# ---- block 1 ----
$ cat config.mk
export PLATFORM = sky130hd
export DESIGN_NAME = frame_painter
export DESIGN_NICKNAME = d
export VERILOG_FILES = /design/src/rtl/frame_painter.sv
export SDC_FILE = /design/constraint.sdc
export NUM_CORES = 1
export LEC_CHECK = 0
export CAP_MARGIN = 20
export CORE_UTILIZATION = 27
export CTS_BUF_LIST = sky130_fd_sc_hd__clkbuf_4 sky130_fd_sc_hd__clkbuf_8
export DETAILED_ROUTE_END_ITERATION = 8
export MAX_ROUTING_LAYER = met4
export PLACE_DENSITY = 0.5
export SLEW_MARGIN = 20
export SYNTH_ARGS = -nofsm -noshare
export SYNTH_HDL_FRONTEND = slang
export SYNTH_SLANG_ARGS = --single-unit
$ cat constraint.sdc
create_clock -name Clck -period 3.1 [get_ports Clck]
set_input_delay 0.62 -clock Clck [delete_from_list [all_inputs] [get_ports Clck]]
set_output_delay 0.62 -clock Clck [all_outputs]
set_load 0.05 [all_outputs]
$ cat src/rtl/frame_painter.sv
// Draw-command painter for the 112x112 3-bit framebuffer. It writes one pixel per cycle
// and hands each finished frame to the flasher over the continuation handshake.
module frame_painter #(
    parameter int SCR_WIDTH  = 112,
    parameter int SCR_HEIGHT = 112,
    parameter int COORD_BITS = 7,
    parameter int ADDR_SIZE  = 14,
    parameter int COLOR_SIZE = 3
) (
    input  logic                  Clck,
    input  logic                  Reset,
    input  logic                  in_cont_signal,
    input  logic                  cmd_valid,
    output logic                  cmd_ready,
    input  logic                  cmd_op,
    input  logic [COORD_BITS-1:0] cmd_x,
    input  logic [COORD_BITS-1:0] cmd_y,
    input  logic [COORD_BITS-1:0] cmd_w,
    input  logic [COORD_BITS-1:0] cmd_h,
    input  logic [COLOR_SIZE-1:0] cmd_color,
    input  logic                  cmd_last,
    output logic [ADDR_SIZE-1:0]  write_addr,
    output logic [COLOR_SIZE-1:0] write_data,
    output logic                  write_en,
    output logic                  out_cont_signal,
    input  logic                  next_fin_signal,
    output logic                  busy
);

    localparam int SB = COORD_BITS + 1;

    typedef enum logic [1:0] {S_IDLE, S_ACCEPT, S_DRAW, S_HANDOFF} state_t;

    state_t               r_state;
    logic [SB-1:0]        r_x;
    logic [SB-1:0]        r_x_start;
    logic [SB-1:0]        r_x_end;
    logic [SB-1:0]        r_y;
    logic [SB-1:0]        r_y_end;
    logic [ADDR_SIZE-1:0] r_row_base;
    logic                 r_last;

    logic [SB-1:0]        w_x_sum;
    logic [SB-1:0]        w_y_sum;
    logic [SB-1:0]        w_x0;
    logic [SB-1:0]        w_y0;
    logic [SB-1:0]        w_x_end;
    logic [SB-1:0]        w_y_end;
    logic                 w_empty;
    logic [ADDR_SIZE-1:0] w_base;
    logic [SB-1:0]        w_x_next;
    logic [SB-1:0]        w_y_next;
    logic [ADDR_SIZE-1:0] w_row_next;

    // y*SCR_WIDTH as a constant shift-add, only used once per command to seed the row base
    function automatic logic [ADDR_SIZE-1:0] row_base(input logic [SB-1:0] y);
        logic [ADDR_SIZE-1:0] acc;
        acc = '0;
        for (int i = 0; i < ADDR_SIZE; i++) begin
            acc = acc + (SCR_WIDTH[i] ? (ADDR_SIZE'(y) << i) : {ADDR_SIZE{1'b0}});
        end
        return acc;
    endfunction

    // Clipped bounds of the command on the input bus
    always_comb begin
        w_x_sum = {1'b0, cmd_x} + {1'b0, cmd_w};
        w_y_sum = {1'b0, cmd_y} + {1'b0, cmd_h};
        if (cmd_op) begin
            w_x0    = '0;
            w_y0    = '0;
            w_x_end = SB'(SCR_WIDTH);
            w_y_end = SB'(SCR_HEIGHT);
        end else begin
            w_x0    = {1'b0, cmd_x};
            w_y0    = {1'b0, cmd_y};
            w_x_end = (w_x_sum > SB'(SCR_WIDTH))  ? SB'(SCR_WIDTH)  : w_x_sum;
            w_y_end = (w_y_sum > SB'(SCR_HEIGHT)) ? SB'(SCR_HEIGHT) : w_y_sum;
        end
        w_empty    = (w_x_end <= w_x0) || (w_y_end <= w_y0);
        w_base     = row_base(w_y0);
        w_x_next   = r_x + SB'(1);
        w_y_next   = r_y + SB'(1);
        w_row_next = r_row_base + ADDR_SIZE'(SCR_WIDTH);
    end

    // Painter FSM with registered handshake and write-port outputs
    always_ff @(posedge Clck or posedge Reset) begin
        if (Reset) begin
            r_state         <= S_IDLE;
            r_x             <= '0;
            r_x_start       <= '0;
            r_x_end         <= '0;
            r_y             <= '0;
            r_y_end         <= '0;
            r_row_base      <= '0;
            r_last          <= 1'b0;
            cmd_ready       <= 1'b0;
            write_addr      <= '0;
            write_data      <= '0;
            write_en        <= 1'b0;
            out_cont_signal <= 1'b0;
            busy            <= 1'b0;
        end else begin
            case (r_state)
                S_IDLE: begin
                    if (in_cont_signal) begin
                        r_state   <= S_ACCEPT;
                        cmd_ready <= 1'b1;
                        busy      <= 1'b1;
                    end
                end
                S_ACCEPT: begin
                    if (cmd_valid) begin
                        r_last     <= cmd_last;
                        write_data <= cmd_color;
                        if (w_empty) begin
                            if (cmd_last) begin
                                r_state         <= S_HANDOFF;
                                cmd_ready       <= 1'b0;
                                out_cont_signal <= 1'b1;
                            end
                        end else begin
                            r_state    <= S_DRAW;
                            cmd_ready  <= 1'b0;
                            write_en   <= 1'b1;
                            write_addr <= w_base + ADDR_SIZE'(w_x0);
                            r_row_base <= w_base;
                            r_x        <= w_x0;
                            r_x_start  <= w_x0;
                            r_x_end    <= w_x_end;
                            r_y        <= w_y0;
                            r_y_end    <= w_y_end;
                        end
                    end
                end
                S_DRAW: begin
                    if (w_x_next == r_x_end) begin
                        if (w_y_next == r_y_end) begin
                            write_en <= 1'b0;
                            if (r_last) begin
                                r_state         <= S_HANDOFF;
                                out_cont_signal <= 1'b1;
                            end else begin
                                r_state   <= S_ACCEPT;
                                cmd_ready <= 1'b1;
                            end
                        end else begin
                            r_x        <= r_x_start;
                            r_y        <= w_y_next;
                            r_row_base <= w_row_next;
                            write_addr <= w_row_next + ADDR_SIZE'(r_x_start);
                        end
                    end else begin
                        r_x        <= w_x_next;
                        write_addr <= write_addr + ADDR_SIZE'(1);
                    end
                end
                S_HANDOFF: begin
                    if (next_fin_signal) begin
                        r_state         <= S_IDLE;
                        out_cont_signal <= 1'b0;
                        busy            <= 1'b0;
                    end
                end
                default: begin
                    r_state         <= S_IDLE;
                    cmd_ready       <= 1'b0;
                    write_en        <= 1'b0;
                    out_cont_signal <= 1'b0;
                    busy            <= 1'b0;
                end
            endcase
        end
    end

endmodule

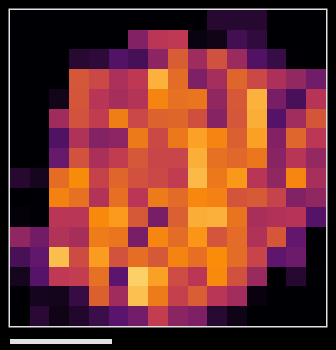
Figure 1: block 1, local utilization.
Scale bar: 50 um. The die is cut into 16 by 16 equal tiles; black is low, pale yellow is high, 0 to 100% covered.
tiles over 75% full: 6.6%
fullest tile: 90%
mean over tiles: 38%
nearly empty tiles: 22%
emptiest ninth of the die: upper left
densest ninth of the die: centre
Final Util: 42.1%
floorplan core density: 27.8%
Placeable Area: 22800 sq um

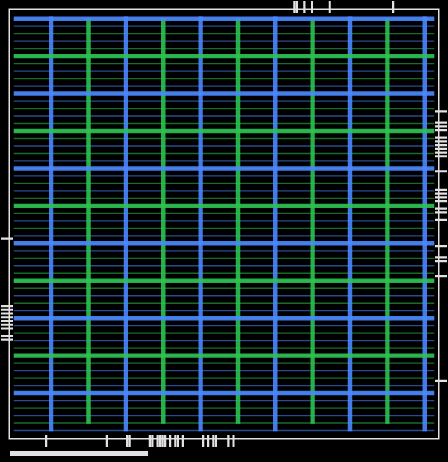
Figure 2: block 1, supply network.
Scale bar: 50 um. Pins as bars on the die edge.
| net | colour |
|---|---|
| VSS | blue |
| VDD | green |
met1 rails: 56
signal pins: 59
met5 straps: 11
Die W: 155 um
peak supply drop: 0.000318 V
Chip Height: 155 um

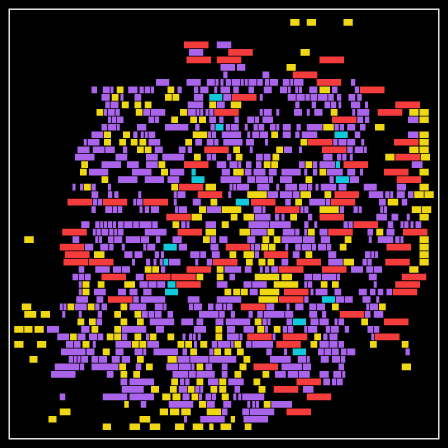
Figure 3: block 1, placed cells, one colour a class.
| class | colour | cells | share of their area |
|---|---|---|---|
| combinational and other logic | purple | 633 | 57% |
| flops | red | 73 | 20% |
| clock drivers and dummy loads | cyan | 15 | 1.8% |
| other buffers and delay cells | yellow | 227 | 22% |
row cnt: 55
Design Area, Final: 9620 sq um
Seq/total area: 19.0%

==> metrics.csv <==
stage,metric,value,unit
logic_synthesis,synthCells,739,
logic_synthesis,yosysTopAreaCell,dfrtp_1,
final_timing,setup_viol,68,
grt,grt_max_degree,38,
layout,instances_no_fill,1261,
grt,use_met3,1.92,%
layout,layout-drive-gt1-share,36.3,%
layout,n_antenna_cell,0,
final_timing,fin_crit,4000,ps
grt,antenna_found_initial,0,
detailed_routing,viasPerCell,4.99,
placement,port_buffers,58,
run_status,status,"complete, but fails checks",
layout,nets,1039,
final_timing,setup_slack,-897,ps
final_timing,rsz0062_at_grt,true,
run_status,violations,negative setup slack,
logic_synthesis,avgSynthCellArea,8.61,sq um
logic_synthesis,mux_area_share,3.09,%
clocking,cts-hold-fix-buffers,0,
logic_synthesis,xor_share,7.52,%
logic_synthesis,syn-cell-area,6360,sq um
critical_path,path_buffers,2,
logic_synthesis,fa_ha_area_share,12.4,%
grt,overflow,0,
layout,comb_cells,587,
logic_synthesis,ys_types,79,
==> how the worst max path moves through the flow <==
stage                  start  slack [ps]  cells past startpoint        endpoint
CTS                 cmd_w[0]        -750                     22  r_row_base[12]
floorplan           cmd_y[0]        -980                     18   write_addr[0]
global placement    cmd_x[0]       -1630                     19          r_x[7]
detailed placement  cmd_y[0]       -1680                     18          r_x[7]
finish              cmd_h[0]        -900                     18          r_x[0]
global route        cmd_y[0]       -1050                     19   write_addr[0]
==> power by group <==
part	switching, mW	internal, mW
clock network	0.399	0.307
logic	2.43	2.16
registers	0.599	1.38

# ---- block 2 ----
Figure 4. Supply network (block 2).
Scale bar: 20 um. Pins as bars on the die edge.
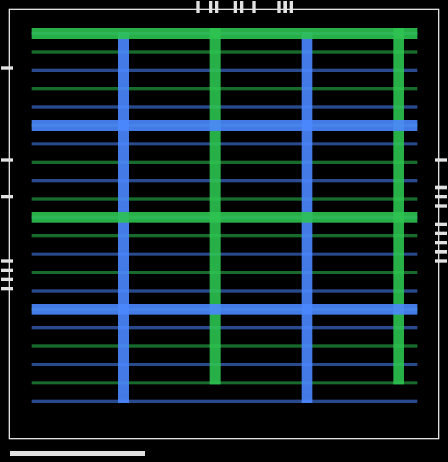
**src/rtl/gauss_pkg.sv**
```systemverilog
// rtl/gauss_pkg.sv - corner codes, controller states and corner classification for the 3x3 Gaussian sequencer
package gauss_pkg;

  localparam logic [3:0] CT_IDLE   = 4'd0;
  localparam logic [3:0] CT_START  = 4'd1;
  localparam logic [3:0] CT_RSTART = 4'd2;
  localparam logic [3:0] CT_LEFT   = 4'd3;
  localparam logic [3:0] CT_RIGHT  = 4'd4;
  localparam logic [3:0] CT_LEND   = 4'd5;
  localparam logic [3:0] CT_REND   = 4'd6;
  localparam logic [3:0] CT_FULL   = 4'd8;

  typedef logic [2:0] state_t;
  localparam state_t ST_IDLE  = 3'd0;
  localparam state_t ST_FILL  = 3'd1;
  localparam state_t ST_RUN   = 3'd2;
  localparam state_t ST_FLUSH = 3'd3;
  localparam state_t ST_DONE  = 3'd4;

  // Top/bottom middle columns stay CT_FULL: cleared line buffers and pad shifts supply the zeros.
  function automatic logic [3:0] corner_code(input int r, input int c, input int w, input int h);
    logic [3:0] code;
    code = CT_FULL;
    if (c == 0) begin
      if (r == 0)          code = CT_START;
      else if (r == h - 1) code = CT_LEND;
      else                 code = CT_LEFT;
    end else if (c == w - 1) begin
      if (r == 0)          code = CT_RSTART;
      else if (r == h - 1) code = CT_REND;
      else                 code = CT_RIGHT;
    end
    return code;
  endfunction

endpackage

```
**src/rtl/gauss_window_ctrl_pos_counter.sv**
```systemverilog
// rtl/gauss_window_ctrl_pos_counter.sv - raster row/col counter with clear, enable, col-wrap and last flags
module gauss_pos_counter #(
  parameter int IMG_W = 16,
  parameter int IMG_H = 16,
  parameter int COL_W = $clog2(IMG_W),
  parameter int ROW_W = $clog2(IMG_H)
) (
  input  logic             clk,
  input  logic             rst,
  input  logic             clr,
  input  logic             en,
  output logic [ROW_W-1:0] row,
  output logic [COL_W-1:0] col,
  output logic             col_wrap,
  output logic             last
);

  assign col_wrap = (col == COL_W'(IMG_W - 1));
  assign last     = col_wrap && (row == ROW_W'(IMG_H - 1));

  always_ff @(posedge clk) begin
    if (rst || clr) begin
      row <= '0;
      col <= '0;
    end else if (en) begin
      if (col_wrap) begin
        col <= '0;
        row <= last ? '0 : row + 1'b1;
      end else begin
        col <= col + 1'b1;
      end
    end
  end

endmodule

```
**src/rtl/gauss_window_ctrl.sv**
```systemverilog
// rtl/gauss_window_ctrl.sv - sequencer driving window shifts, zero padding and corner codes for the 3x3 Gaussian datapath
module gauss_window_ctrl
  import gauss_pkg::*;
#(
  parameter int IMG_W = 16,
  parameter int IMG_H = 16,
  parameter int COL_W = $clog2(IMG_W),
  parameter int ROW_W = $clog2(IMG_H)
) (
  input  logic             clk,
  input  logic             rst,
  input  logic             start,
  input  logic             in_valid,
  output logic             in_ready,
  input  logic             out_ready,
  output logic             lb_clear,
  output logic             shift_en,
  output logic             pad_zero,
  output logic             win_valid,
  output logic [3:0]       corner_type,
  output logic [ROW_W-1:0] out_row,
  output logic [COL_W-1:0] out_col,
  output logic             out_last,
  output logic             busy,
  output logic             done
);

  localparam int CNT_W = $clog2(IMG_W * IMG_H + 1);
  localparam logic [CNT_W-1:0] FILL_LAST = CNT_W'(IMG_W);
  localparam logic [CNT_W-1:0] PIX_LAST  = CNT_W'(IMG_W * IMG_H - 1);
  localparam logic [CNT_W-1:0] FLUSH_N   = CNT_W'(IMG_W + 1);

  state_t           state;
  logic [CNT_W-1:0] icnt;
  logic             accept;
  logic             flush_shift;
  logic             emit;
  logic [ROW_W-1:0] pos_row;
  logic [COL_W-1:0] pos_col;
  logic             pos_wrap;
  logic             pos_last;

  always_comb begin
    in_ready    = ((state == ST_FILL) || (state == ST_RUN)) && out_ready;
    accept      = in_ready && in_valid;
    flush_shift = (state == ST_FLUSH) && out_ready && (icnt < FLUSH_N);
    shift_en    = accept || flush_shift;
    pad_zero    = flush_shift;
    lb_clear    = (state == ST_IDLE) && start && !rst;
    emit        = ((state == ST_RUN) && accept) || flush_shift;
    busy        = (state != ST_IDLE);
    done        = (state == ST_DONE);
  end

  gauss_pos_counter #(
    .IMG_W(IMG_W),
    .IMG_H(IMG_H),
    .COL_W(COL_W),
    .ROW_W(ROW_W)
  ) u_pos (
    .clk     (clk),
    .rst     (rst),
    .clr     (lb_clear),
    .en      (emit),
    .row     (pos_row),
    .col     (pos_col),
    .col_wrap(pos_wrap),
    .last    (pos_last)
  );

  always_ff @(posedge clk) begin
    if (rst) begin
      state       <= ST_IDLE;
      icnt        <= '0;
      win_valid   <= 1'b0;
      corner_type <= CT_IDLE;
      out_row     <= '0;
      out_col     <= '0;
      out_last    <= 1'b0;
    end else begin
      win_valid   <= emit;
      corner_type <= emit ? corner_code(int'(pos_row), int'(pos_col), IMG_W, IMG_H) : CT_IDLE;
      out_last    <= emit && pos_last;
      if (emit) begin
        out_row <= pos_row;
        out_col <= pos_col;
      end
      case (state)
        ST_IDLE: begin
          if (start) begin
            state <= ST_FILL;
            icnt  <= '0;
          end
        end
        ST_FILL: begin
          if (accept) begin
            icnt <= icnt + 1'b1;
            if (icnt == FILL_LAST) state <= ST_RUN;
          end
        end
        ST_RUN: begin
          if (accept) begin
            if (icnt == PIX_LAST) begin
              state <= ST_FLUSH;
              icnt  <= '0;
            end else begin
              icnt <= icnt + 1'b1;
            end
          end
        end
        // icnt now counts padded shifts; leave once the final result has been presented
        ST_FLUSH: begin
          if (flush_shift) icnt <= icnt + 1'b1;
          if (win_valid && out_last) state <= ST_DONE;
        end
        ST_DONE: state <= ST_IDLE;
        default: state <= ST_IDLE;
      endcase
    end
  end

endmodule
```
**config.mk**
```make
export PLATFORM = sky130hd
export DESIGN_NAME = gauss_window_ctrl
export DESIGN_NICKNAME = d
export VERILOG_FILES = /design/src/rtl/gauss_pkg.sv /design/src/rtl/gauss_window_ctrl_pos_counter.sv /design/src/rtl/gauss_window_ctrl.sv
export SDC_FILE = /design/constraint.sdc
export NUM_CORES = 1
export LEC_CHECK = 0
export ABC_CLOCK_PERIOD_IN_PS = 3200
export CAP_MARGIN = 10
export CORE_MARGIN = 3
export CORE_UTILIZATION = 54
export DETAILED_ROUTE_END_ITERATION = 16
export GPL_TIMING_DRIVEN = 0
export PLACE_DENSITY = 0.8
export REMOVE_ABC_BUFFERS = 1
export SETUP_SLACK_MARGIN = 0.2
export SLEW_MARGIN = 20
export SYNTH_ARGS = -nofsm -noshare
export SYNTH_HDL_FRONTEND = slang
export SYNTH_HIERARCHICAL = 1
export SYNTH_SLANG_ARGS = --single-unit
```
**constraint.sdc**
```tcl
create_clock -name clk -period 3.2 [get_ports clk]
set_input_delay 0.32 -clock clk [delete_from_list [all_inputs] [get_ports clk]]
set_output_delay 0.32 -clock clk [all_outputs]
set_load 0.02 [all_outputs]
```
==> metrics.csv <==
stage,metric,value,unit
final_timing,tns,0,ps
pwr,comb_power_share,8.8,%
pwr,p_sw,0.173,mW
grt,grt_pass1_wl,6770,um
detailed_routing,viasPerCell,5.91,
logic_synthesis,syn-cell-area,1770,sq um
grt,track_usage,21.1,%
critical_path,endpoint_kind,register,
layout,nets,238,
layout,area_growth,15.7,%
final_timing,setup_viol,0,
critical_path,worstPathRequired,3440,ps
pwr,ir_worst_vdd,0.000224,V
final_timing,finalCritPeriodShare,85.7,%
layout,seqCellArea,681,sq um
layout,n_all_buffers,26,
pwr,p_leak,0.706,nW
layout,final-clk-cell-share,2.50,%
placement,hpwl,2840,um
run_status,status,completed,
hold_path,hold_start,out_row[2],
detailed_routing,wl_met1,1780,um
grt,busiest_layer,met2,
final_timing,fmaxAchievable,364,MHz
critical_path,endpoint,u_pos/row[3],
clocking,cts_tree,yes,
pwr,powerClk,0.228,mW
logic_synthesis,synthCells,204,
About Figure 4:
| net | colour |
|---|---|
| VSS | blue |
| VDD | green |
met1 rails: 21
met5 straps: 4

## through the flow
stage	setup slack (ps)	area, sq um	hold WS (ps)	cells
2_1_floorplan	-716	1690	389	194
3_3_place_gp	-1630	1980	477	262
3_5_place_dp	481	2000	490	264
4_1_cts	516	2050	512	270
5_1_grt	330	2050	540	270
6_report	456	2050	506	270
## worst max-delay path: stages (launching register included)
cell      delay [ps]
dfxtp_1          360
o41ai_2          530
a31oi_1          170
nor4b_2          580
buf_2            330
and4_4           280
a41oi_1          140
a311oi_1         260

# ---- block 3 ----
Figure 5. Local utilization (block 3).
Scale bar: 50 um. The die is cut into 14 by 14 equal tiles; black is low, pale yellow is high, 0 to 100% covered.
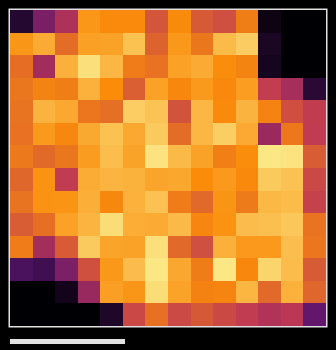
Figure 6. Placed cells, one colour a class (block 3).
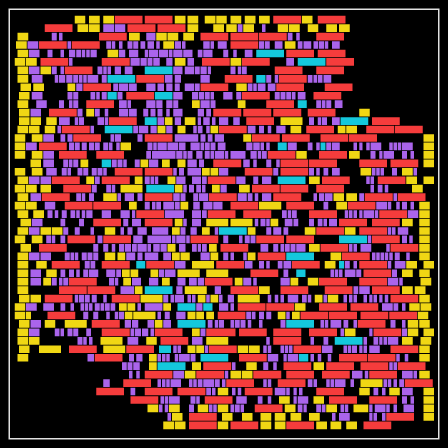
Figure 7. Supply network (block 3).
Scale bar: 50 um. Pins as bars on the die edge.
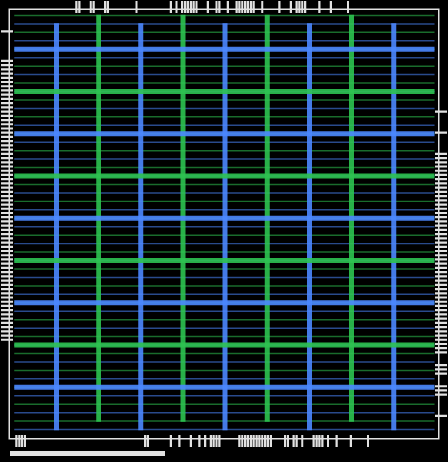
===== src/rtl/if_stage.sv =====
// Instruction-fetch stage: PC register, next-PC selection, I-memory handshake and IF/ID register.
// Optional fetch-stall / flush performance counters are enabled by defining IF_PERF_EN.
module if_stage #(
  parameter logic [31:0] RESET_PC = 32'h0000_0000,
  parameter int          IMEM_AW  = 32
) (
  input  logic               clk,
  input  logic               rst_n,
  input  logic               PCEn,
  input  logic               IF_ID_En,
  input  logic               Branch_ID,
  input  logic [31:0]        BranchAddr_ID,
  input  logic               Jump_ID,
  input  logic [31:0]        JumpAddr_ID,
  output logic               IMemReq,
  output logic [IMEM_AW-1:0] IMemAddr,
  input  logic               IMemReady,
  input  logic [31:0]        IMemRdata,
  output logic [31:0]        Instr_ID,
  output logic [31:0]        PCPlus4_ID,
  output logic               Valid_ID
`ifdef IF_PERF_EN
  ,
  output logic [31:0]        PerfFetchStall,
  output logic [31:0]        PerfFlush
`endif
);

  typedef enum logic [1:0] {S_REQ, S_DROP, S_HOLD} state_e;

  state_e      state_q, state_d;
  logic [31:0] pc_q, pc_d;
  logic [31:0] redir_pc_q, redir_pc_d;
  logic [31:0] buf_instr_q, buf_instr_d;
  logic [31:0] buf_pc4_q, buf_pc4_d;
  logic [31:0] instr_q, instr_d;
  logic [31:0] pc4_q, pc4_d;
  logic        valid_q, valid_d;

  logic        redirect;
  logic [31:0] target;
  logic [31:0] pc_plus4;
  logic        bubble;

  // A stalled ID stage cannot act on its own branch, so redirects need IF_ID_En.
  assign redirect = (Jump_ID | Branch_ID) & IF_ID_En;
  assign target   = Jump_ID ? {JumpAddr_ID[31:2], 2'b00} : {BranchAddr_ID[31:2], 2'b00};
  assign pc_plus4 = pc_q + 32'd4;

  assign IMemReq    = (state_q == S_REQ) || (state_q == S_DROP);
  assign IMemAddr   = pc_q[IMEM_AW-1:0];
  assign Instr_ID   = instr_q;
  assign PCPlus4_ID = pc4_q;
  assign Valid_ID   = valid_q;

  always_comb begin
    state_d     = state_q;
    pc_d        = pc_q;
    redir_pc_d  = redir_pc_q;
    buf_instr_d = buf_instr_q;
    buf_pc4_d   = buf_pc4_q;
    instr_d     = instr_q;
    pc4_d       = pc4_q;
    valid_d     = valid_q;
    bubble      = 1'b0;

    case (state_q)
      S_REQ: begin
        if (IMemReady) begin
          if (redirect) begin
            pc_d   = target;
            bubble = 1'b1;
          end else if (IF_ID_En) begin
            instr_d = IMemRdata;
            pc4_d   = pc_plus4;
            valid_d = 1'b1;
            if (PCEn) pc_d = pc_plus4;
          end else begin
            buf_instr_d = IMemRdata;
            buf_pc4_d   = pc_plus4;
            state_d     = S_HOLD;
          end
        end else if (redirect) begin
          redir_pc_d = target;
          bubble     = 1'b1;
          state_d    = S_DROP;
        end else if (IF_ID_En) begin
          bubble = 1'b1;
        end
      end
      S_DROP: begin
        // The request cannot be withdrawn: wait out the stale response, then jump.
        if (redirect) redir_pc_d = target;
        if (IF_ID_En) bubble = 1'b1;
        if (IMemReady) begin
          pc_d    = redirect ? target : redir_pc_q;
          state_d = S_REQ;
        end
      end
      S_HOLD: begin
        if (redirect) begin
          pc_d    = target;
          bubble  = 1'b1;
          state_d = S_REQ;
        end else if (IF_ID_En) begin
          instr_d = buf_instr_q;
          pc4_d   = buf_pc4_q;
          valid_d = 1'b1;
          if (PCEn) pc_d = pc_plus4;
          state_d = S_REQ;
        end
      end
      default: state_d = S_REQ;
    endcase

    if (bubble) begin
      instr_d = 32'd0;
      pc4_d   = 32'd0;
      valid_d = 1'b0;
    end
  end

  always_ff @(posedge clk or negedge rst_n) begin
    if (!rst_n) begin
      state_q     <= S_REQ;
      pc_q        <= RESET_PC;
      redir_pc_q  <= 32'd0;
      buf_instr_q <= 32'd0;
      buf_pc4_q   <= 32'd0;
      instr_q     <= 32'd0;
      pc4_q       <= 32'd0;
      valid_q     <= 1'b0;
    end else begin
      state_q     <= state_d;
      pc_q        <= pc_d;
      redir_pc_q  <= redir_pc_d;
      buf_instr_q <= buf_instr_d;
      buf_pc4_q   <= buf_pc4_d;
      instr_q     <= instr_d;
      pc4_q       <= pc4_d;
      valid_q     <= valid_d;
    end
  end

`ifdef IF_PERF_EN
  logic        fetch_stall;
  logic [31:0] perf_stall_q, perf_flush_q;

  // Redirect bubbles are flushes, not fetch stalls.
  assign fetch_stall = IF_ID_En & ~redirect &
                       (((state_q == S_REQ) & ~IMemReady) | (state_q == S_DROP));

  always_ff @(posedge clk or negedge rst_n) begin
    if (!rst_n) begin
      perf_stall_q <= 32'd0;
      perf_flush_q <= 32'd0;
    end else begin
      if (fetch_stall && perf_stall_q != 32'hFFFF_FFFF) perf_stall_q <= perf_stall_q + 32'd1;
      if (redirect && perf_flush_q != 32'hFFFF_FFFF) perf_flush_q <= perf_flush_q + 32'd1;
    end
  end

  assign PerfFetchStall = perf_stall_q;
  assign PerfFlush      = perf_flush_q;
`endif

endmodule


===== config.mk =====
export PLATFORM = sky130hd
export DESIGN_NAME = if_stage
export DESIGN_NICKNAME = d
export VERILOG_FILES = /design/src/rtl/if_stage.sv
export SDC_FILE = /design/constraint.sdc
export NUM_CORES = 1
export LEC_CHECK = 0
export ABC_CLOCK_PERIOD_IN_PS = 2400
export CORE_UTILIZATION = 51
export DETAILED_ROUTE_END_ITERATION = 12
export PLACE_DENSITY = 0.78
export SYNTH_ARGS = -nofsm -noshare
export SYNTH_HDL_FRONTEND = slang
export SYNTH_SLANG_ARGS = --single-unit

===== constraint.sdc =====
create_clock -name clk -period 2.4 [get_ports clk]
set_clock_uncertainty 0.2 [all_clocks]
set_input_delay 0.6 -clock clk [delete_from_list [all_inputs] [get_ports clk]]
set_output_delay 0.6 -clock clk [all_outputs]
set_load 0.01 [all_outputs]

==> metrics.csv <==
stage,metric,value,unit
logic_synthesis,yosysWarnings,0,
layout,layout_top_cell,nand2_1,
pwr,pwr-share-clk,26.1,%
detailed_routing,ant_nets,0,
logic_synthesis,most_common_cell,nand2_1,
critical_path,crit_chain,buf_4 > clkdlybuf4s50_1,
pwr,p_sw,3.62,mW
die,fp.dieH,138,um
pwr,power_frac_seq,43.0,%
grt,grt_pass1_vias,8016,
layout,comb_share,33.0,%
run_status,status,completed,
detailed_routing,drc,0,
die,ioPinCount,201,
pwr,ir_worst_vdd,0.000612,V
About Figure 5:
tiles over 75% full: 47%
fullest tile: 95%
nearly empty tiles: 6.1%
Final Util: 70.9%
floorplan core density: 52.1%
Placeable Area: 18000 sq um

About Figure 6:
| class | colour | cells | share of their area |
|---|---|---|---|
| other buffers and delay cells | yellow | 276 | 22% |
| flops | red | 195 | 39% |
| combinational and other logic | purple | 747 | 34% |
| clock drivers and dummy loads | cyan | 32 | 4.6% |
Design Area, Final: 12800 sq um
row cnt: 49
Seq/total area: 38.2%

About Figure 7:
| net | colour |
|---|---|
| VSS | blue |
| VDD | green |
signal pins: 201
met5 straps: 9
met4 straps: 9
met1 rails: 50
rows: 49

## flip-flops by register name, indices dropped and copies added (netlist names)
register,count
Instr_ID,32
IMemAddr,32
PCPlus4_ID,32
buf_instr_q,32
redir_pc_q,32
state_q,2
Valid_ID,1
buf_pc4_q,32
## logic make-up after synthesis
| group | after synthesis | synth area share [%] |
|---|---|---|
| adder cells (fa/ha/maj) | 1 | 0.133 |
| buffers and inverters | 85 | 3.61 |
| multiplexers | 66 | 7.03 |
| XOR/XNOR | 26 | 2.42 |
| AND/OR/NAND/NOR | 360 | 17.4 |
| AND-OR/OR-AND | 285 | 17.5 |
| flip-flops | 195 | 51.9 |

# ---- block 4 ----
### src/rtl/gray_conv_arbiter.sv
// Two-requester round-robin front end sharing one binary/gray converter and a
// single output register slot (EMPTY/FULL) that can drain and refill in one cycle.
module gray_conv_arbiter #(
  parameter int WIDTH = 4
) (
  input  logic             clk,
  input  logic             rst_n,
  input  logic             req0_valid,
  output logic             req0_ready,
  input  logic [WIDTH-1:0] req0_data,
  input  logic             req0_dir,
  input  logic             req1_valid,
  output logic             req1_ready,
  input  logic [WIDTH-1:0] req1_data,
  input  logic             req1_dir,
  output logic             out_valid,
  input  logic             out_ready,
  output logic [WIDTH-1:0] out_data,
  output logic             out_id,
  output logic             out_dir,
  output logic             dbg_state
);

  // Handshake: a request transfers on a cycle where reqN_valid && reqN_ready;
  // the result transfers where out_valid && out_ready. ready never looks at data.
  localparam logic [0:0] EMPTY = 1'b0;
  localparam logic [0:0] FULL  = 1'b1;

  logic [0:0]       state;
  logic             last_grant;
  logic             slot_free;
  logic             grant0;
  logic             grant1;
  logic             accept;
  logic [WIDTH-1:0] sel_data;
  logic             sel_dir;
  logic             sel_id;
  logic [WIDTH-1:0] conv;
  logic             acc;

  always_comb begin
    slot_free  = (state == EMPTY) || out_ready;
    // On a tie the requester that did not win last time gets the slot.
    grant0     = req0_valid && (!req1_valid || last_grant);
    grant1     = req1_valid && (!req0_valid || !last_grant);
    req0_ready = rst_n && slot_free && grant0;
    req1_ready = rst_n && slot_free && grant1;
    accept     = req0_ready || req1_ready;
    sel_id     = req1_ready;
    sel_data   = req1_ready ? req1_data : req0_data;
    sel_dir    = req1_ready ? req1_dir  : req0_dir;
  end

  always_comb begin
    conv = '0;
    acc  = 1'b0;
    if (!sel_dir) begin
      conv = sel_data ^ (sel_data >> 1);
    end else begin
      // Gray to binary is a running XOR from the MSB downwards.
      for (int i = WIDTH - 1; i >= 0; i--) begin
        acc     = acc ^ sel_data[i];
        conv[i] = acc;
      end
    end
  end

  always_ff @(posedge clk or negedge rst_n) begin
    if (!rst_n) begin
      state      <= EMPTY;
      last_grant <= 1'b1;
      out_data   <= '0;
      out_id     <= 1'b0;
      out_dir    <= 1'b0;
    end else if (accept) begin
      state      <= FULL;
      last_grant <= sel_id;
      out_data   <= conv;
      out_id     <= sel_id;
      out_dir    <= sel_dir;
    end else if ((state == FULL) && out_ready) begin
      state <= EMPTY;
    end
  end

  assign out_valid = (state == FULL);
  assign dbg_state = state[0];

endmodule

### config.mk
export PLATFORM = sky130hd
export DESIGN_NAME = gray_conv_arbiter
export DESIGN_NICKNAME = d
export VERILOG_FILES = /design/src/rtl/gray_conv_arbiter.sv
export SDC_FILE = /design/constraint.sdc
export NUM_CORES = 1
export LEC_CHECK = 0
export CAP_MARGIN = 30
export CORE_MARGIN = 2
export CORE_UTILIZATION = 37
export DETAILED_ROUTE_END_ITERATION = 10
export PLACE_DENSITY = 0.8
export SLEW_MARGIN = 5
export SYNTH_ARGS = -nofsm -noshare
export SYNTH_HDL_FRONTEND = slang
export SYNTH_SLANG_ARGS = --single-unit
export TNS_END_PERCENT = 5
### constraint.sdc
create_clock -name clk -period 1.5 [get_ports clk]
set_clock_uncertainty 0.2 [all_clocks]
set_input_delay 0.225 -clock clk [delete_from_list [all_inputs] [get_ports clk]]
set_output_delay 0.225 -clock clk [all_outputs]
set_load 0.02 [all_outputs]
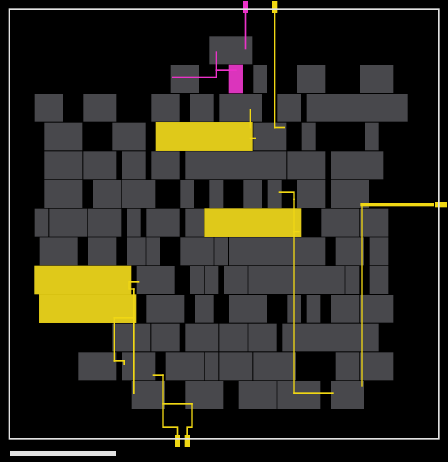
Figure 8: block 4, I/O nets highlighted.
Scale bar: 10 um.
| port | colour | bits | direction | end cells | buffers | wire |
|---|---|---|---|---|---|---|
| req1_ready | magenta | 1 | output | 1 | 1 | 11.8 um |
| out_data | yellow | 4 | output | 4 | 4 | 95.5 um |
IO Port Bufs: 24
IO Count: 25

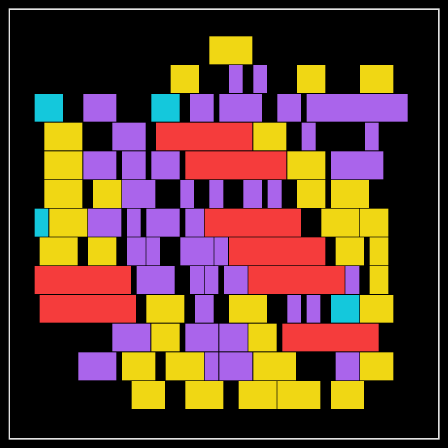
Figure 9: block 4, placed cells, one colour a class.
| class | colour | cells | share of their area |
|---|---|---|---|
| combinational and other logic | purple | 42 | 35% |
| other buffers and delay cells | yellow | 34 | 37% |
| clock drivers and dummy loads | cyan | 4 | 3.2% |
| flops | red | 8 | 25% |
Placeable Area: 1270 sq um
Final Util: 65.9%
Design Area, Final: 836 sq um
Seq/total area: 24.1%

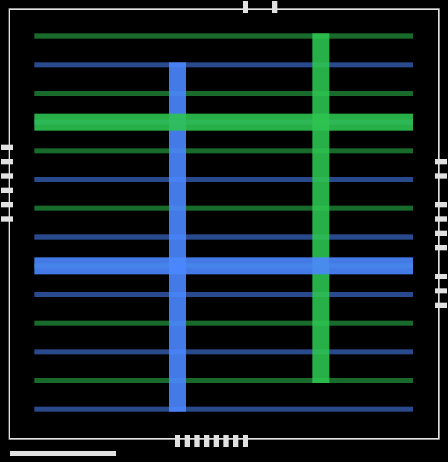
Figure 10: block 4, supply network.
Scale bar: 10 um. Pins as bars on the die edge.
| net | colour |
|---|---|
| VSS | blue |
| VDD | green |
rows: 13
signal pins: 25

==> metrics.csv <==
stage,metric,value,unit
run_status,violations,negative setup slack,
layout,mi_logic_area,273,sq um
logic_synthesis,ys_ff,8,
grt,antenna_found_initial,0,
layout,buf_share,36.2,%
critical_path,timing_worst_setup_path_type,reg2out,
final_timing,fin_crit,1600,ps
clocking,insertion_delay,260,ps
final_timing,rsz0062_at_grt,true,
critical_path,endpoint_kind,primary output,
critical_path,path_max_fanout,3,
detailed_routing,met3_length,115,um
logic_synthesis,yosysTopAreaCell,dfrtp_1,
clocking,cts_buffers,3,
clocking,clk_pin_slew_worst_paths,60,ps
layout,clock_buffers,4,
critical_path,endpoint,req1_ready,
logic_synthesis,flop_cell,dfrtp_1,
logic_synthesis,syn-cell-area,494,sq um
logic_synthesis,edf_count,0,
final_timing,setup_viol,2,
layout,n_all_buffers,34,
final_timing,tightestPinTransition,275,ps
detailed_routing,drc,0,
final_timing,setup_slack,-101,ps
run_status,status,"complete, but fails checks",
layout,fillers,120,
clocking,cts-root-buf,clkbuf_4,
detailed_routing,ant_nets,0,
cells by family after synthesis:
group / Yosys count / synth area share [%]
simple gates: 20 / 19.0
xor+xnor: 9 / 15.9
buf+inv: 5 / 4.81
flops: 8 / 40.8
mux: 3 / 6.08
compound gates: 7 / 13.4
where the power goes:
part	switching [mW]	internal (mW)
clock	0.0876	0.103
sequential	0.0443	0.294
combinational	0.233	0.209
critical path: stages, from the launching register on:
cell and delay, ps:
dfstp_2 570, nand2_1 60, nand4_1 100, inv_2 50, buf_6 120
state kept, by name, summed over array words and instances, names as in the netlist:
signal      cells
dbg_state       1
out_data        4
out_dir         1
out_id          1
last_grant      1

# ---- block 5 ----
Figure 11. I/O nets highlighted (block 5).
Scale bar: 20 um.
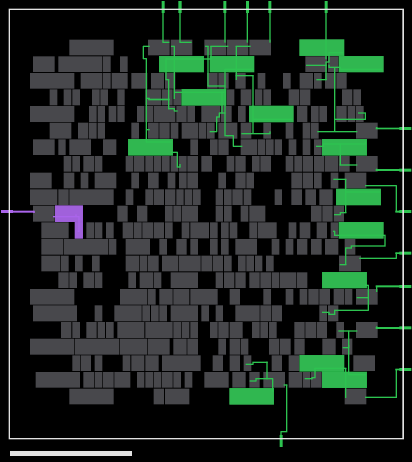
Figure 12. Supply network (block 5).
Scale bar: 20 um. Pins as bars on the die edge.
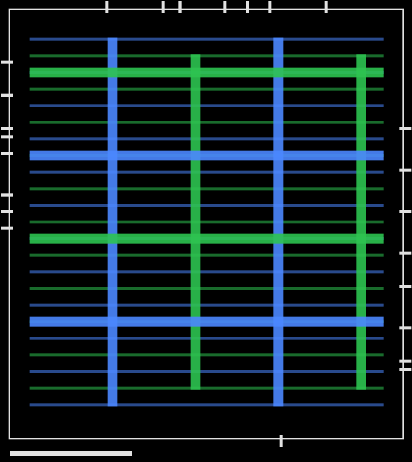
**src/rtl/mult_col_accum.sv**
```systemverilog
// Column-count accumulator behind the Wallace compressor.
// Ripples a 3-bit carry across columns and hands off the assembled product.
module mult_col_accum #(
  parameter  int NCOLS = 11,
  localparam int PW    = NCOLS + 3,
  localparam int CW    = (NCOLS > 1) ? $clog2(NCOLS) : 1
) (
  input  logic          clk,
  input  logic          rst_n,
  input  logic          col_valid,
  output logic          col_ready,
  input  logic          col_co,
  input  logic          col_s2,
  input  logic          col_s1,
  input  logic          col_last,
  output logic          prod_valid,
  input  logic          prod_ready,
  output logic [PW-1:0] prod
);

  localparam int PIW = $clog2(PW);

  typedef enum logic [1:0] {
    ACCUM = 2'd0,
    FLUSH = 2'd1,
    HOLD  = 2'd2
  } state_t;

  state_t          state;
  state_t          state_n;
  logic [CW-1:0]   idx;
  logic [CW-1:0]   idx_n;
  logic [2:0]      carry;
  logic [2:0]      carry_n;
  logic [PW-1:0]   prod_n;
  logic            ready_n;
  logic            valid_n;

  logic [2:0]      cnt;
  logic [3:0]      sum;
  logic            take;
  logic            at_end;
  logic [PIW-1:0]  bit_pos;
  logic [PIW-1:0]  top_pos;

  assign cnt     = {col_co, col_s2, col_s1};
  assign sum     = 4'(cnt) + 4'(carry);
  assign take    = col_valid && col_ready;
  assign at_end  = col_last || (idx == CW'(NCOLS - 1));
  assign bit_pos = PIW'(idx);
  // Flushed carry lands directly above the final column.
  assign top_pos = PIW'(idx) + PIW'(1);

  always_ff @(posedge clk) begin
    if (!rst_n) begin
      state      <= ACCUM;
      idx        <= '0;
      carry      <= '0;
      prod       <= '0;
      prod_valid <= 1'b0;
      col_ready  <= 1'b1;
    end else begin
      state      <= state_n;
      idx        <= idx_n;
      carry      <= carry_n;
      prod       <= prod_n;
      prod_valid <= valid_n;
      col_ready  <= ready_n;
    end
  end

  always_comb begin
    state_n = state;
    unique case (state)
      ACCUM: if (take && at_end) state_n = FLUSH;
      FLUSH: state_n = HOLD;
      HOLD:  if (prod_ready) state_n = ACCUM;
      default: state_n = ACCUM;
    endcase
  end

  always_comb begin
    idx_n   = idx;
    carry_n = carry;
    prod_n  = prod;
    unique case (state)
      ACCUM: begin
        if (take) begin
          prod_n[bit_pos] = sum[0];
          carry_n         = sum[3:1];
          if (!at_end) idx_n = idx + CW'(1);
        end
      end
      FLUSH: begin
        prod_n[top_pos +: 3] = carry;
      end
      HOLD: begin
        if (prod_ready) begin
          prod_n  = '0;
          carry_n = '0;
          idx_n   = '0;
        end
      end
      default: begin
        prod_n  = '0;
        carry_n = '0;
        idx_n   = '0;
      end
    endcase
  end

  // Handshake flags are registered from the next state.
  always_comb begin
    ready_n = (state_n == ACCUM);
    valid_n = (state_n == HOLD);
  end

endmodule

```
**config.mk**
```make
export PLATFORM = sky130hd
export DESIGN_NAME = mult_col_accum
export DESIGN_NICKNAME = d
export VERILOG_FILES = /design/src/rtl/mult_col_accum.sv
export SDC_FILE = /design/constraint.sdc
export NUM_CORES = 1
export LEC_CHECK = 0
export ABC_AREA = 1
export CAP_MARGIN = 20
export CORE_ASPECT_RATIO = 1.1
export CORE_MARGIN = 3
export CORE_UTILIZATION = 56
export DETAILED_ROUTE_END_ITERATION = 10
export GPL_ROUTABILITY_DRIVEN = 0
export PLACE_DENSITY = 0.8
export SYNTH_ARGS = -nofsm -noshare
export SYNTH_HDL_FRONTEND = slang
export SYNTH_SLANG_ARGS = --single-unit
export TNS_END_PERCENT = 30
```
**constraint.sdc**
```tcl
create_clock -name clk -period 3.35 [get_ports clk]
set_clock_uncertainty 0.2 [all_clocks]
set_input_delay 0.5025 -clock clk [delete_from_list [all_inputs] [get_ports clk]]
set_output_delay 0.5025 -clock clk [all_outputs]
set_load 0.05 [all_outputs]
```
==> metrics.csv <==
stage,metric,value,unit
critical_path,path_buffers,2,
layout,layout-drive-gt1-share,8.52,%
layout,seqCellArea,500,sq um
pwr,powerClk,0.147,mW
logic_synthesis,ys_types,36,
grt,grt_use_met1,30.9,%
clocking,insertion_delay,340,ps
job,tool_warnings,31,
final_timing,tightestPinTransition,598,ps
layout,flops,25,
critical_path,worst_path_largest_cell_delay,530,ps
critical_path,r2r_start,bit_pos[1],
final_timing,tns,0,ps
detailed_routing,route.met2.wl,2470,um
run_status,status,completed,
final_timing,rsz0062_at_grt,false,
clocking,cts_max_level,1,
pwr,comb-power,0.337,mW
About Figure 11:
| port | colour | bits | direction | end cells | buffers | wire |
|---|---|---|---|---|---|---|
| col_s2 | purple | 1 | input | 2 | 1 | 10.6 um |
| prod | green | 14 | output | 14 | 14 | 380 um |

About Figure 12:
| net | colour |
|---|---|
| VSS | blue |
| VDD | green |
signal pins: 24
rows: 22
met1 rails: 23
met5 straps: 4
met4 straps: 4
Die W: 64.2 um
Chip Height: 70.1 um
peak supply drop: 0.000200 V
Placeable Area: 3470 sq um

-- Yosys cell counts, types with 3 or more instances --
master / n / share of area, %
inv_1: 36 / 6.5
nor3_2: 3 / 1.4
buf_4: 3 / 1.1
o21ai_1: 5 / 1.2
nand2_1: 86 / 15
nand3_1: 26 / 6.2
dfxtp_1: 25 / 24
o211ai_1: 4 / 1.4
a31oi_1: 8 / 2.4
inv_2: 6 / 1.1
clkbuf_1: 7 / 1.3
o21ai_0: 34 / 8.1
ha_1: 10 / 6.0
nor2_2: 3 / 0.90
a21oi_1: 28 / 6.7
nor2_1: 25 / 4.5

# ---- block 6 ----
**src/rtl/rocketcpu_wb_arbiter3.sv**
```systemverilog
// rtl/rocketcpu_wb_arbiter3.sv - three-master round-robin Wishbone arbiter, grant held per transaction
// Optional transaction watchdog enabled by defining ROCKETCPU_ARB_TIMEOUT_EN.
module rocketcpu_wb_arbiter3 #(
    parameter int unsigned TIMEOUT  = 1024,
    parameter logic [31:0] ERR_DATA = 32'hDEAD_BEEF
) (
    input  logic        i_wb_clk,
    input  logic        reset,
    input  logic [31:0] i_m0_adr,
    input  logic        i_m0_cyc,
    output logic [31:0] o_m0_rdt,
    output logic        o_m0_ack,
    input  logic [31:0] i_m1_adr,
    input  logic [31:0] i_m1_dat,
    input  logic [3:0]  i_m1_sel,
    input  logic        i_m1_we,
    input  logic        i_m1_cyc,
    output logic [31:0] o_m1_rdt,
    output logic        o_m1_ack,
    input  logic [31:0] i_m2_adr,
    input  logic [31:0] i_m2_dat,
    input  logic [3:0]  i_m2_sel,
    input  logic        i_m2_we,
    input  logic        i_m2_cyc,
    output logic [31:0] o_m2_rdt,
    output logic        o_m2_ack,
    output logic [31:0] o_wb_adr,
    output logic [31:0] o_wb_dat,
    output logic [3:0]  o_wb_sel,
    output logic        o_wb_we,
    output logic        o_wb_cyc,
    input  logic [31:0] i_wb_rdt,
    input  logic        i_wb_ack,
    output logic [1:0]  o_grant,
    output logic        o_err
);
    typedef enum logic {IDLE = 1'b0, BUSY = 1'b1} state_t;
    localparam logic [1:0] NONE = 2'd3;

    if (TIMEOUT < 2) begin : g_timeout_check
        $error("TIMEOUT must be at least 2");
    end

    state_t      state_q;
    logic [1:0]  grant_q;
    logic [1:0]  last_q;
    logic [1:0]  pick_d;
    logic [2:0]  req;
    logic [2:0]  slot;
    logic        busy;
    logic        done;
    logic        ack_any;
    logic        tmo_fire;
    logic        g_cyc;
    logic        g_we;
    logic [31:0] g_adr;
    logic [31:0] g_dat;
    logic [3:0]  g_sel;
    logic [31:0] rdt_sel;

    assign req  = {i_m2_cyc, i_m1_cyc, i_m0_cyc};
    assign busy = (state_q == BUSY);

    // Walk the candidates from farthest to nearest so the nearest to last+1 wins.
    always_comb begin
        pick_d = NONE;
        slot   = 3'd0;
        for (int k = 2; k >= 0; k--) begin
            slot = {1'b0, last_q} + 3'(k) + 3'd1;
            if (slot >= 3'd3) slot = slot - 3'd3;
            if (req[slot[1:0]]) pick_d = slot[1:0];
        end
    end

    // grant_q is NONE whenever IDLE, so the default arm zeroes the slave side.
    always_comb begin
        g_cyc = 1'b0;
        g_adr = '0;
        g_dat = '0;
        g_sel = '0;
        g_we  = 1'b0;
        case (grant_q)
            2'd0: begin g_cyc = i_m0_cyc; g_adr = i_m0_adr; g_sel = 4'hF; end
            2'd1: begin g_cyc = i_m1_cyc; g_adr = i_m1_adr; g_dat = i_m1_dat; g_sel = i_m1_sel; g_we = i_m1_we; end
            2'd2: begin g_cyc = i_m2_cyc; g_adr = i_m2_adr; g_dat = i_m2_dat; g_sel = i_m2_sel; g_we = i_m2_we; end
            default: ;
        endcase
    end

`ifdef ROCKETCPU_ARB_TIMEOUT_EN
    localparam int unsigned   CW       = $clog2(TIMEOUT + 1);
    localparam logic [CW-1:0] CNT_LAST = CW'(TIMEOUT - 1);
    localparam logic [CW-1:0] CNT_MAX  = CW'(TIMEOUT);
    logic [CW-1:0] cnt_q;

    always_ff @(posedge i_wb_clk) begin
        if (reset || !busy) begin
            cnt_q <= '0;
        end else if (!i_wb_ack && cnt_q != CNT_MAX) begin
            cnt_q <= cnt_q + CW'(1);
        end
    end

    assign tmo_fire = busy && g_cyc && !i_wb_ack && (cnt_q == CNT_LAST);
`else
    assign tmo_fire = 1'b0;
`endif

    assign done    = busy && (i_wb_ack || !g_cyc || tmo_fire);
    assign ack_any = busy && (i_wb_ack || tmo_fire);
    assign rdt_sel = tmo_fire ? ERR_DATA : i_wb_rdt;

    assign o_wb_cyc = busy && g_cyc && !tmo_fire;
    assign o_wb_adr = g_adr;
    assign o_wb_dat = g_dat;
    assign o_wb_sel = g_sel;
    assign o_wb_we  = g_we;
    assign o_grant  = grant_q;
    assign o_err    = tmo_fire;

    assign o_m0_ack = ack_any && (grant_q == 2'd0);
    assign o_m1_ack = ack_any && (grant_q == 2'd1);
    assign o_m2_ack = ack_any && (grant_q == 2'd2);
    assign o_m0_rdt = (busy && grant_q == 2'd0) ? rdt_sel : '0;
    assign o_m1_rdt = (busy && grant_q == 2'd1) ? rdt_sel : '0;
    assign o_m2_rdt = (busy && grant_q == 2'd2) ? rdt_sel : '0;

    always_ff @(posedge i_wb_clk) begin
        if (reset) begin
            state_q <= IDLE;
            grant_q <= NONE;
            last_q  <= 2'd2;
        end else begin
            case (state_q)
                IDLE: begin
                    if (req != 3'b000) begin
                        state_q <= BUSY;
                        grant_q <= pick_d;
                    end
                end
                BUSY: begin
                    if (done) begin
                        state_q <= IDLE;
                        grant_q <= NONE;
                        last_q  <= grant_q;
                    end
                end
                default: state_q <= IDLE;
            endcase
        end
    end
endmodule

```
**config.mk**
```make
export PLATFORM = sky130hd
export DESIGN_NAME = rocketcpu_wb_arbiter3
export DESIGN_NICKNAME = d
export VERILOG_FILES = /design/src/rtl/rocketcpu_wb_arbiter3.sv
export SDC_FILE = /design/constraint.sdc
export NUM_CORES = 1
export LEC_CHECK = 0
export ABC_AREA = 1
export CAP_MARGIN = 20
export CORE_AREA = 2 2 150 152
export CTS_BUF_LIST = sky130_fd_sc_hd__clkbuf_16
export DETAILED_ROUTE_END_ITERATION = 10
export DIE_AREA = 0 0 152 154
export GPL_TIMING_DRIVEN = 0
export PLACE_DENSITY = 0.47
export SLEW_MARGIN = 10
export SYNTH_ARGS = -nofsm -noshare
export SYNTH_HDL_FRONTEND = slang
export SYNTH_SLANG_ARGS = --single-unit
```
**constraint.sdc**
```tcl
create_clock -name i_wb_clk -period 2.2 [get_ports i_wb_clk]
set_input_delay 0.66 -clock i_wb_clk [delete_from_list [all_inputs] [get_ports i_wb_clk]]
set_output_delay 0.66 -clock i_wb_clk [all_outputs]
set_load 0.01 [all_outputs]
```
==> metrics.csv <==
stage,metric,value,unit
critical_path,worstPathRequired,1540,ps
layout,inverters,84,
layout,nets,1205,
clocking,cts_setup_buffers,22,
placement,port_buffers,378,
layout,area_growth,269,%
critical_path,endpoint_kind,primary output,
pwr,total_power,3.42,mW
logic_synthesis,flop_cell,dfxtp_1,
run_status,status,"complete, but fails checks",
placement,routabilityCongestion,0.817,
critical_path,r2r_setup_slack,500,ps
layout,comb_cells,427,
job,tool_warnings,34,
clocking,cts_buffers,3,
layout,n_antenna_cell,0,
hold_path,whs_endpoint,last_q[1],
clocking,cts-hold-fix-buffers,0,
die,fp.dieH,154,um
logic_synthesis,ys_cells,553,
placement,hpwl,15700,um
hold_path,hold_path_depth,2,
final_timing,setup_slack,-144,ps
final_timing,setup_viol,101,
pwr,internal-power,1.88,mW
die,fp_util,11.1,%
final_timing,finalCritPeriodShare,107,%
run_status,violations,negative setup slack,
clocking,cts_sinks,5,
==> critical path, stage by stage, from the launching register on <==
cell,delay (ps)
dfxtp_4,360
inv_4,80
ha_4,130
buf_12,140
buf_12,170
buf_12,140
buf_12,110
nand2_2,40
a21oi_2,120
buf_2,140
==> sequential cells by signal (all words and copies together) (netlist names) <==
signal	cells
busy	1
last_q	2
o_grant	2
==> per-layer routing <==
layer  vias to the layer above  part of all wire [%]
met5                         -                     0
met2                       244                    55
met1                      2326                    38
met4                         0                   1.7
li1                       2524                     -
met3                        23                   5.5
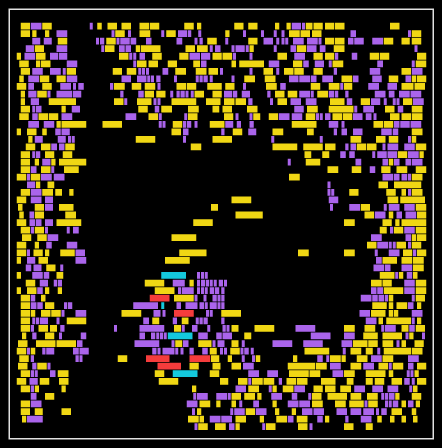
Figure 13: block 6, placed cells, one colour a class.
| class | colour | cells | share of their area |
|---|---|---|---|
| other buffers and delay cells | yellow | 469 | 57% |
| clock drivers and dummy loads | cyan | 4 | 0.92% |
| flops | red | 5 | 1.3% |
| combinational and other logic | purple | 511 | 40% |
Final Util: 41.1%
Seq/total area: 1.22%
row cnt: 54
Placeable Area: 21700 sq um
Design Area, Final: 8910 sq um

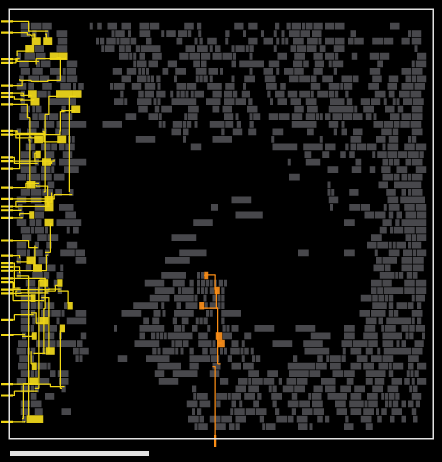
Figure 14: block 6, I/O nets highlighted.
Scale bar: 50 um.
| port | colour | bits | direction | end cells | buffers | wire |
|---|---|---|---|---|---|---|
| o_wb_dat | yellow | 32 | output | 32 | 32 | 856 um |
| i_m2_cyc | orange | 1 | input | 5 | 1 | 71.8 um |


# ---- block 7 ----
Figure 15. Routing congestion (block 7).
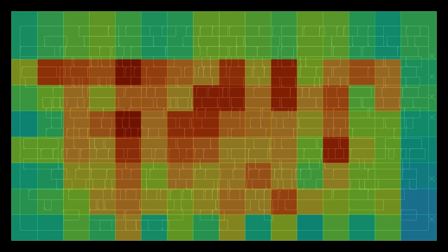
Figure 16. Local utilization (block 7).
Scale bar: 20 um. The die is cut into 11 by 6 equal tiles; black is low, pale yellow is high, 0 to 100% covered.
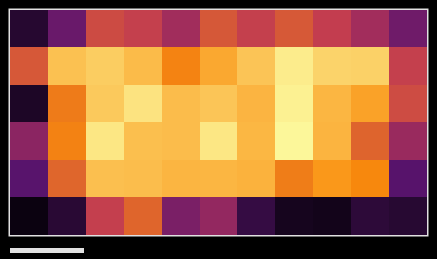
Figure 17. I/O nets highlighted (block 7).
Scale bar: 20 um.
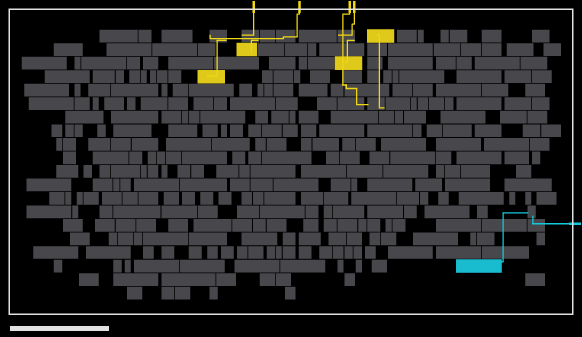
<file path="config.mk">
export PLATFORM = sky130hd
export DESIGN_NAME = video_scanout
export DESIGN_NICKNAME = d
export VERILOG_FILES = /design/src/rtl/video_scanout.sv
export SDC_FILE = /design/constraint.sdc
export NUM_CORES = 1
export LEC_CHECK = 0
export CAP_MARGIN = 25
export CORE_AREA = 2 2 111 59
export CTS_CLUSTER_SIZE = 8
export DETAILED_ROUTE_END_ITERATION = 6
export DIE_AREA = 0 0 113 61
export PLACE_DENSITY = 0.72
export SETUP_SLACK_MARGIN = 0.5
export SLEW_MARGIN = 10
export SYNTH_ARGS = -nofsm -noshare
export SYNTH_HDL_FRONTEND = slang
export SYNTH_SLANG_ARGS = --single-unit
</file>
<file path="constraint.sdc">
create_clock -name clk -period 2.1 [get_ports clk]
set_clock_uncertainty 0.15 [all_clocks]
set_input_delay 0.63 -clock clk [delete_from_list [all_inputs] [get_ports clk]]
set_output_delay 0.63 -clock clk [all_outputs]
set_load 0.01 [all_outputs]
</file>
<file path="src/rtl/video_scanout.sv">
// video_scanout
//   Reader side of the 16x16 one-bit video RAM. Generates VGA raster timing,
//   maps each visible pixel onto a RAM cell, reads that cell through the
//   shared x/y port, and emits the pixel with aligned de/hsync/vsync two
//   cycles after the counter state. Host writes go into a one-deep buffer
//   and are forwarded to the RAM only during blanking.
//
// Ports
//   clk, rst_n          pixel clock, async active-low reset
//   wr_valid/wr_ready   host write handshake (ready = buffer empty)
//   wr_x, wr_y, wr_data host write cell coordinates and bit
//   mem_x, mem_y        shared RAM address (write address when mem_we)
//   mem_we, mem_wdata   RAM write strobe and data
//   mem_rdata           RAM read data, registered inside the RAM
//   pixel, de           pixel value and display enable
//   hsync, vsync        sync outputs, polarity set by SYNC_POL
//   frame_start         one-cycle pulse at raster origin, not delayed
module video_scanout #(
   parameter int H_ACTIVE = 640,
   parameter int H_FP     = 16,
   parameter int H_SYNC   = 96,
   parameter int H_BP     = 48,
   parameter int V_ACTIVE = 480,
   parameter int V_FP     = 10,
   parameter int V_SYNC   = 2,
   parameter int V_BP     = 33,
   parameter int CELL_W   = 32,
   parameter int CELL_H   = 30,
   parameter int SYNC_POL = 0
) (
   input  logic       clk,
   input  logic       rst_n,
   input  logic       wr_valid,
   output logic       wr_ready,
   input  logic [3:0] wr_x,
   input  logic [3:0] wr_y,
   input  logic       wr_data,
   output logic [3:0] mem_x,
   output logic [3:0] mem_y,
   output logic       mem_we,
   output logic       mem_wdata,
   input  logic       mem_rdata,
   output logic       pixel,
   output logic       de,
   output logic       hsync,
   output logic       vsync,
   output logic       frame_start
);

   localparam int H_TOTAL = H_ACTIVE + H_FP + H_SYNC + H_BP;
   localparam int V_TOTAL = V_ACTIVE + V_FP + V_SYNC + V_BP;
   localparam int HW  = $clog2(H_TOTAL);
   localparam int VW  = $clog2(V_TOTAL);
   localparam int SXW = (CELL_W > 1) ? $clog2(CELL_W) : 1;
   localparam int SYW = (CELL_H > 1) ? $clog2(CELL_H) : 1;

   localparam logic [HW-1:0]  H_LAST   = HW'(H_TOTAL - 1);
   localparam logic [VW-1:0]  V_LAST   = VW'(V_TOTAL - 1);
   localparam logic [HW-1:0]  H_ACT_C  = HW'(H_ACTIVE);
   localparam logic [VW-1:0]  V_ACT_C  = VW'(V_ACTIVE);
   localparam logic [HW-1:0]  H_GRID_C = HW'(16 * CELL_W);
   localparam logic [VW-1:0]  V_GRID_C = VW'(16 * CELL_H);
   localparam logic [HW-1:0]  HS_BEG   = HW'(H_ACTIVE + H_FP);
   localparam logic [HW-1:0]  HS_END   = HW'(H_ACTIVE + H_FP + H_SYNC);
   localparam logic [VW-1:0]  VS_BEG   = VW'(V_ACTIVE + V_FP);
   localparam logic [VW-1:0]  VS_END   = VW'(V_ACTIVE + V_FP + V_SYNC);
   localparam logic [SXW-1:0] SX_LAST  = SXW'(CELL_W - 1);
   localparam logic [SYW-1:0] SY_LAST  = SYW'(CELL_H - 1);
   localparam logic           SYNC_LVL = (SYNC_POL != 0);

   logic [HW-1:0]  hcount_q, hcount_d;
   logic [VW-1:0]  vcount_q, vcount_d;
   logic [SXW-1:0] sub_x_q, sub_x_d;
   logic [SYW-1:0] sub_y_q, sub_y_d;
   logic [3:0]     cx_q, cx_d, cy_q, cy_d;
   logic           h_wrap, v_wrap;

   logic           act, in_grid, hs_raw, vs_raw;

   logic           pend_q, pend_d;
   logic [3:0]     wbx_q, wbx_d, wby_q, wby_d;
   logic           wbd_q, wbd_d;

   logic           act_d1_q, in_grid_d1_q, hs_d1_q, vs_d1_q;
   logic           pixel_q, pixel_d, de_q, hsync_q, hsync_d, vsync_q, vsync_d;

   // Raster and cell counters. Cell coordinates are tracked incrementally
   // alongside the raster so no division is needed; cx/cy saturate at 15
   // and the in_grid flag masks whatever lies beyond the grid.
   always_comb begin
      h_wrap   = (hcount_q == H_LAST);
      v_wrap   = (vcount_q == V_LAST);
      hcount_d = hcount_q + HW'(1);
      vcount_d = vcount_q;
      sub_x_d  = sub_x_q + SXW'(1);
      cx_d     = cx_q;
      sub_y_d  = sub_y_q;
      cy_d     = cy_q;
      if (sub_x_q == SX_LAST) begin
         sub_x_d = '0;
         if (cx_q != 4'hf) cx_d = cx_q + 4'd1;
      end
      if (h_wrap) begin
         hcount_d = '0;
         sub_x_d  = '0;
         cx_d     = '0;
         if (v_wrap) begin
            vcount_d = '0;
            sub_y_d  = '0;
            cy_d     = '0;
         end else begin
            vcount_d = vcount_q + VW'(1);
            if (sub_y_q == SY_LAST) begin
               sub_y_d = '0;
               if (cy_q != 4'hf) cy_d = cy_q + 4'd1;
            end else begin
               sub_y_d = sub_y_q + SYW'(1);
            end
         end
      end
   end

   always_comb begin
      act         = (hcount_q < H_ACT_C) && (vcount_q < V_ACT_C);
      in_grid     = (hcount_q < H_GRID_C) && (vcount_q < V_GRID_C);
      hs_raw      = (hcount_q >= HS_BEG) && (hcount_q < HS_END);
      vs_raw      = (vcount_q >= VS_BEG) && (vcount_q < VS_END);
      frame_start = (hcount_q == '0) && (vcount_q == '0);
   end

   // Write buffer: drains on the first blank cycle. Capture and drain can
   // never coincide because wr_ready is low for as long as pend is set.
   always_comb begin
      wr_ready  = !pend_q;
      mem_we    = pend_q && !act;
      mem_wdata = wbd_q;
      mem_x     = mem_we ? wbx_q : cx_q;
      mem_y     = mem_we ? wby_q : cy_q;
      pend_d    = pend_q;
      wbx_d     = wbx_q;
      wby_d     = wby_q;
      wbd_d     = wbd_q;
      if (mem_we) begin
         pend_d = 1'b0;
      end else if (wr_valid && !pend_q) begin
         pend_d = 1'b1;
         wbx_d  = wr_x;
         wby_d  = wr_y;
         wbd_d  = wr_data;
      end
   end

   // Stage 2. A read slot lost to a buffered write has act_d1 = 0, so its
   // data never reaches the pixel output.
   always_comb begin
      pixel_d = mem_rdata && act_d1_q && in_grid_d1_q;
      hsync_d = hs_d1_q ? SYNC_LVL : !SYNC_LVL;
      vsync_d = vs_d1_q ? SYNC_LVL : !SYNC_LVL;
   end

   always_ff @(posedge clk or negedge rst_n) begin
      if (!rst_n) begin
         hcount_q     <= '0;
         vcount_q     <= '0;
         sub_x_q      <= '0;
         sub_y_q      <= '0;
         cx_q         <= '0;
         cy_q         <= '0;
         pend_q       <= 1'b0;
         wbx_q        <= '0;
         wby_q        <= '0;
         wbd_q        <= 1'b0;
         act_d1_q     <= 1'b0;
         in_grid_d1_q <= 1'b0;
         hs_d1_q      <= 1'b0;
         vs_d1_q      <= 1'b0;
         pixel_q      <= 1'b0;
         de_q         <= 1'b0;
         hsync_q      <= !SYNC_LVL;
         vsync_q      <= !SYNC_LVL;
      end else begin
         hcount_q     <= hcount_d;
         vcount_q     <= vcount_d;
         sub_x_q      <= sub_x_d;
         sub_y_q      <= sub_y_d;
         cx_q         <= cx_d;
         cy_q         <= cy_d;
         pend_q       <= pend_d;
         wbx_q        <= wbx_d;
         wby_q        <= wby_d;
         wbd_q        <= wbd_d;
         act_d1_q     <= act;
         in_grid_d1_q <= in_grid;
         hs_d1_q      <= hs_raw;
         vs_d1_q      <= vs_raw;
         pixel_q      <= pixel_d;
         de_q         <= act_d1_q;
         hsync_q      <= hsync_d;
         vsync_q      <= vsync_d;
      end
   end

   assign pixel = pixel_q;
   assign de    = de_q;
   assign hsync = hsync_q;
   assign vsync = vsync_q;

endmodule

</file>
==> metrics.csv <==
stage,metric,value,unit
final_timing,slew_violations,0,
logic_synthesis,synthDominantCellAreaShare,48.9,%
layout,fillers,388,
logic_synthesis,avgSynthCellArea,11.2,sq um
die,coreArea,5910,sq um
run_status,violations,"design-rule violations, negative setup slack",
final_timing,fin_crit,2580,ps
clocking,cts_setup_buffers,18,
logic_synthesis,synth.area.top_cells,"dfrtp_1 (49%), mux2_4 (4.9%), ha_1 (4.5%), mux2_2 (3.7%), nand3_1 (2.9%)",
placement,routabilityCongestion,0.865,
logic_synthesis,yosysTopAreaCell,dfrtp_1,
run_status,status,"complete, but fails checks",
detailed_routing,drc,6,
critical_path,worstPathRequired,1320,ps
final_timing,timing.hold.ws,101,ps
final_timing,setup_viol,10,
final_timing,setup_slack,-476,ps
layout,seqCellArea,1410,sq um
Notes on Figure 15 above:
Final Util: 73.5%
wire per inst: 19.7 um
M1 GR Usage: 34.9%
met3 usage: 5.69%
GRT Util Overall: 23.5%

Notes on Figure 16 above:
mean over tiles: 62%
densest ninth of the die: centre
emptiest ninth of the die: lower right
tiles over 75% full: 44%

Notes on Figure 17 above:
| port | colour | bits | direction | end cells | buffers | wire |
|---|---|---|---|---|---|---|
| wr_y | yellow | 4 | input | 4 | 4 | 102 um |
| de | cyan | 1 | output | 1 | 1 | 24.5 um |

==> report_power, final <==
part           internal (mW)  switching [mW]
Sequential              1.15          0.0421
Combinational          0.132          0.0733
Clock                  0.561           0.396
Total                   1.84           0.511
==> how the worst max path moves through the flow <==
stage	slack [ps]	from	endpoint	cells after the start
after floorplan	5	vcount_q[5]	mem_x[0]	5
after global placement	-430	vcount_q[5]	mem_y[2]	5
after detailed placement	-490	vcount_q[5]	mem_y[3]	5
after CTS	-480	hcount_q[8]	mem_x[2]	6
after global routing	-520	hcount_q[8]	mem_x[2]	6
final	-480	vcount_q[5]	mem_x[2]	6

# ---- block 8 ----
**config.mk**
```make
export PLATFORM = sky130hd
export DESIGN_NAME = tone_synth_flat
export DESIGN_NICKNAME = d
export VERILOG_FILES = /design/src/rtl/tone_synth_if.sv /design/src/rtl/tone_synth.sv /design/src/flat_wrapper.sv
export SDC_FILE = /design/constraint.sdc
export NUM_CORES = 1
export LEC_CHECK = 0
export CAP_MARGIN = 10
export CORE_MARGIN = 2
export CORE_UTILIZATION = 45
export CTS_BUF_LIST = sky130_fd_sc_hd__clkbuf_2
export CTS_CLUSTER_DIAMETER = 120
export DETAILED_ROUTE_END_ITERATION = 8
export PLACE_DENSITY = 0.72
export REMOVE_ABC_BUFFERS = 1
export SYNTH_ARGS = -nofsm -noshare
export SYNTH_HDL_FRONTEND = slang
export SYNTH_SLANG_ARGS = --single-unit
```
**constraint.sdc**
```tcl
create_clock -name clk -period 3.5 [get_ports clk]
set_input_delay 0.875 -clock clk [delete_from_list [all_inputs] [get_ports clk]]
set_output_delay 0.875 -clock clk [all_outputs]
set_load 0.01 [all_outputs]
```
**src/rtl/tone_synth_if.sv**
```systemverilog
// tone_synth_if: control and audio signals of the tone synthesizer.
// The master side (controller or testbench) drives the tone request.
// The slave side (tone_synth) returns the audio output and status.
interface tone_synth_if #(
  parameter int OCT_W = 2
);
  logic             en;
  logic [2:0]       note;
  logic [OCT_W-1:0] octave;
  logic             load;
  logic             auto;
  logic             tone_out;
  logic [2:0]       cur_note;
  logic             period_tick;

  modport master (
    output en, note, octave, load, auto,
    input  tone_out, cur_note, period_tick
  );

  modport slave (
    input  en, note, octave, load, auto,
    output tone_out, cur_note, period_tick
  );
endinterface

```
**src/rtl/tone_synth.sv**
```systemverilog
// tone_synth: square-wave tone generator for an 8-note scale with octave shift.
// The half period is D[note] >> octave clocks, with a floor of 1.
// Note and octave changes are queued in a pending register. They take effect
// only at a full-period boundary (the 1->0 edge of tone_out), so the waveform
// is never cut short. When the tone is disabled, a queued change applies at once.
// Optional feature: define TONE_SYNTH_AUTOPLAY_EN to build autoplay. With
// autoplay, the note advances by one every STEP_PERIODS periods while auto=1.
module tone_synth #(
  parameter int DIV_W        = 16,
  parameter int OCT_W        = 2,
  parameter int STEP_PERIODS = 4
) (
  input logic         clk,
  input logic         reset,
  tone_synth_if.slave bus
);

  // Half-period clock counts at 50 MHz for do..do2.
  function automatic logic [DIV_W-1:0] div_lookup(input logic [2:0] n);
    case (n)
      3'd0:    return DIV_W'(47801);
      3'd1:    return DIV_W'(42590);
      3'd2:    return DIV_W'(37937);
      3'd3:    return DIV_W'(35817);
      3'd4:    return DIV_W'(31929);
      3'd5:    return DIV_W'(28409);
      3'd6:    return DIV_W'(25330);
      default: return DIV_W'(23901);
    endcase
  endfunction

  logic [DIV_W-1:0] r_cnt;
  logic             r_tone;
  logic             r_tick;
  logic [2:0]       r_cur_note;
  logic [OCT_W-1:0] r_cur_oct;
  logic             r_pend;
  logic [2:0]       r_pend_note;
  logic [OCT_W-1:0] r_pend_oct;

`ifdef TONE_SYNTH_AUTOPLAY_EN
  localparam int STEP_W = (STEP_PERIODS > 1) ? $clog2(STEP_PERIODS) : 1;
  logic [STEP_W-1:0] r_step;
`endif

  logic [DIV_W-1:0] w_shift;
  logic [DIV_W-1:0] w_half;
  logic             w_last;
  logic             w_bnd;
  logic             w_apply;

  // A very high octave can shift the divisor down to zero, so clamp it to 1.
  assign w_shift = div_lookup(r_cur_note) >> r_cur_oct;
  assign w_half  = (w_shift == '0) ? DIV_W'(1) : w_shift;
  assign w_last  = (r_cnt == (w_half - DIV_W'(1)));
  // A boundary is the toggle that takes tone_out from 1 to 0.
  assign w_bnd   = bus.en && w_last && r_tone;
  // A queued change lands at a boundary, or at once while the tone is off.
  assign w_apply = r_pend && (w_bnd || !bus.en);

  // Half-period counter, square-wave output and period tick.
  always_ff @(posedge clk or posedge reset) begin
    if (reset) begin
      r_cnt  <= '0;
      r_tone <= 1'b0;
      r_tick <= 1'b0;
    end else if (!bus.en) begin
      r_cnt  <= '0;
      r_tone <= 1'b0;
      r_tick <= 1'b0;
    end else begin
      r_tick <= w_bnd;
      if (w_last) begin
        r_cnt  <= '0;
        r_tone <= ~r_tone;
      end else begin
        r_cnt  <= r_cnt + DIV_W'(1);
      end
    end
  end

  // Pending note queue, current note/octave and optional autoplay stepping.
  always_ff @(posedge clk or posedge reset) begin
    if (reset) begin
      r_cur_note  <= 3'd0;
      r_cur_oct   <= '0;
      r_pend      <= 1'b0;
      r_pend_note <= 3'd0;
      r_pend_oct  <= '0;
`ifdef TONE_SYNTH_AUTOPLAY_EN
      r_step      <= '0;
`endif
    end else begin
      if (w_apply) begin
        r_cur_note <= r_pend_note;
        r_cur_oct  <= r_pend_oct;
      end
      // A load in the same cycle as a boundary is queued for the next boundary.
      if (bus.load) begin
        r_pend_note <= bus.note;
        r_pend_oct  <= bus.octave;
        r_pend      <= 1'b1;
      end else if (w_apply) begin
        r_pend      <= 1'b0;
      end
`ifdef TONE_SYNTH_AUTOPLAY_EN
      // Explicit loads win over autoplay and restart the step count.
      if (w_apply || bus.load || !bus.auto) begin
        r_step <= '0;
      end else if (w_bnd) begin
        if (r_step == STEP_W'(STEP_PERIODS - 1)) begin
          r_step     <= '0;
          r_cur_note <= r_cur_note + 3'd1;
        end else begin
          r_step     <= r_step + STEP_W'(1);
        end
      end
`endif
    end
  end

  assign bus.tone_out    = r_tone;
  assign bus.cur_note    = r_cur_note;
  assign bus.period_tick = r_tick;

endmodule
```
**src/flat_wrapper.sv**
```systemverilog
// flat-port wrapper written by rule: the top's interface ports become plain ports
module tone_synth_flat 
#(
  parameter int DIV_W        = 16,
  parameter int OCT_W        = 2,
  parameter int STEP_PERIODS = 4
)
  (clk, reset, bus_en, bus_note, bus_octave, bus_load, bus_auto, bus_tone_out, bus_cur_note, bus_period_tick);
  tone_synth_if #(.OCT_W(OCT_W)) bus_i ();
  input logic clk;
  input logic reset;
  input wire logic [$bits(bus_i.en)-1:0] bus_en;
  input wire logic [$bits(bus_i.note)-1:0] bus_note;
  input wire logic [$bits(bus_i.octave)-1:0] bus_octave;
  input wire logic [$bits(bus_i.load)-1:0] bus_load;
  input wire logic [$bits(bus_i.auto)-1:0] bus_auto;
  output wire logic [$bits(bus_i.tone_out)-1:0] bus_tone_out;
  output wire logic [$bits(bus_i.cur_note)-1:0] bus_cur_note;
  output wire logic [$bits(bus_i.period_tick)-1:0] bus_period_tick;
  assign bus_i.en = bus_en;
  assign bus_i.note = bus_note;
  assign bus_i.octave = bus_octave;
  assign bus_i.load = bus_load;
  assign bus_i.auto = bus_auto;
  assign bus_tone_out = bus_i.tone_out;
  assign bus_cur_note = bus_i.cur_note;
  assign bus_period_tick = bus_i.period_tick;
  tone_synth #(.DIV_W(DIV_W), .OCT_W(OCT_W), .STEP_PERIODS(STEP_PERIODS)) u_core (.clk(clk), .reset(reset), .bus(bus_i));
endmodule
```
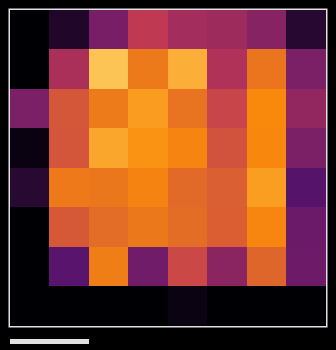
Figure 18: block 8, local utilization.
Scale bar: 20 um. The die is cut into 8 by 8 equal tiles; black is low, pale yellow is high, 0 to 100% covered.
mean over tiles: 43%
fullest tile: 87%
emptiest ninth of the die: lower left
nearly empty tiles: 17%
Final Util: 51.6%
floorplan core density: 46.8%
Placeable Area: 5540 sq um

==> metrics.csv <==
stage,metric,value,unit
grt,grt_use_met1,27.7,%
logic_synthesis,synthTopCellsByCount,"nor2_1 (36), dfrtp_1 (29), xor2_1 (15), nand2_1 (14)",
pwr,pwr-share-clk,13.5,%
logic_synthesis,yosysTopAreaCell,dfrtp_1,
clocking,cts_buffer_depth,2,
die,row_count,27,
critical_path,cp.arrival,3610,ps
logic_synthesis,yosysSeqAreaShare,28.0,%
logic_synthesis,topCombFamilyByArea,simple AND/OR/NAND/NOR gates,
pwr,netSwitchingFraction,42.8,%
layout,area_growth,10.4,%
pwr,internal-power,0.695,mW
critical_path,path_buffers,1,
critical_path,worstRegToRegCells,11,
placement,port_buffers,13,
final_timing,slew_headroom,72.7,%
pwr,ir_worst_vdd,0.000196,V
logic_synthesis,avgSynthCellArea,8.20,sq um
layout,instances_no_fill,402,
grt,grt_pass1_wl,9840,um
job,tool_warnings,26,
critical_path,path_depth,11,
logic_synthesis,mux_area_share,4.78,%
grt,busiest_layer,met2,
pwr,power_frac_seq,31.9,%
run_status,status,completed,
detailed_routing,vias,2376,
detailed_routing,drc,0,
job,maxCapViolCount,0,
## cell type report
cell class              count  area, sq um
flip-flops and latches     29          729
clock buffers               5         25.0
well taps                  72         90.1
repair buffers             36          300
inverters                  12         45.0
fillers                   561         2680
multi-input cells         245         1650
clock inverters             3         17.5
## state kept, by name, indices dropped and copies added (netlist names)
name,cells
u_core.bus.cur_note,3
u_core.bus.tone_out,1
u_core.r_pend_oct,2
u_core.r_cnt,16
u_core.bus.period_tick,1
u_core.r_pend_note,3
u_core.r_pend,1
u_core.r_cur_oct,2

# ---- block 9 ----
### config.mk
export PLATFORM = sky130hd
export DESIGN_NAME = dsp_pipe_ctrl
export DESIGN_NICKNAME = d
export VERILOG_FILES = /design/src/rtl/dsp_pipe_ctrl.sv
export SDC_FILE = /design/constraint.sdc
export NUM_CORES = 1
export LEC_CHECK = 0
export CAP_MARGIN = 20
export CELL_PAD_IN_SITES_DETAIL_PLACEMENT = 0
export CELL_PAD_IN_SITES_GLOBAL_PLACEMENT = 1
export CORE_MARGIN = 10
export CORE_UTILIZATION = 29
export DETAILED_ROUTE_END_ITERATION = 10
export GPL_TIMING_DRIVEN = 0
export PLACE_DENSITY = 0.86
export SYNTH_ARGS = -nofsm -noshare
export SYNTH_HDL_FRONTEND = slang
export SYNTH_SLANG_ARGS = --single-unit
### constraint.sdc
create_clock -name clk -period 2.5 [get_ports clk]
set_clock_uncertainty 0.15 [all_clocks]
set_input_delay 0.75 -clock clk [delete_from_list [all_inputs] [get_ports clk]]
set_output_delay 0.75 -clock clk [all_outputs]
set_load 0.01 [all_outputs]
### src/rtl/dsp_pipe_ctrl.sv
// Valid/ready sequencer for a STAGES-deep chain of datapath registers: per-stage valid bits,
// load enables, bubble collapse, occupancy and flush. Optional stall counter: DSP_PIPE_CTRL_PERF_EN.
module dsp_pipe_ctrl #(
    parameter int STAGES = 4,
    parameter int CNT_W  = 4
`ifdef DSP_PIPE_CTRL_PERF_EN
    ,
    parameter int PERF_W = 16
`endif
) (
    input  logic              clk,
    input  logic              reset,
    input  logic              in_valid,
    output logic              in_ready,
    output logic              out_valid,
    input  logic              out_ready,
    input  logic              flush,
    output logic [STAGES-1:0] stage_en,
    output logic [STAGES-1:0] stage_vld,
    output logic [CNT_W-1:0]  occupancy,
    output logic              busy
`ifdef DSP_PIPE_CTRL_PERF_EN
    ,
    input  logic              perf_clr,
    output logic [PERF_W-1:0] stall_cnt
`endif
);

    // Handshake: a word moves across a boundary on a cycle where the sender's valid and the
    // receiver's ready are both high; valid never depends on ready, ready may depend on valid.

    logic [STAGES-1:0] v_q, v_d;
    logic [STAGES-1:0] rdy;
    logic [STAGES-1:0] src;
    logic [CNT_W-1:0]  occ_q, occ_d;
    logic              accept;
    logic              deliver;

    // A stage can take a word unless it and every stage after it are full and the output is stalled.
    always_comb begin : ready_chain
        logic full_above;
        full_above = 1'b1;
        rdy        = '0;
        for (int i = STAGES - 1; i >= 0; i--) begin
            full_above = full_above & v_q[i];
            rdy[i]     = ~full_above | out_ready;
        end
    end

    always_comb begin
        in_ready = rdy[0] & ~flush & ~reset;
        accept   = in_valid & in_ready;
        deliver  = v_q[STAGES-1] & out_ready;
        src      = {v_q[STAGES-2:0], accept};
        stage_en = rdy & src & {STAGES{~flush}};

        v_d   = (rdy & src) | (~rdy & v_q);
        occ_d = occ_q + CNT_W'(accept) - CNT_W'(deliver);
        if (flush) begin
            v_d   = '0;
            occ_d = '0;
        end
    end

    always_ff @(posedge clk or posedge reset) begin
        if (reset) begin
            v_q   <= '0;
            occ_q <= '0;
        end else begin
            v_q   <= v_d;
            occ_q <= occ_d;
        end
    end

    assign out_valid = v_q[STAGES-1];
    assign stage_vld = v_q;
    assign occupancy = occ_q;
    assign busy      = |v_q;

`ifdef DSP_PIPE_CTRL_PERF_EN
    logic [PERF_W-1:0] stall_q, stall_d;

    // Clear wins over increment; the count sticks at all-ones once reached.
    always_comb begin
        stall_d = stall_q;
        if (perf_clr) begin
            stall_d = '0;
        end else if (v_q[STAGES-1] && !out_ready && !(&stall_q)) begin
            stall_d = stall_q + PERF_W'(1);
        end
    end

    always_ff @(posedge clk or posedge reset) begin
        if (reset) begin
            stall_q <= '0;
        end else begin
            stall_q <= stall_d;
        end
    end

    assign stall_cnt = stall_q;
`endif

endmodule

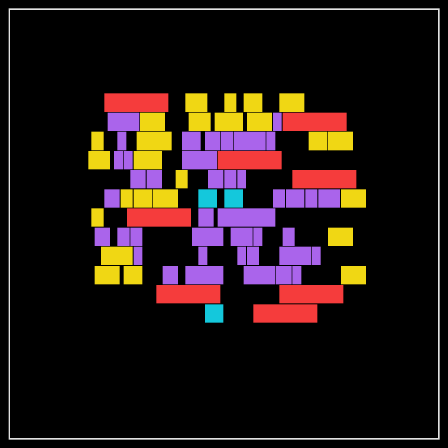
Figure 19: block 9, placed cells, one colour a class.
| class | colour | cells | share of their area |
|---|---|---|---|
| clock drivers | cyan | 3 | 3.1% |
| flops | red | 8 | 27% |
| combinational and other logic | purple | 41 | 39% |
| other buffers and delay cells | yellow | 25 | 30% |

==> metrics.csv <==
stage,metric,value,unit
run_status,status,completed,
detailed_routing,drtIter0Drc,5,
detailed_routing,wl,1190,um
hold_path,hold_path_depth,2,
pwr,p_leak,0.367,nW
final_timing,timing.hold.ws,428,ps
layout,nets,89,
grt,overflow,0,
final_timing,fin_crit,2440,ps
layout,final-clk-cell-share,3.00,%
grt,grt_pass1_wl,2010,um
logic_synthesis,ys_ff,8,
placement,pre_cts_slack,-670,ps
pwr,p_sw,0.0808,mW
final_timing,tns,0,ps
final_timing,fmaxAchievable,410,MHz
job,tool_warnings,26,
placement,place_inst,86,
die,die_w,60.8,um
logic_synthesis,synthAoiAreaFrac,6.75,%
clocking,cts-hold-fix-buffers,0,
critical_path,crit_chain,buf_2 > and4b_4 > nand2_2 > and3_1 > buf_2,
logic_synthesis,synthTopCellsByCount,"dfrtp_1 (8), nor2_1 (7), a21oi_1 (5), inv_1 (5), ha_1 (4)",
die,coreArea,1540,sq um
hold_path,whs_endpoint,stage_vld[2],
final_timing,slew_violations,0,
final_timing,setup_viol,0,
pwr,p_seq,0.142,mW
critical_path,cp.arrival,1540,ps
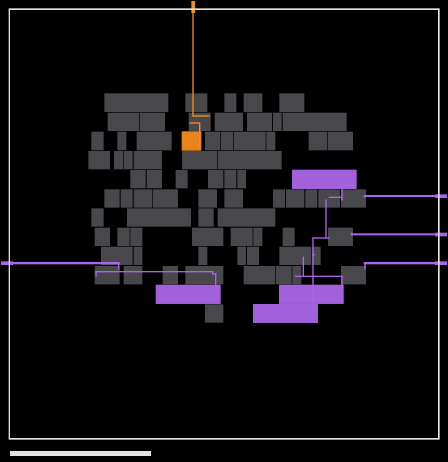
Figure 20: block 9, I/O nets highlighted.
Scale bar: 20 um.
| port | colour | bits | direction | end cells | buffers | wire |
|---|---|---|---|---|---|---|
| busy | orange | 1 | output | 1 | 1 | 21.9 um |
| occupancy | purple | 4 | output | 4 | 4 | 104 um |

[worst max path at each step]
| stage | endpoint | cells after the start | slack (ps) | startpoint |
|---|---|---|---|---|
| 3_3_place_gp | stage_en[3] | 4 | -660 | flush |
| 2_1_floorplan | occupancy[1] | 8 | 60 | out_ready |
| 3_5_place_dp | stage_en[3] | 4 | -670 | flush |
| 5_1_grt | stage_en[2] | 4 | 10 | flush |
| 4_1_cts | stage_en[0] | 5 | 50 | out_ready |
| 6_report | stage_en[0] | 5 | 60 | out_ready |
[worst max-delay path, delay by kind of cell]
kind	cells	cell delay, ps
simple gates	3	550
buf+inv	2	240

# ---- block 10 ----
Figure 21. Routing congestion (block 10).
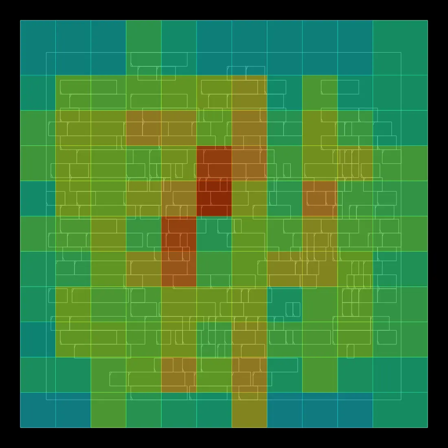
Figure 22. I/O nets highlighted (block 10).
Scale bar: 20 um.
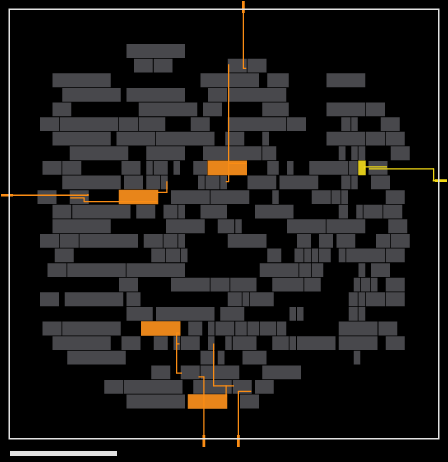
===== src/rtl/alu_issue_stage_if.sv =====
// Command, alu and result signals of the ALU issue stage, bundled for port connection.
// slave = the issue stage itself, master = the side driving commands and hosting the alu.
interface alu_issue_stage_if #(
  parameter int WIDTH = 4
);
  logic             cmd_valid;
  logic             cmd_ready;
  logic [2:0]       cmd_op;
  logic [WIDTH-1:0] cmd_x;
  logic [WIDTH-1:0] cmd_y;
  logic [1:0]       cmd_cmode;
  logic [2:0]       alu_op;
  logic [WIDTH-1:0] alu_x;
  logic [WIDTH-1:0] alu_y;
  logic             alu_c;
  logic [WIDTH-1:0] alu_s;
  logic             alu_cout;
  logic             alu_zero;
  logic             alu_ovf;
  logic             res_valid;
  logic             res_ready;
  logic [WIDTH-1:0] res_s;
  logic             res_c;
  logic             res_z;
  logic             res_of;
  logic             flag_c;
  logic             busy;

  modport slave (
    input  cmd_valid, cmd_op, cmd_x, cmd_y, cmd_cmode,
    input  alu_s, alu_cout, alu_zero, alu_ovf, res_ready,
    output cmd_ready, alu_op, alu_x, alu_y, alu_c,
    output res_valid, res_s, res_c, res_z, res_of, flag_c, busy
  );

  modport master (
    output cmd_valid, cmd_op, cmd_x, cmd_y, cmd_cmode,
    output alu_s, alu_cout, alu_zero, alu_ovf, res_ready,
    input  cmd_ready, alu_op, alu_x, alu_y, alu_c,
    input  res_valid, res_s, res_c, res_z, res_of, flag_c, busy
  );
endinterface


===== src/rtl/alu_issue_stage.sv =====
// Buffers ALU commands in a small FIFO, drives registered alu inputs, samples the alu
// outputs after SETTLE cycles and hands the result downstream; keeps a chained carry flag.
module alu_issue_stage #(
  parameter int WIDTH      = 4,
  parameter int SETTLE     = 1,
  parameter int FIFO_DEPTH = 2
) (
  input logic              clk,
  input logic              rst,
  alu_issue_stage_if.slave bus
);
  localparam int AW  = $clog2(FIFO_DEPTH);
  localparam int CW  = $clog2(FIFO_DEPTH + 1);
  localparam int SCW = (SETTLE > 1) ? $clog2(SETTLE) : 1;

  typedef struct packed {
    logic [2:0]       op;
    logic [WIDTH-1:0] x;
    logic [WIDTH-1:0] y;
    logic [1:0]       cmode;
  } cmd_t;

  typedef enum logic [1:0] {IDLE, DRIVE, WAIT_OUT} state_t;

  cmd_t             mem_q [FIFO_DEPTH];
  cmd_t             cmd_in, head;
  logic [AW-1:0]    wr_ptr_q, wr_ptr_d, rd_ptr_q, rd_ptr_d;
  logic [CW-1:0]    count_q, count_d;
  state_t           state_q, state_d;
  logic [SCW-1:0]   cnt_q, cnt_d;
  logic [2:0]       alu_op_q, alu_op_d;
  logic [WIDTH-1:0] alu_x_q, alu_x_d, alu_y_q, alu_y_d;
  logic             alu_c_q, alu_c_d;
  logic             res_valid_q, res_valid_d;
  logic [WIDTH-1:0] res_s_q, res_s_d;
  logic             res_c_q, res_c_d, res_z_q, res_z_d, res_of_q, res_of_d;
  logic             flag_c_q, flag_c_d;
  logic             cmd_ready, push, load, load_c;

  // Ready comes from the registered count only: a full FIFO refuses even if it pops this cycle.
  assign cmd_ready = !rst && (count_q != CW'(FIFO_DEPTH));
  assign push      = bus.cmd_valid && cmd_ready;
  assign cmd_in    = '{op: bus.cmd_op, x: bus.cmd_x, y: bus.cmd_y, cmode: bus.cmd_cmode};
  assign head      = mem_q[rd_ptr_q];

  always_comb begin
    state_d     = state_q;
    cnt_d       = cnt_q;
    load        = 1'b0;
    load_c      = flag_c_q;
    res_valid_d = res_valid_q;
    res_s_d     = res_s_q;
    res_c_d     = res_c_q;
    res_z_d     = res_z_q;
    res_of_d    = res_of_q;
    flag_c_d    = flag_c_q;
    case (state_q)
      IDLE: begin
        if (count_q != '0) begin
          load    = 1'b1;
          state_d = DRIVE;
          cnt_d   = '0;
        end
      end
      DRIVE: begin
        if (cnt_q == SCW'(SETTLE - 1)) begin
          res_s_d     = bus.alu_s;
          res_c_d     = bus.alu_cout;
          res_z_d     = bus.alu_zero;
          res_of_d    = bus.alu_ovf;
          res_valid_d = 1'b1;
          state_d     = WAIT_OUT;
        end else begin
          cnt_d = cnt_q + 1'b1;
        end
      end
      WAIT_OUT: begin
        if (bus.res_ready) begin
          flag_c_d    = res_c_q;
          // Next command of a carry chain sees the carry being retired right now.
          load_c      = res_c_q;
          res_valid_d = 1'b0;
          if (count_q != '0) begin
            load    = 1'b1;
            state_d = DRIVE;
            cnt_d   = '0;
          end else begin
            state_d = IDLE;
          end
        end
      end
      default: state_d = IDLE;
    endcase

    alu_op_d = alu_op_q;
    alu_x_d  = alu_x_q;
    alu_y_d  = alu_y_q;
    alu_c_d  = alu_c_q;
    if (load) begin
      alu_op_d = head.op;
      alu_x_d  = head.x;
      alu_y_d  = head.y;
      alu_c_d  = (head.cmode == 2'b01) || ((head.cmode == 2'b10) && load_c);
    end

    wr_ptr_d = wr_ptr_q + AW'(push);
    rd_ptr_d = rd_ptr_q + AW'(load);
    count_d  = count_q + CW'(push) - CW'(load);
  end

  always_ff @(posedge clk) begin
    if (push) mem_q[wr_ptr_q] <= cmd_in;
  end

  always_ff @(posedge clk) begin
    if (rst) begin
      wr_ptr_q    <= '0;
      rd_ptr_q    <= '0;
      count_q     <= '0;
      state_q     <= IDLE;
      cnt_q       <= '0;
      alu_op_q    <= '0;
      alu_x_q     <= '0;
      alu_y_q     <= '0;
      alu_c_q     <= 1'b0;
      res_valid_q <= 1'b0;
      res_s_q     <= '0;
      res_c_q     <= 1'b0;
      res_z_q     <= 1'b0;
      res_of_q    <= 1'b0;
      flag_c_q    <= 1'b0;
    end else begin
      wr_ptr_q    <= wr_ptr_d;
      rd_ptr_q    <= rd_ptr_d;
      count_q     <= count_d;
      state_q     <= state_d;
      cnt_q       <= cnt_d;
      alu_op_q    <= alu_op_d;
      alu_x_q     <= alu_x_d;
      alu_y_q     <= alu_y_d;
      alu_c_q     <= alu_c_d;
      res_valid_q <= res_valid_d;
      res_s_q     <= res_s_d;
      res_c_q     <= res_c_d;
      res_z_q     <= res_z_d;
      res_of_q    <= res_of_d;
      flag_c_q    <= flag_c_d;
    end
  end

  assign bus.cmd_ready = cmd_ready;
  assign bus.alu_op    = alu_op_q;
  assign bus.alu_x     = alu_x_q;
  assign bus.alu_y     = alu_y_q;
  assign bus.alu_c     = alu_c_q;
  assign bus.res_valid = res_valid_q;
  assign bus.res_s     = res_s_q;
  assign bus.res_c     = res_c_q;
  assign bus.res_z     = res_z_q;
  assign bus.res_of    = res_of_q;
  assign bus.flag_c    = flag_c_q;
  assign bus.busy      = (state_q != IDLE) || (count_q != '0);
endmodule

===== src/flat_wrapper.sv =====
// flat-port wrapper written by rule: the top's interface ports become plain ports
module alu_issue_stage_flat 
#(
  parameter int WIDTH      = 4,
  parameter int SETTLE     = 1,
  parameter int FIFO_DEPTH = 2
)
  (clk, rst, bus_cmd_valid, bus_cmd_op, bus_cmd_x, bus_cmd_y, bus_cmd_cmode, bus_alu_s, bus_alu_cout, bus_alu_zero, bus_alu_ovf, bus_res_ready, bus_cmd_ready, bus_alu_op, bus_alu_x, bus_alu_y, bus_alu_c, bus_res_valid, bus_res_s, bus_res_c, bus_res_z, bus_res_of, bus_flag_c, bus_busy);
  alu_issue_stage_if #(.WIDTH(WIDTH)) bus_i ();
  input logic clk;
  input logic rst;
  input wire logic [$bits(bus_i.cmd_valid)-1:0] bus_cmd_valid;
  input wire logic [$bits(bus_i.cmd_op)-1:0] bus_cmd_op;
  input wire logic [$bits(bus_i.cmd_x)-1:0] bus_cmd_x;
  input wire logic [$bits(bus_i.cmd_y)-1:0] bus_cmd_y;
  input wire logic [$bits(bus_i.cmd_cmode)-1:0] bus_cmd_cmode;
  input wire logic [$bits(bus_i.alu_s)-1:0] bus_alu_s;
  input wire logic [$bits(bus_i.alu_cout)-1:0] bus_alu_cout;
  input wire logic [$bits(bus_i.alu_zero)-1:0] bus_alu_zero;
  input wire logic [$bits(bus_i.alu_ovf)-1:0] bus_alu_ovf;
  input wire logic [$bits(bus_i.res_ready)-1:0] bus_res_ready;
  output wire logic [$bits(bus_i.cmd_ready)-1:0] bus_cmd_ready;
  output wire logic [$bits(bus_i.alu_op)-1:0] bus_alu_op;
  output wire logic [$bits(bus_i.alu_x)-1:0] bus_alu_x;
  output wire logic [$bits(bus_i.alu_y)-1:0] bus_alu_y;
  output wire logic [$bits(bus_i.alu_c)-1:0] bus_alu_c;
  output wire logic [$bits(bus_i.res_valid)-1:0] bus_res_valid;
  output wire logic [$bits(bus_i.res_s)-1:0] bus_res_s;
  output wire logic [$bits(bus_i.res_c)-1:0] bus_res_c;
  output wire logic [$bits(bus_i.res_z)-1:0] bus_res_z;
  output wire logic [$bits(bus_i.res_of)-1:0] bus_res_of;
  output wire logic [$bits(bus_i.flag_c)-1:0] bus_flag_c;
  output wire logic [$bits(bus_i.busy)-1:0] bus_busy;
  assign bus_i.cmd_valid = bus_cmd_valid;
  assign bus_i.cmd_op = bus_cmd_op;
  assign bus_i.cmd_x = bus_cmd_x;
  assign bus_i.cmd_y = bus_cmd_y;
  assign bus_i.cmd_cmode = bus_cmd_cmode;
  assign bus_i.alu_s = bus_alu_s;
  assign bus_i.alu_cout = bus_alu_cout;
  assign bus_i.alu_zero = bus_alu_zero;
  assign bus_i.alu_ovf = bus_alu_ovf;
  assign bus_i.res_ready = bus_res_ready;
  assign bus_cmd_ready = bus_i.cmd_ready;
  assign bus_alu_op = bus_i.alu_op;
  assign bus_alu_x = bus_i.alu_x;
  assign bus_alu_y = bus_i.alu_y;
  assign bus_alu_c = bus_i.alu_c;
  assign bus_res_valid = bus_i.res_valid;
  assign bus_res_s = bus_i.res_s;
  assign bus_res_c = bus_i.res_c;
  assign bus_res_z = bus_i.res_z;
  assign bus_res_of = bus_i.res_of;
  assign bus_flag_c = bus_i.flag_c;
  assign bus_busy = bus_i.busy;
  alu_issue_stage #(.WIDTH(WIDTH), .SETTLE(SETTLE), .FIFO_DEPTH(FIFO_DEPTH)) u_core (.clk(clk), .rst(rst), .bus(bus_i));
endmodule

===== config.mk =====
export PLATFORM = sky130hd
export DESIGN_NAME = alu_issue_stage_flat
export DESIGN_NICKNAME = d
export VERILOG_FILES = /design/src/rtl/alu_issue_stage_if.sv /design/src/rtl/alu_issue_stage.sv /design/src/flat_wrapper.sv
export SDC_FILE = /design/constraint.sdc
export NUM_CORES = 1
export LEC_CHECK = 0
export CORE_MARGIN = 5
export CORE_UTILIZATION = 40
export CTS_BUF_LIST = sky130_fd_sc_hd__clkbuf_4 sky130_fd_sc_hd__clkbuf_8
export CTS_CLUSTER_DIAMETER = 120
export DETAILED_ROUTE_END_ITERATION = 7
export PLACE_DENSITY = 0.67
export SYNTH_ARGS = -nofsm -noshare
export SYNTH_HDL_FRONTEND = slang
export SYNTH_SLANG_ARGS = --single-unit

===== constraint.sdc =====
create_clock -name clk -period 3.65 [get_ports clk]
set_clock_uncertainty 0.2 [all_clocks]
set_input_delay 0.365 -clock clk [delete_from_list [all_inputs] [get_ports clk]]
set_output_delay 0.365 -clock clk [all_outputs]
set_load 0.05 [all_outputs]

==> metrics.csv <==
stage,metric,value,unit
layout,inverters,3,
logic_synthesis,fa_ha_area_share,2.57,%
detailed_routing,drtIter0Drc,68,
critical_path,r2r_start,u_core.rd_ptr_q,
clocking,cts_tree,yes,
die,ioPinCount,47,
final_timing,timing.hold.ws,259,ps
placement,dpl_cell_area,2470,sq um
logic_synthesis,ys_ff,53,
final_timing,tightestPinTransition,802,ps
pwr,comb_power_share,40.7,%
critical_path,timing_worst_setup_path_type,in2out,
layout,layout_top_cell,clkdlybuf4s50_1,
logic_synthesis,edf_count,26,
clocking,cts_buffers,5,
job,tool_warnings,27,
layout,area_growth,31.5,%
critical_path,worstRegToRegCells,3,
detailed_routing,routedWlPerCell,13.6,um
run_status,status,completed,
About Figure 21:
Final Util: 54.1%
busiest layer in global routing: met2
M1 GR Usage: 14.6%

About Figure 22:
| port | colour | bits | direction | end cells | buffers | wire |
|---|---|---|---|---|---|---|
| bus_alu_ovf | yellow | 1 | input | 1 | 1 | 19.1 um |
| bus_alu_y | orange | 4 | output | 4 | 4 | 117 um |

[power by group through the flow]
stage	Clock [mW]	Sequential [mW]	Combinational, mW
final	0.330	0.819	0.789
after global routing	0.359	0.836	0.849
after CTS	0.342	0.823	0.800
after detailed placement	0	0.835	0.798
after global placement	0	0.831	0.782
after floorplan	0	1.04	0.336
[layer usage]
metal	vias up	share of wire, %	global-route usage (%)
met1	581	44	14.6
met5	-	0	0
met2	43	49	20.2
li1	628	-	-
met3	5	6.5	3.84
met4	0	0.72	3.61

# ---- block 11 ----
### config.mk
export PLATFORM = sky130hd
export DESIGN_NAME = lane_unpacker_flat
export DESIGN_NICKNAME = d
export VERILOG_FILES = /design/src/rtl/lane_unpacker_if.sv /design/src/rtl/lane_unpacker.sv /design/src/flat_wrapper.sv
export SDC_FILE = /design/constraint.sdc
export NUM_CORES = 1
export LEC_CHECK = 0
export CAP_MARGIN = 20
export CORE_MARGIN = 2
export CORE_UTILIZATION = 41
export DETAILED_ROUTE_END_ITERATION = 6
export PLACE_DENSITY = 0.73
export SYNTH_ARGS = -nofsm -noshare
export SYNTH_HDL_FRONTEND = slang
export SYNTH_SLANG_ARGS = --single-unit
### constraint.sdc
create_clock -name clk -period 10.1 [get_ports clk]
set_input_delay 2.02 -clock clk [delete_from_list [all_inputs] [get_ports clk]]
set_output_delay 2.02 -clock clk [all_outputs]
set_load 0.02 [all_outputs]
### src/rtl/lane_unpacker_if.sv
// Handshake bundle for lane_unpacker: packed-word input stream and element output stream.
interface lane_unpacker_if #(
  parameter int unsigned LANES  = 4,
  parameter int unsigned LANE_W = 2,
  parameter int unsigned OUT_W  = 8
);
  logic                       in_valid;
  logic                       in_ready;
  logic [LANES*LANE_W-1:0]    in_data;
  logic [LANES-1:0]           in_signed;
  logic                       in_is_signed;
  logic                       out_valid;
  logic                       out_ready;
  logic [OUT_W-1:0]           out_data;
  logic [$clog2(LANES)-1:0]   out_idx;
  logic                       out_last;
  logic                       err;

  modport master (
    output in_valid, in_data, in_signed, in_is_signed, out_ready,
    input  in_ready, out_valid, out_data, out_idx, out_last, err
  );

  modport slave (
    input  in_valid, in_data, in_signed, in_is_signed, out_ready,
    output in_ready, out_valid, out_data, out_idx, out_last, err
  );
endinterface

### src/rtl/lane_unpacker.sv
// Splits a packed lane word at sign-mask boundaries and streams extended elements one per cycle.
// Optional LANE_UNPACK_ERR_EN: reject words whose top mask bit is clear and pulse err.
module lane_unpacker #(
  parameter int unsigned LANES  = 4,
  parameter int unsigned LANE_W = 2,
  parameter int unsigned OUT_W  = 8
) (
  input  logic            clk,
  input  logic            rst_n,
  lane_unpacker_if.slave  bus
);
  localparam int unsigned DataW = LANES * LANE_W;
  localparam int unsigned IdxW  = $clog2(LANES);
  localparam logic [IdxW-1:0] TopLane = IdxW'(LANES - 1);

  typedef enum logic [0:0] {StIdle, StEmit} state_t;

  typedef struct packed {
    logic [IdxW-1:0]  e;
    logic [OUT_W-1:0] val;
  } elem_t;

  // Element starting at lane s: closes at the lowest mask bit at or above s.
  function automatic elem_t pick(input logic [DataW-1:0] d, input logic [LANES-1:0] m,
                                 input logic [IdxW-1:0] s, input logic sg);
    elem_t            r;
    logic [OUT_W-1:0] sh;
    logic             msb;
    int               w;
    r.e = TopLane;
    for (int i = LANES - 1; i >= 0; i--) begin
      if (m[i] && (i >= int'(s))) r.e = IdxW'(i);
    end
    sh  = OUT_W'(d) >> (LANE_W * s);
    w   = int'(LANE_W) * (int'(r.e) - int'(s) + 1);
    msb = 1'b0;
    for (int b = 0; b < OUT_W; b++) begin
      if (b == w - 1) msb = sh[b];
    end
    for (int b = 0; b < OUT_W; b++) begin
      r.val[b] = (b < w) ? sh[b] : (sg & msb);
    end
    return r;
  endfunction

  state_t           state_q;
  logic [DataW-1:0] data_q;
  logic [LANES-1:0] mask_q;
  logic             sgn_q;
  logic [IdxW-1:0]  e_q;
  logic             out_valid_q;
  logic [OUT_W-1:0] out_data_q;
  logic [IdxW-1:0]  idx_q;
  logic             out_last_q;

  logic             accept;
  logic             advance;
  logic             bad_word;
  logic [LANES-1:0] mask_in;
  elem_t            first_elem;
  elem_t            next_elem;

  always_comb begin
`ifdef LANE_UNPACK_ERR_EN
    mask_in  = bus.in_signed;
    bad_word = ~bus.in_signed[LANES-1];
`else
    mask_in  = bus.in_signed | {1'b1, {(LANES-1){1'b0}}};
    bad_word = 1'b0;
`endif
  end

  assign bus.in_ready = rst_n &&
                        ((state_q == StIdle) || (out_valid_q && bus.out_ready && out_last_q));
  assign accept       = bus.in_valid && bus.in_ready;
  assign advance      = out_valid_q && bus.out_ready;

  always_comb begin
    first_elem = pick(bus.in_data, mask_in, '0, bus.in_is_signed);
    next_elem  = pick(data_q, mask_q, e_q + 1'b1, sgn_q);
  end

  always_ff @(posedge clk) begin
    if (!rst_n) begin
      state_q     <= StIdle;
      data_q      <= '0;
      mask_q      <= '0;
      sgn_q       <= 1'b0;
      e_q         <= '0;
      out_valid_q <= 1'b0;
      out_data_q  <= '0;
      idx_q       <= '0;
      out_last_q  <= 1'b0;
    end else if (accept && !bad_word) begin
      state_q     <= StEmit;
      data_q      <= bus.in_data;
      mask_q      <= mask_in;
      sgn_q       <= bus.in_is_signed;
      e_q         <= first_elem.e;
      out_valid_q <= 1'b1;
      out_data_q  <= first_elem.val;
      idx_q       <= '0;
      out_last_q  <= (first_elem.e == TopLane);
    end else if (accept || (advance && out_last_q)) begin
      // Rejected word or end of word with nothing new: fall back to idle.
      state_q     <= StIdle;
      out_valid_q <= 1'b0;
      out_last_q  <= 1'b0;
    end else if (advance) begin
      e_q         <= next_elem.e;
      out_data_q  <= next_elem.val;
      idx_q       <= idx_q + 1'b1;
      out_last_q  <= (next_elem.e == TopLane);
    end
  end

`ifdef LANE_UNPACK_ERR_EN
  logic err_q;

  always_ff @(posedge clk) begin
    if (!rst_n) err_q <= 1'b0;
    else        err_q <= accept && bad_word;
  end

  assign bus.err = err_q;
`else
  assign bus.err = 1'b0;
`endif

  assign bus.out_valid = out_valid_q;
  assign bus.out_data  = out_data_q;
  assign bus.out_idx   = idx_q;
  assign bus.out_last  = out_last_q;
endmodule

### src/flat_wrapper.sv
// flat-port wrapper written by rule: the top's interface ports become plain ports
module lane_unpacker_flat 
#(
  parameter int unsigned LANES  = 4,
  parameter int unsigned LANE_W = 2,
  parameter int unsigned OUT_W  = 8
)
  (clk, rst_n, bus_in_valid, bus_in_data, bus_in_signed, bus_in_is_signed, bus_out_ready, bus_in_ready, bus_out_valid, bus_out_data, bus_out_idx, bus_out_last, bus_err);
  lane_unpacker_if #(.LANES(LANES), .LANE_W(LANE_W), .OUT_W(OUT_W)) bus_i ();
  input  logic clk;
  input  logic rst_n;
  input wire logic [$bits(bus_i.in_valid)-1:0] bus_in_valid;
  input wire logic [$bits(bus_i.in_data)-1:0] bus_in_data;
  input wire logic [$bits(bus_i.in_signed)-1:0] bus_in_signed;
  input wire logic [$bits(bus_i.in_is_signed)-1:0] bus_in_is_signed;
  input wire logic [$bits(bus_i.out_ready)-1:0] bus_out_ready;
  output wire logic [$bits(bus_i.in_ready)-1:0] bus_in_ready;
  output wire logic [$bits(bus_i.out_valid)-1:0] bus_out_valid;
  output wire logic [$bits(bus_i.out_data)-1:0] bus_out_data;
  output wire logic [$bits(bus_i.out_idx)-1:0] bus_out_idx;
  output wire logic [$bits(bus_i.out_last)-1:0] bus_out_last;
  output wire logic [$bits(bus_i.err)-1:0] bus_err;
  assign bus_i.in_valid = bus_in_valid;
  assign bus_i.in_data = bus_in_data;
  assign bus_i.in_signed = bus_in_signed;
  assign bus_i.in_is_signed = bus_in_is_signed;
  assign bus_i.out_ready = bus_out_ready;
  assign bus_in_ready = bus_i.in_ready;
  assign bus_out_valid = bus_i.out_valid;
  assign bus_out_data = bus_i.out_data;
  assign bus_out_idx = bus_i.out_idx;
  assign bus_out_last = bus_i.out_last;
  assign bus_err = bus_i.err;
  lane_unpacker #(.LANES(LANES), .LANE_W(LANE_W), .OUT_W(OUT_W)) u_core (.clk(clk), .rst_n(rst_n), .bus(bus_i));
endmodule
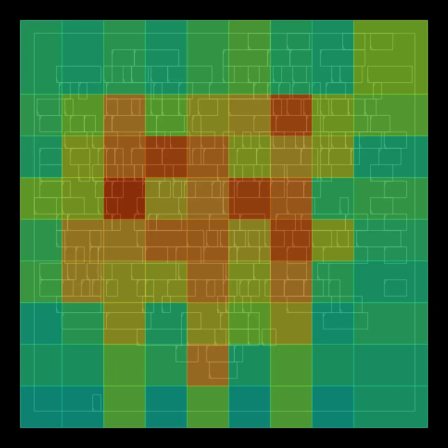
Figure 23: block 11, routing congestion.
M1 GR Usage: 28.9%
wire per inst: 14.4 um

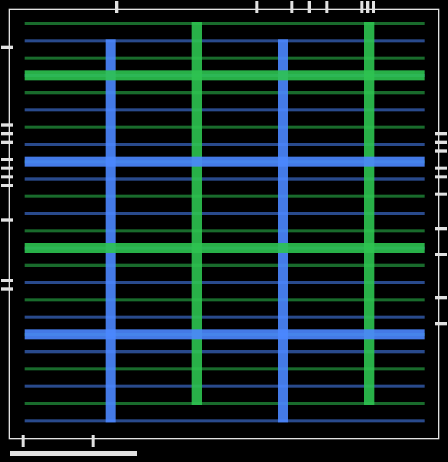
Figure 24: block 11, supply network.
Scale bar: 20 um. Pins as bars on the die edge.
| net | colour |
|---|---|
| VSS | blue |
| VDD | green |
rows: 23
met1 rails: 24
signal pins: 31
met4 straps: 4
Chip Height: 67.4 um
Placeable Area: 3940 sq um
peak supply drop: 0.0000790 V
Die W: 67.4 um

==> metrics.csv <==
stage,metric,value,unit
run_status,status,completed,
job,tool_warnings,29,
layout,largest_cell_class,logic gates,
clocking,cts-root-buf,clkbuf_8,
final_timing,hold_viol,0,
logic_synthesis,yosysTopAreaCell,dfxtp_1,
layout,final-clk-cell-share,2.76,%
layout,layout-drive-gt1-share,5.22,%
critical_path,cp.arrival,3970,ps
clocking,cts_buffer_depth,2,
critical_path,r2r_start,u_core.e_q[0],
critical_path,path_buffers,2,
detailed_routing,vias,1581,
layout,mi_logic_area,1040,sq um
layout,seqCellArea,520,sq um
layout,comb_share,52.1,%
detailed_routing,route.met2.wl,1730,um
critical_path,worst_path_largest_cell_delay,1120,ps
hold_path,hold_start,u_core.data_q[1],
placement,port_buffers,28,
die,die_area,4550,sq um
clocking,cts-resized-gates,0,
critical_path,r2r-end,u_core.bus.out_data[2],
pwr,power_density,146,nW/um^2
detailed_routing,wl,4030,um
layout,nets,256,
die,tap_cells,50,
clocking,cts_sinks,26,
through the flow:
stage	hold slack, ps	std cells
after floorplan	431	208
after detailed placement	457	276
after CTS	470	280
after global routing	502	280
final	464	280
after global placement	445	276
worst min-delay path: stages (launching register included):
cell and delay, ps:
dfxtp_1 320, nand2_1 50, o21ai_0 60
state kept, by name, summed over array words and instances, names as in the netlist:
signal and flops:
u_core.mask_q 3, u_core.state_q 1, u_core.bus.out_data 8, u_core.bus.out_idx 2, u_core.bus.out_last 1, u_core.e_q 2, u_core.data_q 8, u_core.sgn_q 1

# ---- block 12 ----
Figure 25. Supply network (block 12).
Scale bar: 100 um. Pins as bars on the die edge.
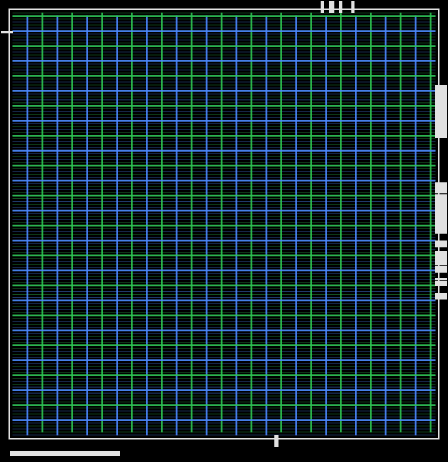
Figure 26. Local utilization (block 12).
Scale bar: 100 um. The die is cut into 39 by 39 equal tiles; black is low, pale yellow is high, 0 to 100% covered.
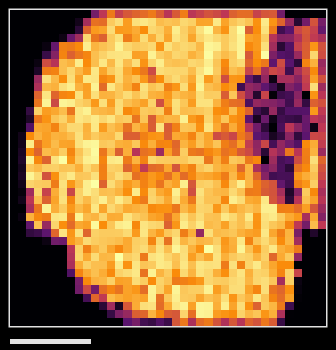
<file path="src/rtl/dmem_lsu_pkg.sv">
// -----------------------------------------------------------------------------
// dmem_lsu_pkg
// Shared definitions for the load/store data memory:
//   - access size encodings (byte / half / word, 2'b11 is illegal)
//   - FSM state encoding (IDLE / ACCESS / RESP)
//   - small helper that classifies the size field
// -----------------------------------------------------------------------------
package dmem_lsu_pkg;

  // Access size as presented on req_size.
  typedef enum logic [1:0] {
    SZ_BYTE = 2'b00,
    SZ_HALF = 2'b01,
    SZ_WORD = 2'b10,
    SZ_ILL  = 2'b11
  } size_e;

  // Request sequencing states.
  typedef enum logic [1:0] {
    IDLE   = 2'b00,
    ACCESS = 2'b01,
    RESP   = 2'b10
  } state_e;

  // Upper bound on the configurable wait-state count.
  localparam int MAX_WAIT_STATES = 15;

  // True when the size field names a real access width.
  function automatic logic size_is_legal(input logic [1:0] size);
    return (size != SZ_ILL);
  endfunction

endpackage

</file>
<file path="src/rtl/dmem_lsu_lane_fmt.sv">
// -----------------------------------------------------------------------------
// lsu_lane_fmt
// Purely combinational byte-lane formatter for the data memory.
// Little-endian lanes: lane = addr_lo.
//
// Ports:
//   size        in  2   access size (SZ_BYTE / SZ_HALF / SZ_WORD)
//   load_signed in  1   1 = sign-extend loads, 0 = zero-extend
//   addr_lo     in  2   byte offset inside the word
//   old_word    in  32  current contents of the addressed word
//   wdata       in  32  right-aligned store data
//   store_word  out 32  old_word with the addressed lane(s) replaced
//   load_word   out 32  addressed lane(s) extended to 32 bits
//   misalign    out 1   half on odd address or word not on a 4-byte boundary
// -----------------------------------------------------------------------------
module lsu_lane_fmt
  import dmem_lsu_pkg::*;
(
  input  logic [1:0]  size,
  input  logic        load_signed,
  input  logic [1:0]  addr_lo,
  input  logic [31:0] old_word,
  input  logic [31:0] wdata,
  output logic [31:0] store_word,
  output logic [31:0] load_word,
  output logic        misalign
);

  logic [7:0]  byte_s;
  logic [15:0] half_s;

  // Store merge: only the addressed lane(s) take new data.
  always_comb begin
    store_word = old_word;
    case (size)
      SZ_BYTE: begin
        case (addr_lo)
          2'd0:    store_word = {old_word[31:8], wdata[7:0]};
          2'd1:    store_word = {old_word[31:16], wdata[7:0], old_word[7:0]};
          2'd2:    store_word = {old_word[31:24], wdata[7:0], old_word[15:0]};
          2'd3:    store_word = {wdata[7:0], old_word[23:0]};
          default: store_word = old_word;
        endcase
      end
      SZ_HALF: begin
        // addr_lo[0] is ignored here; a set bit is reported as misaligned.
        if (addr_lo[1]) begin
          store_word = {wdata[15:0], old_word[15:0]};
        end else begin
          store_word = {old_word[31:16], wdata[15:0]};
        end
      end
      SZ_WORD: store_word = wdata;
      default: store_word = old_word;
    endcase
  end

  // Lane extraction for byte and half loads.
  always_comb begin
    byte_s = 8'h00;
    half_s = 16'h0000;
    case (addr_lo)
      2'd0:    byte_s = old_word[7:0];
      2'd1:    byte_s = old_word[15:8];
      2'd2:    byte_s = old_word[23:16];
      2'd3:    byte_s = old_word[31:24];
      default: byte_s = 8'h00;
    endcase
    if (addr_lo[1]) begin
      half_s = old_word[31:16];
    end else begin
      half_s = old_word[15:0];
    end
  end

  // Load extension; word loads pass straight through.
  always_comb begin
    load_word = 32'h0000_0000;
    case (size)
      SZ_BYTE: begin
        if (load_signed) begin
          load_word = {{24{byte_s[7]}}, byte_s};
        end else begin
          load_word = {24'h00_0000, byte_s};
        end
      end
      SZ_HALF: begin
        if (load_signed) begin
          load_word = {{16{half_s[15]}}, half_s};
        end else begin
          load_word = {16'h0000, half_s};
        end
      end
      SZ_WORD: load_word = old_word;
      default: load_word = 32'h0000_0000;
    endcase
  end

  // Alignment check per access size.
  always_comb begin
    misalign = 1'b0;
    case (size)
      SZ_HALF: misalign = addr_lo[0];
      SZ_WORD: misalign = (addr_lo != 2'b00);
      default: misalign = 1'b0;
    endcase
  end

endmodule

</file>
<file path="src/rtl/dmem_lsu.sv">
// -----------------------------------------------------------------------------
// dmem_lsu
// Load/store data memory with a valid/ready request port and a one-cycle
// response strobe. Byte, half and word accesses, sign/zero-extended loads,
// configurable wait states, and error reporting for misaligned, out-of-range
// and illegal-size requests.
//
// Parameters:
//   DEPTH_WORDS  number of 32-bit words (byte space = 4*DEPTH_WORDS)
//   WAIT_STATES  extra ACCESS cycles before the response (0..15)
//   CNT_W        wait-state counter width
//
// Ports:
//   clk, reset              clock / asynchronous active-high reset
//   req_valid, req_ready    request handshake (accepted in IDLE only)
//   req_we, req_size,
//   req_signed, req_addr,
//   req_wdata               request fields, captured on acceptance
//   rsp_valid               one-cycle response strobe
//   rsp_rdata, rsp_err      response data / error, held until next response
//   busy                    high whenever a request is in flight
// -----------------------------------------------------------------------------
module dmem_lsu #(
  parameter int DEPTH_WORDS = 64,
  parameter int WAIT_STATES = 0,
  parameter int CNT_W       = 4
) (
  input  logic        clk,
  input  logic        reset,
  input  logic        req_valid,
  output logic        req_ready,
  input  logic        req_we,
  input  logic [1:0]  req_size,
  input  logic        req_signed,
  input  logic [31:0] req_addr,
  input  logic [31:0] req_wdata,
  output logic        rsp_valid,
  output logic [31:0] rsp_rdata,
  output logic        rsp_err,
  output logic        busy
);

  import dmem_lsu_pkg::*;

  localparam int IDX_W = (DEPTH_WORDS > 1) ? $clog2(DEPTH_WORDS) : 1;

  // Sequencing and captured request.
  state_e             state_r;
  logic [CNT_W-1:0]   cnt_r;
  logic               we_r;
  logic [1:0]         size_r;
  logic               signed_r;
  logic [31:0]        addr_r;
  logic [31:0]        wdata_r;

  // Registered outputs.
  logic               req_ready_r;
  logic               rsp_valid_r;
  logic [31:0]        rsp_rdata_r;
  logic               rsp_err_r;
  logic               busy_r;

  // Storage: not touched by reset, starts at zero.
  logic [31:0]        mem_r [0:DEPTH_WORDS-1] = '{default: 32'h0000_0000};

  // Access-path combinational signals.
  logic [IDX_W-1:0]   idx_s;
  logic               in_range_s;
  logic [31:0]        rd_word_s;
  logic [31:0]        store_word_s;
  logic [31:0]        load_word_s;
  logic               misalign_s;
  logic               err_s;
  logic               commit_s;

  assign idx_s      = addr_r[IDX_W+1:2];
  assign in_range_s = (addr_r[31:2] < 30'(DEPTH_WORDS));
  assign err_s      = misalign_s | ~in_range_s | ~size_is_legal(size_r);
  // The access happens on the edge that leaves ACCESS with the counter spent.
  assign commit_s   = (state_r == ACCESS) && (cnt_r == {CNT_W{1'b0}});

  // Read the addressed word; out-of-range addresses never index the array.
  always_comb begin
    if (in_range_s) begin
      rd_word_s = mem_r[idx_s];
    end else begin
      rd_word_s = 32'h0000_0000;
    end
  end

  lsu_lane_fmt u_lane_fmt (
    .size        (size_r),
    .load_signed (signed_r),
    .addr_lo     (addr_r[1:0]),
    .old_word    (rd_word_s),
    .wdata       (wdata_r),
    .store_word  (store_word_s),
    .load_word   (load_word_s),
    .misalign    (misalign_s)
  );

  // Memory write at the commit edge; errored requests leave memory untouched.
  always_ff @(posedge clk) begin
    if (commit_s && we_r && !err_s) begin
      mem_r[idx_s] <= store_word_s;
    end
  end

  // Request FSM, wait-state counter, request capture and registered outputs.
  always_ff @(posedge clk or posedge reset) begin
    if (reset) begin
      state_r     <= IDLE;
      cnt_r       <= {CNT_W{1'b0}};
      we_r        <= 1'b0;
      size_r      <= 2'b00;
      signed_r    <= 1'b0;
      addr_r      <= 32'h0000_0000;
      wdata_r     <= 32'h0000_0000;
      req_ready_r <= 1'b1;
      rsp_valid_r <= 1'b0;
      rsp_rdata_r <= 32'h0000_0000;
      rsp_err_r   <= 1'b0;
      busy_r      <= 1'b0;
    end else begin
      case (state_r)
        IDLE: begin
          rsp_valid_r <= 1'b0;
          if (req_valid) begin
            we_r        <= req_we;
            size_r      <= req_size;
            signed_r    <= req_signed;
            addr_r      <= req_addr;
            wdata_r     <= req_wdata;
            cnt_r       <= CNT_W'(WAIT_STATES);
            req_ready_r <= 1'b0;
            busy_r      <= 1'b1;
            state_r     <= ACCESS;
          end
        end
        ACCESS: begin
          if (cnt_r != {CNT_W{1'b0}}) begin
            cnt_r <= cnt_r - CNT_W'(32'd1);
          end else begin
            rsp_valid_r <= 1'b1;
            rsp_err_r   <= err_s;
            // Stores and errors return zero data.
            if (err_s || we_r) begin
              rsp_rdata_r <= 32'h0000_0000;
            end else begin
              rsp_rdata_r <= load_word_s;
            end
            state_r <= RESP;
          end
        end
        RESP: begin
          rsp_valid_r <= 1'b0;
          req_ready_r <= 1'b1;
          busy_r      <= 1'b0;
          state_r     <= IDLE;
        end
        default: begin
          rsp_valid_r <= 1'b0;
          req_ready_r <= 1'b1;
          busy_r      <= 1'b0;
          cnt_r       <= {CNT_W{1'b0}};
          state_r     <= IDLE;
        end
      endcase
    end
  end

  assign req_ready = req_ready_r;
  assign rsp_valid = rsp_valid_r;
  assign rsp_rdata = rsp_rdata_r;
  assign rsp_err   = rsp_err_r;
  assign busy      = busy_r;

endmodule
</file>
<file path="config.mk">
export PLATFORM = sky130hd
export DESIGN_NAME = dmem_lsu
export DESIGN_NICKNAME = d
export VERILOG_FILES = /design/src/rtl/dmem_lsu_pkg.sv /design/src/rtl/dmem_lsu_lane_fmt.sv /design/src/rtl/dmem_lsu.sv
export SDC_FILE = /design/constraint.sdc
export NUM_CORES = 2
export LEC_CHECK = 0
export CAP_MARGIN = 5
export CORE_MARGIN = 2
export CORE_UTILIZATION = 57
export DETAILED_ROUTE_END_ITERATION = 6
export PLACE_DENSITY = 0.81
export SLEW_MARGIN = 20
export SYNTH_ARGS = -nofsm -noshare
export SYNTH_HDL_FRONTEND = slang
export SYNTH_SLANG_ARGS = --single-unit
</file>
<file path="constraint.sdc">
create_clock -name clk -period 7.3 [get_ports clk]
set_clock_uncertainty 0.1 [all_clocks]
set_input_delay 1.095 -clock clk [delete_from_list [all_inputs] [get_ports clk]]
set_output_delay 1.095 -clock clk [all_outputs]
set_load 0.05 [all_outputs]
</file>
==> metrics.csv <==
stage,metric,value,unit
grt,grt_use_met1,48.1,%
layout,layout-drive-gt1-share,20.8,%
clocking,cts-resized-gates,0,
placement,hpwl,177000,um
layout,mi_logic_area,19500,sq um
logic_synthesis,ys_cells,4862,
layout,inverters,33,
clocking,insertion_delay,900,ps
logic_synthesis,avgSynthCellArea,17.4,sq um
placement,port_buffers,106,
clocking,cts-hold-fix-buffers,0,
critical_path,worstRegToRegCells,11,
detailed_routing,viasPerCell,7.50,
job,maxCapViolCount,0,
logic_synthesis,synthDominantCellAreaShare,72.8,%
pwr,p_sw,11.3,mW
run_status,status,completed,
grt,use_met2,55.7,%
critical_path,cpMaxStageDelayCell,dfrtp_4,
critical_path,endpoint_kind,register,
logic_synthesis,yosysWarnings,0,
placement,dpl_cell_area,89700,sq um
final_timing,setup_viol,0,
pwr,pwr-share-clk,31.3,%
## Picture notes: Figure 25
| net | colour |
|---|---|
| VSS | blue |
| VDD | green |
met4 straps: 28
signal pins: 107
Placeable Area: 147000 sq um
Die W: 389 um
Chip Height: 389 um

## Picture notes: Figure 26
tiles over 75% full: 52%
fullest tile: 100%
nearly empty tiles: 15%
mean over tiles: 62%

==> per-stage QoR <==
step                hold WS, ps  setup TNS (ps)  utilization [%]  instances
CTS                         391               0             65.3       7200
detailed placement          372               0             60.8       6825
floorplan                   365               0                -       4862
global placement            363           -2840             60.7       6819
finish                      389               0             65.4       7216
global route                410               0             65.4       7207
==> power groups by stage <==
stage / combinational, mW / clock (mW) / sequential [mW]
after detailed placement: 7.74 / 0 / 15.3
final: 8.38 / 10.7 / 15.1
after global routing: 8.25 / 11.1 / 15.1
after floorplan: 3.88 / 0 / 15.3
after global placement: 7.59 / 0 / 15.3
after CTS: 7.79 / 10.6 / 15.0

# ---- block 13 ----
$ cat config.mk
export PLATFORM = sky130hd
export DESIGN_NAME = serial_alu_sequencer
export DESIGN_NICKNAME = d
export VERILOG_FILES = /design/src/rtl/serial_alu_sequencer.sv
export SDC_FILE = /design/constraint.sdc
export NUM_CORES = 1
export LEC_CHECK = 0
export CAP_MARGIN = 40
export CORE_ASPECT_RATIO = 0.5
export CORE_UTILIZATION = 52
export CTS_CLUSTER_DIAMETER = 50
export CTS_CLUSTER_SIZE = 8
export DETAILED_ROUTE_END_ITERATION = 12
export MAX_ROUTING_LAYER = met4
export PLACE_DENSITY_LB_ADDON = 0.2
export SLEW_MARGIN = 20
export SYNTH_ARGS = -nofsm -noshare
export SYNTH_HDL_FRONTEND = slang
export SYNTH_SLANG_ARGS = --single-unit
$ cat constraint.sdc
create_clock -name clk -period 2.7 [get_ports clk]
set_clock_uncertainty 0.1 [all_clocks]
set_input_delay 0.405 -clock clk [delete_from_list [all_inputs] [get_ports clk]]
set_output_delay 0.405 -clock clk [all_outputs]
set_load 0.005 [all_outputs]
$ cat src/rtl/serial_alu_sequencer.sv
// ---------------------------------------------------------------------------
// serial_alu_sequencer
//
// Runs a WIDTH-bit ALU operation through an external 1-bit ALU slice. The
// slice handles one bit per clock, starting at the LSB. This block latches
// the operands, presents one operand bit per cycle to the slice, and chains
// the slice carry from bit to bit. It assembles the result, then reports the
// Zero and signed Overflow flags.
//
// Ports
//   clk             rising-edge clock
//   reset_n         asynchronous active-low reset
//   start           operation request, sampled only while idle
//   A, B            WIDTH-bit operands
//   ALUOp           0000 AND, 0001 OR, 0010 ADD, 0110 SUB, 1100 NOR
//   slice_a/b       current operand bits driven to the slice
//   slice_CarryIn   carry into the slice (ALUOp[2] at bit 0, then chained)
//   slice_ALUOp     latched opcode driven to the slice
//   slice_Result    slice result bit (combinational in the slice)
//   slice_CarryOut  slice carry out (combinational in the slice)
//   busy            high while an operation is running or completing
//   done            one-cycle pulse, Result/Zero/Overflow valid
//   Result          assembled result, held until the next accepted start
//   Zero            Result == 0, held with Result
//   Overflow        signed overflow for ADD/SUB, 0 for every other opcode
// ---------------------------------------------------------------------------
module serial_alu_sequencer #(
    parameter int WIDTH = 64
) (
    input  logic             clk,
    input  logic             reset_n,
    input  logic             start,
    input  logic [WIDTH-1:0] A,
    input  logic [WIDTH-1:0] B,
    input  logic [3:0]       ALUOp,
    output logic             slice_a,
    output logic             slice_b,
    output logic             slice_CarryIn,
    output logic [3:0]       slice_ALUOp,
    input  logic             slice_Result,
    input  logic             slice_CarryOut,
    output logic             busy,
    output logic             done,
    output logic [WIDTH-1:0] Result,
    output logic             Zero,
    output logic             Overflow
);

    localparam int              IW       = $clog2(WIDTH);
    localparam logic [IW-1:0]   LAST_IDX = IW'(WIDTH - 1);
    localparam logic [3:0]      OP_ADD   = 4'b0010;
    localparam logic [3:0]      OP_SUB   = 4'b0110;

    typedef enum logic [1:0] {
        IDLE = 2'd0,
        RUN  = 2'd1,
        DONE = 2'd2
    } state_t;

    state_t            state;
    state_t            state_nx;

    logic [WIDTH-1:0]  a_lat;
    logic [WIDTH-1:0]  b_lat;
    logic [3:0]        op_lat;
    logic [IW-1:0]     idx;
    logic              carry;
    logic [WIDTH-1:0]  result_nx;
    logic              is_arith;
    logic              last_bit;

    assign slice_ALUOp = op_lat;
    assign is_arith    = (op_lat == OP_ADD) || (op_lat == OP_SUB);
    assign last_bit    = (idx == LAST_IDX);

    // -----------------------------------------------------------------------
    // State register
    // -----------------------------------------------------------------------
    // NOTE: registers use non-blocking assignments so every flop samples
    // pre-edge values; blocking here would create order-dependent races.
    always_ff @(posedge clk or negedge reset_n) begin
        if (!reset_n) begin
            state <= IDLE;
        end else begin
            state <= state_nx;
        end
    end

    // -----------------------------------------------------------------------
    // Next state and slice-facing outputs
    // -----------------------------------------------------------------------
    // NOTE: every output gets a default before the case statement, so no
    // path leaves a signal unassigned and no latch is inferred.
    always_comb begin
        state_nx      = state;
        busy          = 1'b0;
        done          = 1'b0;
        slice_a       = 1'b0;
        slice_b       = 1'b0;
        slice_CarryIn = 1'b0;

        case (state)
            IDLE: begin
                if (start) begin
                    state_nx = RUN;
                end
            end
            RUN: begin
                busy    = 1'b1;
                slice_a = a_lat[idx];
                slice_b = b_lat[idx];
                // Bit 0 takes the subtract carry-in (ALUOp[2]); later bits
                // take the chained carry.
                slice_CarryIn = (idx == '0) ? op_lat[2] : carry;
                if (last_bit) begin
                    state_nx = DONE;
                end
            end
            DONE: begin
                busy     = 1'b1;
                done     = 1'b1;
                state_nx = IDLE;
            end
            default: begin
                state_nx = IDLE;
            end
        endcase
    end

    // The result with the current slice bit merged in. On the last bit this
    // is the final value, which lets Zero be computed on the same edge.
    always_comb begin
        result_nx      = Result;
        result_nx[idx] = slice_Result;
    end

    // -----------------------------------------------------------------------
    // Operand latches, bit index, carry chain and result assembly
    // -----------------------------------------------------------------------
    always_ff @(posedge clk or negedge reset_n) begin
        if (!reset_n) begin
            a_lat    <= '0;
            b_lat    <= '0;
            op_lat   <= '0;
            idx      <= '0;
            carry    <= 1'b0;
            Result   <= '0;
            Zero     <= 1'b0;
            Overflow <= 1'b0;
        end else begin
            case (state)
                IDLE: begin
                    if (start) begin
                        a_lat    <= A;
                        b_lat    <= B;
                        op_lat   <= ALUOp;
                        idx      <= '0;
                        carry    <= 1'b0;
                        Result   <= '0;
                        Zero     <= 1'b0;
                        Overflow <= 1'b0;
                    end
                end
                RUN: begin
                    Result <= result_nx;
                    carry  <= slice_CarryOut;
                    idx    <= idx + 1'b1;
                    if (last_bit) begin
                        // Signed overflow is the carry into the MSB XOR the
                        // carry out of it.
                        Overflow <= is_arith & (slice_CarryIn ^ slice_CarryOut);
                        Zero     <= (result_nx == '0);
                    end
                end
                default: begin
                    // DONE: hold everything; results stay valid.
                end
            endcase
        end
    end

endmodule

==> metrics.csv <==
stage,metric,value,unit
run_status,status,"complete, but fails checks",
run_status,violations,negative setup slack,
pwr,power_density,987,nW/um^2
pwr,p_sw,5.23,mW
logic_synthesis,edf_count,0,
detailed_routing,maxUsedRoutingLayer,met4,
die,ioPinCount,212,
final_timing,rsz0062_at_grt,true,
grt,grt_max_degree,82,
critical_path,startpoint,idx[2],
job,maxCapViolCount,0,
layout,seq_share,35.2,%
detailed_routing,drtIter0Drc,864,
final_timing,setup_slack,-360,ps
logic_synthesis,avgSynthCellArea,10.8,sq um
logic_synthesis,yosysWarnings,0,
final_timing,setup_viol,2,
logic_synthesis,synthCells,980,
-- critical path, cell delays in order, from the launching register on --
cell and delay [ps]:
dfrtp_2 500, buf_12 180, buf_4 140, mux2i_1 110, o21ai_0 150, a21oi_1 80, a311oi_1 320, o21ai_1 130
a31oi_2 210, buf_2 160
-- state kept, by name, indices dropped and copies added, names as in the netlist --
signal and flops:
Overflow 1, Result 64, a_lat 64, Zero 1, slice_ALUOp 4, state 2
carry 1, idx 6, b_lat 64
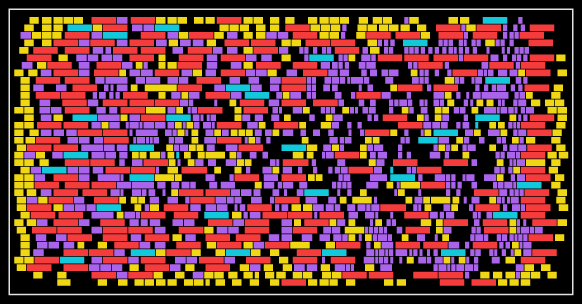
Figure 27: block 13, placed cells, one colour a class.
| class | colour | cells | share of their area |
|---|---|---|---|
| clock drivers and dummy loads | cyan | 33 | 5.3% |
| flops | red | 207 | 36% |
| other buffers and delay cells | yellow | 353 | 23% |
| combinational and other logic | purple | 684 | 36% |

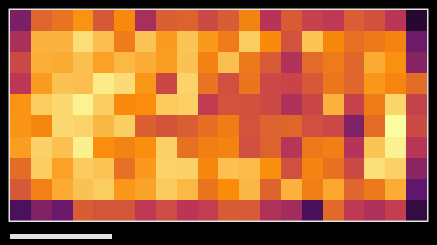
Figure 28: block 13, local utilization.
Scale bar: 50 um. The die is cut into 20 by 10 equal tiles; black is low, pale yellow is high, 0 to 100% covered.
densest ninth of the die: middle left
fullest tile: 99%
mean over tiles: 69%
tiles over 75% full: 40%
floorplan core density: 53.8%
Final Util: 74.7%
Placeable Area: 19700 sq um

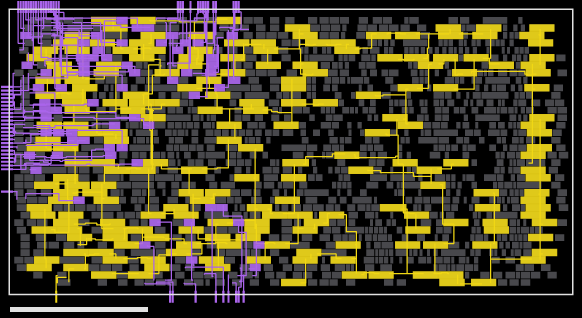
Figure 29: block 13, I/O nets highlighted.
Scale bar: 50 um.
| port | colour | bits | direction | end cells | buffers | wire |
|---|---|---|---|---|---|---|
| A | purple | 64 | input | 64 | 64 | 1920 um |
| reset_n | yellow | 1 | input | 207 | 6 | 1650 um |


# ---- block 14 ----
Figure 30. Routing congestion (block 14).
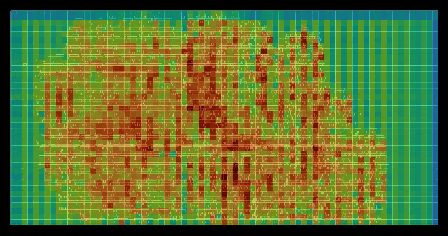
Figure 31. Supply network (block 14).
Scale bar: 200 um. Pins as bars on the die edge.
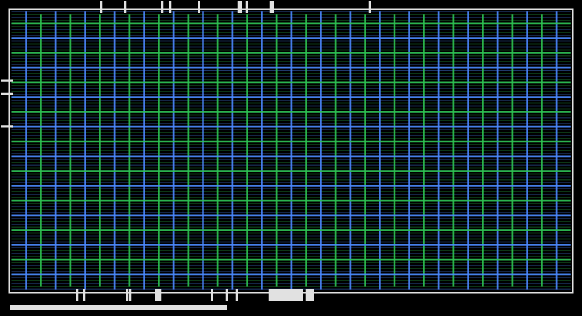
### src/rtl/biquad_cascade.sv
// Cascaded Direct Form I biquad sections sharing one multiplier; one product per cycle,
// five taps plus one round/saturate/history-update cycle per stage.
module biquad_cascade #(
  parameter int DATA_WIDTH = 16,
  parameter int COEF_WIDTH = 18,
  parameter int COEF_FRAC  = 14,
  parameter int N_STAGES   = 4,
  parameter int STAGE_BITS = 2
) (
  input  logic                         clk,
  input  logic                         reset,
  input  logic signed [DATA_WIDTH-1:0] sample_in,
  input  logic                         start,
  output logic                         ready,
  output logic signed [DATA_WIDTH-1:0] sample_out,
  output logic                         done,
  input  logic signed [COEF_WIDTH-1:0] param_in,
  input  logic [STAGE_BITS-1:0]        param_stage,
  input  logic [2:0]                   param_target,
  input  logic                         write_param,
  input  logic [N_STAGES-1:0]          stage_bypass,
  input  logic                         clear_state
);

  localparam int ACC_W = DATA_WIDTH + COEF_WIDTH + 3;

  localparam logic [1:0] S_IDLE   = 2'd0;
  localparam logic [1:0] S_MAC    = 2'd1;
  localparam logic [1:0] S_UPDATE = 2'd2;

  localparam logic [STAGE_BITS-1:0] LAST_STAGE = STAGE_BITS'(N_STAGES - 1);

  localparam logic signed [COEF_WIDTH-1:0] COEF_ONE  = COEF_WIDTH'(1) << COEF_FRAC;
  localparam logic signed [DATA_WIDTH-1:0] DATA_MAX  = {1'b0, {(DATA_WIDTH-1){1'b1}}};
  localparam logic signed [DATA_WIDTH-1:0] DATA_MIN  = {1'b1, {(DATA_WIDTH-1){1'b0}}};
  localparam logic signed [ACC_W-1:0]      SAT_MAX   = ACC_W'(DATA_MAX);
  localparam logic signed [ACC_W-1:0]      SAT_MIN   = ACC_W'(DATA_MIN);
  localparam logic signed [ACC_W-1:0]      ROUND     = ACC_W'(1) << (COEF_FRAC - 1);
  localparam logic signed [ACC_W-1:0]      ACC_ZERO  = '0;

  logic [1:0]                   state_reg;
  logic                         ready_reg;
  logic                         done_reg;
  logic signed [DATA_WIDTH-1:0] sample_out_reg;
  logic signed [DATA_WIDTH-1:0] u_reg;
  logic [STAGE_BITS-1:0]        stage_reg;
  logic [2:0]                   tap_reg;
  logic                         bypass_reg;
  logic signed [ACC_W-1:0]      acc_reg;

  logic signed [ACC_W-1:0]      acc_next;
  logic signed [ACC_W-1:0]      prod;
  logic signed [ACC_W-1:0]      acc_round;
  logic signed [ACC_W-1:0]      acc_shift;
  logic signed [DATA_WIDTH-1:0] y_sat;
  logic signed [DATA_WIDTH-1:0] y_next;
  logic signed [COEF_WIDTH-1:0] coef_sel;
  logic signed [DATA_WIDTH-1:0] operand;

  logic signed [COEF_WIDTH-1:0] tap_coef [N_STAGES];
  logic signed [DATA_WIDTH-1:0] tap_hist [N_STAGES];

  logic hist_clear;
  logic hist_shift;
  logic coef_write;

  assign hist_clear = ready_reg && clear_state;
  assign hist_shift = (state_reg == S_UPDATE) && !bypass_reg;
  assign coef_write = ready_reg && write_param && (param_target <= 3'd4);

  // Per-stage coefficient bank and history; each stage presents the operands for the current tap.
  for (genvar gi = 0; gi < N_STAGES; gi++) begin : g_stage
    localparam logic [STAGE_BITS-1:0] IDX = STAGE_BITS'(gi);

    logic signed [DATA_WIDTH-1:0] x1_reg, x2_reg, y1_reg, y2_reg;
    logic signed [COEF_WIDTH-1:0] coef_reg [5];

    always_ff @(posedge clk) begin
      if (reset) begin
        x1_reg <= '0;
        x2_reg <= '0;
        y1_reg <= '0;
        y2_reg <= '0;
        for (int t = 0; t < 5; t++) begin
          coef_reg[t] <= (t == 0) ? COEF_ONE : '0;
        end
      end else begin
        if (hist_clear) begin
          x1_reg <= '0;
          x2_reg <= '0;
          y1_reg <= '0;
          y2_reg <= '0;
        end else if (hist_shift && stage_reg == IDX) begin
          x2_reg <= x1_reg;
          x1_reg <= u_reg;
          y2_reg <= y1_reg;
          y1_reg <= y_next;
        end
        if (coef_write && param_stage == IDX) begin
          coef_reg[param_target] <= param_in;
        end
      end
    end

    assign tap_coef[gi] = coef_reg[tap_reg];
    assign tap_hist[gi] = (tap_reg == 3'd1) ? x1_reg :
                          (tap_reg == 3'd2) ? x2_reg :
                          (tap_reg == 3'd3) ? y1_reg : y2_reg;
  end

  // Feedback taps (a1, a2) are subtracted; the accumulator restarts on tap 0.
  always_comb begin
    coef_sel  = tap_coef[stage_reg];
    operand   = (tap_reg == 3'd0) ? u_reg : tap_hist[stage_reg];
    prod      = ACC_W'(coef_sel) * ACC_W'(operand);
    acc_next  = ((tap_reg == 3'd0) ? ACC_ZERO : acc_reg) + ((tap_reg >= 3'd3) ? -prod : prod);
    acc_round = acc_reg + ROUND;
    acc_shift = acc_round >>> COEF_FRAC;
    if (acc_shift > SAT_MAX) begin
      y_sat = DATA_MAX;
    end else if (acc_shift < SAT_MIN) begin
      y_sat = DATA_MIN;
    end else begin
      y_sat = acc_shift[DATA_WIDTH-1:0];
    end
    y_next = bypass_reg ? u_reg : y_sat;
  end

  always_ff @(posedge clk) begin
    if (reset) begin
      state_reg      <= S_IDLE;
      ready_reg      <= 1'b1;
      done_reg       <= 1'b0;
      sample_out_reg <= '0;
      u_reg          <= '0;
      stage_reg      <= '0;
      tap_reg        <= '0;
      bypass_reg     <= 1'b0;
      acc_reg        <= '0;
    end else begin
      done_reg <= 1'b0;
      case (state_reg)
        S_IDLE: begin
          if (start) begin
            u_reg     <= sample_in;
            stage_reg <= '0;
            tap_reg   <= '0;
            ready_reg <= 1'b0;
            state_reg <= S_MAC;
          end
        end
        S_MAC: begin
          acc_reg <= acc_next;
          if (tap_reg == 3'd0) begin
            bypass_reg <= stage_bypass[stage_reg];
          end
          if (tap_reg == 3'd4) begin
            state_reg <= S_UPDATE;
          end else begin
            tap_reg <= tap_reg + 3'd1;
          end
        end
        S_UPDATE: begin
          u_reg <= y_next;
          if (stage_reg != LAST_STAGE) begin
            stage_reg <= stage_reg + 1'b1;
            tap_reg   <= '0;
            state_reg <= S_MAC;
          end else begin
            sample_out_reg <= y_next;
            done_reg       <= 1'b1;
            ready_reg      <= 1'b1;
            state_reg      <= S_IDLE;
          end
        end
        default: begin
          state_reg <= S_IDLE;
          ready_reg <= 1'b1;
        end
      endcase
    end
  end

  assign ready      = ready_reg;
  assign done       = done_reg;
  assign sample_out = sample_out_reg;

endmodule
### config.mk
export PLATFORM = sky130hd
export DESIGN_NAME = biquad_cascade
export DESIGN_NICKNAME = d
export VERILOG_FILES = /design/src/rtl/biquad_cascade.sv
export SDC_FILE = /design/constraint.sdc
export NUM_CORES = 2
export LEC_CHECK = 0
export CAP_MARGIN = 20
export CORE_ASPECT_RATIO = 0.5
export CORE_UTILIZATION = 40
export DETAILED_ROUTE_END_ITERATION = 8
export PLACE_DENSITY = 0.64
export SYNTH_ARGS = -nofsm -noshare
export SYNTH_HDL_FRONTEND = slang
export SYNTH_SLANG_ARGS = --single-unit
### constraint.sdc
create_clock -name clk -period 23.7 [get_ports clk]
set_input_delay 4.74 -clock clk [delete_from_list [all_inputs] [get_ports clk]]
set_output_delay 4.74 -clock clk [all_outputs]
set_load 0.1 [all_outputs]
==> metrics.csv <==
stage,metric,value,unit
critical_path,cp-start-kind,register,
logic_synthesis,fa_ha_area_share,14.1,%
logic_synthesis,ys_ff,914,
placement,pre_cts_slack,10400,ps
pwr,powerClk,1.41,mW
clocking,cts_buffers,88,
final_timing,tns,0,ps
critical_path,r2r_setup_slack,10460,ps
logic_synthesis,ys_types,86,
clocking,clk_pin_slew_worst_paths,70,ps
layout,seqCellArea,24100,sq um
die,coreArea,132000,sq um
logic_synthesis,mux_area_share,10.9,%
placement,dpl_cell_area,56300,sq um
critical_path,path_max_fanout,39,
run_status,status,completed,
logic_synthesis,flop_cell,edfxtp_1,
Notes on Figure 30 above:
wire per inst: 20.4 um
busiest layer in global routing: met2
M1 GR Usage: 28.3%

Notes on Figure 31 above:
| net | colour |
|---|---|
| VSS | blue |
| VDD | green |
signal pins: 66
met4 straps: 37
met5 straps: 18

## tightest hold or removal path, stage by stage, from the launching register on
cell	delay [ps]
dfxtp_1	310
nand2_1	50
a21oi_1	50
## area by class of cell
class,count,area share [%]
Multi-Input combinational cell,3526,46.3
Timing Repair Buffer,143,2.27
Sequential cell,914,40.6
Clock buffer,119,4.13
Inverter,369,2.33
Clock inverter,41,0.683
Tap cell,1776,3.74

# ---- block 15 ----
Figure 32. Routing congestion (block 15).
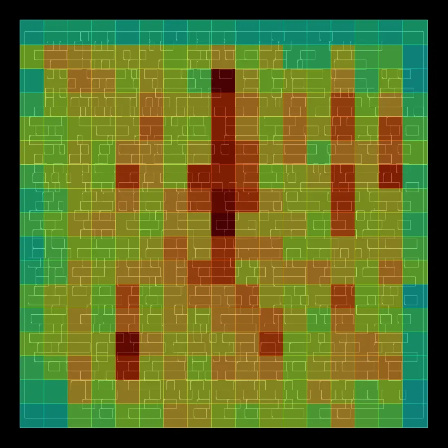
Figure 33. Supply network (block 15).
Scale bar: 20 um. Pins as bars on the die edge.
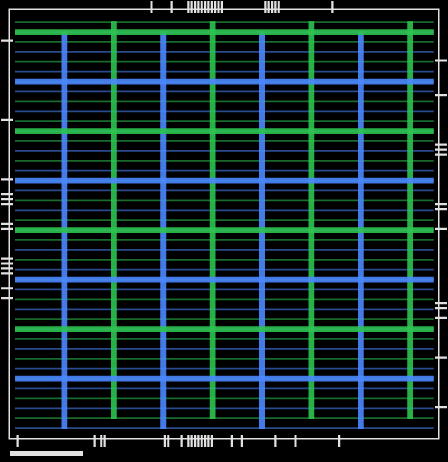
**src/rtl/alarm_bank_if.sv**
```systemverilog
// alarm_bank_if: time base, configuration write port, user buttons and buzzer outputs of the alarm bank.
// Latency: none (signal bundle only).
// Backpressure: none; all strobes are single-cycle pulses with no handshake.
interface alarm_bank_if #(
  parameter int NUM_ALARMS = 4,
  parameter int IDXW       = (NUM_ALARMS > 1) ? $clog2(NUM_ALARMS) : 1
);
  logic                  tick_1hz;
  logic [23:0]           time_in;
  logic [2:0]            weekday_in;
  logic                  wr_en;
  logic [IDXW-1:0]       wr_idx;
  logic [15:0]           wr_time;
  logic [6:0]            wr_mask;
  logic                  wr_enable;
  logic                  snooze;
  logic                  dismiss;
  logic                  ring;
  logic [IDXW-1:0]       ring_idx;
  logic [NUM_ALARMS-1:0] pending;

  modport master (
    output tick_1hz, time_in, weekday_in,
    output wr_en, wr_idx, wr_time, wr_mask, wr_enable,
    output snooze, dismiss,
    input  ring, ring_idx, pending
  );

  modport slave (
    input  tick_1hz, time_in, weekday_in,
    input  wr_en, wr_idx, wr_time, wr_mask, wr_enable,
    input  snooze, dismiss,
    output ring, ring_idx, pending
  );
endinterface

```
**src/rtl/alarm_bank.sv**
```systemverilog
// alarm_bank: weekday-masked BCD alarm channels sharing one buzzer; snooze built only with `ALARM_SNOOZE_EN.
// Latency: ring asserts one clk after the triggering tick_1hz; configuration writes take effect the next clk.
// Backpressure: none; triggers that cannot ring at once are held in per-channel pending flags.
module alarm_bank #(
  parameter int NUM_ALARMS = 4,
  parameter int RING_SECS  = 60,
  parameter int SNOOZE_MIN = 5,
  parameter int MAX_SNOOZE = 3
) (
  input  logic        clk,
  input  logic        rst,
  alarm_bank_if.slave bus
);

  localparam int IDXW = (NUM_ALARMS > 1) ? $clog2(NUM_ALARMS) : 1;
  localparam logic [7:0] RING_LAST = 8'(RING_SECS - 1);

  typedef enum logic [1:0] {
    ST_IDLE    = 2'd0,
    ST_RINGING = 2'd1
`ifdef ALARM_SNOOZE_EN
    , ST_SNOOZED = 2'd2
`endif
  } state_t;

  state_t                state;
  logic                  ring_q;
  logic [IDXW-1:0]       ring_idx_q;
  logic [NUM_ALARMS-1:0] pend_q;
  logic [7:0]            ring_cnt;

  logic [NUM_ALARMS-1:0] ch_en;
  logic [15:0]           ch_time [NUM_ALARMS];
  logic [6:0]            ch_mask [NUM_ALARMS];

  logic                  idx_ok;
  logic                  time_ok;
  logic                  wr_ok;
  logic                  wr_abort;
  logic [7:0]            wd_sel;
  logic [NUM_ALARMS-1:0] trig;
  logic [NUM_ALARMS-1:0] cand;
  logic [NUM_ALARMS-1:0] win_oh;
  logic [NUM_ALARMS-1:0] act_oh;
  logic [IDXW-1:0]       win_idx;

  // Qualify a configuration write: channel in range and a legal BCD hh:mm.
  always_comb begin
    idx_ok  = (int'(bus.wr_idx) < NUM_ALARMS);
    time_ok = (bus.wr_time[15:12] <= 4'd2) && (bus.wr_time[11:8] <= 4'd9) &&
              (bus.wr_time[7:4]   <= 4'd5) && (bus.wr_time[3:0]  <= 4'd9) &&
              !((bus.wr_time[15:12] == 4'd2) && (bus.wr_time[11:8] > 4'd3));
    wr_ok    = bus.wr_en && idx_ok && time_ok;
    wr_abort = wr_ok && (state != ST_IDLE) && (bus.wr_idx == ring_idx_q);
  end

  // Per-channel configuration registers.
  always_ff @(posedge clk or negedge rst) begin
    if (!rst) begin
      ch_en <= '0;
      for (int i = 0; i < NUM_ALARMS; i++) begin
        ch_time[i] <= 16'h0000;
        ch_mask[i] <= 7'h00;
      end
    end else if (wr_ok) begin
      for (int i = 0; i < NUM_ALARMS; i++) begin
        if (bus.wr_idx == IDXW'(i)) begin
          ch_en[i]   <= bus.wr_enable;
          ch_time[i] <= bus.wr_time;
          ch_mask[i] <= bus.wr_mask;
        end
      end
    end
  end

  // Weekday 7 maps onto the always-zero mask bit, so it can never match.
  assign wd_sel = 8'b1 << bus.weekday_in;

  // Trigger detection, lowest-index arbitration and one-hot decodes.
  always_comb begin
    trig    = '0;
    win_oh  = '0;
    act_oh  = '0;
    win_idx = '0;
    for (int i = 0; i < NUM_ALARMS; i++) begin
      trig[i] = bus.tick_1hz && ch_en[i] && (bus.weekday_in != 3'd7) &&
                (|({1'b0, ch_mask[i]} & wd_sel)) &&
                (bus.time_in[23:8] == ch_time[i]) && (bus.time_in[7:0] == 8'h00);
    end
    cand = pend_q | trig;
    for (int i = NUM_ALARMS - 1; i >= 0; i--) begin
      if (cand[i]) win_idx = IDXW'(i);
    end
    for (int i = 0; i < NUM_ALARMS; i++) begin
      win_oh[i] = (win_idx == IDXW'(i));
      act_oh[i] = (ring_idx_q == IDXW'(i));
    end
  end

`ifdef ALARM_SNOOZE_EN
  localparam logic [3:0] SN_ADD  = 4'(SNOOZE_MIN);
  localparam logic [3:0] SN_WRAP = 4'(10 - SNOOZE_MIN);
  localparam logic [2:0] SNZ_MAX = 3'(MAX_SNOOZE);

  logic [2:0]  snz_cnt;
  logic [15:0] snz_target;
  logic [15:0] snz_next;
  logic        snz_hit;
  logic [3:0]  sa_ht, sa_hu, sa_mt, sa_mu;
  logic        sa_cm, sa_ch;

  // BCD add of SNOOZE_MIN minutes to the current hh:mm, wrapping 23:59 to 00:00.
  always_comb begin
    sa_ht = bus.time_in[23:20];
    sa_hu = bus.time_in[19:16];
    sa_mt = bus.time_in[15:12];
    sa_mu = bus.time_in[11:8];
    sa_cm = 1'b0;
    sa_ch = 1'b0;
    if (sa_mu >= SN_WRAP) begin
      sa_mu = sa_mu - SN_WRAP;
      sa_cm = 1'b1;
    end else begin
      sa_mu = sa_mu + SN_ADD;
    end
    if (sa_cm) begin
      if (sa_mt == 4'd5) begin
        sa_mt = 4'd0;
        sa_ch = 1'b1;
      end else begin
        sa_mt = sa_mt + 4'd1;
      end
    end
    if (sa_ch) begin
      if ((sa_ht == 4'd2) && (sa_hu == 4'd3)) begin
        sa_ht = 4'd0;
        sa_hu = 4'd0;
      end else if (sa_hu == 4'd9) begin
        sa_ht = sa_ht + 4'd1;
        sa_hu = 4'd0;
      end else begin
        sa_hu = sa_hu + 4'd1;
      end
    end
    snz_next = {sa_ht, sa_hu, sa_mt, sa_mu};
    snz_hit  = bus.tick_1hz && (bus.time_in == {snz_target, 8'h00});
  end
`else
  logic unused_snooze;
  localparam int unused_snooze_params = SNOOZE_MIN + MAX_SNOOZE;
  assign unused_snooze = bus.snooze;
`endif

  // Ring sequencer; a write to the active channel overrides every other event.
  always_ff @(posedge clk or negedge rst) begin
    if (!rst) begin
      state      <= ST_IDLE;
      ring_q     <= 1'b0;
      ring_idx_q <= '0;
      pend_q     <= '0;
      ring_cnt   <= '0;
`ifdef ALARM_SNOOZE_EN
      snz_cnt    <= '0;
      snz_target <= 16'h0000;
`endif
    end else if (wr_abort) begin
      state  <= ST_IDLE;
      ring_q <= 1'b0;
      pend_q <= cand & ~act_oh;
    end else begin
      pend_q <= cand;
      case (state)
        ST_IDLE: begin
`ifdef ALARM_SNOOZE_EN
          snz_cnt <= '0;
`endif
          if (|cand) begin
            state      <= ST_RINGING;
            ring_q     <= 1'b1;
            ring_idx_q <= win_idx;
            ring_cnt   <= '0;
            pend_q     <= cand & ~win_oh;
          end
        end
        ST_RINGING: begin
          if (bus.dismiss) begin
            state  <= ST_IDLE;
            ring_q <= 1'b0;
`ifdef ALARM_SNOOZE_EN
          end else if (bus.snooze && (snz_cnt < SNZ_MAX)) begin
            state      <= ST_SNOOZED;
            ring_q     <= 1'b0;
            snz_target <= snz_next;
            snz_cnt    <= snz_cnt + 3'd1;
`endif
          end else if (bus.tick_1hz) begin
            if (ring_cnt == RING_LAST) begin
              state  <= ST_IDLE;
              ring_q <= 1'b0;
            end else begin
              ring_cnt <= ring_cnt + 8'd1;
            end
          end
        end
`ifdef ALARM_SNOOZE_EN
        ST_SNOOZED: begin
          if (bus.dismiss) begin
            state <= ST_IDLE;
          end else if (snz_hit) begin
            state    <= ST_RINGING;
            ring_q   <= 1'b1;
            ring_cnt <= '0;
          end
        end
`endif
        default: begin
          state  <= ST_IDLE;
          ring_q <= 1'b0;
        end
      endcase
    end
  end

  assign bus.ring     = ring_q;
  assign bus.ring_idx = ring_idx_q;
  assign bus.pending  = pend_q;

endmodule

```
**src/flat_wrapper.sv**
```systemverilog
// flat-port wrapper written by rule: the top's interface ports become plain ports
module alarm_bank_flat 
#(
  parameter int NUM_ALARMS = 4,
  parameter int RING_SECS  = 60,
  parameter int SNOOZE_MIN = 5,
  parameter int MAX_SNOOZE = 3
)
  (clk, rst, bus_tick_1hz, bus_time_in, bus_weekday_in, bus_wr_en, bus_wr_idx, bus_wr_time, bus_wr_mask, bus_wr_enable, bus_snooze, bus_dismiss, bus_ring, bus_ring_idx, bus_pending);
  alarm_bank_if #(.NUM_ALARMS(NUM_ALARMS)) bus_i ();
  input  logic clk;
  input  logic rst;
  input wire logic [$bits(bus_i.tick_1hz)-1:0] bus_tick_1hz;
  input wire logic [$bits(bus_i.time_in)-1:0] bus_time_in;
  input wire logic [$bits(bus_i.weekday_in)-1:0] bus_weekday_in;
  input wire logic [$bits(bus_i.wr_en)-1:0] bus_wr_en;
  input wire logic [$bits(bus_i.wr_idx)-1:0] bus_wr_idx;
  input wire logic [$bits(bus_i.wr_time)-1:0] bus_wr_time;
  input wire logic [$bits(bus_i.wr_mask)-1:0] bus_wr_mask;
  input wire logic [$bits(bus_i.wr_enable)-1:0] bus_wr_enable;
  input wire logic [$bits(bus_i.snooze)-1:0] bus_snooze;
  input wire logic [$bits(bus_i.dismiss)-1:0] bus_dismiss;
  output wire logic [$bits(bus_i.ring)-1:0] bus_ring;
  output wire logic [$bits(bus_i.ring_idx)-1:0] bus_ring_idx;
  output wire logic [$bits(bus_i.pending)-1:0] bus_pending;
  assign bus_i.tick_1hz = bus_tick_1hz;
  assign bus_i.time_in = bus_time_in;
  assign bus_i.weekday_in = bus_weekday_in;
  assign bus_i.wr_en = bus_wr_en;
  assign bus_i.wr_idx = bus_wr_idx;
  assign bus_i.wr_time = bus_wr_time;
  assign bus_i.wr_mask = bus_wr_mask;
  assign bus_i.wr_enable = bus_wr_enable;
  assign bus_i.snooze = bus_snooze;
  assign bus_i.dismiss = bus_dismiss;
  assign bus_ring = bus_i.ring;
  assign bus_ring_idx = bus_i.ring_idx;
  assign bus_pending = bus_i.pending;
  alarm_bank #(.NUM_ALARMS(NUM_ALARMS), .RING_SECS(RING_SECS), .SNOOZE_MIN(SNOOZE_MIN), .MAX_SNOOZE(MAX_SNOOZE)) u_core (.clk(clk), .rst(rst), .bus(bus_i));
endmodule
```
**config.mk**
```make
export PLATFORM = sky130hd
export DESIGN_NAME = alarm_bank_flat
export DESIGN_NICKNAME = d
export VERILOG_FILES = /design/src/rtl/alarm_bank_if.sv /design/src/rtl/alarm_bank.sv /design/src/flat_wrapper.sv
export SDC_FILE = /design/constraint.sdc
export NUM_CORES = 1
export LEC_CHECK = 0
export CELL_PAD_IN_SITES_DETAIL_PLACEMENT = 2
export CELL_PAD_IN_SITES_GLOBAL_PLACEMENT = 2
export CORE_UTILIZATION = 41
export CTS_CLUSTER_SIZE = 24
export DETAILED_ROUTE_END_ITERATION = 7
export PLACE_DENSITY_LB_ADDON = 0.15
export RECOVER_POWER = 100
export SLEW_MARGIN = 20
export SYNTH_ARGS = -nofsm -noshare
export SYNTH_HDL_FRONTEND = slang
export SYNTH_SLANG_ARGS = --single-unit
```
**constraint.sdc**
```tcl
create_clock -name clk -period 4.8 [get_ports clk]
set_clock_uncertainty 0.1 [all_clocks]
set_input_delay 0.96 -clock clk [delete_from_list [all_inputs] [get_ports clk]]
set_output_delay 0.96 -clock clk [all_outputs]
set_load 0.02 [all_outputs]
```
==> metrics.csv <==
stage,metric,value,unit
detailed_routing,wl_met1,6770,um
die,tap_cells,172,
layout,comb_share,38.8,%
run_status,status,"complete, but fails checks",
critical_path,r2r-end,u_core.ring_cnt[6],
logic_synthesis,synth.area.top_cells,"dfrtp_1 (51%), mux2_2 (18%), xnor2_1 (8.0%), xor2_1 (2.6%), nand4_1 (1.6%)",
hold_path,whs_endpoint,u_core.ch_mask[14],
pwr,ir_worst_vdd,0.000328,V
placement,hpwl,10600,um
layout,seqCellArea,2780,sq um
final_timing,setup_slack,763,ps
layout,fillers,1284,
logic_synthesis,most_common_cell,dfrtp_1,
logic_synthesis,syn-cell-area,5480,sq um
final_timing,fin_crit,4040,ps
run_status,violations,"max-capacitance violations, max-slew violations",
job,maxCapViolCount,6,
die,fp.dieH,118,um
clocking,cts-hold-fix-buffers,0,
critical_path,endpoint,u_core.ring_cnt[6],
final_timing,slew_violations,214,
placement,port_buffers,64,
hold_path,hold_path_depth,1,
critical_path,worst_path_largest_cell_delay,960,ps
pwr,pwr-share-clk,38.4,%
final_timing,fmaxAchievable,248,MHz
About Figure 32:
Final Util: 50.7%
M1 GR Usage: 29.6%
wire per inst: 23.1 um
met3 usage: 5.86%
GRT Util Overall: 23.9%

About Figure 33:
| net | colour |
|---|---|
| VDD | green |
| VSS | blue |
met5 straps: 8
met1 rails: 42
signal pins: 66
rows: 41

==> metal layers <==
| layer | track usage [%] | vias up |
|---|---|---|
| met1 | 29.6 | 1972 |
| met5 | 0 | - |
| met3 | 5.86 | 14 |
| li1 | - | 1684 |
| met2 | 41.5 | 51 |
| met4 | 6.57 | 0 |
==> stage by stage <==
step / cells / cell area, sq um
6_report: 669 / 6510
5_1_grt: 669 / 6510
4_1_cts: 669 / 6580
3_5_place_dp: 653 / 6270
3_3_place_gp: 653 / 6270
2_1_floorplan: 433 / 5480

# ---- block 16 ----
===== config.mk =====
export PLATFORM = sky130hd
export DESIGN_NAME = alu_result_stage
export DESIGN_NICKNAME = d
export VERILOG_FILES = /design/src/rtl/alu_result_stage.sv
export SDC_FILE = /design/constraint.sdc
export NUM_CORES = 1
export LEC_CHECK = 0
export CAP_MARGIN = 20
export CELL_PAD_IN_SITES_DETAIL_PLACEMENT = 1
export CELL_PAD_IN_SITES_GLOBAL_PLACEMENT = 1
export CORE_UTILIZATION = 42
export DETAILED_ROUTE_END_ITERATION = 16
export HOLD_SLACK_MARGIN = 0.1
export PLACE_DENSITY_LB_ADDON = 0.1
export SLEW_MARGIN = 20
export SYNTH_ARGS = -nofsm -noshare
export SYNTH_HDL_FRONTEND = slang
export SYNTH_SLANG_ARGS = --single-unit

===== constraint.sdc =====
create_clock -name clk_i -period 7.3 [get_ports clk_i]
set_input_delay 1.095 -clock clk_i [delete_from_list [all_inputs] [get_ports clk_i]]
set_output_delay 1.095 -clock clk_i [all_outputs]
set_load 0.03 [all_outputs]

===== src/rtl/alu_result_stage.sv =====
// Two-entry result FIFO between the ALU and writeback. It computes status flags when an
// entry is pushed, and on retirement updates the architectural carry/borrow flags and the op counter.
module alu_result_stage #(
   parameter int CNT_W = 16
) (
   input  logic             clk_i,
   input  logic             rst_i,
   input  logic             in_valid_i,
   output logic             in_ready_o,
   input  logic [31:0]      result_i,
   input  logic             carry_i,
   input  logic             borrow_i,
   input  logic [4:0]       selector_i,
   output logic             out_valid_o,
   input  logic             out_ready_i,
   output logic [31:0]      out_result_o,
   output logic [4:0]       out_selector_o,
   output logic [4:0]       out_flags_o,
   output logic             carry_flag_o,
   output logic             borrow_flag_o,
   output logic [CNT_W-1:0] op_count_o
);

   localparam int DATA_W = 32;
   localparam int SEL_W  = 5;
   localparam int FLG_W  = 5;

   localparam logic [SEL_W-1:0] SEL_ADD     = 5'd0;
   localparam logic [SEL_W-1:0] SEL_SUB     = 5'd1;
   localparam logic [SEL_W-1:0] SEL_MAX_LEG = 5'd12;

   // Flag word {illegal, borrow, carry, negative, zero}
   function automatic logic [FLG_W-1:0] calc_flags(
      input logic [DATA_W-1:0] res,
      input logic              carry,
      input logic              borrow,
      input logic [SEL_W-1:0]  sel
   );
      return {(sel > SEL_MAX_LEG), borrow, carry, res[DATA_W-1], (res == '0)};
   endfunction

   // Control state
   logic [1:0]       occ_q, occ_d;
   logic             head_q, head_d;
   logic             tail_q, tail_d;
   logic             in_ready_q, in_ready_d;
   logic             carry_flag_q, carry_flag_d;
   logic             borrow_flag_q, borrow_flag_d;
   logic [CNT_W-1:0] op_count_q, op_count_d;

   // Entry storage
   logic [DATA_W-1:0] res_mem_q [2];
   logic [DATA_W-1:0] res_mem_d [2];
   logic [SEL_W-1:0]  sel_mem_q [2];
   logic [SEL_W-1:0]  sel_mem_d [2];
   logic [FLG_W-1:0]  flg_mem_q [2];
   logic [FLG_W-1:0]  flg_mem_d [2];

   logic push, pop, valid;

   assign valid = (occ_q != 2'd0);
   assign push  = in_valid_i & in_ready_q;
   assign pop   = valid & out_ready_i;

   always_comb begin
      occ_d         = occ_q;
      head_d        = head_q;
      tail_d        = tail_q;
      carry_flag_d  = carry_flag_q;
      borrow_flag_d = borrow_flag_q;
      op_count_d    = op_count_q;
      res_mem_d     = res_mem_q;
      sel_mem_d     = sel_mem_q;
      flg_mem_d     = flg_mem_q;

      if (push) begin
         res_mem_d[tail_q] = result_i;
         sel_mem_d[tail_q] = selector_i;
         flg_mem_d[tail_q] = calc_flags(result_i, carry_i, borrow_i, selector_i);
         tail_d            = ~tail_q;
      end

      if (pop) begin
         head_d     = ~head_q;
         op_count_d = op_count_q + 1'b1;
         if (sel_mem_q[head_q] == SEL_ADD)
            carry_flag_d = flg_mem_q[head_q][2];
         else if (sel_mem_q[head_q] == SEL_SUB)
            borrow_flag_d = flg_mem_q[head_q][3];
      end

      case ({push, pop})
         2'b10:   occ_d = occ_q + 2'd1;
         2'b01:   occ_d = occ_q - 2'd1;
         default: occ_d = occ_q;
      endcase

      // Ready is registered: it reflects occupancy after this edge
      in_ready_d = (occ_d < 2'd2);
   end

   always_ff @(posedge clk_i) begin
      if (rst_i) begin
         occ_q         <= '0;
         head_q        <= 1'b0;
         tail_q        <= 1'b0;
         in_ready_q    <= 1'b0;
         carry_flag_q  <= 1'b0;
         borrow_flag_q <= 1'b0;
         op_count_q    <= '0;
      end else begin
         occ_q         <= occ_d;
         head_q        <= head_d;
         tail_q        <= tail_d;
         in_ready_q    <= in_ready_d;
         carry_flag_q  <= carry_flag_d;
         borrow_flag_q <= borrow_flag_d;
         op_count_q    <= op_count_d;
      end
   end

   // Storage is never written while in_ready is low, so it needs no reset
   always_ff @(posedge clk_i) begin
      res_mem_q <= res_mem_d;
      sel_mem_q <= sel_mem_d;
      flg_mem_q <= flg_mem_d;
   end

   assign in_ready_o     = in_ready_q;
   assign out_valid_o    = valid;
   assign out_result_o   = valid ? res_mem_q[head_q] : '0;
   assign out_selector_o = valid ? sel_mem_q[head_q] : '0;
   assign out_flags_o    = valid ? flg_mem_q[head_q] : '0;
   assign carry_flag_o   = carry_flag_q;
   assign borrow_flag_o  = borrow_flag_q;
   assign op_count_o     = op_count_q;

endmodule


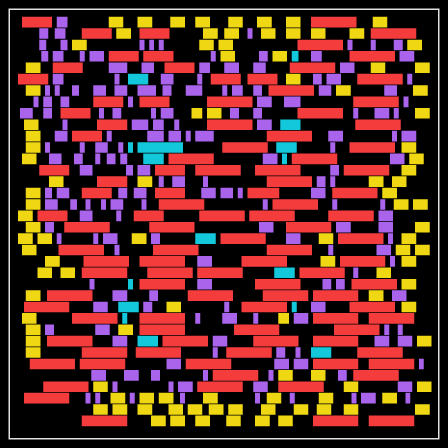
Figure 34: block 16, placed cells, one colour a class.
| class | colour | cells | share of their area |
|---|---|---|---|
| flops | red | 105 | 54% |
| other buffers and delay cells | yellow | 106 | 20% |
| clock drivers and dummy loads | cyan | 16 | 3.3% |
| combinational and other logic | purple | 185 | 23% |
row cnt: 36
Final Util: 57.2%
Placeable Area: 9730 sq um

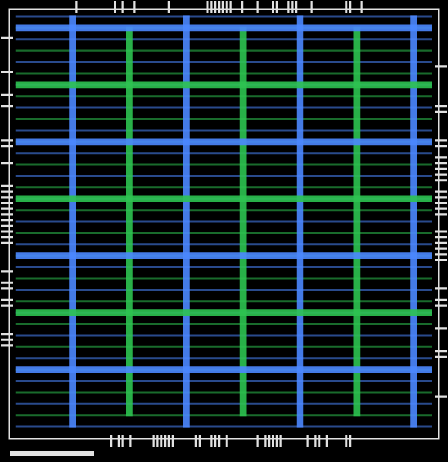
Figure 35: block 16, supply network.
Scale bar: 20 um. Pins as bars on the die edge.
| net | colour |
|---|---|
| VDD | green |
| VSS | blue |
signal pins: 105
met4 straps: 7
rows: 36
peak supply drop: 0.000146 V
Chip Height: 102 um

==> metrics.csv <==
stage,metric,value,unit
placement,hpwl,6420,um
logic_synthesis,flop_cell,edfxtp_1,
logic_synthesis,ys_types,37,
final_timing,finalCritPeriodShare,51.3,%
logic_synthesis,syn_nets,350,
logic_synthesis,synthAoiAreaFrac,3.00,%
final_timing,fmaxAchievable,267,MHz
clocking,cts_setup_buffers,0,
critical_path,worstRegToRegCells,4,
clocking,cts_max_level,3,
die,die_w,102,um
final_timing,fin_crit,3750,ps
grt,grt_pass1_wl,14400,um
final_timing,slew_violations,0,
final_timing,timing.hold.ws,489,ps
layout,layout_top_cells,"clkdlybuf4s50_1 (104), edfxtp_1 (82), nor2_1 (60), mux2i_1 (41), dfxtp_1 (22)",
critical_path,cp-start-kind,register,
hold_path,hold_path_depth,2,
clocking,cts_sinks,105,
pwr,total_power,1.79,mW
critical_path,startpoint,head_q,
critical_path,endpoint,out_result_o[2],
final_timing,setup_slack,3550,ps
detailed_routing,routedWlPerCell,17.3,um
clocking,cts-hold-fix-buffers,0,
run_status,status,completed,
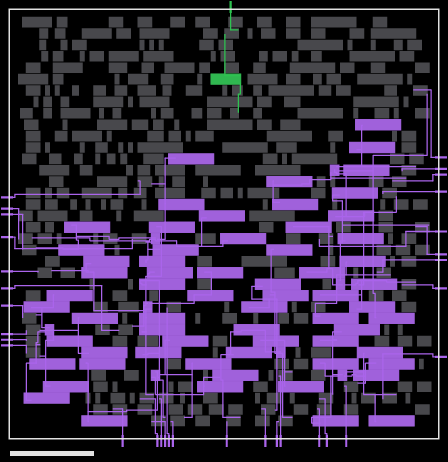
Figure 36: block 16, I/O nets highlighted.
Scale bar: 20 um.
| port | colour | bits | direction | end cells | buffers | wire |
|---|---|---|---|---|---|---|
| result_i | purple | 32 | input | 72 | 32 | 1510 um |
| carry_flag_o | green | 1 | output | 1 | 1 | 27.5 um |
IO Count: 105
IO Port Bufs: 104

## layout make-up
type / count / area (sq um) / area share (%)
flip-flops and latches: 105 / 2920 / 52.6
multi-input cells: 184 / 1230 / 22.2
repair buffers: 106 / 1060 / 19.0
well taps: 133 / 166 / 2.99
clock buffers: 11 / 131 / 2.36
clock inverters: 5 / 46.3 / 0.832
inverters: 1 / 3.75 / 0.0675
## power by group through the flow
stage	combinational, mW	clock [mW]	sequential, mW
after detailed placement	0.699	0	0.781
after CTS	0.701	0.349	0.767
after global placement	0.686	0	0.777
final	0.688	0.340	0.766
after floorplan	0.442	0	0.756
after global routing	0.739	0.370	0.773

# ---- block 17 ----
Figure 37. I/O nets highlighted (block 17).
Scale bar: 20 um.
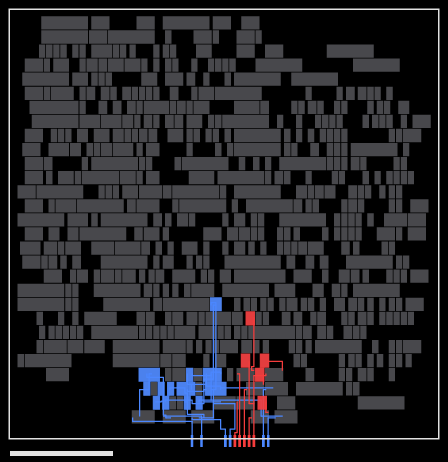
Figure 38. Local utilization (block 17).
Scale bar: 20 um. The die is cut into 8 by 8 equal tiles; black is low, pale yellow is high, 0 to 100% covered.
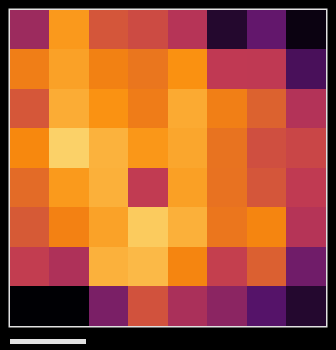
### config.mk
export PLATFORM = sky130hd
export DESIGN_NAME = hazard_scoreboard_stall
export DESIGN_NICKNAME = d
export VERILOG_FILES = /design/src/rtl/hazard_pkg.sv /design/src/rtl/hazard_op_decode.sv /design/src/rtl/hazard_scoreboard_stall.sv
export SDC_FILE = /design/constraint.sdc
export NUM_CORES = 1
export LEC_CHECK = 0
export ABC_AREA = 1
export CORE_UTILIZATION = 50
export DETAILED_ROUTE_END_ITERATION = 16
export GPL_TIMING_DRIVEN = 0
export PLACE_DENSITY_LB_ADDON = 0.3
export RECOVER_POWER = 50
export SKIP_CTS_REPAIR_TIMING = 1
export SLEW_MARGIN = 40
export SYNTH_ARGS = -nofsm -noshare
export SYNTH_HDL_FRONTEND = slang
export SYNTH_HIERARCHICAL = 1
export SYNTH_SLANG_ARGS = --single-unit
### constraint.sdc
create_clock -name clk -period 1.8 [get_ports clk]
set_clock_uncertainty 0.15 [all_clocks]
set_input_delay 0.18 -clock clk [delete_from_list [all_inputs] [get_ports clk]]
set_output_delay 0.18 -clock clk [all_outputs]
set_load 0.01 [all_outputs]
### src/rtl/hazard_pkg.sv
// Shared definitions for the hazard scoreboard: opcodes, the scoreboard entry
// layout and small helpers used by the decode and stall logic.
package hazard_pkg;

  localparam logic [5:0] OP_RTYPE = 6'd0;
  localparam logic [5:0] OP_J     = 6'd2;
  localparam logic [5:0] OP_JAL   = 6'd3;
  localparam logic [5:0] OP_BEQ   = 6'd4;
  localparam logic [5:0] OP_BNE   = 6'd5;
  localparam logic [5:0] OP_ADDI  = 6'd8;
  localparam logic [5:0] OP_ADDIU = 6'd9;
  localparam logic [5:0] OP_SLTI  = 6'd10;
  localparam logic [5:0] OP_ANDI  = 6'd12;
  localparam logic [5:0] OP_ORI   = 6'd13;
  localparam logic [5:0] OP_LUI   = 6'd15;
  localparam logic [5:0] OP_LW    = 6'd35;
  localparam logic [5:0] OP_SW    = 6'd43;

  localparam int LINK_REG = 31;

  // Entry fields are sized for a 32-entry register file and latencies up to 15.
  localparam int REG_W = 5;
  localparam int RDY_W = 4;

  typedef struct packed {
    logic             valid;
    logic [REG_W-1:0] dest;
    logic [RDY_W-1:0] rdy;
  } sb_entry_t;

  function automatic logic [RDY_W-1:0] rdyDec(input logic [RDY_W-1:0] r);
    return (r == '0) ? r : r - RDY_W'(1);
  endfunction

endpackage

### src/rtl/hazard_op_decode.sv
// Combinational opcode classifier: which sources are read, which register is
// written, whether the producer is a load, and how much slack the consumer has.
module hazard_op_decode
  import hazard_pkg::*;
#(
  parameter int RW           = 5,
  parameter bit BRANCH_IN_ID = 1'b1
) (
  input  logic [5:0]    opcode,
  input  logic [RW-1:0] rs,
  input  logic [RW-1:0] rt,
  input  logic [RW-1:0] rd,
  output logic          readsRs,
  output logic          readsRt,
  output logic [RW-1:0] dest,
  output logic          isLoad,
  output logic          slack
);

  always_comb begin
    // NOTE: every output gets a default before the case so no path infers a latch.
    readsRs = 1'b0;
    readsRt = 1'b0;
    dest    = '0;
    isLoad  = 1'b0;
    slack   = 1'b1;
    case (opcode)
      OP_RTYPE: begin
        readsRs = 1'b1;
        readsRt = 1'b1;
        dest    = rd;
      end
      OP_LW: begin
        readsRs = 1'b1;
        dest    = rt;
        isLoad  = 1'b1;
      end
      OP_ADDI, OP_ADDIU, OP_SLTI, OP_ANDI, OP_ORI: begin
        readsRs = 1'b1;
        dest    = rt;
      end
      OP_LUI: dest = rt;
      OP_SW: begin
        readsRs = 1'b1;
        readsRt = 1'b1;
      end
      OP_BEQ, OP_BNE: begin
        readsRs = 1'b1;
        readsRt = 1'b1;
        slack   = BRANCH_IN_ID ? 1'b0 : 1'b1;
      end
      OP_JAL: dest = RW'(LINK_REG);
      default: ;
    endcase
  end

endmodule

### src/rtl/hazard_scoreboard_stall.sv
// Scoreboard-based interlock: tracks in-flight register writes past ID and
// stalls the ID instruction until every source it needs can be forwarded.
module hazard_scoreboard_stall
  import hazard_pkg::*;
#(
  parameter int RW           = 5,
  parameter int DEPTH        = 3,
  parameter int ALU_LAT      = 1,
  parameter int LOAD_LAT     = 2,
  parameter bit BRANCH_IN_ID = 1'b1,
  parameter int CNT_W        = 16,
  parameter int MAX_STALL    = 8
) (
  input  logic             clk,
  input  logic             reset,
  input  logic             id_valid,
  input  logic [5:0]       id_opcode,
  input  logic [RW-1:0]    id_rs,
  input  logic [RW-1:0]    id_rt,
  input  logic [RW-1:0]    id_rd,
  input  logic             flush,
  input  logic             pipe_hold,
  output logic             stall,
  output logic [CNT_W-1:0] stall_count,
  output logic             stall_timeout,
  output logic             sb_busy
);

  localparam int CONS_W = $clog2(MAX_STALL + 1);

  sb_entry_t         sb [DEPTH];
  sb_entry_t         newEntry;
  logic [CONS_W-1:0] consec;
  logic              readsRs, readsRt, isLoad, slack;
  logic [RW-1:0]     dest;
  logic              hazRs, hazRt;
  logic [RDY_W-1:0]  slackExt;

  hazard_op_decode #(
    .RW           (RW),
    .BRANCH_IN_ID (BRANCH_IN_ID)
  ) u_decode (
    .opcode  (id_opcode),
    .rs      (id_rs),
    .rt      (id_rt),
    .rd      (id_rd),
    .readsRs (readsRs),
    .readsRt (readsRt),
    .dest    (dest),
    .isLoad  (isLoad),
    .slack   (slack)
  );

  always_comb begin
    slackExt = RDY_W'(slack);
    hazRs    = 1'b0;
    hazRt    = 1'b0;
    // Walk oldest to youngest so the youngest matching producer decides.
    for (int i = DEPTH - 1; i >= 0; i--) begin
      if (sb[i].valid && sb[i].dest == id_rs) hazRs = (sb[i].rdy > slackExt);
      if (sb[i].valid && sb[i].dest == id_rt) hazRt = (sb[i].rdy > slackExt);
    end
    hazRs = hazRs && readsRs && (id_rs != '0);
    hazRt = hazRt && readsRt && (id_rt != '0);
  end

  assign stall = id_valid & ~flush & ~reset & (hazRs | hazRt);

  always_comb begin
    sb_busy = 1'b0;
    for (int i = 0; i < DEPTH; i++) sb_busy = sb_busy | sb[i].valid;
  end

  always_comb begin
    newEntry = '0;
    if (id_valid && !flush && !stall && dest != '0) begin
      newEntry = '{valid: 1'b1, dest: dest,
                   rdy: isLoad ? RDY_W'(LOAD_LAT) : RDY_W'(ALU_LAT)};
    end
  end

  always_ff @(posedge clk or posedge reset) begin
    if (reset) begin
      // NOTE: the scoreboard is plain flops, so clearing every entry on reset is intended.
      for (int i = 0; i < DEPTH; i++) sb[i] <= '0;
      stall_count   <= '0;
      stall_timeout <= 1'b0;
      consec        <= '0;
    end else if (!pipe_hold) begin
      // NOTE: non-blocking updates make every entry shift from its pre-edge neighbour.
      sb[0] <= newEntry;
      for (int i = 1; i < DEPTH; i++) begin
        sb[i] <= '{valid: sb[i-1].valid, dest: sb[i-1].dest, rdy: rdyDec(sb[i-1].rdy)};
      end
      if (stall) begin
        if (stall_count != '1) stall_count <= stall_count + CNT_W'(1);
        if (consec >= CONS_W'(MAX_STALL)) stall_timeout <= 1'b1;
        else                              consec <= consec + CONS_W'(1);
      end else begin
        consec <= '0;
      end
    end
  end

endmodule

==> metrics.csv <==
stage,metric,value,unit
run_status,status,"complete, but fails checks",
run_status,violations,negative setup slack,
clocking,cts_buffer_depth,2,
die,ioPinCount,45,
final_timing,fmaxAchievable,444,MHz
pwr,p_seq,1.11,mW
detailed_routing,drc,0,
placement,routabilityCongestion,0.910,
pwr,power_frac_seq,50.3,%
layout,reg_top3,"sb x27, stall_count x16, consec x4",
layout,inverters,66,
pwr,internal-power,1.62,mW
layout,fillers,575,
layout,clock_buffers,6,
final_timing,slew_headroom,22.2,%
layout,layout-drive-gt1-share,11.5,%
logic_synthesis,ys_ff,48,
pwr,comb-power,0.309,mW
layout,n_antenna_cell,0,
logic_synthesis,xor_share,4.57,%
logic_synthesis,syn_nets,531,
pwr,ir_worst_vdd,0.000325,V
detailed_routing,wl_met1,3670,um
logic_synthesis,synth.area.top_cells,"dfrtp_1 (37%), nand2_1 (23%), inv_1 (6.3%), nor2_1 (6.0%), o21ai_0 (3.7%)",
pwr,maxPowerGroup,registers,
grt,grt_pass1_wl,12800,um
final_timing,setup_slack,-453,ps
die,fp_util,51.6,%
final_timing,setup_viol,30,
critical_path,endpoint_kind,register,
Notes on Figure 37 above:
| port | colour | bits | direction | end cells | buffers | wire |
|---|---|---|---|---|---|---|
| id_opcode | blue | 6 | input | 16 | 6 | 220 um |
| id_rd | red | 5 | input | 5 | 5 | 76.7 um |

Notes on Figure 38 above:
emptiest ninth of the die: upper right
mean over tiles: 59%
tiles over 75% full: 28%

path summary, 6_finish.rpt:
path                                start              end  slack, ps
max in group asynchronous           reset           sb[12]        390
worst max register to register      sb[0]   stall_count[9]       -400
min in group clk                pipe_hold           sb[18]        150
worst min-delay path                reset  stall_count[14]          9
worst max-delay path                reset   stall_count[9]       -450
worst min register to register     sb[24]           sb[24]        350

# ---- block 18 ----
Figure 39. Routing congestion (block 18).
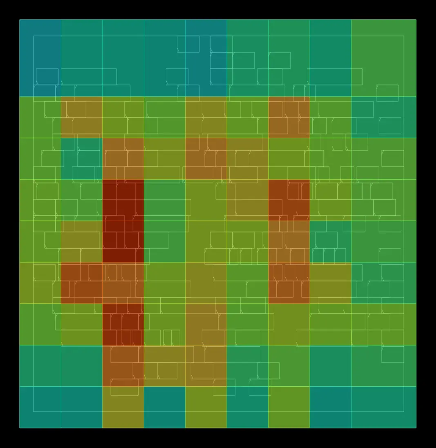
Figure 40. Placed cells, one colour a class (block 18).
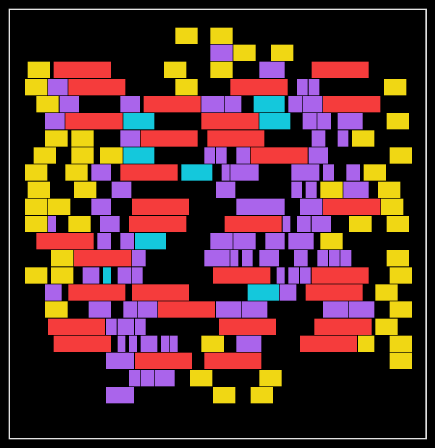
Figure 41. Local utilization (block 18).
Scale bar: 20 um. The die is cut into 7 by 7 equal tiles; black is low, pale yellow is high, 0 to 100% covered.
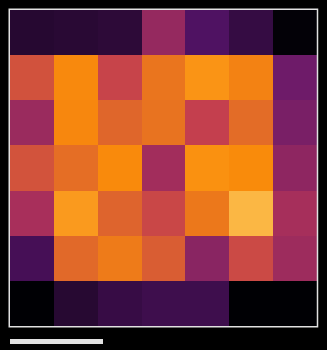
$ cat src/rtl/fetch_unit_pkg.sv
// fetch_unit_pkg: shared constants and types for the fetch unit.
// PC source encodings, opcode width, NOP opcode and the fetch FSM states.
package fetch_unit_pkg;

  localparam int OPCODE_WIDTH = 4;

  localparam logic PCSRC_OPERAND = 1'b0;
  localparam logic PCSRC_JUMP    = 1'b1;

  localparam logic [OPCODE_WIDTH-1:0] NOP_OPCODE = 4'b0000;

  typedef enum logic {
    IDLE,
    WAIT
  } fetchState_t;

endpackage

$ cat src/rtl/fetch_unit_pc_reg.sv
// fetch_unit_pc_reg: program counter, load > increment > hold.
// Ports: clk, reset (async low), loadPc, incPc, selPc, operand, jumpAddr -> pc.
module fetch_unit_pc_reg
  import fetch_unit_pkg::*;
#(
  parameter int PC_WIDTH = 8
) (
  input  logic                clk,
  input  logic                reset,
  input  logic                loadPc,
  input  logic                incPc,
  input  logic                selPc,
  input  logic [PC_WIDTH-1:0] operand,
  input  logic [PC_WIDTH-1:0] jumpAddr,
  output logic [PC_WIDTH-1:0] pc
);

  logic [PC_WIDTH-1:0] pcNext;

  always_comb begin
    pcNext = pc;
    if (loadPc) begin
      unique case (selPc)
        PCSRC_OPERAND: pcNext = operand;
        PCSRC_JUMP:    pcNext = jumpAddr;
      endcase
    end else if (incPc) begin
      pcNext = pc + 1'b1;
    end
  end

  always_ff @(posedge clk or negedge reset) begin
    if (!reset) pc <= '0;
    else        pc <= pcNext;
  end

endmodule

$ cat src/rtl/fetch_unit.sv
// fetch_unit: owns PC and IR, runs req/ack reads to instruction memory.
// Ports: controller strobes in, imem req/addr/ack/rdata, Opcode/Operand/PC,
// ir_valid pulse, busy, sticky fetch_err.
module fetch_unit
  import fetch_unit_pkg::*;
#(
  parameter int PC_WIDTH    = 8,
  parameter int INSTR_WIDTH = 8,
  parameter int TIMEOUT     = 15
) (
  input  logic                           clk,
  input  logic                           reset,
  input  logic                           LoadIR,
  input  logic                           IncPC,
  input  logic                           SelPC,
  input  logic                           LoadPC,
  input  logic [PC_WIDTH-1:0]            jump_addr,
  output logic                           imem_req,
  output logic [PC_WIDTH-1:0]            imem_addr,
  input  logic                           imem_ack,
  input  logic [INSTR_WIDTH-1:0]         imem_rdata,
  output logic [OPCODE_WIDTH-1:0]        Opcode,
  output logic [INSTR_WIDTH-OPCODE_WIDTH-1:0] Operand,
  output logic [PC_WIDTH-1:0]            PC,
  output logic                           ir_valid,
  output logic                           busy,
  output logic                           fetch_err
);

  localparam int OPND_W = INSTR_WIDTH - OPCODE_WIDTH;
  localparam int CNT_W  = $clog2(TIMEOUT + 1);
  localparam logic [CNT_W-1:0] CNT_LAST = CNT_W'(TIMEOUT - 1);

  fetchState_t            state, stateNext;
  logic [CNT_W-1:0]       cnt, cntNext;
  logic [INSTR_WIDTH-1:0] ir, irNext;
  logic [PC_WIDTH-1:0]    addrNext;
  logic                   validNext;
  logic                   errNext;

  always_ff @(posedge clk or negedge reset) begin
    if (!reset) begin
      state     <= IDLE;
      cnt       <= '0;
      ir        <= '0;
      imem_addr <= '0;
      ir_valid  <= 1'b0;
      fetch_err <= 1'b0;
    end else begin
      state     <= stateNext;
      cnt       <= cntNext;
      ir        <= irNext;
      imem_addr <= addrNext;
      ir_valid  <= validNext;
      fetch_err <= errNext;
    end
  end

  always_comb begin
    stateNext = state;
    cntNext   = cnt;
    irNext    = ir;
    addrNext  = imem_addr;
    validNext = 1'b0;
    errNext   = fetch_err;
    unique case (state)
      IDLE: begin
        if (LoadIR) begin
          stateNext = WAIT;
          addrNext  = PC;
          cntNext   = '0;
        end
      end
      WAIT: begin
        if (LoadIR) errNext = 1'b1;
        if (imem_ack) begin
          irNext    = imem_rdata;
          validNext = 1'b1;
          stateNext = IDLE;
        end else if (cnt == CNT_LAST) begin
          // abort: deliver a NOP so the controller keeps stepping
          irNext    = {NOP_OPCODE, {OPND_W{1'b0}}};
          errNext   = 1'b1;
          validNext = 1'b1;
          stateNext = IDLE;
        end else begin
          cntNext = cnt + 1'b1;
        end
      end
    endcase
  end

  assign imem_req = (state == WAIT);
  assign busy     = (state == WAIT);
  assign Opcode   = ir[INSTR_WIDTH-1 -: OPCODE_WIDTH];
  assign Operand  = ir[OPND_W-1:0];

  fetch_unit_pc_reg #(
    .PC_WIDTH(PC_WIDTH)
  ) u_pcReg (
    .clk     (clk),
    .reset   (reset),
    .loadPc  (LoadPC),
    .incPc   (IncPC),
    .selPc   (SelPC),
    .operand (PC_WIDTH'(ir[OPND_W-1:0])),
    .jumpAddr(jump_addr),
    .pc      (PC)
  );

endmodule

$ cat config.mk
export PLATFORM = sky130hd
export DESIGN_NAME = fetch_unit
export DESIGN_NICKNAME = d
export VERILOG_FILES = /design/src/rtl/fetch_unit_pkg.sv /design/src/rtl/fetch_unit_pc_reg.sv /design/src/rtl/fetch_unit.sv
export SDC_FILE = /design/constraint.sdc
export NUM_CORES = 1
export LEC_CHECK = 0
export ABC_CLOCK_PERIOD_IN_PS = 3300
export CORE_AREA = 2 2 64 66
export DETAILED_ROUTE_END_ITERATION = 10
export DIE_AREA = 0 0 66 68
export GPL_ROUTABILITY_DRIVEN = 0
export PLACE_DENSITY = 0.74
export SLEW_MARGIN = 40
export SYNTH_ARGS = -nofsm -noshare
export SYNTH_HDL_FRONTEND = slang
export SYNTH_SLANG_ARGS = --single-unit
export TNS_END_PERCENT = 5
$ cat constraint.sdc
create_clock -name clk -period 3.3 [get_ports clk]
set_input_delay 0.495 -clock clk [delete_from_list [all_inputs] [get_ports clk]]
set_output_delay 0.495 -clock clk [all_outputs]
set_load 0.01 [all_outputs]
==> metrics.csv <==
stage,metric,value,unit
layout,comb_share,30.3,%
logic_synthesis,syn_nets,149,
hold_path,whs_endpoint,fetch_err,
critical_path,path_depth,1,
final_timing,slew_headroom,56.8,%
logic_synthesis,xor_share,2.38,%
die,die_area,4490,sq um
hold_path,hold_start,fetch_err,
die,tap_cells,50,
clocking,cts_tree,yes,
layout,largest_cell_class,flip-flops and latches,
grt,use_met3,4.28,%
grt,grt_pass1_vias,1206,
grt,antenna_found_initial,0,
critical_path,worstPathRequired,2800,ps
critical_path,path_buffers,1,
run_status,status,completed,
placement,pre_cts_slack,1190,ps
critical_path,worstRegToRegCells,5,
Notes on Figure 39 above:
busiest layer in global routing: met2
M1 GR Usage: 19.9%
GRT Util Overall: 16.6%
wire per inst: 14.7 um

Notes on Figure 40 above:
| class | colour | cells | share of their area |
|---|---|---|---|
| combinational and other logic | purple | 85 | 32% |
| other buffers and delay cells | yellow | 51 | 25% |
| clock drivers and dummy loads | cyan | 8 | 4.9% |
| flops | red | 31 | 38% |

Notes on Figure 41 above:
nearly empty tiles: 8.2%
fullest tile: 84%
tiles over 75% full: 8.2%
mean over tiles: 45%
Final Util: 54.3%
Placeable Area: 3860 sq um
floorplan core density: 38.2%

## synthesized netlist by cell type, drive strengths merged (3+ instances only)
cell type,n,share of area (%)
a21oi,4,1.4
a22o,8,4.8
and3,4,1.7
buf,7,3.2
dfrtp,31,53
ha,3,2.5
inv,4,1.0
mux2,9,6.9
mux2i,5,3.4
nand2,4,1.0
nand2b,3,1.3
nand3,7,2.4
nand4,3,2.3
o21ai,6,2.3
xor2,4,2.4
## power breakdown
part / switching, mW / internal [mW]
Sequential: 0.0744 / 0.458
Clock: 0.133 / 0.190
Combinational: 0.137 / 0.218

# ---- block 19 ----
<file path="src/rtl/seq_det_ctrl_if.sv">
// Bus bundle for seq_det_ctrl: run request, pattern/window configuration,
// serial data in, and the status/result outputs.
interface seq_det_ctrl_if #(
  parameter int PAT_W = 8,
  parameter int CNT_W = 8
);
  localparam int LEN_W = $clog2(PAT_W) + 1;

  logic             start;
  logic [PAT_W-1:0] pattern;
  logic [LEN_W-1:0] pat_len;
  logic [CNT_W-1:0] window;
  logic             D;
  logic             busy;
  logic             match;
  logic             done;
  logic             err;
  logic [CNT_W-1:0] hit_cnt;

  modport master (
    output start, pattern, pat_len, window, D,
    input  busy, match, done, err, hit_cnt
  );

  modport slave (
    input  start, pattern, pat_len, window, D,
    output busy, match, done, err, hit_cnt
  );
endinterface

</file>
<file path="src/rtl/seq_det_ctrl.sv">
// Windowed serial pattern detector: counts occurrences of a programmable
// bit pattern over a fixed number of samples. Define SEQ_DET_OVERLAP_EN to allow overlapping matches.
module seq_det_ctrl #(
  parameter int PAT_W = 8,
  parameter int CNT_W = 8
) (
  input  logic          clk,
  input  logic          rst,
  seq_det_ctrl_if.slave bus
);
  localparam int LEN_W = $clog2(PAT_W) + 1;

  typedef enum logic [1:0] {
    IDLE = 2'd0,
    LOAD = 2'd1,
    RUN  = 2'd2,
    DONE = 2'd3
  } state_t;

  state_t           state;
  logic [PAT_W-1:0] pat_lat;
  logic [LEN_W-1:0] len_lat;
  logic [CNT_W-1:0] win_lat;
  logic [PAT_W-1:0] shreg;
  logic [LEN_W-1:0] seen;
  logic [CNT_W-1:0] samples;
  logic [CNT_W-1:0] hit_cnt;
  logic             busy;
  logic             match;
  logic             done;
  logic             err;

  logic [PAT_W-1:0] shift_nxt;
  logic [PAT_W-1:0] cmp_mask;
  logic [LEN_W-1:0] seen_nxt;
  logic [CNT_W-1:0] samples_nxt;
  logic [CNT_W-1:0] hit_nxt;
  logic             hit_now;
  logic             cfg_bad;

  function automatic logic [PAT_W-1:0] len_mask(input logic [LEN_W-1:0] len);
    logic [PAT_W-1:0] m;
    for (int i = 0; i < PAT_W; i++) begin
      m[i] = (i < int'(len));
    end
    return m;
  endfunction

  // Next-sample view of the shift register and the match decision on it.
  always_comb begin
    shift_nxt   = {shreg[PAT_W-2:0], bus.D};
    cmp_mask    = len_mask(len_lat);
    seen_nxt    = (seen == LEN_W'(PAT_W)) ? seen : seen + LEN_W'(1);
    samples_nxt = samples + CNT_W'(1);
    hit_nxt     = (hit_cnt == {CNT_W{1'b1}}) ? hit_cnt : hit_cnt + CNT_W'(1);
    hit_now     = (seen_nxt >= len_lat) &&
                  ((shift_nxt & cmp_mask) == (pat_lat & cmp_mask));
    cfg_bad     = (len_lat == LEN_W'(0)) || (len_lat > LEN_W'(PAT_W)) ||
                  (win_lat == CNT_W'(0));
  end

  // Control FSM with registered status outputs.
  always_ff @(posedge clk or posedge rst) begin
    if (rst) begin
      state   <= IDLE;
      pat_lat <= '0;
      len_lat <= '0;
      win_lat <= '0;
      shreg   <= '0;
      seen    <= '0;
      samples <= '0;
      hit_cnt <= '0;
      busy    <= 1'b0;
      match   <= 1'b0;
      done    <= 1'b0;
      err     <= 1'b0;
    end else begin
      case (state)
        IDLE: begin
          match <= 1'b0;
          done  <= 1'b0;
          if (bus.start) begin
            pat_lat <= bus.pattern;
            len_lat <= bus.pat_len;
            win_lat <= bus.window;
            busy    <= 1'b1;
            state   <= LOAD;
          end else begin
            busy    <= 1'b0;
          end
        end
        LOAD: begin
          shreg   <= '0;
          seen    <= '0;
          samples <= '0;
          hit_cnt <= '0;
          match   <= 1'b0;
          if (cfg_bad) begin
            err   <= 1'b1;
            done  <= 1'b1;
            state <= DONE;
          end else begin
            err   <= 1'b0;
            state <= RUN;
          end
        end
        RUN: begin
          shreg   <= shift_nxt;
          samples <= samples_nxt;
          if (hit_now) begin
            match   <= 1'b1;
            hit_cnt <= hit_nxt;
`ifdef SEQ_DET_OVERLAP_EN
            seen    <= seen_nxt;
`else
            // Next occurrence must be built entirely from fresh bits.
            seen    <= LEN_W'(0);
`endif
          end else begin
            match   <= 1'b0;
            seen    <= seen_nxt;
          end
          if (samples_nxt == win_lat) begin
            done  <= 1'b1;
            state <= DONE;
          end else begin
            done  <= 1'b0;
          end
        end
        DONE: begin
          done  <= 1'b0;
          match <= 1'b0;
          busy  <= 1'b0;
          state <= IDLE;
        end
        default: begin
          done  <= 1'b0;
          match <= 1'b0;
          busy  <= 1'b0;
          state <= IDLE;
        end
      endcase
    end
  end

  assign bus.busy    = busy;
  assign bus.match   = match;
  assign bus.done    = done;
  assign bus.err     = err;
  assign bus.hit_cnt = hit_cnt;
endmodule

</file>
<file path="src/flat_wrapper.sv">
// flat-port wrapper written by rule: the top's interface ports become plain ports
module seq_det_ctrl_flat 
#(
  parameter int PAT_W = 8,
  parameter int CNT_W = 8
)
  (clk, rst, bus_start, bus_pattern, bus_pat_len, bus_window, bus_D, bus_busy, bus_match, bus_done, bus_err, bus_hit_cnt);
  seq_det_ctrl_if #(.PAT_W(PAT_W), .CNT_W(CNT_W)) bus_i ();
  input  logic clk;
  input  logic rst;
  input wire logic [$bits(bus_i.start)-1:0] bus_start;
  input wire logic [$bits(bus_i.pattern)-1:0] bus_pattern;
  input wire logic [$bits(bus_i.pat_len)-1:0] bus_pat_len;
  input wire logic [$bits(bus_i.window)-1:0] bus_window;
  input wire logic [$bits(bus_i.D)-1:0] bus_D;
  output wire logic [$bits(bus_i.busy)-1:0] bus_busy;
  output wire logic [$bits(bus_i.match)-1:0] bus_match;
  output wire logic [$bits(bus_i.done)-1:0] bus_done;
  output wire logic [$bits(bus_i.err)-1:0] bus_err;
  output wire logic [$bits(bus_i.hit_cnt)-1:0] bus_hit_cnt;
  assign bus_i.start = bus_start;
  assign bus_i.pattern = bus_pattern;
  assign bus_i.pat_len = bus_pat_len;
  assign bus_i.window = bus_window;
  assign bus_i.D = bus_D;
  assign bus_busy = bus_i.busy;
  assign bus_match = bus_i.match;
  assign bus_done = bus_i.done;
  assign bus_err = bus_i.err;
  assign bus_hit_cnt = bus_i.hit_cnt;
  seq_det_ctrl #(.PAT_W(PAT_W), .CNT_W(CNT_W)) u_core (.clk(clk), .rst(rst), .bus(bus_i));
endmodule
</file>
<file path="config.mk">
export PLATFORM = sky130hd
export DESIGN_NAME = seq_det_ctrl_flat
export DESIGN_NICKNAME = d
export VERILOG_FILES = /design/src/rtl/seq_det_ctrl_if.sv /design/src/rtl/seq_det_ctrl.sv /design/src/flat_wrapper.sv
export SDC_FILE = /design/constraint.sdc
export NUM_CORES = 1
export LEC_CHECK = 0
export ABC_AREA = 1
export CAP_MARGIN = 40
export CORE_UTILIZATION = 55
export CTS_CLUSTER_SIZE = 16
export DETAILED_ROUTE_END_ITERATION = 16
export PLACE_DENSITY_LB_ADDON = 0.15
export RECOVER_POWER = 50
export SLEW_MARGIN = 15
export SYNTH_ARGS = -nofsm -noshare
export SYNTH_HDL_FRONTEND = slang
export SYNTH_SLANG_ARGS = --single-unit
</file>
<file path="constraint.sdc">
create_clock -name clk -period 3.9 [get_ports clk]
set_input_delay 0.78 -clock clk [delete_from_list [all_inputs] [get_ports clk]]
set_output_delay 0.78 -clock clk [all_outputs]
set_load 0.05 [all_outputs]
</file>
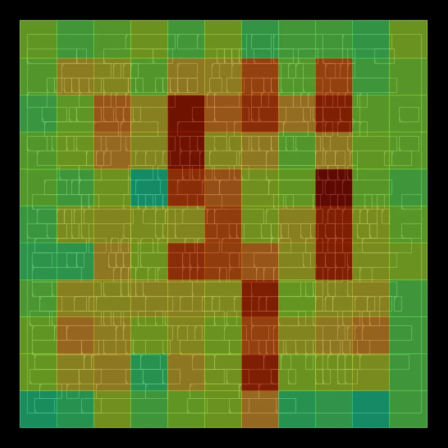
Figure 42: block 19, routing congestion.
met2 Resource Use GR: 39.5%
Final Util: 68.6%
M1 GR Usage: 29.2%

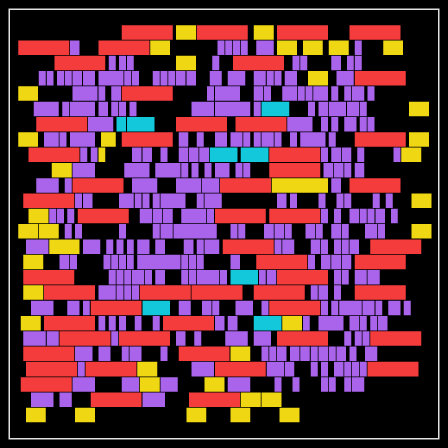
Figure 43: block 19, placed cells, one colour a class.
| class | colour | cells | share of their area |
|---|---|---|---|
| flops | red | 53 | 38% |
| other buffers and delay cells | yellow | 39 | 12% |
| combinational and other logic | purple | 300 | 47% |
| clock drivers and dummy loads | cyan | 8 | 2.9% |
Placeable Area: 5200 sq um
Seq/total area: 37.1%
row cnt: 26

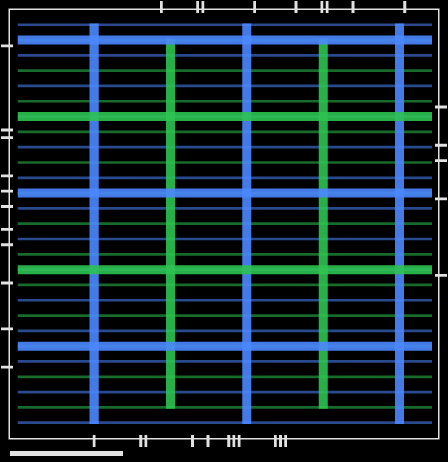
Figure 44: block 19, supply network.
Scale bar: 20 um. Pins as bars on the die edge.
| net | colour |
|---|---|
| VSS | blue |
| VDD | green |
met4 straps: 5
signal pins: 36
met1 rails: 27
rows: 26
met5 straps: 5

==> metrics.csv <==
stage,metric,value,unit
detailed_routing,met3_length,183,um
critical_path,r2r-end,u_core.seen[2],
grt,overflow,0,
final_timing,hold_viol,0,
clocking,cts_setup_buffers,0,
layout,instances_no_fill,470,
hold_path,whs_endpoint,u_core.bus.done,
logic_synthesis,synthAoiAreaFrac,8.00,%
detailed_routing,viasPerCell,5.24,
final_timing,fin_crit,2370,ps
critical_path,path_depth,1,
clocking,cts_buffers,5,
critical_path,cp.arrival,1590,ps
critical_path,worst_path_largest_cell_delay,840,ps
detailed_routing,drc,0,
clocking,cts_max_level,2,
layout,flops,53,
run_status,status,completed,
hold_path,hold_path_depth,2,
layout,layout-drive-gt1-share,10.3,%
critical_path,worstPathRequired,3120,ps
final_timing,finClkSkew,9.68,ps
critical_path,crit_family,buffers and inverters,
logic_synthesis,yosysWarnings,0,
-- where the power goes --
part	switching, mW	leakage [nW]	internal [mW]
logic	0.658	0.961	0.384
registers	0.130	0.675	0.706
clock network	0.175	0.0542	0.161
total	0.963	1.69	1.25
-- worst max-delay path by stage --
stage                                     start               endpoint
after floorplan                             rst        u_core.bus.busy
after global placement                bus_start      u_core.win_lat[1]
after detailed placement                  bus_D  u_core.bus.hit_cnt[0]
after CTS                 u_core.bus.hit_cnt[7]         bus_hit_cnt[7]
after global routing            u_core.state[0]      u_core.samples[6]
final                     u_core.bus.hit_cnt[7]         bus_hit_cnt[7]

# ---- block 20 ----
Figure 45. Placed cells, one colour a class (block 20).
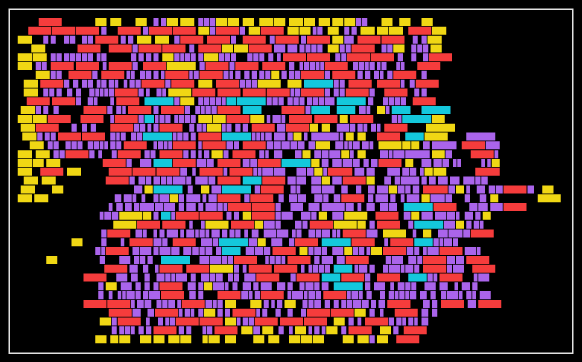
Figure 46. I/O nets highlighted (block 20).
Scale bar: 50 um.
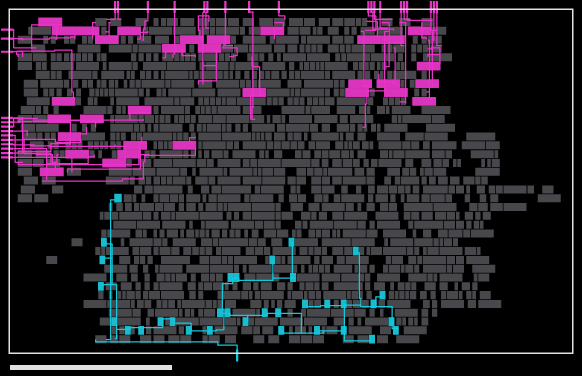
Figure 47. Routing congestion (block 20).
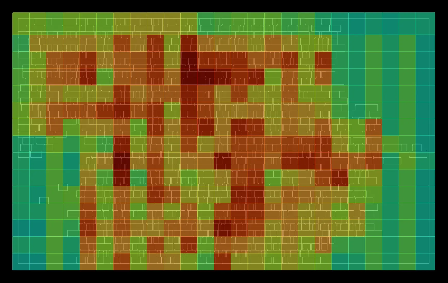
File: src/rtl/spi_debug_pkg.sv
// Shared opcodes, state encodings and status-byte layout for the SPI debug target.
package spi_debug_pkg;

  localparam logic [7:0] OP_WRITE  = 8'h02;
  localparam logic [7:0] OP_READ   = 8'h03;
  localparam logic [7:0] OP_STATUS = 8'h05;

  typedef enum logic [2:0] {
    S_IDLE   = 3'd0,
    S_OPCODE = 3'd1,
    S_ADDR   = 3'd2,
    S_WDATA  = 3'd3,
    S_DUMMY  = 3'd4,
    S_RDATA  = 3'd5,
    S_STATUS = 3'd6,
    S_IGNORE = 3'd7
  } frame_state_e;

  typedef enum logic {
    BUS_IDLE = 1'b0,
    BUS_WAIT = 1'b1
  } bus_state_e;

  localparam int unsigned STAT_BUSY = 0;
  localparam int unsigned STAT_ERR  = 1;
  localparam int unsigned STAT_TMO  = 2;

  function automatic logic [7:0] status_byte(input logic tmo, input logic err, input logic busy);
    logic [7:0] s;
    s            = '0;
    s[STAT_BUSY] = busy;
    s[STAT_ERR]  = err;
    s[STAT_TMO]  = tmo;
    return s;
  endfunction

endpackage

File: src/rtl/spi_debug_target_if.sv
// Single-beat 32-bit memory initiator bus, same shape as the vproc memory port.
interface spi_debug_target_if;
  logic        req;
  logic [31:0] addr;
  logic        we;
  logic [3:0]  be;
  logic [31:0] wdata;
  logic        rvalid;
  logic        err;
  logic [31:0] rdata;

  modport master (output req, addr, we, be, wdata, input rvalid, err, rdata);
  modport slave  (input req, addr, we, be, wdata, output rvalid, err, rdata);
endinterface

File: src/rtl/spi_target_sync.sv
// Synchronizes the asynchronous SPI pins into clk and derives SCK/CS edge pulses.
module spi_target_sync #(
  parameter int unsigned SYNC_STAGES = 2
) (
  input  logic clk,
  input  logic rst,
  input  logic cs_n_i,
  input  logic sck_i,
  input  logic mosi_i,
  output logic mosi_o,
  output logic sck_rise_o,
  output logic sck_fall_o,
  output logic cs_fall_o,
  output logic cs_rise_o
);
  import spi_debug_pkg::*;

  logic [SYNC_STAGES-1:0] cs_q, sck_q, mosi_q;
  logic                   cs_prev_q, sck_prev_q;

  // cs_n resets to its idle (high) level so leaving reset never fakes a frame start.
  always_ff @(posedge clk) begin
    if (!rst) begin
      cs_q       <= '1;
      sck_q      <= '0;
      mosi_q     <= '0;
      cs_prev_q  <= 1'b1;
      sck_prev_q <= 1'b0;
    end else begin
      cs_q       <= {cs_q[SYNC_STAGES-2:0], cs_n_i};
      sck_q      <= {sck_q[SYNC_STAGES-2:0], sck_i};
      mosi_q     <= {mosi_q[SYNC_STAGES-2:0], mosi_i};
      cs_prev_q  <= cs_q[SYNC_STAGES-1];
      sck_prev_q <= sck_q[SYNC_STAGES-1];
    end
  end

  assign mosi_o     = mosi_q[SYNC_STAGES-1];
  assign sck_rise_o =  sck_q[SYNC_STAGES-1] & ~sck_prev_q;
  assign sck_fall_o = ~sck_q[SYNC_STAGES-1] &  sck_prev_q;
  assign cs_fall_o  = ~cs_q[SYNC_STAGES-1]  &  cs_prev_q;
  assign cs_rise_o  =  cs_q[SYNC_STAGES-1]  & ~cs_prev_q;

endmodule

File: src/rtl/spi_debug_target.sv
// SPI mode-0 responder turning host frames into single 32-bit memory transactions.
module spi_debug_target #(
  parameter int unsigned SYNC_STAGES    = 2,
  parameter int unsigned TIMEOUT_CYCLES = 255,
  parameter int unsigned DUMMY_BITS     = 8
) (
  input  logic clk,
  input  logic rst,
  input  logic spi_cs_n,
  input  logic spi_sck,
  input  logic spi_mosi,
  output logic spi_miso,
  spi_debug_target_if.master mem
);
  import spi_debug_pkg::*;

  localparam int unsigned TW = $clog2(TIMEOUT_CYCLES + 1);
  localparam logic [TW-1:0] TMO_LAST  = TW'(TIMEOUT_CYCLES - 1);
  localparam logic [5:0]    DUMMY_LAST = 6'(DUMMY_BITS - 1);

  logic mosi_s, sck_rise, sck_fall, cs_fall, cs_rise;

  spi_target_sync #(.SYNC_STAGES(SYNC_STAGES)) u_sync (
    .clk        (clk),
    .rst        (rst),
    .cs_n_i     (spi_cs_n),
    .sck_i      (spi_sck),
    .mosi_i     (spi_mosi),
    .mosi_o     (mosi_s),
    .sck_rise_o (sck_rise),
    .sck_fall_o (sck_fall),
    .cs_fall_o  (cs_fall),
    .cs_rise_o  (cs_rise)
  );

  frame_state_e  state_q, state_d;
  bus_state_e    bus_q, bus_d;
  logic [5:0]    cnt_q, cnt_d;
  logic [31:0]   shift_q, shift_d;
  logic [31:0]   tx_q, tx_d;
  logic          miso_q, miso_d;
  logic          start_q, start_d;
  logic          req_q, req_d;
  logic          we_q, we_d;
  logic [31:0]   addr_q, addr_d;
  logic [31:0]   wdata_q, wdata_d;
  logic [31:0]   rdata_q, rdata_d;
  logic          rdata_vld_q, rdata_vld_d;
  logic [TW-1:0] tmo_cnt_q, tmo_cnt_d;
  logic          err_q, err_d;
  logic          tmo_q, tmo_d;
  logic          busy;

  assign busy = (bus_q == BUS_WAIT);

  always_comb begin
    state_d     = state_q;
    bus_d       = bus_q;
    cnt_d       = cnt_q;
    shift_d     = shift_q;
    tx_d        = tx_q;
    miso_d      = miso_q;
    start_d     = 1'b0;
    req_d       = req_q;
    we_d        = we_q;
    addr_d      = addr_q;
    wdata_d     = wdata_q;
    rdata_d     = rdata_q;
    rdata_vld_d = rdata_vld_q;
    tmo_cnt_d   = tmo_cnt_q;
    err_d       = err_q;
    tmo_d       = tmo_q;

    // Frame FSM runs first so that flag sets from the bus FSM below win over a status-read clear.
    if (cs_rise) begin
      state_d = S_IDLE;
      miso_d  = 1'b0;
    end else if (cs_fall) begin
      state_d = S_OPCODE;
      cnt_d   = '0;
      miso_d  = 1'b0;
    end else if (sck_rise && state_q != S_IDLE) begin
      shift_d = {shift_q[30:0], mosi_s};
      cnt_d   = cnt_q + 6'd1;
      unique case (state_q)
        S_OPCODE: if (cnt_q == 6'd7) begin
          cnt_d = '0;
          if (shift_d[7:0] == OP_WRITE || shift_d[7:0] == OP_READ) begin
            if (busy) begin
              state_d = S_IGNORE;
              err_d   = 1'b1;
            end else begin
              state_d = S_ADDR;
              we_d    = (shift_d[7:0] == OP_WRITE);
            end
          end else if (shift_d[7:0] == OP_STATUS) begin
            state_d = S_STATUS;
            tx_d    = {status_byte(tmo_q, err_q, busy), 24'h0};
          end else begin
            state_d = S_IGNORE;
          end
        end
        S_ADDR: if (cnt_q == 6'd31) begin
          cnt_d  = '0;
          addr_d = shift_d;
          if (we_q) begin
            state_d = S_WDATA;
          end else begin
            state_d     = S_DUMMY;
            start_d     = 1'b1;
            rdata_vld_d = 1'b0;
          end
        end
        S_WDATA: if (cnt_q == 6'd31) begin
          state_d = S_IGNORE;
          wdata_d = shift_d;
          start_d = 1'b1;
        end
        S_DUMMY: if (cnt_q == DUMMY_LAST) begin
          cnt_d   = '0;
          state_d = S_RDATA;
          if (rdata_vld_q) begin
            tx_d = rdata_q;
          end else begin
            tx_d  = '1;
            err_d = 1'b1;
          end
        end
        S_RDATA:  if (cnt_q == 6'd31) state_d = S_IGNORE;
        S_STATUS: if (cnt_q == 6'd7) begin
          state_d = S_IGNORE;
          err_d   = 1'b0;
          tmo_d   = 1'b0;
        end
        default: ;
      endcase
    end else if (sck_fall) begin
      if (state_q == S_STATUS || state_q == S_RDATA) begin
        miso_d = tx_q[31];
        tx_d   = {tx_q[30:0], 1'b0};
      end else begin
        miso_d = 1'b0;
      end
    end

    unique case (bus_q)
      BUS_IDLE: if (start_q) begin
        req_d     = 1'b1;
        bus_d     = BUS_WAIT;
        tmo_cnt_d = '0;
      end
      BUS_WAIT: if (mem.rvalid) begin
        req_d = 1'b0;
        bus_d = BUS_IDLE;
        if (mem.err) err_d = 1'b1;
        if (!we_q) begin
          rdata_d     = mem.err ? '1 : mem.rdata;
          rdata_vld_d = 1'b1;
        end
      end else if (tmo_cnt_q == TMO_LAST) begin
        req_d = 1'b0;
        bus_d = BUS_IDLE;
        tmo_d = 1'b1;
      end else begin
        tmo_cnt_d = tmo_cnt_q + TW'(1);
      end
      default: ;
    endcase
  end

  always_ff @(posedge clk) begin
    if (!rst) begin
      state_q     <= S_IDLE;
      bus_q       <= BUS_IDLE;
      cnt_q       <= '0;
      shift_q     <= '0;
      tx_q        <= '0;
      miso_q      <= 1'b0;
      start_q     <= 1'b0;
      req_q       <= 1'b0;
      we_q        <= 1'b0;
      addr_q      <= '0;
      wdata_q     <= '0;
      rdata_q     <= '0;
      rdata_vld_q <= 1'b0;
      tmo_cnt_q   <= '0;
      err_q       <= 1'b0;
      tmo_q       <= 1'b0;
    end else begin
      state_q     <= state_d;
      bus_q       <= bus_d;
      cnt_q       <= cnt_d;
      shift_q     <= shift_d;
      tx_q        <= tx_d;
      miso_q      <= miso_d;
      start_q     <= start_d;
      req_q       <= req_d;
      we_q        <= we_d;
      addr_q      <= addr_d;
      wdata_q     <= wdata_d;
      rdata_q     <= rdata_d;
      rdata_vld_q <= rdata_vld_d;
      tmo_cnt_q   <= tmo_cnt_d;
      err_q       <= err_d;
      tmo_q       <= tmo_d;
    end
  end

  assign spi_miso  = miso_q & ~spi_cs_n;
  assign mem.req   = req_q;
  assign mem.addr  = addr_q;
  assign mem.we    = we_q;
  assign mem.be    = {4{req_q}};
  assign mem.wdata = wdata_q;

endmodule
File: src/flat_wrapper.sv
// flat-port wrapper written by rule: the top's interface ports become plain ports
module spi_debug_target_flat import spi_debug_pkg::*;
#(
  parameter int unsigned SYNC_STAGES    = 2,
  parameter int unsigned TIMEOUT_CYCLES = 255,
  parameter int unsigned DUMMY_BITS     = 8
)
  (clk, rst, spi_cs_n, spi_sck, spi_mosi, spi_miso, mem_req, mem_addr, mem_we, mem_be, mem_wdata, mem_rvalid, mem_err, mem_rdata);
  spi_debug_target_if mem_i ();
  input  logic clk;
  input  logic rst;
  input  logic spi_cs_n;
  input  logic spi_sck;
  input  logic spi_mosi;
  output logic spi_miso;
  output wire logic [$bits(mem_i.req)-1:0] mem_req;
  output wire logic [$bits(mem_i.addr)-1:0] mem_addr;
  output wire logic [$bits(mem_i.we)-1:0] mem_we;
  output wire logic [$bits(mem_i.be)-1:0] mem_be;
  output wire logic [$bits(mem_i.wdata)-1:0] mem_wdata;
  input wire logic [$bits(mem_i.rvalid)-1:0] mem_rvalid;
  input wire logic [$bits(mem_i.err)-1:0] mem_err;
  input wire logic [$bits(mem_i.rdata)-1:0] mem_rdata;
  assign mem_req = mem_i.req;
  assign mem_addr = mem_i.addr;
  assign mem_we = mem_i.we;
  assign mem_be = mem_i.be;
  assign mem_wdata = mem_i.wdata;
  assign mem_i.rvalid = mem_rvalid;
  assign mem_i.err = mem_err;
  assign mem_i.rdata = mem_rdata;
  spi_debug_target #(.SYNC_STAGES(SYNC_STAGES), .TIMEOUT_CYCLES(TIMEOUT_CYCLES), .DUMMY_BITS(DUMMY_BITS)) u_core (.clk(clk), .rst(rst), .spi_cs_n(spi_cs_n), .spi_sck(spi_sck), .spi_mosi(spi_mosi), .spi_miso(spi_miso), .mem(mem_i));
endmodule
File: config.mk
export PLATFORM = sky130hd
export DESIGN_NAME = spi_debug_target_flat
export DESIGN_NICKNAME = d
export VERILOG_FILES = /design/src/rtl/spi_debug_pkg.sv /design/src/rtl/spi_debug_target_if.sv /design/src/rtl/spi_target_sync.sv /design/src/rtl/spi_debug_target.sv /design/src/flat_wrapper.sv
export SDC_FILE = /design/constraint.sdc
export NUM_CORES = 1
export LEC_CHECK = 0
export CAP_MARGIN = 5
export CORE_ASPECT_RATIO = 0.6
export CORE_MARGIN = 2
export CORE_UTILIZATION = 50
export DETAILED_ROUTE_END_ITERATION = 10
export PLACE_DENSITY = 0.87
export SKIP_CTS_REPAIR_TIMING = 1
export SLEW_MARGIN = 15
export SYNTH_ARGS = -nofsm -noshare
export SYNTH_HDL_FRONTEND = slang
export SYNTH_SLANG_ARGS = --single-unit
File: constraint.sdc
create_clock -name clk -period 2 [get_ports clk]
set_input_delay 0.5 -clock clk [delete_from_list [all_inputs] [get_ports clk]]
set_output_delay 0.5 -clock clk [all_outputs]
set_load 0.03 [all_outputs]
==> metrics.csv <==
stage,metric,value,unit
logic_synthesis,yosysWarnings,0,
layout,n_antenna_cell,0,
logic_synthesis,topCombFamilyByArea,simple AND/OR/NAND/NOR gates,
critical_path,path_max_fanout,16,
pwr,p_seq,3.83,mW
layout,fillers,1303,
critical_path,startpoint,u_core.u_sync.cs_q[1],
run_status,status,"complete, but fails checks",
pwr,p_sw,2.11,mW
final_timing,setup_slack,-9.64,ps
pwr,power_frac_seq,48.8,%
final_timing,finClkSkew,16.7,ps
pwr,ir_worst_vdd,0.000545,V
placement,place_inst,1349,
logic_synthesis,fa_ha_area_share,0.726,%
logic_synthesis,ys_cells,1058,
layout,buf_share,16.6,%
layout,seqCellArea,3850,sq um
final_timing,setup_viol,2,
logic_synthesis,synthDominantCellAreaShare,44.6,%
logic_synthesis,yosysTopAreaCell,dfxtp_1,
layout,instances_no_fill,1389,
layout,final_util,64.7,%
detailed_routing,maxUsedRoutingLayer,met4,
run_status,violations,negative setup slack,
logic_synthesis,yosysChipArea,8620,sq um
detailed_routing,wl_met1,11100,um
About Figure 45:
| class | colour | cells | share of their area |
|---|---|---|---|
| clock drivers and dummy loads | cyan | 32 | 6.0% |
| flops | red | 192 | 36% |
| combinational and other logic | purple | 764 | 41% |
| other buffers and delay cells | yellow | 167 | 17% |

About Figure 46:
| port | colour | bits | direction | end cells | buffers | wire |
|---|---|---|---|---|---|---|
| mem_err | cyan | 1 | input | 33 | 2 | 365 um |
| mem_wdata | magenta | 32 | output | 32 | 32 | 1100 um |
IO Port Bufs: 109
IO Count: 110

About Figure 47:
M1 GR Usage: 36.6%
met2 Resource Use GR: 39.0%
wire per inst: 18.1 um
busiest layer in global routing: met2
met3 usage: 5.56%

## path summary, 6_finish.rpt
check        slack (ps)                    end  cells after the start
max                 -10    u_core.mem.addr[10]                      9
min                 410     u_core.rdata_q[25]                      3
max reg2reg         -10    u_core.mem.addr[10]                      9
min reg2reg         430  u_core.u_sync.cs_q[1]                      1
## worst max-delay path: stages, from the launching register on
cell	delay, ps
dfxtp_2	340
inv_2	50
ha_4	260
nand3b_1	140
buf_6	170
nor4_4	270
buf_6	210
buf_12	160
nand3_1	120
a21oi_1	210

# ---- block 21 ----
--- config.mk ---
export PLATFORM = sky130hd
export DESIGN_NAME = hazard_scoreboard
export DESIGN_NICKNAME = d
export VERILOG_FILES = /design/src/rtl/hazard_scoreboard_pkg.sv /design/src/rtl/scoreboard_entry.sv /design/src/rtl/hazard_scoreboard.sv
export SDC_FILE = /design/constraint.sdc
export NUM_CORES = 1
export LEC_CHECK = 0
export CORE_MARGIN = 3
export CORE_UTILIZATION = 54
export DETAILED_ROUTE_END_ITERATION = 7
export GPL_ROUTABILITY_DRIVEN = 0
export HOLD_SLACK_MARGIN = 0.12
export PLACE_DENSITY = 0.76
export SETUP_SLACK_MARGIN = 0.3
export SLEW_MARGIN = 20
export SYNTH_ARGS = -nofsm -noshare
export SYNTH_HDL_FRONTEND = slang
export SYNTH_SLANG_ARGS = --single-unit
--- constraint.sdc ---
create_clock -name clk -period 5.6 [get_ports clk]
set_input_delay 1.12 -clock clk [delete_from_list [all_inputs] [get_ports clk]]
set_output_delay 1.12 -clock clk [all_outputs]
set_load 0.05 [all_outputs]
--- src/rtl/hazard_scoreboard_pkg.sv ---
// Shared decode-stage definitions for the hazard scoreboard: result latencies
// and the per-slot view of a decoded instruction.
package hazard_scoreboard_pkg;

    localparam int LAT_LOAD = 3;
    localparam int LAT_MFC0 = 2;
    localparam int LAT_ALU  = 0;

    localparam int REG_W    = 5;
    localparam int SB_LAT_W = $clog2(LAT_LOAD + 1);

    typedef struct packed {
        logic [REG_W-1:0]    rs;
        logic [REG_W-1:0]    rt;
        logic [1:0]          rsrtRead;
        logic [REG_W-1:0]    Dst;
        logic                WbEn;
        logic [SB_LAT_W-1:0] Lat;
    } IssueSlot_t;

endpackage

--- src/rtl/scoreboard_entry.sv ---
// One register's countdown: cycles left before its pending result can be
// forwarded. Clear beats freeze, freeze beats load, load beats decrement.
module scoreboard_entry #(
    parameter int LAT_W = 2
) (
    input  logic             clk,
    input  logic             rst,
    input  logic             clear,
    input  logic             freeze,
    input  logic             load,
    input  logic [LAT_W-1:0] load_val,
    output logic [LAT_W-1:0] cnt
);

    logic [LAT_W-1:0] cnt_q;
    logic [LAT_W-1:0] cnt_d;

    always_comb begin
        cnt_d = cnt_q;
        if (clear) begin
            cnt_d = '0;
        end else if (freeze) begin
            cnt_d = cnt_q;
        end else if (load) begin
            cnt_d = load_val;
        end else if (cnt_q != '0) begin
            cnt_d = cnt_q - 1'b1;
        end
    end

    always_ff @(posedge clk or posedge rst) begin
        if (rst) begin
            cnt_q <= '0;
        end else begin
            cnt_q <= cnt_d;
        end
    end

    assign cnt = cnt_q;

endmodule

--- src/rtl/hazard_scoreboard.sv ---
// ID-stage data-hazard detector: per-register countdown scoreboard, in-order
// issue mask for the decode slots, and a saturating stall-cycle counter.
module hazard_scoreboard
    import hazard_scoreboard_pkg::*;
#(
    parameter int NUM_REGS    = 32,
    parameter int ISSUE_WIDTH = 2,
    parameter int MAX_LAT     = LAT_LOAD,
    parameter int LAT_W       = $clog2(MAX_LAT + 1)
) (
    input  logic                                clk,
    input  logic                                rst,
    input  logic [ISSUE_WIDTH-1:0]              ID_Valid,
    input  logic [ISSUE_WIDTH-1:0][REG_W-1:0]   ID_rs,
    input  logic [ISSUE_WIDTH-1:0][REG_W-1:0]   ID_rt,
    input  logic [ISSUE_WIDTH-1:0][1:0]         ID_rsrtRead,
    input  logic [ISSUE_WIDTH-1:0][REG_W-1:0]   ID_Dst,
    input  logic [ISSUE_WIDTH-1:0]              ID_WbEn,
    input  logic [ISSUE_WIDTH-1:0][LAT_W-1:0]   ID_Lat,
    input  logic                                Pipe_Freeze,
    input  logic                                Flush,
    output logic                                ID_DH_Stall,
    output logic [ISSUE_WIDTH-1:0]              ID_Issue,
    output logic [LAT_W-1:0]                    ID_Stall_Wait,
    output logic [31:0]                         DH_Stall_Cnt
);

    IssueSlot_t [ISSUE_WIDTH-1:0] slot;
    logic [LAT_W-1:0]             cnt [NUM_REGS];
    logic [ISSUE_WIDTH-1:0]       blocked;
    logic [ISSUE_WIDTH-1:0]       pair_raw;
    logic [ISSUE_WIDTH-1:0]       issue;
    logic                         stall;
    logic [LAT_W-1:0]             wait_max;
    logic [31:0]                  stall_cnt_q;
    logic [31:0]                  stall_cnt_d;

    always_comb begin
        for (int k = 0; k < ISSUE_WIDTH; k++) begin
            slot[k].rs       = ID_rs[k];
            slot[k].rt       = ID_rt[k];
            slot[k].rsrtRead = ID_rsrtRead[k];
            slot[k].Dst      = ID_Dst[k];
            slot[k].WbEn     = ID_WbEn[k];
            slot[k].Lat      = SB_LAT_W'(ID_Lat[k]);
        end
    end

    // Younger slots also check older same-bundle writers: there is no
    // same-cycle bypass between decode slots.
    always_comb begin
        blocked  = '0;
        pair_raw = '0;
        issue    = '0;
        for (int k = 0; k < ISSUE_WIDTH; k++) begin
            blocked[k] = (slot[k].rsrtRead[1] && (cnt[slot[k].rs] != '0)) ||
                         (slot[k].rsrtRead[0] && (cnt[slot[k].rt] != '0));
            for (int j = 0; j < k; j++) begin
                if (slot[j].WbEn && (slot[j].Dst != '0) &&
                    ((slot[k].rsrtRead[1] && (slot[k].rs == slot[j].Dst)) ||
                     (slot[k].rsrtRead[0] && (slot[k].rt == slot[j].Dst)))) begin
                    pair_raw[k] = 1'b1;
                end
            end
        end
        issue[0] = ID_Valid[0] & ~blocked[0] & ~Pipe_Freeze & ~Flush;
        for (int k = 1; k < ISSUE_WIDTH; k++) begin
            issue[k] = issue[k-1] & ID_Valid[k] & ~blocked[k] & ~pair_raw[k];
        end
    end

    always_comb begin
        stall    = ID_Valid[0] & blocked[0];
        wait_max = '0;
        if (stall) begin
            if (slot[0].rsrtRead[1] && (cnt[slot[0].rs] > wait_max)) begin
                wait_max = cnt[slot[0].rs];
            end
            if (slot[0].rsrtRead[0] && (cnt[slot[0].rt] > wait_max)) begin
                wait_max = cnt[slot[0].rt];
            end
        end
    end

    assign cnt[0] = '0;

    // Later slots are scanned last, so the youngest writer's latency wins.
    for (genvar r = 1; r < NUM_REGS; r++) begin : g_entry
        logic             ld;
        logic [LAT_W-1:0] ld_val;

        always_comb begin
            ld     = 1'b0;
            ld_val = '0;
            for (int k = 0; k < ISSUE_WIDTH; k++) begin
                if (issue[k] && slot[k].WbEn && (slot[k].Dst == REG_W'(r))) begin
                    ld     = 1'b1;
                    ld_val = LAT_W'(slot[k].Lat);
                end
            end
        end

        scoreboard_entry #(
            .LAT_W   (LAT_W)
        ) u_entry (
            .clk     (clk),
            .rst     (rst),
            .clear   (Flush),
            .freeze  (Pipe_Freeze),
            .load    (ld),
            .load_val(ld_val),
            .cnt     (cnt[r])
        );
    end

    always_comb begin
        stall_cnt_d = stall_cnt_q;
        if (stall && !Pipe_Freeze && (stall_cnt_q != 32'hFFFF_FFFF)) begin
            stall_cnt_d = stall_cnt_q + 32'd1;
        end
    end

    always_ff @(posedge clk or posedge rst) begin
        if (rst) begin
            stall_cnt_q <= '0;
        end else begin
            stall_cnt_q <= stall_cnt_d;
        end
    end

    assign ID_DH_Stall   = stall;
    assign ID_Issue      = issue;
    assign ID_Stall_Wait = wait_max;
    assign DH_Stall_Cnt  = stall_cnt_q;

endmodule

==> metrics.csv <==
stage,metric,value,unit
final_timing,tightestPinTransition,1010,ps
layout,seq_share,22.4,%
detailed_routing,wl_met1,12300,um
layout,instances_no_fill,1360,
critical_path,endpoint,ID_Stall_Wait[1],
layout,nets,1219,
clocking,cts_setup_buffers,0,
clocking,cts_buffer_depth,2,
critical_path,r2r_start,g_entry[3].u_entry.cnt[1],
critical_path,startpoint,ID_rs[1],
grt,overflow,0,
hold_path,hold_path_depth,1,
critical_path,worstPathRequired,4480,ps
job,maxCapViolCount,0,
layout,area_growth,15.1,%
grt,grt_pass1_wl,49500,um
logic_synthesis,yosysSeqAreaShare,25.8,%
final_timing,slew_headroom,32.7,%
critical_path,r2r-end,g_entry[24].u_entry.cnt[1],
layout,comb_cells,827,
run_status,status,completed,
detailed_routing,route.met2.wl,13500,um
logic_synthesis,xor_share,3.94,%
placed cells by master (no fill, tap or decap), drive strengths merged, types with 6 or more instances in the layout:
cell type	count
nor2b	16
ha	34
a221oi	6
o21ai	17
inv	94
a2111oi	10
o2111ai	8
nor4	9
nor3	45
buf	39
dfrtp	94
xnor2	15
a211oi	15
xor2	26
nand3	58
mux2	39
mux4	19
a22o	15
o32ai	11
nand2b	12
or3	6
a31oi	18
clkbuf	9
o22ai	23
mux2i	93
nand4	35
clkdlybuf4s50	74
nor2	114
a21oi	26
nand2	64
and3	8
or2	6
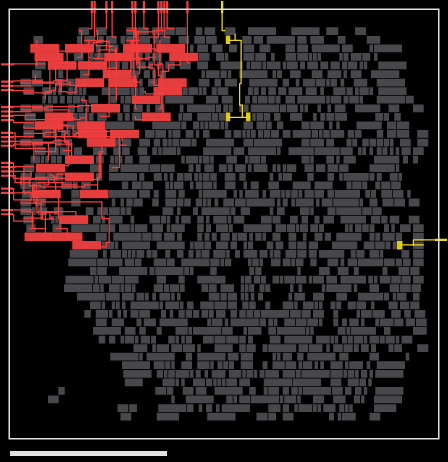
Figure 48: block 21, I/O nets highlighted.
Scale bar: 50 um.
| port | colour | bits | direction | end cells | buffers | wire |
|---|---|---|---|---|---|---|
| ID_Valid | yellow | 2 | input | 4 | 2 | 62.9 um |
| DH_Stall_Cnt | red | 32 | output | 32 | 32 | 1410 um |


# ---- block 22 ----
Figure 49. I/O nets highlighted (block 22).
Scale bar: 20 um.
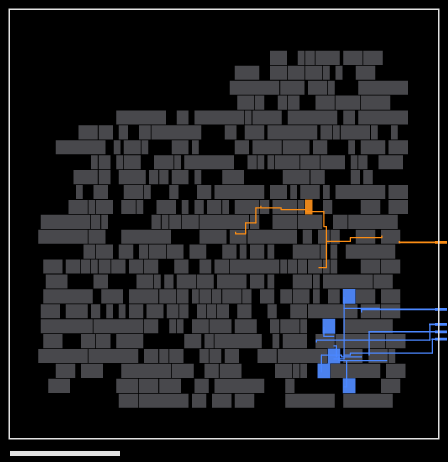
Figure 50. Local utilization (block 22).
Scale bar: 20 um. The die is cut into 8 by 8 equal tiles; black is low, pale yellow is high, 0 to 100% covered.
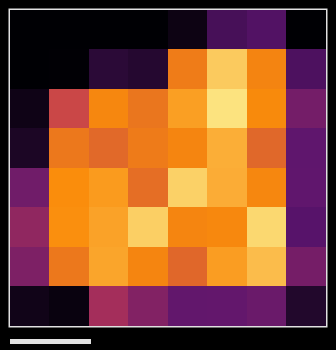
Figure 51. Placed cells, one colour a class (block 22).
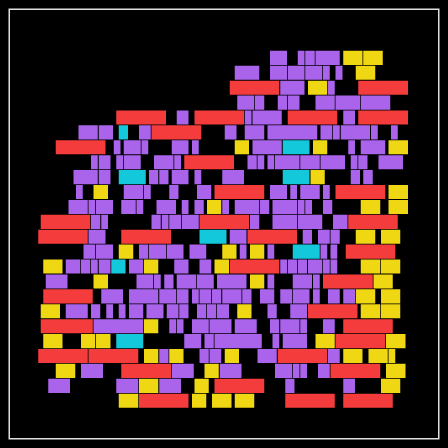
==> config.mk <==
export PLATFORM = sky130hd
export DESIGN_NAME = halflife_sequencer
export DESIGN_NICKNAME = d
export VERILOG_FILES = /design/src/rtl/halflife_sequencer.sv
export SDC_FILE = /design/constraint.sdc
export NUM_CORES = 1
export LEC_CHECK = 0
export CORE_MARGIN = 5
export CORE_UTILIZATION = 49
export DETAILED_ROUTE_END_ITERATION = 7
export PLACE_DENSITY = 0.76
export RECOVER_POWER = 25
export SLEW_MARGIN = 10
export SYNTH_ARGS = -nofsm -noshare
export SYNTH_HDL_FRONTEND = slang
export SYNTH_SLANG_ARGS = --single-unit
export TNS_END_PERCENT = 50
==> constraint.sdc <==
create_clock -name clk -period 3.7 [get_ports clk]
set_input_delay 0.555 -clock clk [delete_from_list [all_inputs] [get_ports clk]]
set_output_delay 0.555 -clock clk [all_outputs]
set_load 0.05 [all_outputs]
==> src/rtl/halflife_sequencer.sv <==
// halflife_sequencer
//   Sequences a half-life decay run on an external up/down/load counter.
//   A run loads an initial count, then repeatedly waits a programmable
//   period and steps the counter down until its value has halved (floor).
//   The run ends with a one-cycle done pulse once a halving reaches zero.
//
// Ports
//   clk       in   1   system clock, rising edge
//   rst       in   1   asynchronous active-low reset
//   start     in   1   begin a run (accepted only in IDLE)
//   abort     in   1   cancel; return to IDLE and clear the counter
//   init_val  in   N   initial count, captured on an accepted start
//   period    in   PW  cycles per half-life wait (0 behaves as 1)
//   cnt_val   in   N   counter output (registered, 1-cycle command latency)
//   cnt_clr   out  1   counter clear command
//   cnt_down  out  1   counter decrement command
//   cnt_load  out  1   counter load command
//   cnt_in    out  N   counter load data
//   busy      out  1   high while a run is in progress
//   done      out  1   one-cycle pulse at run completion
//   halvings  out  HW  completed halvings (saturating)
module halflife_sequencer #(
  parameter int N  = 4,
  parameter int PW = 8,
  parameter int HW = 4
) (
  input  logic          clk,
  input  logic          rst,
  input  logic          start,
  input  logic          abort,
  input  logic [N-1:0]  init_val,
  input  logic [PW-1:0] period,
  input  logic [N-1:0]  cnt_val,
  output logic          cnt_clr,
  output logic          cnt_down,
  output logic          cnt_load,
  output logic [N-1:0]  cnt_in,
  output logic          busy,
  output logic          done,
  output logic [HW-1:0] halvings
);

  typedef enum logic [1:0] {
    IDLE  = 2'b00,
    LOAD  = 2'b01,
    WAIT  = 2'b10,
    HALVE = 2'b11
  } state_t;

  localparam logic [PW-1:0] P_ONE = PW'(1);
  localparam logic [HW-1:0] H_ONE = HW'(1);
  localparam logic [N-1:0]  N_ONE = N'(1);

  state_t        r_state;
  logic [PW-1:0] r_prescaler;
  logic [PW-1:0] r_period;
  logic [N-1:0]  r_target;
  logic [HW-1:0] r_halvings;
  logic          r_cnt_clr;
  logic          r_cnt_down;
  logic          r_cnt_load;
  logic [N-1:0]  r_cnt_in;
  logic          r_done;

  state_t        w_next_state;
  logic [PW-1:0] w_prescaler_next;
  logic [PW-1:0] w_period_next;
  logic [N-1:0]  w_target_next;
  logic [HW-1:0] w_halvings_next;
  logic          w_clr_next;
  logic          w_down_next;
  logic          w_load_next;
  logic [N-1:0]  w_cnt_in_next;
  logic          w_done_next;
  logic [PW-1:0] w_wait_last;
  logic [N-1:0]  w_cnt_pred;

  // Last prescaler value of a wait; a zero period behaves like one cycle.
  assign w_wait_last = (r_period == '0) ? '0 : (r_period - P_ONE);

  // Counter value expected after this cycle's edge, given the decrement
  // command currently being issued. Lets cnt_down stay a registered output
  // without stepping past the target.
  assign w_cnt_pred = r_cnt_down ? (cnt_val - N_ONE) : cnt_val;

  // Next-state and next-command logic. abort overrides everything,
  // including a start seen in the same cycle.
  always_comb begin
    w_next_state     = r_state;
    w_prescaler_next = r_prescaler;
    w_period_next    = r_period;
    w_target_next    = r_target;
    w_halvings_next  = r_halvings;
    w_clr_next       = 1'b0;
    w_load_next      = 1'b0;
    w_cnt_in_next    = '0;
    w_done_next      = 1'b0;

    if (abort) begin
      w_next_state = IDLE;
      w_clr_next   = 1'b1;
    end else begin
      case (r_state)
        IDLE: begin
          if (start) begin
            w_halvings_next = '0;
            if (init_val != '0) begin
              w_next_state  = LOAD;
              w_load_next   = 1'b1;
              w_cnt_in_next = init_val;
            end else begin
              w_done_next = 1'b1;
            end
          end
        end
        LOAD: begin
          w_next_state     = WAIT;
          w_prescaler_next = '0;
          w_period_next    = period;
        end
        WAIT: begin
          if (r_prescaler == w_wait_last) begin
            w_target_next = cnt_val >> 1;
            w_next_state  = HALVE;
          end else begin
            w_prescaler_next = r_prescaler + P_ONE;
          end
        end
        HALVE: begin
          if (cnt_val <= r_target) begin
            if (r_halvings != '1) begin
              w_halvings_next = r_halvings + H_ONE;
            end
            if (r_target == '0) begin
              w_next_state = IDLE;
              w_done_next  = 1'b1;
            end else begin
              w_next_state     = WAIT;
              w_prescaler_next = '0;
              w_period_next    = period;
            end
          end
        end
        default: w_next_state = IDLE;
      endcase
    end

    // Decrement next cycle only while the predicted value is above target.
    w_down_next = (w_next_state == HALVE) && (w_cnt_pred > w_target_next);
  end

  // State and registered command outputs.
  always_ff @(posedge clk or negedge rst) begin
    if (!rst) begin
      r_state     <= IDLE;
      r_prescaler <= '0;
      r_period    <= '0;
      r_target    <= '0;
      r_halvings  <= '0;
      r_cnt_clr   <= 1'b0;
      r_cnt_down  <= 1'b0;
      r_cnt_load  <= 1'b0;
      r_cnt_in    <= '0;
      r_done      <= 1'b0;
    end else begin
      r_state     <= w_next_state;
      r_prescaler <= w_prescaler_next;
      r_period    <= w_period_next;
      r_target    <= w_target_next;
      r_halvings  <= w_halvings_next;
      r_cnt_clr   <= w_clr_next;
      r_cnt_down  <= w_down_next;
      r_cnt_load  <= w_load_next;
      r_cnt_in    <= w_cnt_in_next;
      r_done      <= w_done_next;
    end
  end

  assign cnt_clr  = r_cnt_clr;
  assign cnt_down = r_cnt_down;
  assign cnt_load = r_cnt_load;
  assign cnt_in   = r_cnt_in;
  assign done     = r_done;
  assign halvings = r_halvings;
  assign busy     = (r_state != IDLE);

endmodule

==> metrics.csv <==
stage,metric,value,unit
logic_synthesis,synthCells,237,
die,coreArea,4410,sq um
critical_path,endpoint_kind,register,
critical_path,cp-start-kind,register,
pwr,comb_power_share,50.7,%
grt,use_met3,4.81,%
detailed_routing,drc,0,
logic_synthesis,xor_share,3.85,%
clocking,cts_sinks,34,
layout,layout-drive-gt1-share,19.4,%
logic_synthesis,syn_nets,273,
job,maxCapViolCount,0,
clocking,cts-root-buf,clkbuf_8,
grt,grt_pass1_wl,9160,um
clocking,cts_buffer_depth,2,
final_timing,fin_crit,3650,ps
critical_path,r2r_start,r_period[0],
run_status,status,completed,
logic_synthesis,topCombFamilyByArea,simple AND/OR/NAND/NOR gates,
placement,place_inst,335,
clocking,cts-resized-gates,2,
detailed_routing,wl,5540,um
final_timing,tightestPinTransition,1350,ps
logic_synthesis,ys_sh_simple,18.9,%
critical_path,worstPathRequired,3910,ps
critical_path,path_depth,16,
pwr,p_seq,0.508,mW
critical_path,r2r_setup_slack,50,ps
final_timing,slew_headroom,9.82,%
final_timing,setup_slack,54.7,ps
Notes on Figure 49 above:
| port | colour | bits | direction | end cells | buffers | wire |
|---|---|---|---|---|---|---|
| init_val | blue | 4 | input | 5 | 4 | 126 um |
| busy | orange | 1 | output | 1 | 1 | 52.2 um |
IO Port Bufs: 32
IO Count: 33

Notes on Figure 50 above:
emptiest ninth of the die: upper left
mean over tiles: 47%
nearly empty tiles: 11%

Notes on Figure 51 above:
| class | colour | cells | share of their area |
|---|---|---|---|
| flops | red | 34 | 30% |
| other buffers and delay cells | yellow | 54 | 17% |
| combinational and other logic | purple | 198 | 50% |
| clock drivers and dummy loads | cyan | 8 | 3.3% |
Seq/total area: 28.9%
row cnt: 24
Design Area, Final: 2940 sq um

-- state kept, by name (all words and copies together), names as in the netlist --
signal	cells
cnt_clr	1
cnt_down	1
cnt_in	4
cnt_load	1
done	1
halvings	4
r_period	8
r_prescaler	8
r_state	2
r_target	4
-- final cells by class --
type                            count  area, sq um
Fill cell                         373         1470
Timing Repair Buffer               54          479
Inverter                           19         71.3
Clock inverter                      2         12.5
Clock buffer                        6         82.6
Multi-Input combinational cell    179         1380
Sequential cell                    34          852
Tap cell                           52         65.1

# ---- block 23 ----
**config.mk**
```make
export PLATFORM = sky130hd
export DESIGN_NAME = dmem_arbiter
export DESIGN_NICKNAME = d
export VERILOG_FILES = /design/src/rtl/dmem_arb_pkg.sv /design/src/rtl/dmem_arbiter.sv
export SDC_FILE = /design/constraint.sdc
export NUM_CORES = 1
export LEC_CHECK = 0
export ABC_AREA = 1
export CAP_MARGIN = 30
export CORE_MARGIN = 2
export CORE_UTILIZATION = 31
export CTS_BUF_LIST = sky130_fd_sc_hd__clkbuf_8 sky130_fd_sc_hd__clkbuf_16
export CTS_CLUSTER_DIAMETER = 30
export DETAILED_ROUTE_END_ITERATION = 6
export PLACE_DENSITY = 0.82
export SLEW_MARGIN = 20
export SYNTH_ARGS = -nofsm -noshare
export SYNTH_HDL_FRONTEND = slang
export SYNTH_SLANG_ARGS = --single-unit
```
**constraint.sdc**
```tcl
create_clock -name clock -period 1.8 [get_ports clock]
set_input_delay 0.36 -clock clock [delete_from_list [all_inputs] [get_ports clock]]
set_output_delay 0.36 -clock clock [all_outputs]
set_load 0.005 [all_outputs]
```
**src/rtl/dmem_arb_pkg.sv**
```systemverilog
// Shared definitions for the data-memory arbiter: owner encoding and the
// default starvation limit.
package dmem_arb_pkg;
  localparam int STARVE_LIMIT_DEF = 8;

  typedef enum logic {
    ST_CPU    = 1'b0,
    ST_PERIPH = 1'b1
  } owner_e;
endpackage

```
**src/rtl/dmem_arbiter.sv**
```systemverilog
// Single-port RAM arbiter between a CPU and a peripheral. The CPU has priority
// until a peripheral request has waited STARVE_LIMIT cycles; then the CPU is stalled.
module dmem_arbiter
  import dmem_arb_pkg::*;
#(
  parameter int ADDR_W       = 12,
  parameter int DATA_W       = 32,
  parameter int STARVE_LIMIT = STARVE_LIMIT_DEF
) (
  input  logic              clock,
  input  logic              anti_reset,
  input  logic              cpu_en,
  input  logic              cpu_we,
  input  logic [ADDR_W-1:0] cpu_addr,
  input  logic [DATA_W-1:0] cpu_wdata,
  output logic [DATA_W-1:0] cpu_rdata,
  output logic              cpu_stall,
  input  logic              p_req,
  input  logic              p_we,
  input  logic [ADDR_W-1:0] p_addr,
  input  logic [DATA_W-1:0] p_wdata,
  output logic              p_gnt,
  output logic              p_rvalid,
  output logic [DATA_W-1:0] p_rdata,
  output logic              ram_wen,
  output logic [ADDR_W-1:0] ram_addr,
  output logic [DATA_W-1:0] ram_din,
  input  logic [DATA_W-1:0] ram_dout,
  output logic [15:0]       starve_events
);
  localparam int              CNT_W = $clog2(STARVE_LIMIT + 1);
  localparam logic [CNT_W-1:0] LIMIT = CNT_W'(STARVE_LIMIT);

  owner_e              owner_q, owner_d;
  logic                rd_pending_q, rd_pending_d;
  logic [CNT_W-1:0]    wait_cnt;
  logic [15:0]         starve_q;
  logic [DATA_W-1:0]   cpu_rdata_q;
  logic                p_own, forced, cpu_rd_ret;

  // State register: owner and read-ness of the access issued this cycle
  always_ff @(posedge clock or negedge anti_reset) begin
    if (!anti_reset) begin
      owner_q      <= ST_CPU;
      rd_pending_q <= 1'b0;
    end else begin
      owner_q      <= owner_d;
      rd_pending_q <= rd_pending_d;
    end
  end

  // Next state: decide who owns this cycle's RAM access
  always_comb begin
    forced       = p_req & cpu_en & (wait_cnt == LIMIT);
    p_own        = p_req & (~cpu_en | forced);
    owner_d      = p_own ? ST_PERIPH : ST_CPU;
    rd_pending_d = p_own ? ~p_we : (cpu_en & ~cpu_we);
  end

  // Outputs: RAM mux follows the owner; read returns follow the registered owner
  always_comb begin
    p_gnt      = p_own;
    cpu_stall  = forced;
    ram_addr   = p_own ? p_addr  : cpu_addr;
    ram_din    = p_own ? p_wdata : cpu_wdata;
    ram_wen    = p_own ? p_we    : (cpu_we & cpu_en);
    p_rvalid   = (owner_q == ST_PERIPH) & rd_pending_q;
    p_rdata    = p_rvalid ? ram_dout : '0;
    cpu_ret_sel: begin
      cpu_rd_ret = (owner_q == ST_CPU) & rd_pending_q;
      cpu_rdata  = cpu_rd_ret ? ram_dout : cpu_rdata_q;
    end
    starve_events = starve_q;
  end

  // Wait counter, starvation statistics and the held CPU read value
  always_ff @(posedge clock or negedge anti_reset) begin
    if (!anti_reset) begin
      wait_cnt    <= '0;
      starve_q    <= '0;
      cpu_rdata_q <= '0;
    end else begin
      if (!p_req || p_own)     wait_cnt <= '0;
      else if (wait_cnt < LIMIT) wait_cnt <= wait_cnt + CNT_W'(1);
      if (forced && starve_q != 16'hFFFF) starve_q <= starve_q + 16'd1;
      if (cpu_rd_ret) cpu_rdata_q <= ram_dout;
    end
  end
endmodule

```
==> metrics.csv <==
stage,metric,value,unit
layout,instances_no_fill,1000,
grt,grt_max_degree,26,
pwr,powerClk,0.843,mW
logic_synthesis,syn_nets,627,
logic_synthesis,syn-cell-area,3290,sq um
final_timing,setup_viol,77,
layout,n_all_buffers,379,
run_status,status,"complete, but fails checks",
pwr,comb_power_share,45.0,%
final_timing,setup_slack,-518,ps
final_timing,tightestPinTransition,363,ps
logic_synthesis,avgSynthCellArea,6.60,sq um
placement,routabilityCongestion,0.893,
layout,comb_share,27.0,%
critical_path,endpoint_kind,primary output,
layout,fillers,775,
run_status,violations,negative setup slack,
[flip-flops by register name, indices dropped and copies added, names as in the netlist]
name and count:
owner_q 1, rd_pending_q 1, wait_cnt 4, starve_events 16, cpu_rdata_q 32
[layer usage]
layer	track usage, %	vias up	part of all wire, %
li1	-	2245	-
met2	48.2	224	54
met3	3.59	52	5.0
met5	0	-	0
met4	7.70	0	4.4
met1	25.6	2267	36
[what timing repair did]
item / CTS / global route
cloned: 10 / 10
setup endpoints to repair: 112 / 122
pin swaps: 4 / 13
hold buffers: 1 / 0
endpoints found under the hold margin: 12 / 0
buffers inserted: 26 / 27
resized: 512 / 170
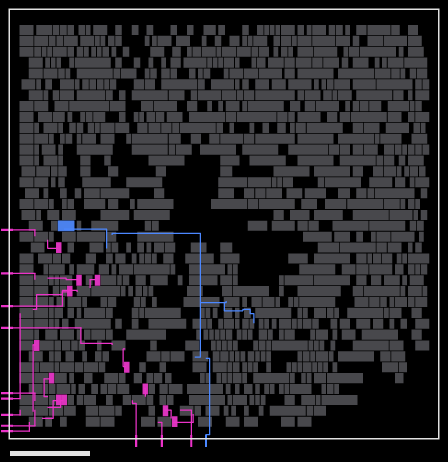
Figure 52: block 23, I/O nets highlighted.
Scale bar: 20 um.
| port | colour | bits | direction | end cells | buffers | wire |
|---|---|---|---|---|---|---|
| cpu_stall | blue | 1 | output | 1 | 2 | 111 um |
| cpu_addr | magenta | 12 | input | 12 | 12 | 224 um |
IO Port Bufs: 253
IO Count: 254


# ---- block 24 ----
[src/rtl/nibble_serial_subtractor.sv]
// Digit-serial unsigned subtractor: diff = in1 - in2 - borrow_in, one DIGIT-wide
// digit per clock, LSB digit first, behind valid/ready handshakes on both sides.
module nibble_serial_subtractor #(
    parameter int WIDTH = 16,
    parameter int DIGIT = 4
) (
    input  logic             clk,
    input  logic             rst_n,
    input  logic             start_valid,
    output logic             start_ready,
    input  logic [WIDTH-1:0] in1,
    input  logic [WIDTH-1:0] in2,
    input  logic             borrow_in,
    output logic             busy,
    output logic             done_valid,
    input  logic             done_ready,
    output logic [WIDTH-1:0] diff,
    output logic             borrow_out,
    output logic             overflow
);

    localparam int ND = WIDTH / DIGIT;
    localparam int CW = (ND > 1) ? $clog2(ND) : 1;
    localparam logic [CW-1:0] CNT_ZERO = CW'(0);
    localparam logic [CW-1:0] CNT_ONE  = CW'(1);
    localparam logic [CW-1:0] CNT_LAST = CW'(ND - 1);

    typedef enum logic [1:0] {
        ST_IDLE = 2'd0,
        ST_RUN  = 2'd1,
        ST_DONE = 2'd2
    } state_t;

    state_t             state_q, state_d;
    logic [CW-1:0]      cnt_q, cnt_d;
    logic               borrow_q, borrow_d;
    logic [WIDTH-1:0]   a_q, a_d;
    logic [WIDTH-1:0]   b_q, b_d;
    logic [WIDTH-1:0]   diff_q, diff_d;
    logic               borrow_out_q, borrow_out_d;
    logic               overflow_q, overflow_d;

    int                 dig_lsb_s;
    logic [DIGIT-1:0]   a_dig_s;
    logic [DIGIT-1:0]   b_dig_s;
    logic [DIGIT:0]     dig_s;

    // Single subtract cell: the top bit of the DIGIT+1 result is the outgoing borrow.
    always_comb begin
        dig_lsb_s = int'(cnt_q) * DIGIT;
        a_dig_s   = a_q[dig_lsb_s +: DIGIT];
        b_dig_s   = b_q[dig_lsb_s +: DIGIT];
        dig_s     = {1'b0, a_dig_s} - {1'b0, b_dig_s} - {{DIGIT{1'b0}}, borrow_q};
    end

    // Next-state and datapath update for the IDLE/RUN/DONE sequencer.
    always_comb begin
        state_d      = state_q;
        cnt_d        = cnt_q;
        borrow_d     = borrow_q;
        a_d          = a_q;
        b_d          = b_q;
        diff_d       = diff_q;
        borrow_out_d = borrow_out_q;
        overflow_d   = overflow_q;

        case (state_q)
            ST_IDLE: begin
                if (start_valid) begin
                    a_d          = in1;
                    b_d          = in2;
                    borrow_d     = borrow_in;
                    diff_d       = {WIDTH{1'b0}};
                    borrow_out_d = 1'b0;
                    overflow_d   = 1'b0;
                    cnt_d        = CNT_ZERO;
                    state_d      = ST_RUN;
                end else begin
                    state_d = ST_IDLE;
                end
            end
            ST_RUN: begin
                diff_d[dig_lsb_s +: DIGIT] = dig_s[DIGIT-1:0];
                borrow_d                   = dig_s[DIGIT];
                if (cnt_q == CNT_LAST) begin
                    // diff_d already holds the final top digit here.
                    cnt_d        = CNT_ZERO;
                    borrow_out_d = dig_s[DIGIT];
                    overflow_d   = (a_q[WIDTH-1] != b_q[WIDTH-1]) &&
                                   (diff_d[WIDTH-1] != a_q[WIDTH-1]);
                    state_d      = ST_DONE;
                end else begin
                    cnt_d   = cnt_q + CNT_ONE;
                    state_d = ST_RUN;
                end
            end
            ST_DONE: begin
                if (done_ready) begin
                    state_d = ST_IDLE;
                end else begin
                    state_d = ST_DONE;
                end
            end
            default: begin
                state_d = ST_IDLE;
                cnt_d   = CNT_ZERO;
            end
        endcase
    end

    // State and datapath registers; reset discards any operation in flight.
    always_ff @(posedge clk or negedge rst_n) begin
        if (!rst_n) begin
            state_q      <= ST_IDLE;
            cnt_q        <= CNT_ZERO;
            borrow_q     <= 1'b0;
            a_q          <= {WIDTH{1'b0}};
            b_q          <= {WIDTH{1'b0}};
            diff_q       <= {WIDTH{1'b0}};
            borrow_out_q <= 1'b0;
            overflow_q   <= 1'b0;
        end else begin
            state_q      <= state_d;
            cnt_q        <= cnt_d;
            borrow_q     <= borrow_d;
            a_q          <= a_d;
            b_q          <= b_d;
            diff_q       <= diff_d;
            borrow_out_q <= borrow_out_d;
            overflow_q   <= overflow_d;
        end
    end

    assign start_ready = (state_q == ST_IDLE);
    assign busy        = (state_q == ST_RUN);
    assign done_valid  = (state_q == ST_DONE);
    assign diff        = diff_q;
    assign borrow_out  = borrow_out_q;
    assign overflow    = overflow_q;

endmodule

[config.mk]
export PLATFORM = sky130hd
export DESIGN_NAME = nibble_serial_subtractor
export DESIGN_NICKNAME = d
export VERILOG_FILES = /design/src/rtl/nibble_serial_subtractor.sv
export SDC_FILE = /design/constraint.sdc
export NUM_CORES = 1
export LEC_CHECK = 0
export CORE_AREA = 2 2 95 97
export DETAILED_ROUTE_END_ITERATION = 8
export DIE_AREA = 0 0 97 99
export PLACE_DENSITY = 0.6
export SETUP_SLACK_MARGIN = 0.4
export SLEW_MARGIN = 10
export SYNTH_ARGS = -nofsm -noshare
export SYNTH_HDL_FRONTEND = slang
export SYNTH_SLANG_ARGS = --single-unit
[constraint.sdc]
create_clock -name clk -period 3.45 [get_ports clk]
set_input_delay 0.8625 -clock clk [delete_from_list [all_inputs] [get_ports clk]]
set_output_delay 0.8625 -clock clk [all_outputs]
set_load 0.1 [all_outputs]
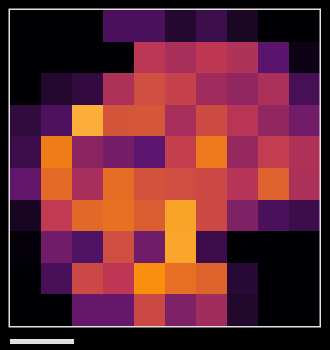
Figure 53: block 24, local utilization.
Scale bar: 20 um. The die is cut into 10 by 10 equal tiles; black is low, pale yellow is high, 0 to 100% covered.
tiles over 75% full: 4.0%
fullest tile: 83%
mean over tiles: 33%
nearly empty tiles: 21%

==> metrics.csv <==
stage,metric,value,unit
clocking,cts_max_level,2,
critical_path,cpMaxStageDelayCell,mux4_2,
final_timing,tightestPinTransition,832,ps
clocking,cts_buffer_depth,2,
detailed_routing,routedWlPerCell,15.6,um
final_timing,finClkSkew,6.06,ps
hold_path,hp-class,reg2reg,
job,maxCapViolCount,0,
layout,area_growth,29.7,%
critical_path,r2r_setup_slack,650,ps
placement,routabilityCongestion,0.734,
layout,layout_top_cells,"dfrtp_1 (55), clkdlybuf4s50_1 (35), mux2_2 (31), buf_4 (25), a22o_1 (17)",
grt,use_met3,2.91,%
detailed_routing,dr.pass1.iters,4,
critical_path,worstRegToRegCells,8,
final_timing,fin_crit,2800,ps
critical_path,path_buffers,0,
final_timing,finalCritPeriodShare,81.3,%
critical_path,timing_worst_setup_path_type,reg2reg,
detailed_routing,viasPerCell,4.75,
run_status,status,completed,
logic_synthesis,most_common_cell,dfrtp_1,
logic_synthesis,ys_ff,55,
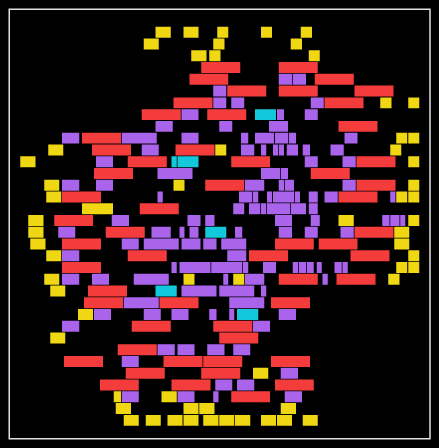
Figure 54: block 24, placed cells, one colour a class.
| class | colour | cells | share of their area |
|---|---|---|---|
| clock drivers and dummy loads | cyan | 6 | 2.3% |
| other buffers and delay cells | yellow | 62 | 18% |
| flops | red | 55 | 44% |
| combinational and other logic | purple | 120 | 36% |

[worst max-delay path by stage]
| stage | to | cells after the start |
|---|---|---|
| 6_report | borrow_out | 8 |
| 2_1_floorplan | borrow_out | 9 |
| 5_1_grt | borrow_out | 8 |
| 3_5_place_dp | overflow | 8 |
| 3_3_place_gp | overflow | 8 |
| 4_1_cts | overflow | 8 |
[per-stage QoR]
stage / area, sq um / utilization (%)
6_report: 3290 / 38.5
5_1_grt: 3290 / 38.5
4_1_cts: 3280 / 38.4
3_5_place_dp: 3210 / 37.5
3_3_place_gp: 3210 / 37.5
2_1_floorplan: 2530 / -

# ---- block 25 ----
Figure 55. Routing congestion (block 25).
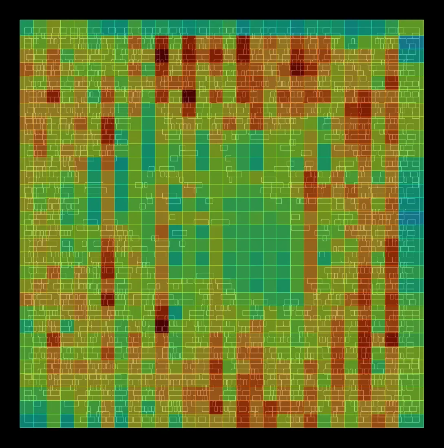
Figure 56. Local utilization (block 25).
Scale bar: 50 um. The die is cut into 21 by 21 equal tiles; black is low, pale yellow is high, 0 to 100% covered.
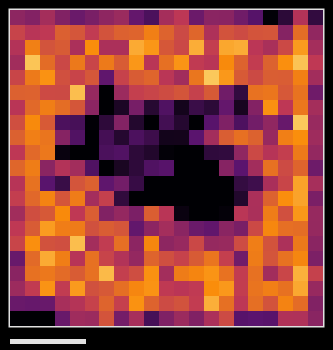
Figure 57. Supply network (block 25).
Scale bar: 50 um. Pins as bars on the die edge.
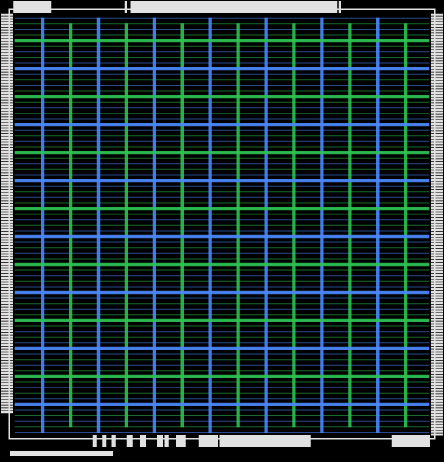
File: src/rtl/mod_exp_controller_pkg.sv
// Shared types and constants for the square-and-multiply
// modular exponentiation controller.
package mod_exp_controller_pkg;

  localparam int SIZE_DEF     = 64;
  localparam int EXP_BITS_DEF = 64;
  localparam int ACC_INIT     = 1;

  typedef enum logic [2:0] {
    IDLE,
    CHECK,
    ISSUE,
    WAIT,
    RECYCLE,
    ADVANCE,
    DONE
  } state_e;

  typedef enum logic {
    PH_SQ,
    PH_MUL
  } phase_e;

endpackage

File: src/rtl/mod_exp_controller_msb_finder.sv
// Priority encoder: index of the most significant set bit
// of the exponent, plus an all-zero flag.
module mod_exp_controller_msb_finder #(
  parameter  int EXP_BITS = 64,
  localparam int IW       = $clog2(EXP_BITS)
) (
  input  logic [EXP_BITS-1:0] exp_i,
  output logic [IW-1:0]       idx_o,
  output logic                zero_o
);

  always_comb begin
    idx_o  = '0;
    zero_o = 1'b1;
    for (int i = 0; i < EXP_BITS; i++) begin
      if (exp_i[i]) begin
        idx_o  = IW'(i);
        zero_o = 1'b0;
      end
    end
  end

endmodule

File: src/rtl/mod_exp_controller.sv
// Left-to-right square-and-multiply sequencer around one single-shot
// multiply-modulo unit. MODEXP_SKIP_LEADING_ZEROS_EN skips leading zero bits.
module mod_exp_controller
  import mod_exp_controller_pkg::*;
#(
  parameter  int SIZE     = SIZE_DEF,
  parameter  int EXP_BITS = EXP_BITS_DEF,
  localparam int IW       = $clog2(EXP_BITS)
) (
  input  logic                clk,
  input  logic                rst,
  input  logic [SIZE-1:0]     in_base_tdata,
  input  logic [EXP_BITS-1:0] in_exp_tdata,
  input  logic [SIZE-1:0]     in_mod_tdata,
  input  logic                in_tvalid,
  output logic                in_tready,
  output logic [SIZE-1:0]     out_tdata,
  output logic                out_err,
  output logic                out_tvalid,
  input  logic                out_tready,
  output logic                mm_rst,
  output logic [SIZE-1:0]     mm_multiplier_tdata,
  output logic [SIZE-1:0]     mm_multiplicand_tdata,
  output logic [SIZE-1:0]     mm_modulus_tdata,
  output logic                mm_in_tvalid,
  input  logic                mm_in_tready,
  input  logic [SIZE-1:0]     mm_out_tdata,
  input  logic                mm_out_tvalid,
  output logic                mm_out_tready,
  output logic                busy
);

  state_e              state_q, state_d;
  phase_e              phase_q, phase_d;
  logic [SIZE-1:0]     acc_q, acc_d;
  logic [IW-1:0]       idx_q, idx_d;
  logic [SIZE-1:0]     base_q, base_d;
  logic [EXP_BITS-1:0] exp_q, exp_d;
  logic [SIZE-1:0]     mod_q, mod_d;
  logic [SIZE-1:0]     res_q, res_d;
  logic                err_q, err_d;

`ifdef MODEXP_SKIP_LEADING_ZEROS_EN
  logic [IW-1:0] msb_idx;
  logic          msb_zero;

  mod_exp_controller_msb_finder #(
    .EXP_BITS(EXP_BITS)
  ) u_msb (
    .exp_i (exp_q),
    .idx_o (msb_idx),
    .zero_o(msb_zero)
  );
`endif

  always_comb begin
    state_d = state_q;
    phase_d = phase_q;
    acc_d   = acc_q;
    idx_d   = idx_q;
    base_d  = base_q;
    exp_d   = exp_q;
    mod_d   = mod_q;
    res_d   = res_q;
    err_d   = err_q;
    unique case (state_q)
      IDLE: begin
        if (in_tvalid) begin
          base_d  = in_base_tdata;
          exp_d   = in_exp_tdata;
          mod_d   = in_mod_tdata;
          acc_d   = SIZE'(ACC_INIT);
          idx_d   = IW'(EXP_BITS - 1);
          state_d = CHECK;
        end
      end
      CHECK: begin
        phase_d = PH_SQ;
        if (mod_q == '0) begin
          res_d   = '0;
          err_d   = 1'b1;
          state_d = DONE;
        end else if (mod_q == SIZE'(1)) begin
          res_d   = '0;
          err_d   = 1'b0;
          state_d = DONE;
        end else begin
`ifdef MODEXP_SKIP_LEADING_ZEROS_EN
          if (msb_zero) begin
            res_d   = SIZE'(ACC_INIT);
            err_d   = 1'b0;
            state_d = DONE;
          end else begin
            idx_d   = msb_idx;
            state_d = ISSUE;
          end
`else
          state_d = ISSUE;
`endif
        end
      end
      ISSUE: begin
        if (mm_in_tready) state_d = WAIT;
      end
      WAIT: begin
        if (mm_out_tvalid) begin
          acc_d   = mm_out_tdata;
          state_d = RECYCLE;
        end
      end
      RECYCLE: begin
        if (phase_q == PH_SQ && exp_q[idx_q]) begin
          phase_d = PH_MUL;
          state_d = ISSUE;
        end else begin
          state_d = ADVANCE;
        end
      end
      ADVANCE: begin
        if (idx_q == '0) begin
          res_d   = acc_q;
          err_d   = 1'b0;
          state_d = DONE;
        end else begin
          idx_d   = idx_q - IW'(1);
          phase_d = PH_SQ;
          state_d = ISSUE;
        end
      end
      DONE: begin
        if (out_tready) state_d = IDLE;
      end
      default: state_d = IDLE;
    endcase
  end

  always_ff @(posedge clk) begin
    if (rst) begin
      state_q <= IDLE;
      phase_q <= PH_SQ;
      acc_q   <= SIZE'(ACC_INIT);
      idx_q   <= IW'(EXP_BITS - 1);
      base_q  <= '0;
      exp_q   <= '0;
      mod_q   <= '0;
      res_q   <= '0;
      err_q   <= 1'b0;
    end else begin
      state_q <= state_d;
      phase_q <= phase_d;
      acc_q   <= acc_d;
      idx_q   <= idx_d;
      base_q  <= base_d;
      exp_q   <= exp_d;
      mod_q   <= mod_d;
      res_q   <= res_d;
      err_q   <= err_d;
    end
  end

  // Unit is single-shot: recycle it for one cycle after each product.
  assign mm_rst                = rst | (state_q == RECYCLE);
  assign in_tready             = (state_q == IDLE);
  assign busy                  = (state_q != IDLE);
  assign out_tvalid            = (state_q == DONE);
  assign out_tdata             = res_q;
  assign out_err               = err_q;
  assign mm_in_tvalid          = (state_q == ISSUE);
  assign mm_out_tready         = (state_q == WAIT);
  assign mm_multiplier_tdata   = acc_q;
  assign mm_multiplicand_tdata = (phase_q == PH_MUL) ? base_q : acc_q;
  assign mm_modulus_tdata      = mod_q;

endmodule

File: config.mk
export PLATFORM = sky130hd
export DESIGN_NAME = mod_exp_controller
export DESIGN_NICKNAME = d
export VERILOG_FILES = /design/src/rtl/mod_exp_controller_pkg.sv /design/src/rtl/mod_exp_controller_msb_finder.sv /design/src/rtl/mod_exp_controller.sv
export SDC_FILE = /design/constraint.sdc
export NUM_CORES = 1
export LEC_CHECK = 0
export CORE_AREA = 2 2 204 206
export CTS_CLUSTER_DIAMETER = 80
export DETAILED_ROUTE_END_ITERATION = 12
export DIE_AREA = 0 0 206 208
export GPL_ROUTABILITY_DRIVEN = 0
export PLACE_DENSITY = 0.62
export SYNTH_ARGS = -nofsm -noshare
export SYNTH_HDL_FRONTEND = slang
export SYNTH_SLANG_ARGS = --single-unit
File: constraint.sdc
create_clock -name clk -period 2.3 [get_ports clk]
set_input_delay 0.23 -clock clk [delete_from_list [all_inputs] [get_ports clk]]
set_output_delay 0.23 -clock clk [all_outputs]
set_load 0.03 [all_outputs]
==> metrics.csv <==
stage,metric,value,unit
run_status,status,completed,
detailed_routing,ant_nets,0,
pwr,p_seq,6.88,mW
layout,flops,331,
layout,largest_cell_class,flip-flops and latches,
final_timing,setup_slack,92.8,ps
detailed_routing,wl,50700,um
layout,comb_share,30.2,%
final_timing,hold_viol,0,
final_timing,tightestPinTransition,877,ps
hold_path,hold_path_depth,3,
pwr,internal-power,12.1,mW
layout,buf_share,27.9,%
clocking,cts-root-buf,clkbuf_16,
layout,mi_logic_area,6200,sq um
pwr,pwr-share-clk,33.1,%
pwr,total_power,18.2,mW
logic_synthesis,synthDominantCellAreaShare,48.8,%
critical_path,startpoint,state_q[2],
pwr,maxPowerGroup,registers,
Notes on Figure 55 above:
busiest layer in global routing: met2
met3 usage: 7.61%

Notes on Figure 56 above:
tiles over 75% full: 8.8%
mean over tiles: 46%
emptiest ninth of the die: centre
nearly empty tiles: 7.9%
fullest tile: 88%
Final Util: 50.5%
Placeable Area: 40600 sq um
floorplan core density: 33.5%

Notes on Figure 57 above:
| net | colour |
|---|---|
| VSS | blue |
| VDD | green |
signal pins: 525
met5 straps: 14
met1 rails: 75
rows: 74
met4 straps: 14
Die W: 206 um
Chip Height: 208 um

kinds of logic (layout without fill, tap and decap cells):
kind of cell	count (synthesis)	count (layout)	share of synthesized area, %
other	0	3	0
AOI/OAI and AO/OA	355	355	14.1
adders and majority gates	1	1	0.0922
muxes	87	87	8.19
xor gates and xnor gates	2	2	0.129
buffers and inverters	148	640	6.07
and+or+nand+nor	712	712	22.6
DFF	331	331	48.8
registers in the layout, summed over array words and instances, names as in the netlist, 3 cells and up:
signal               cells
mm_multiplier_tdata     64
exp_q                   64
base_q                  64
out_tdata               64
state_q                  3
idx_q                    6
mm_modulus_tdata        64


==> notes/layouts.md <==
Pictures saved along the way, in no particular order.

Placed cells, one colour a class.
shot_01.png
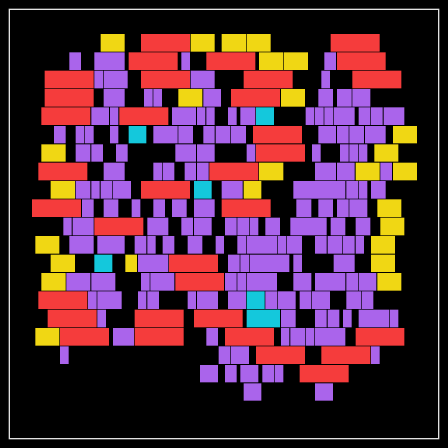
shot_02.png
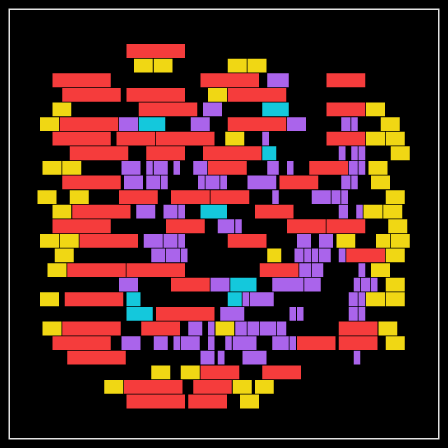
shot_03.png
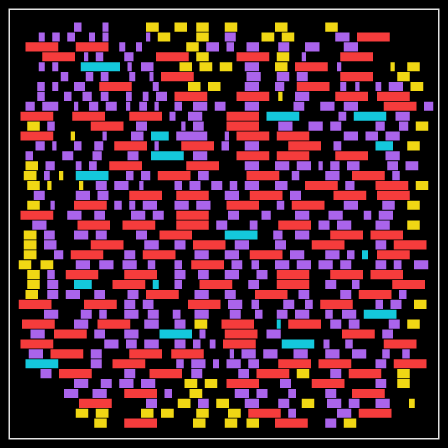
shot_04.png
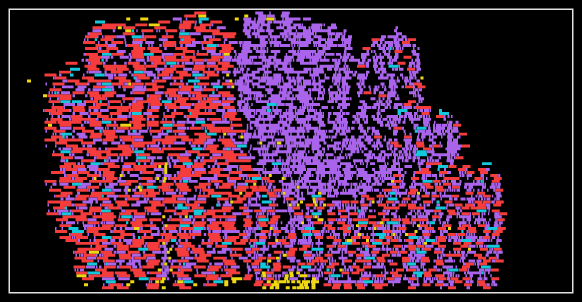
shot_05.png
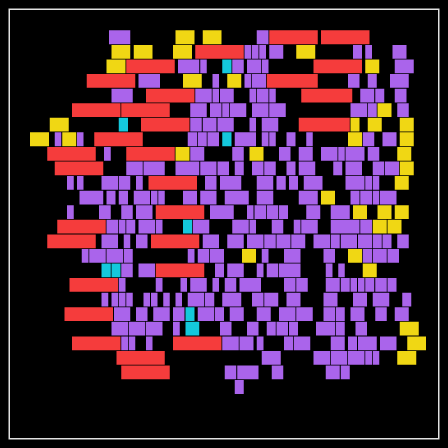
shot_06.png
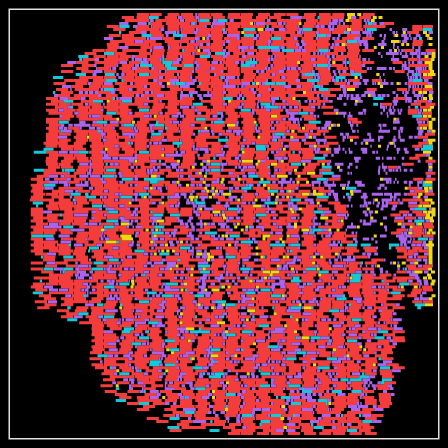
The one with the most sequential cells is shot_06.png.
shot_05.png: block 8
shot_06.png: block 12
shot_04.png: block 14
shot_02.png: block 10
shot_03.png: block 15
shot_01.png: block 2

Key to shot_05.png:
| class | colour | cells | share of their area |
|---|---|---|---|
| flops | red | 29 | 26% |
| combinational and other logic | purple | 257 | 61% |
| other buffers and delay cells | yellow | 36 | 11% |
| clock drivers and dummy loads | cyan | 8 | 1.5% |


==> gallery <==
Supply network.
picture 1
Scale bar: 50 um. Pins as bars on the die edge.
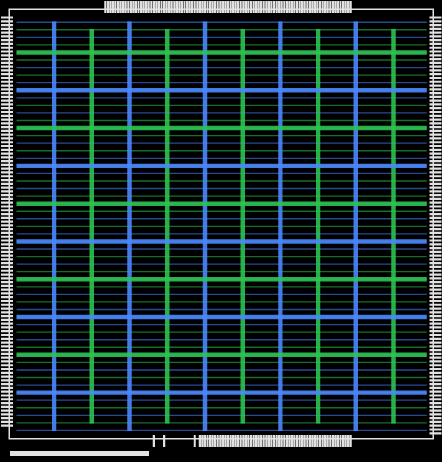
picture 2
Scale bar: 20 um. Pins as bars on the die edge.
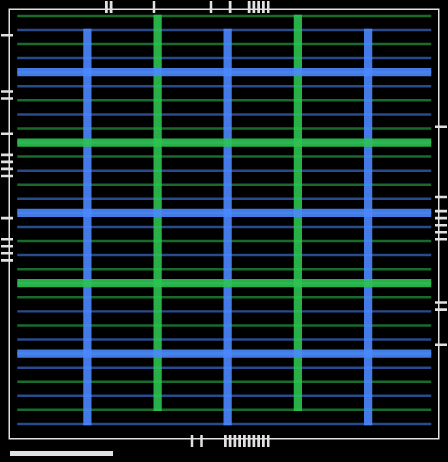
picture 3
Scale bar: 20 um. Pins as bars on the die edge.
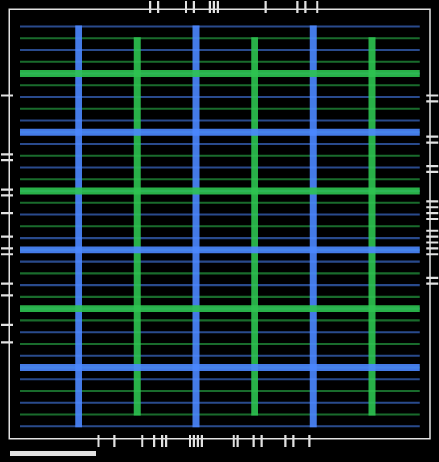
picture 4
Scale bar: 20 um. Pins as bars on the die edge.
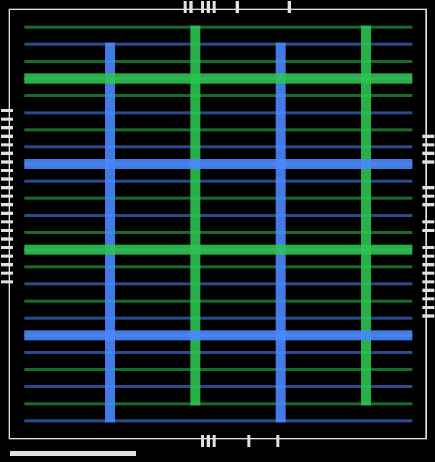
picture 5
Scale bar: 20 um. Pins as bars on the die edge.
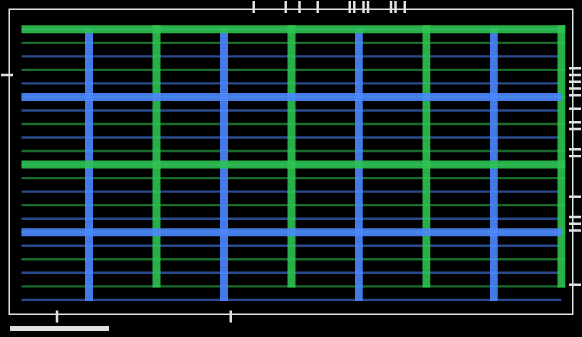
picture 6
Scale bar: 50 um. Pins as bars on the die edge.
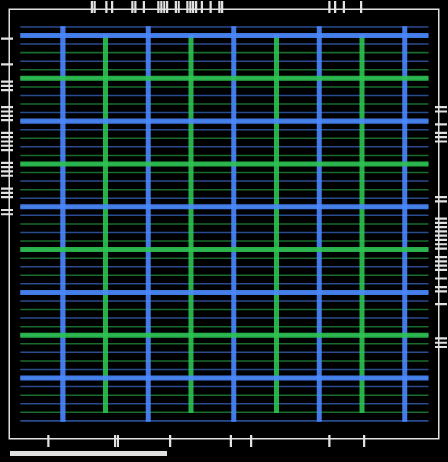
block 7 -> picture 5
block 21 -> picture 6
block 17 -> picture 2
block 18 -> picture 4
block 24 -> picture 3
block 6 -> picture 1
Of these, fewest pins: picture 5
Of these, smallest die: picture 4

Key to picture 5:
| net | colour |
|---|---|
| VSS | blue |
| VDD | green |
met4 straps: 8
met5 straps: 4
signal pins: 29

No activity file was given, so power comes from the tool's default toggle rates.
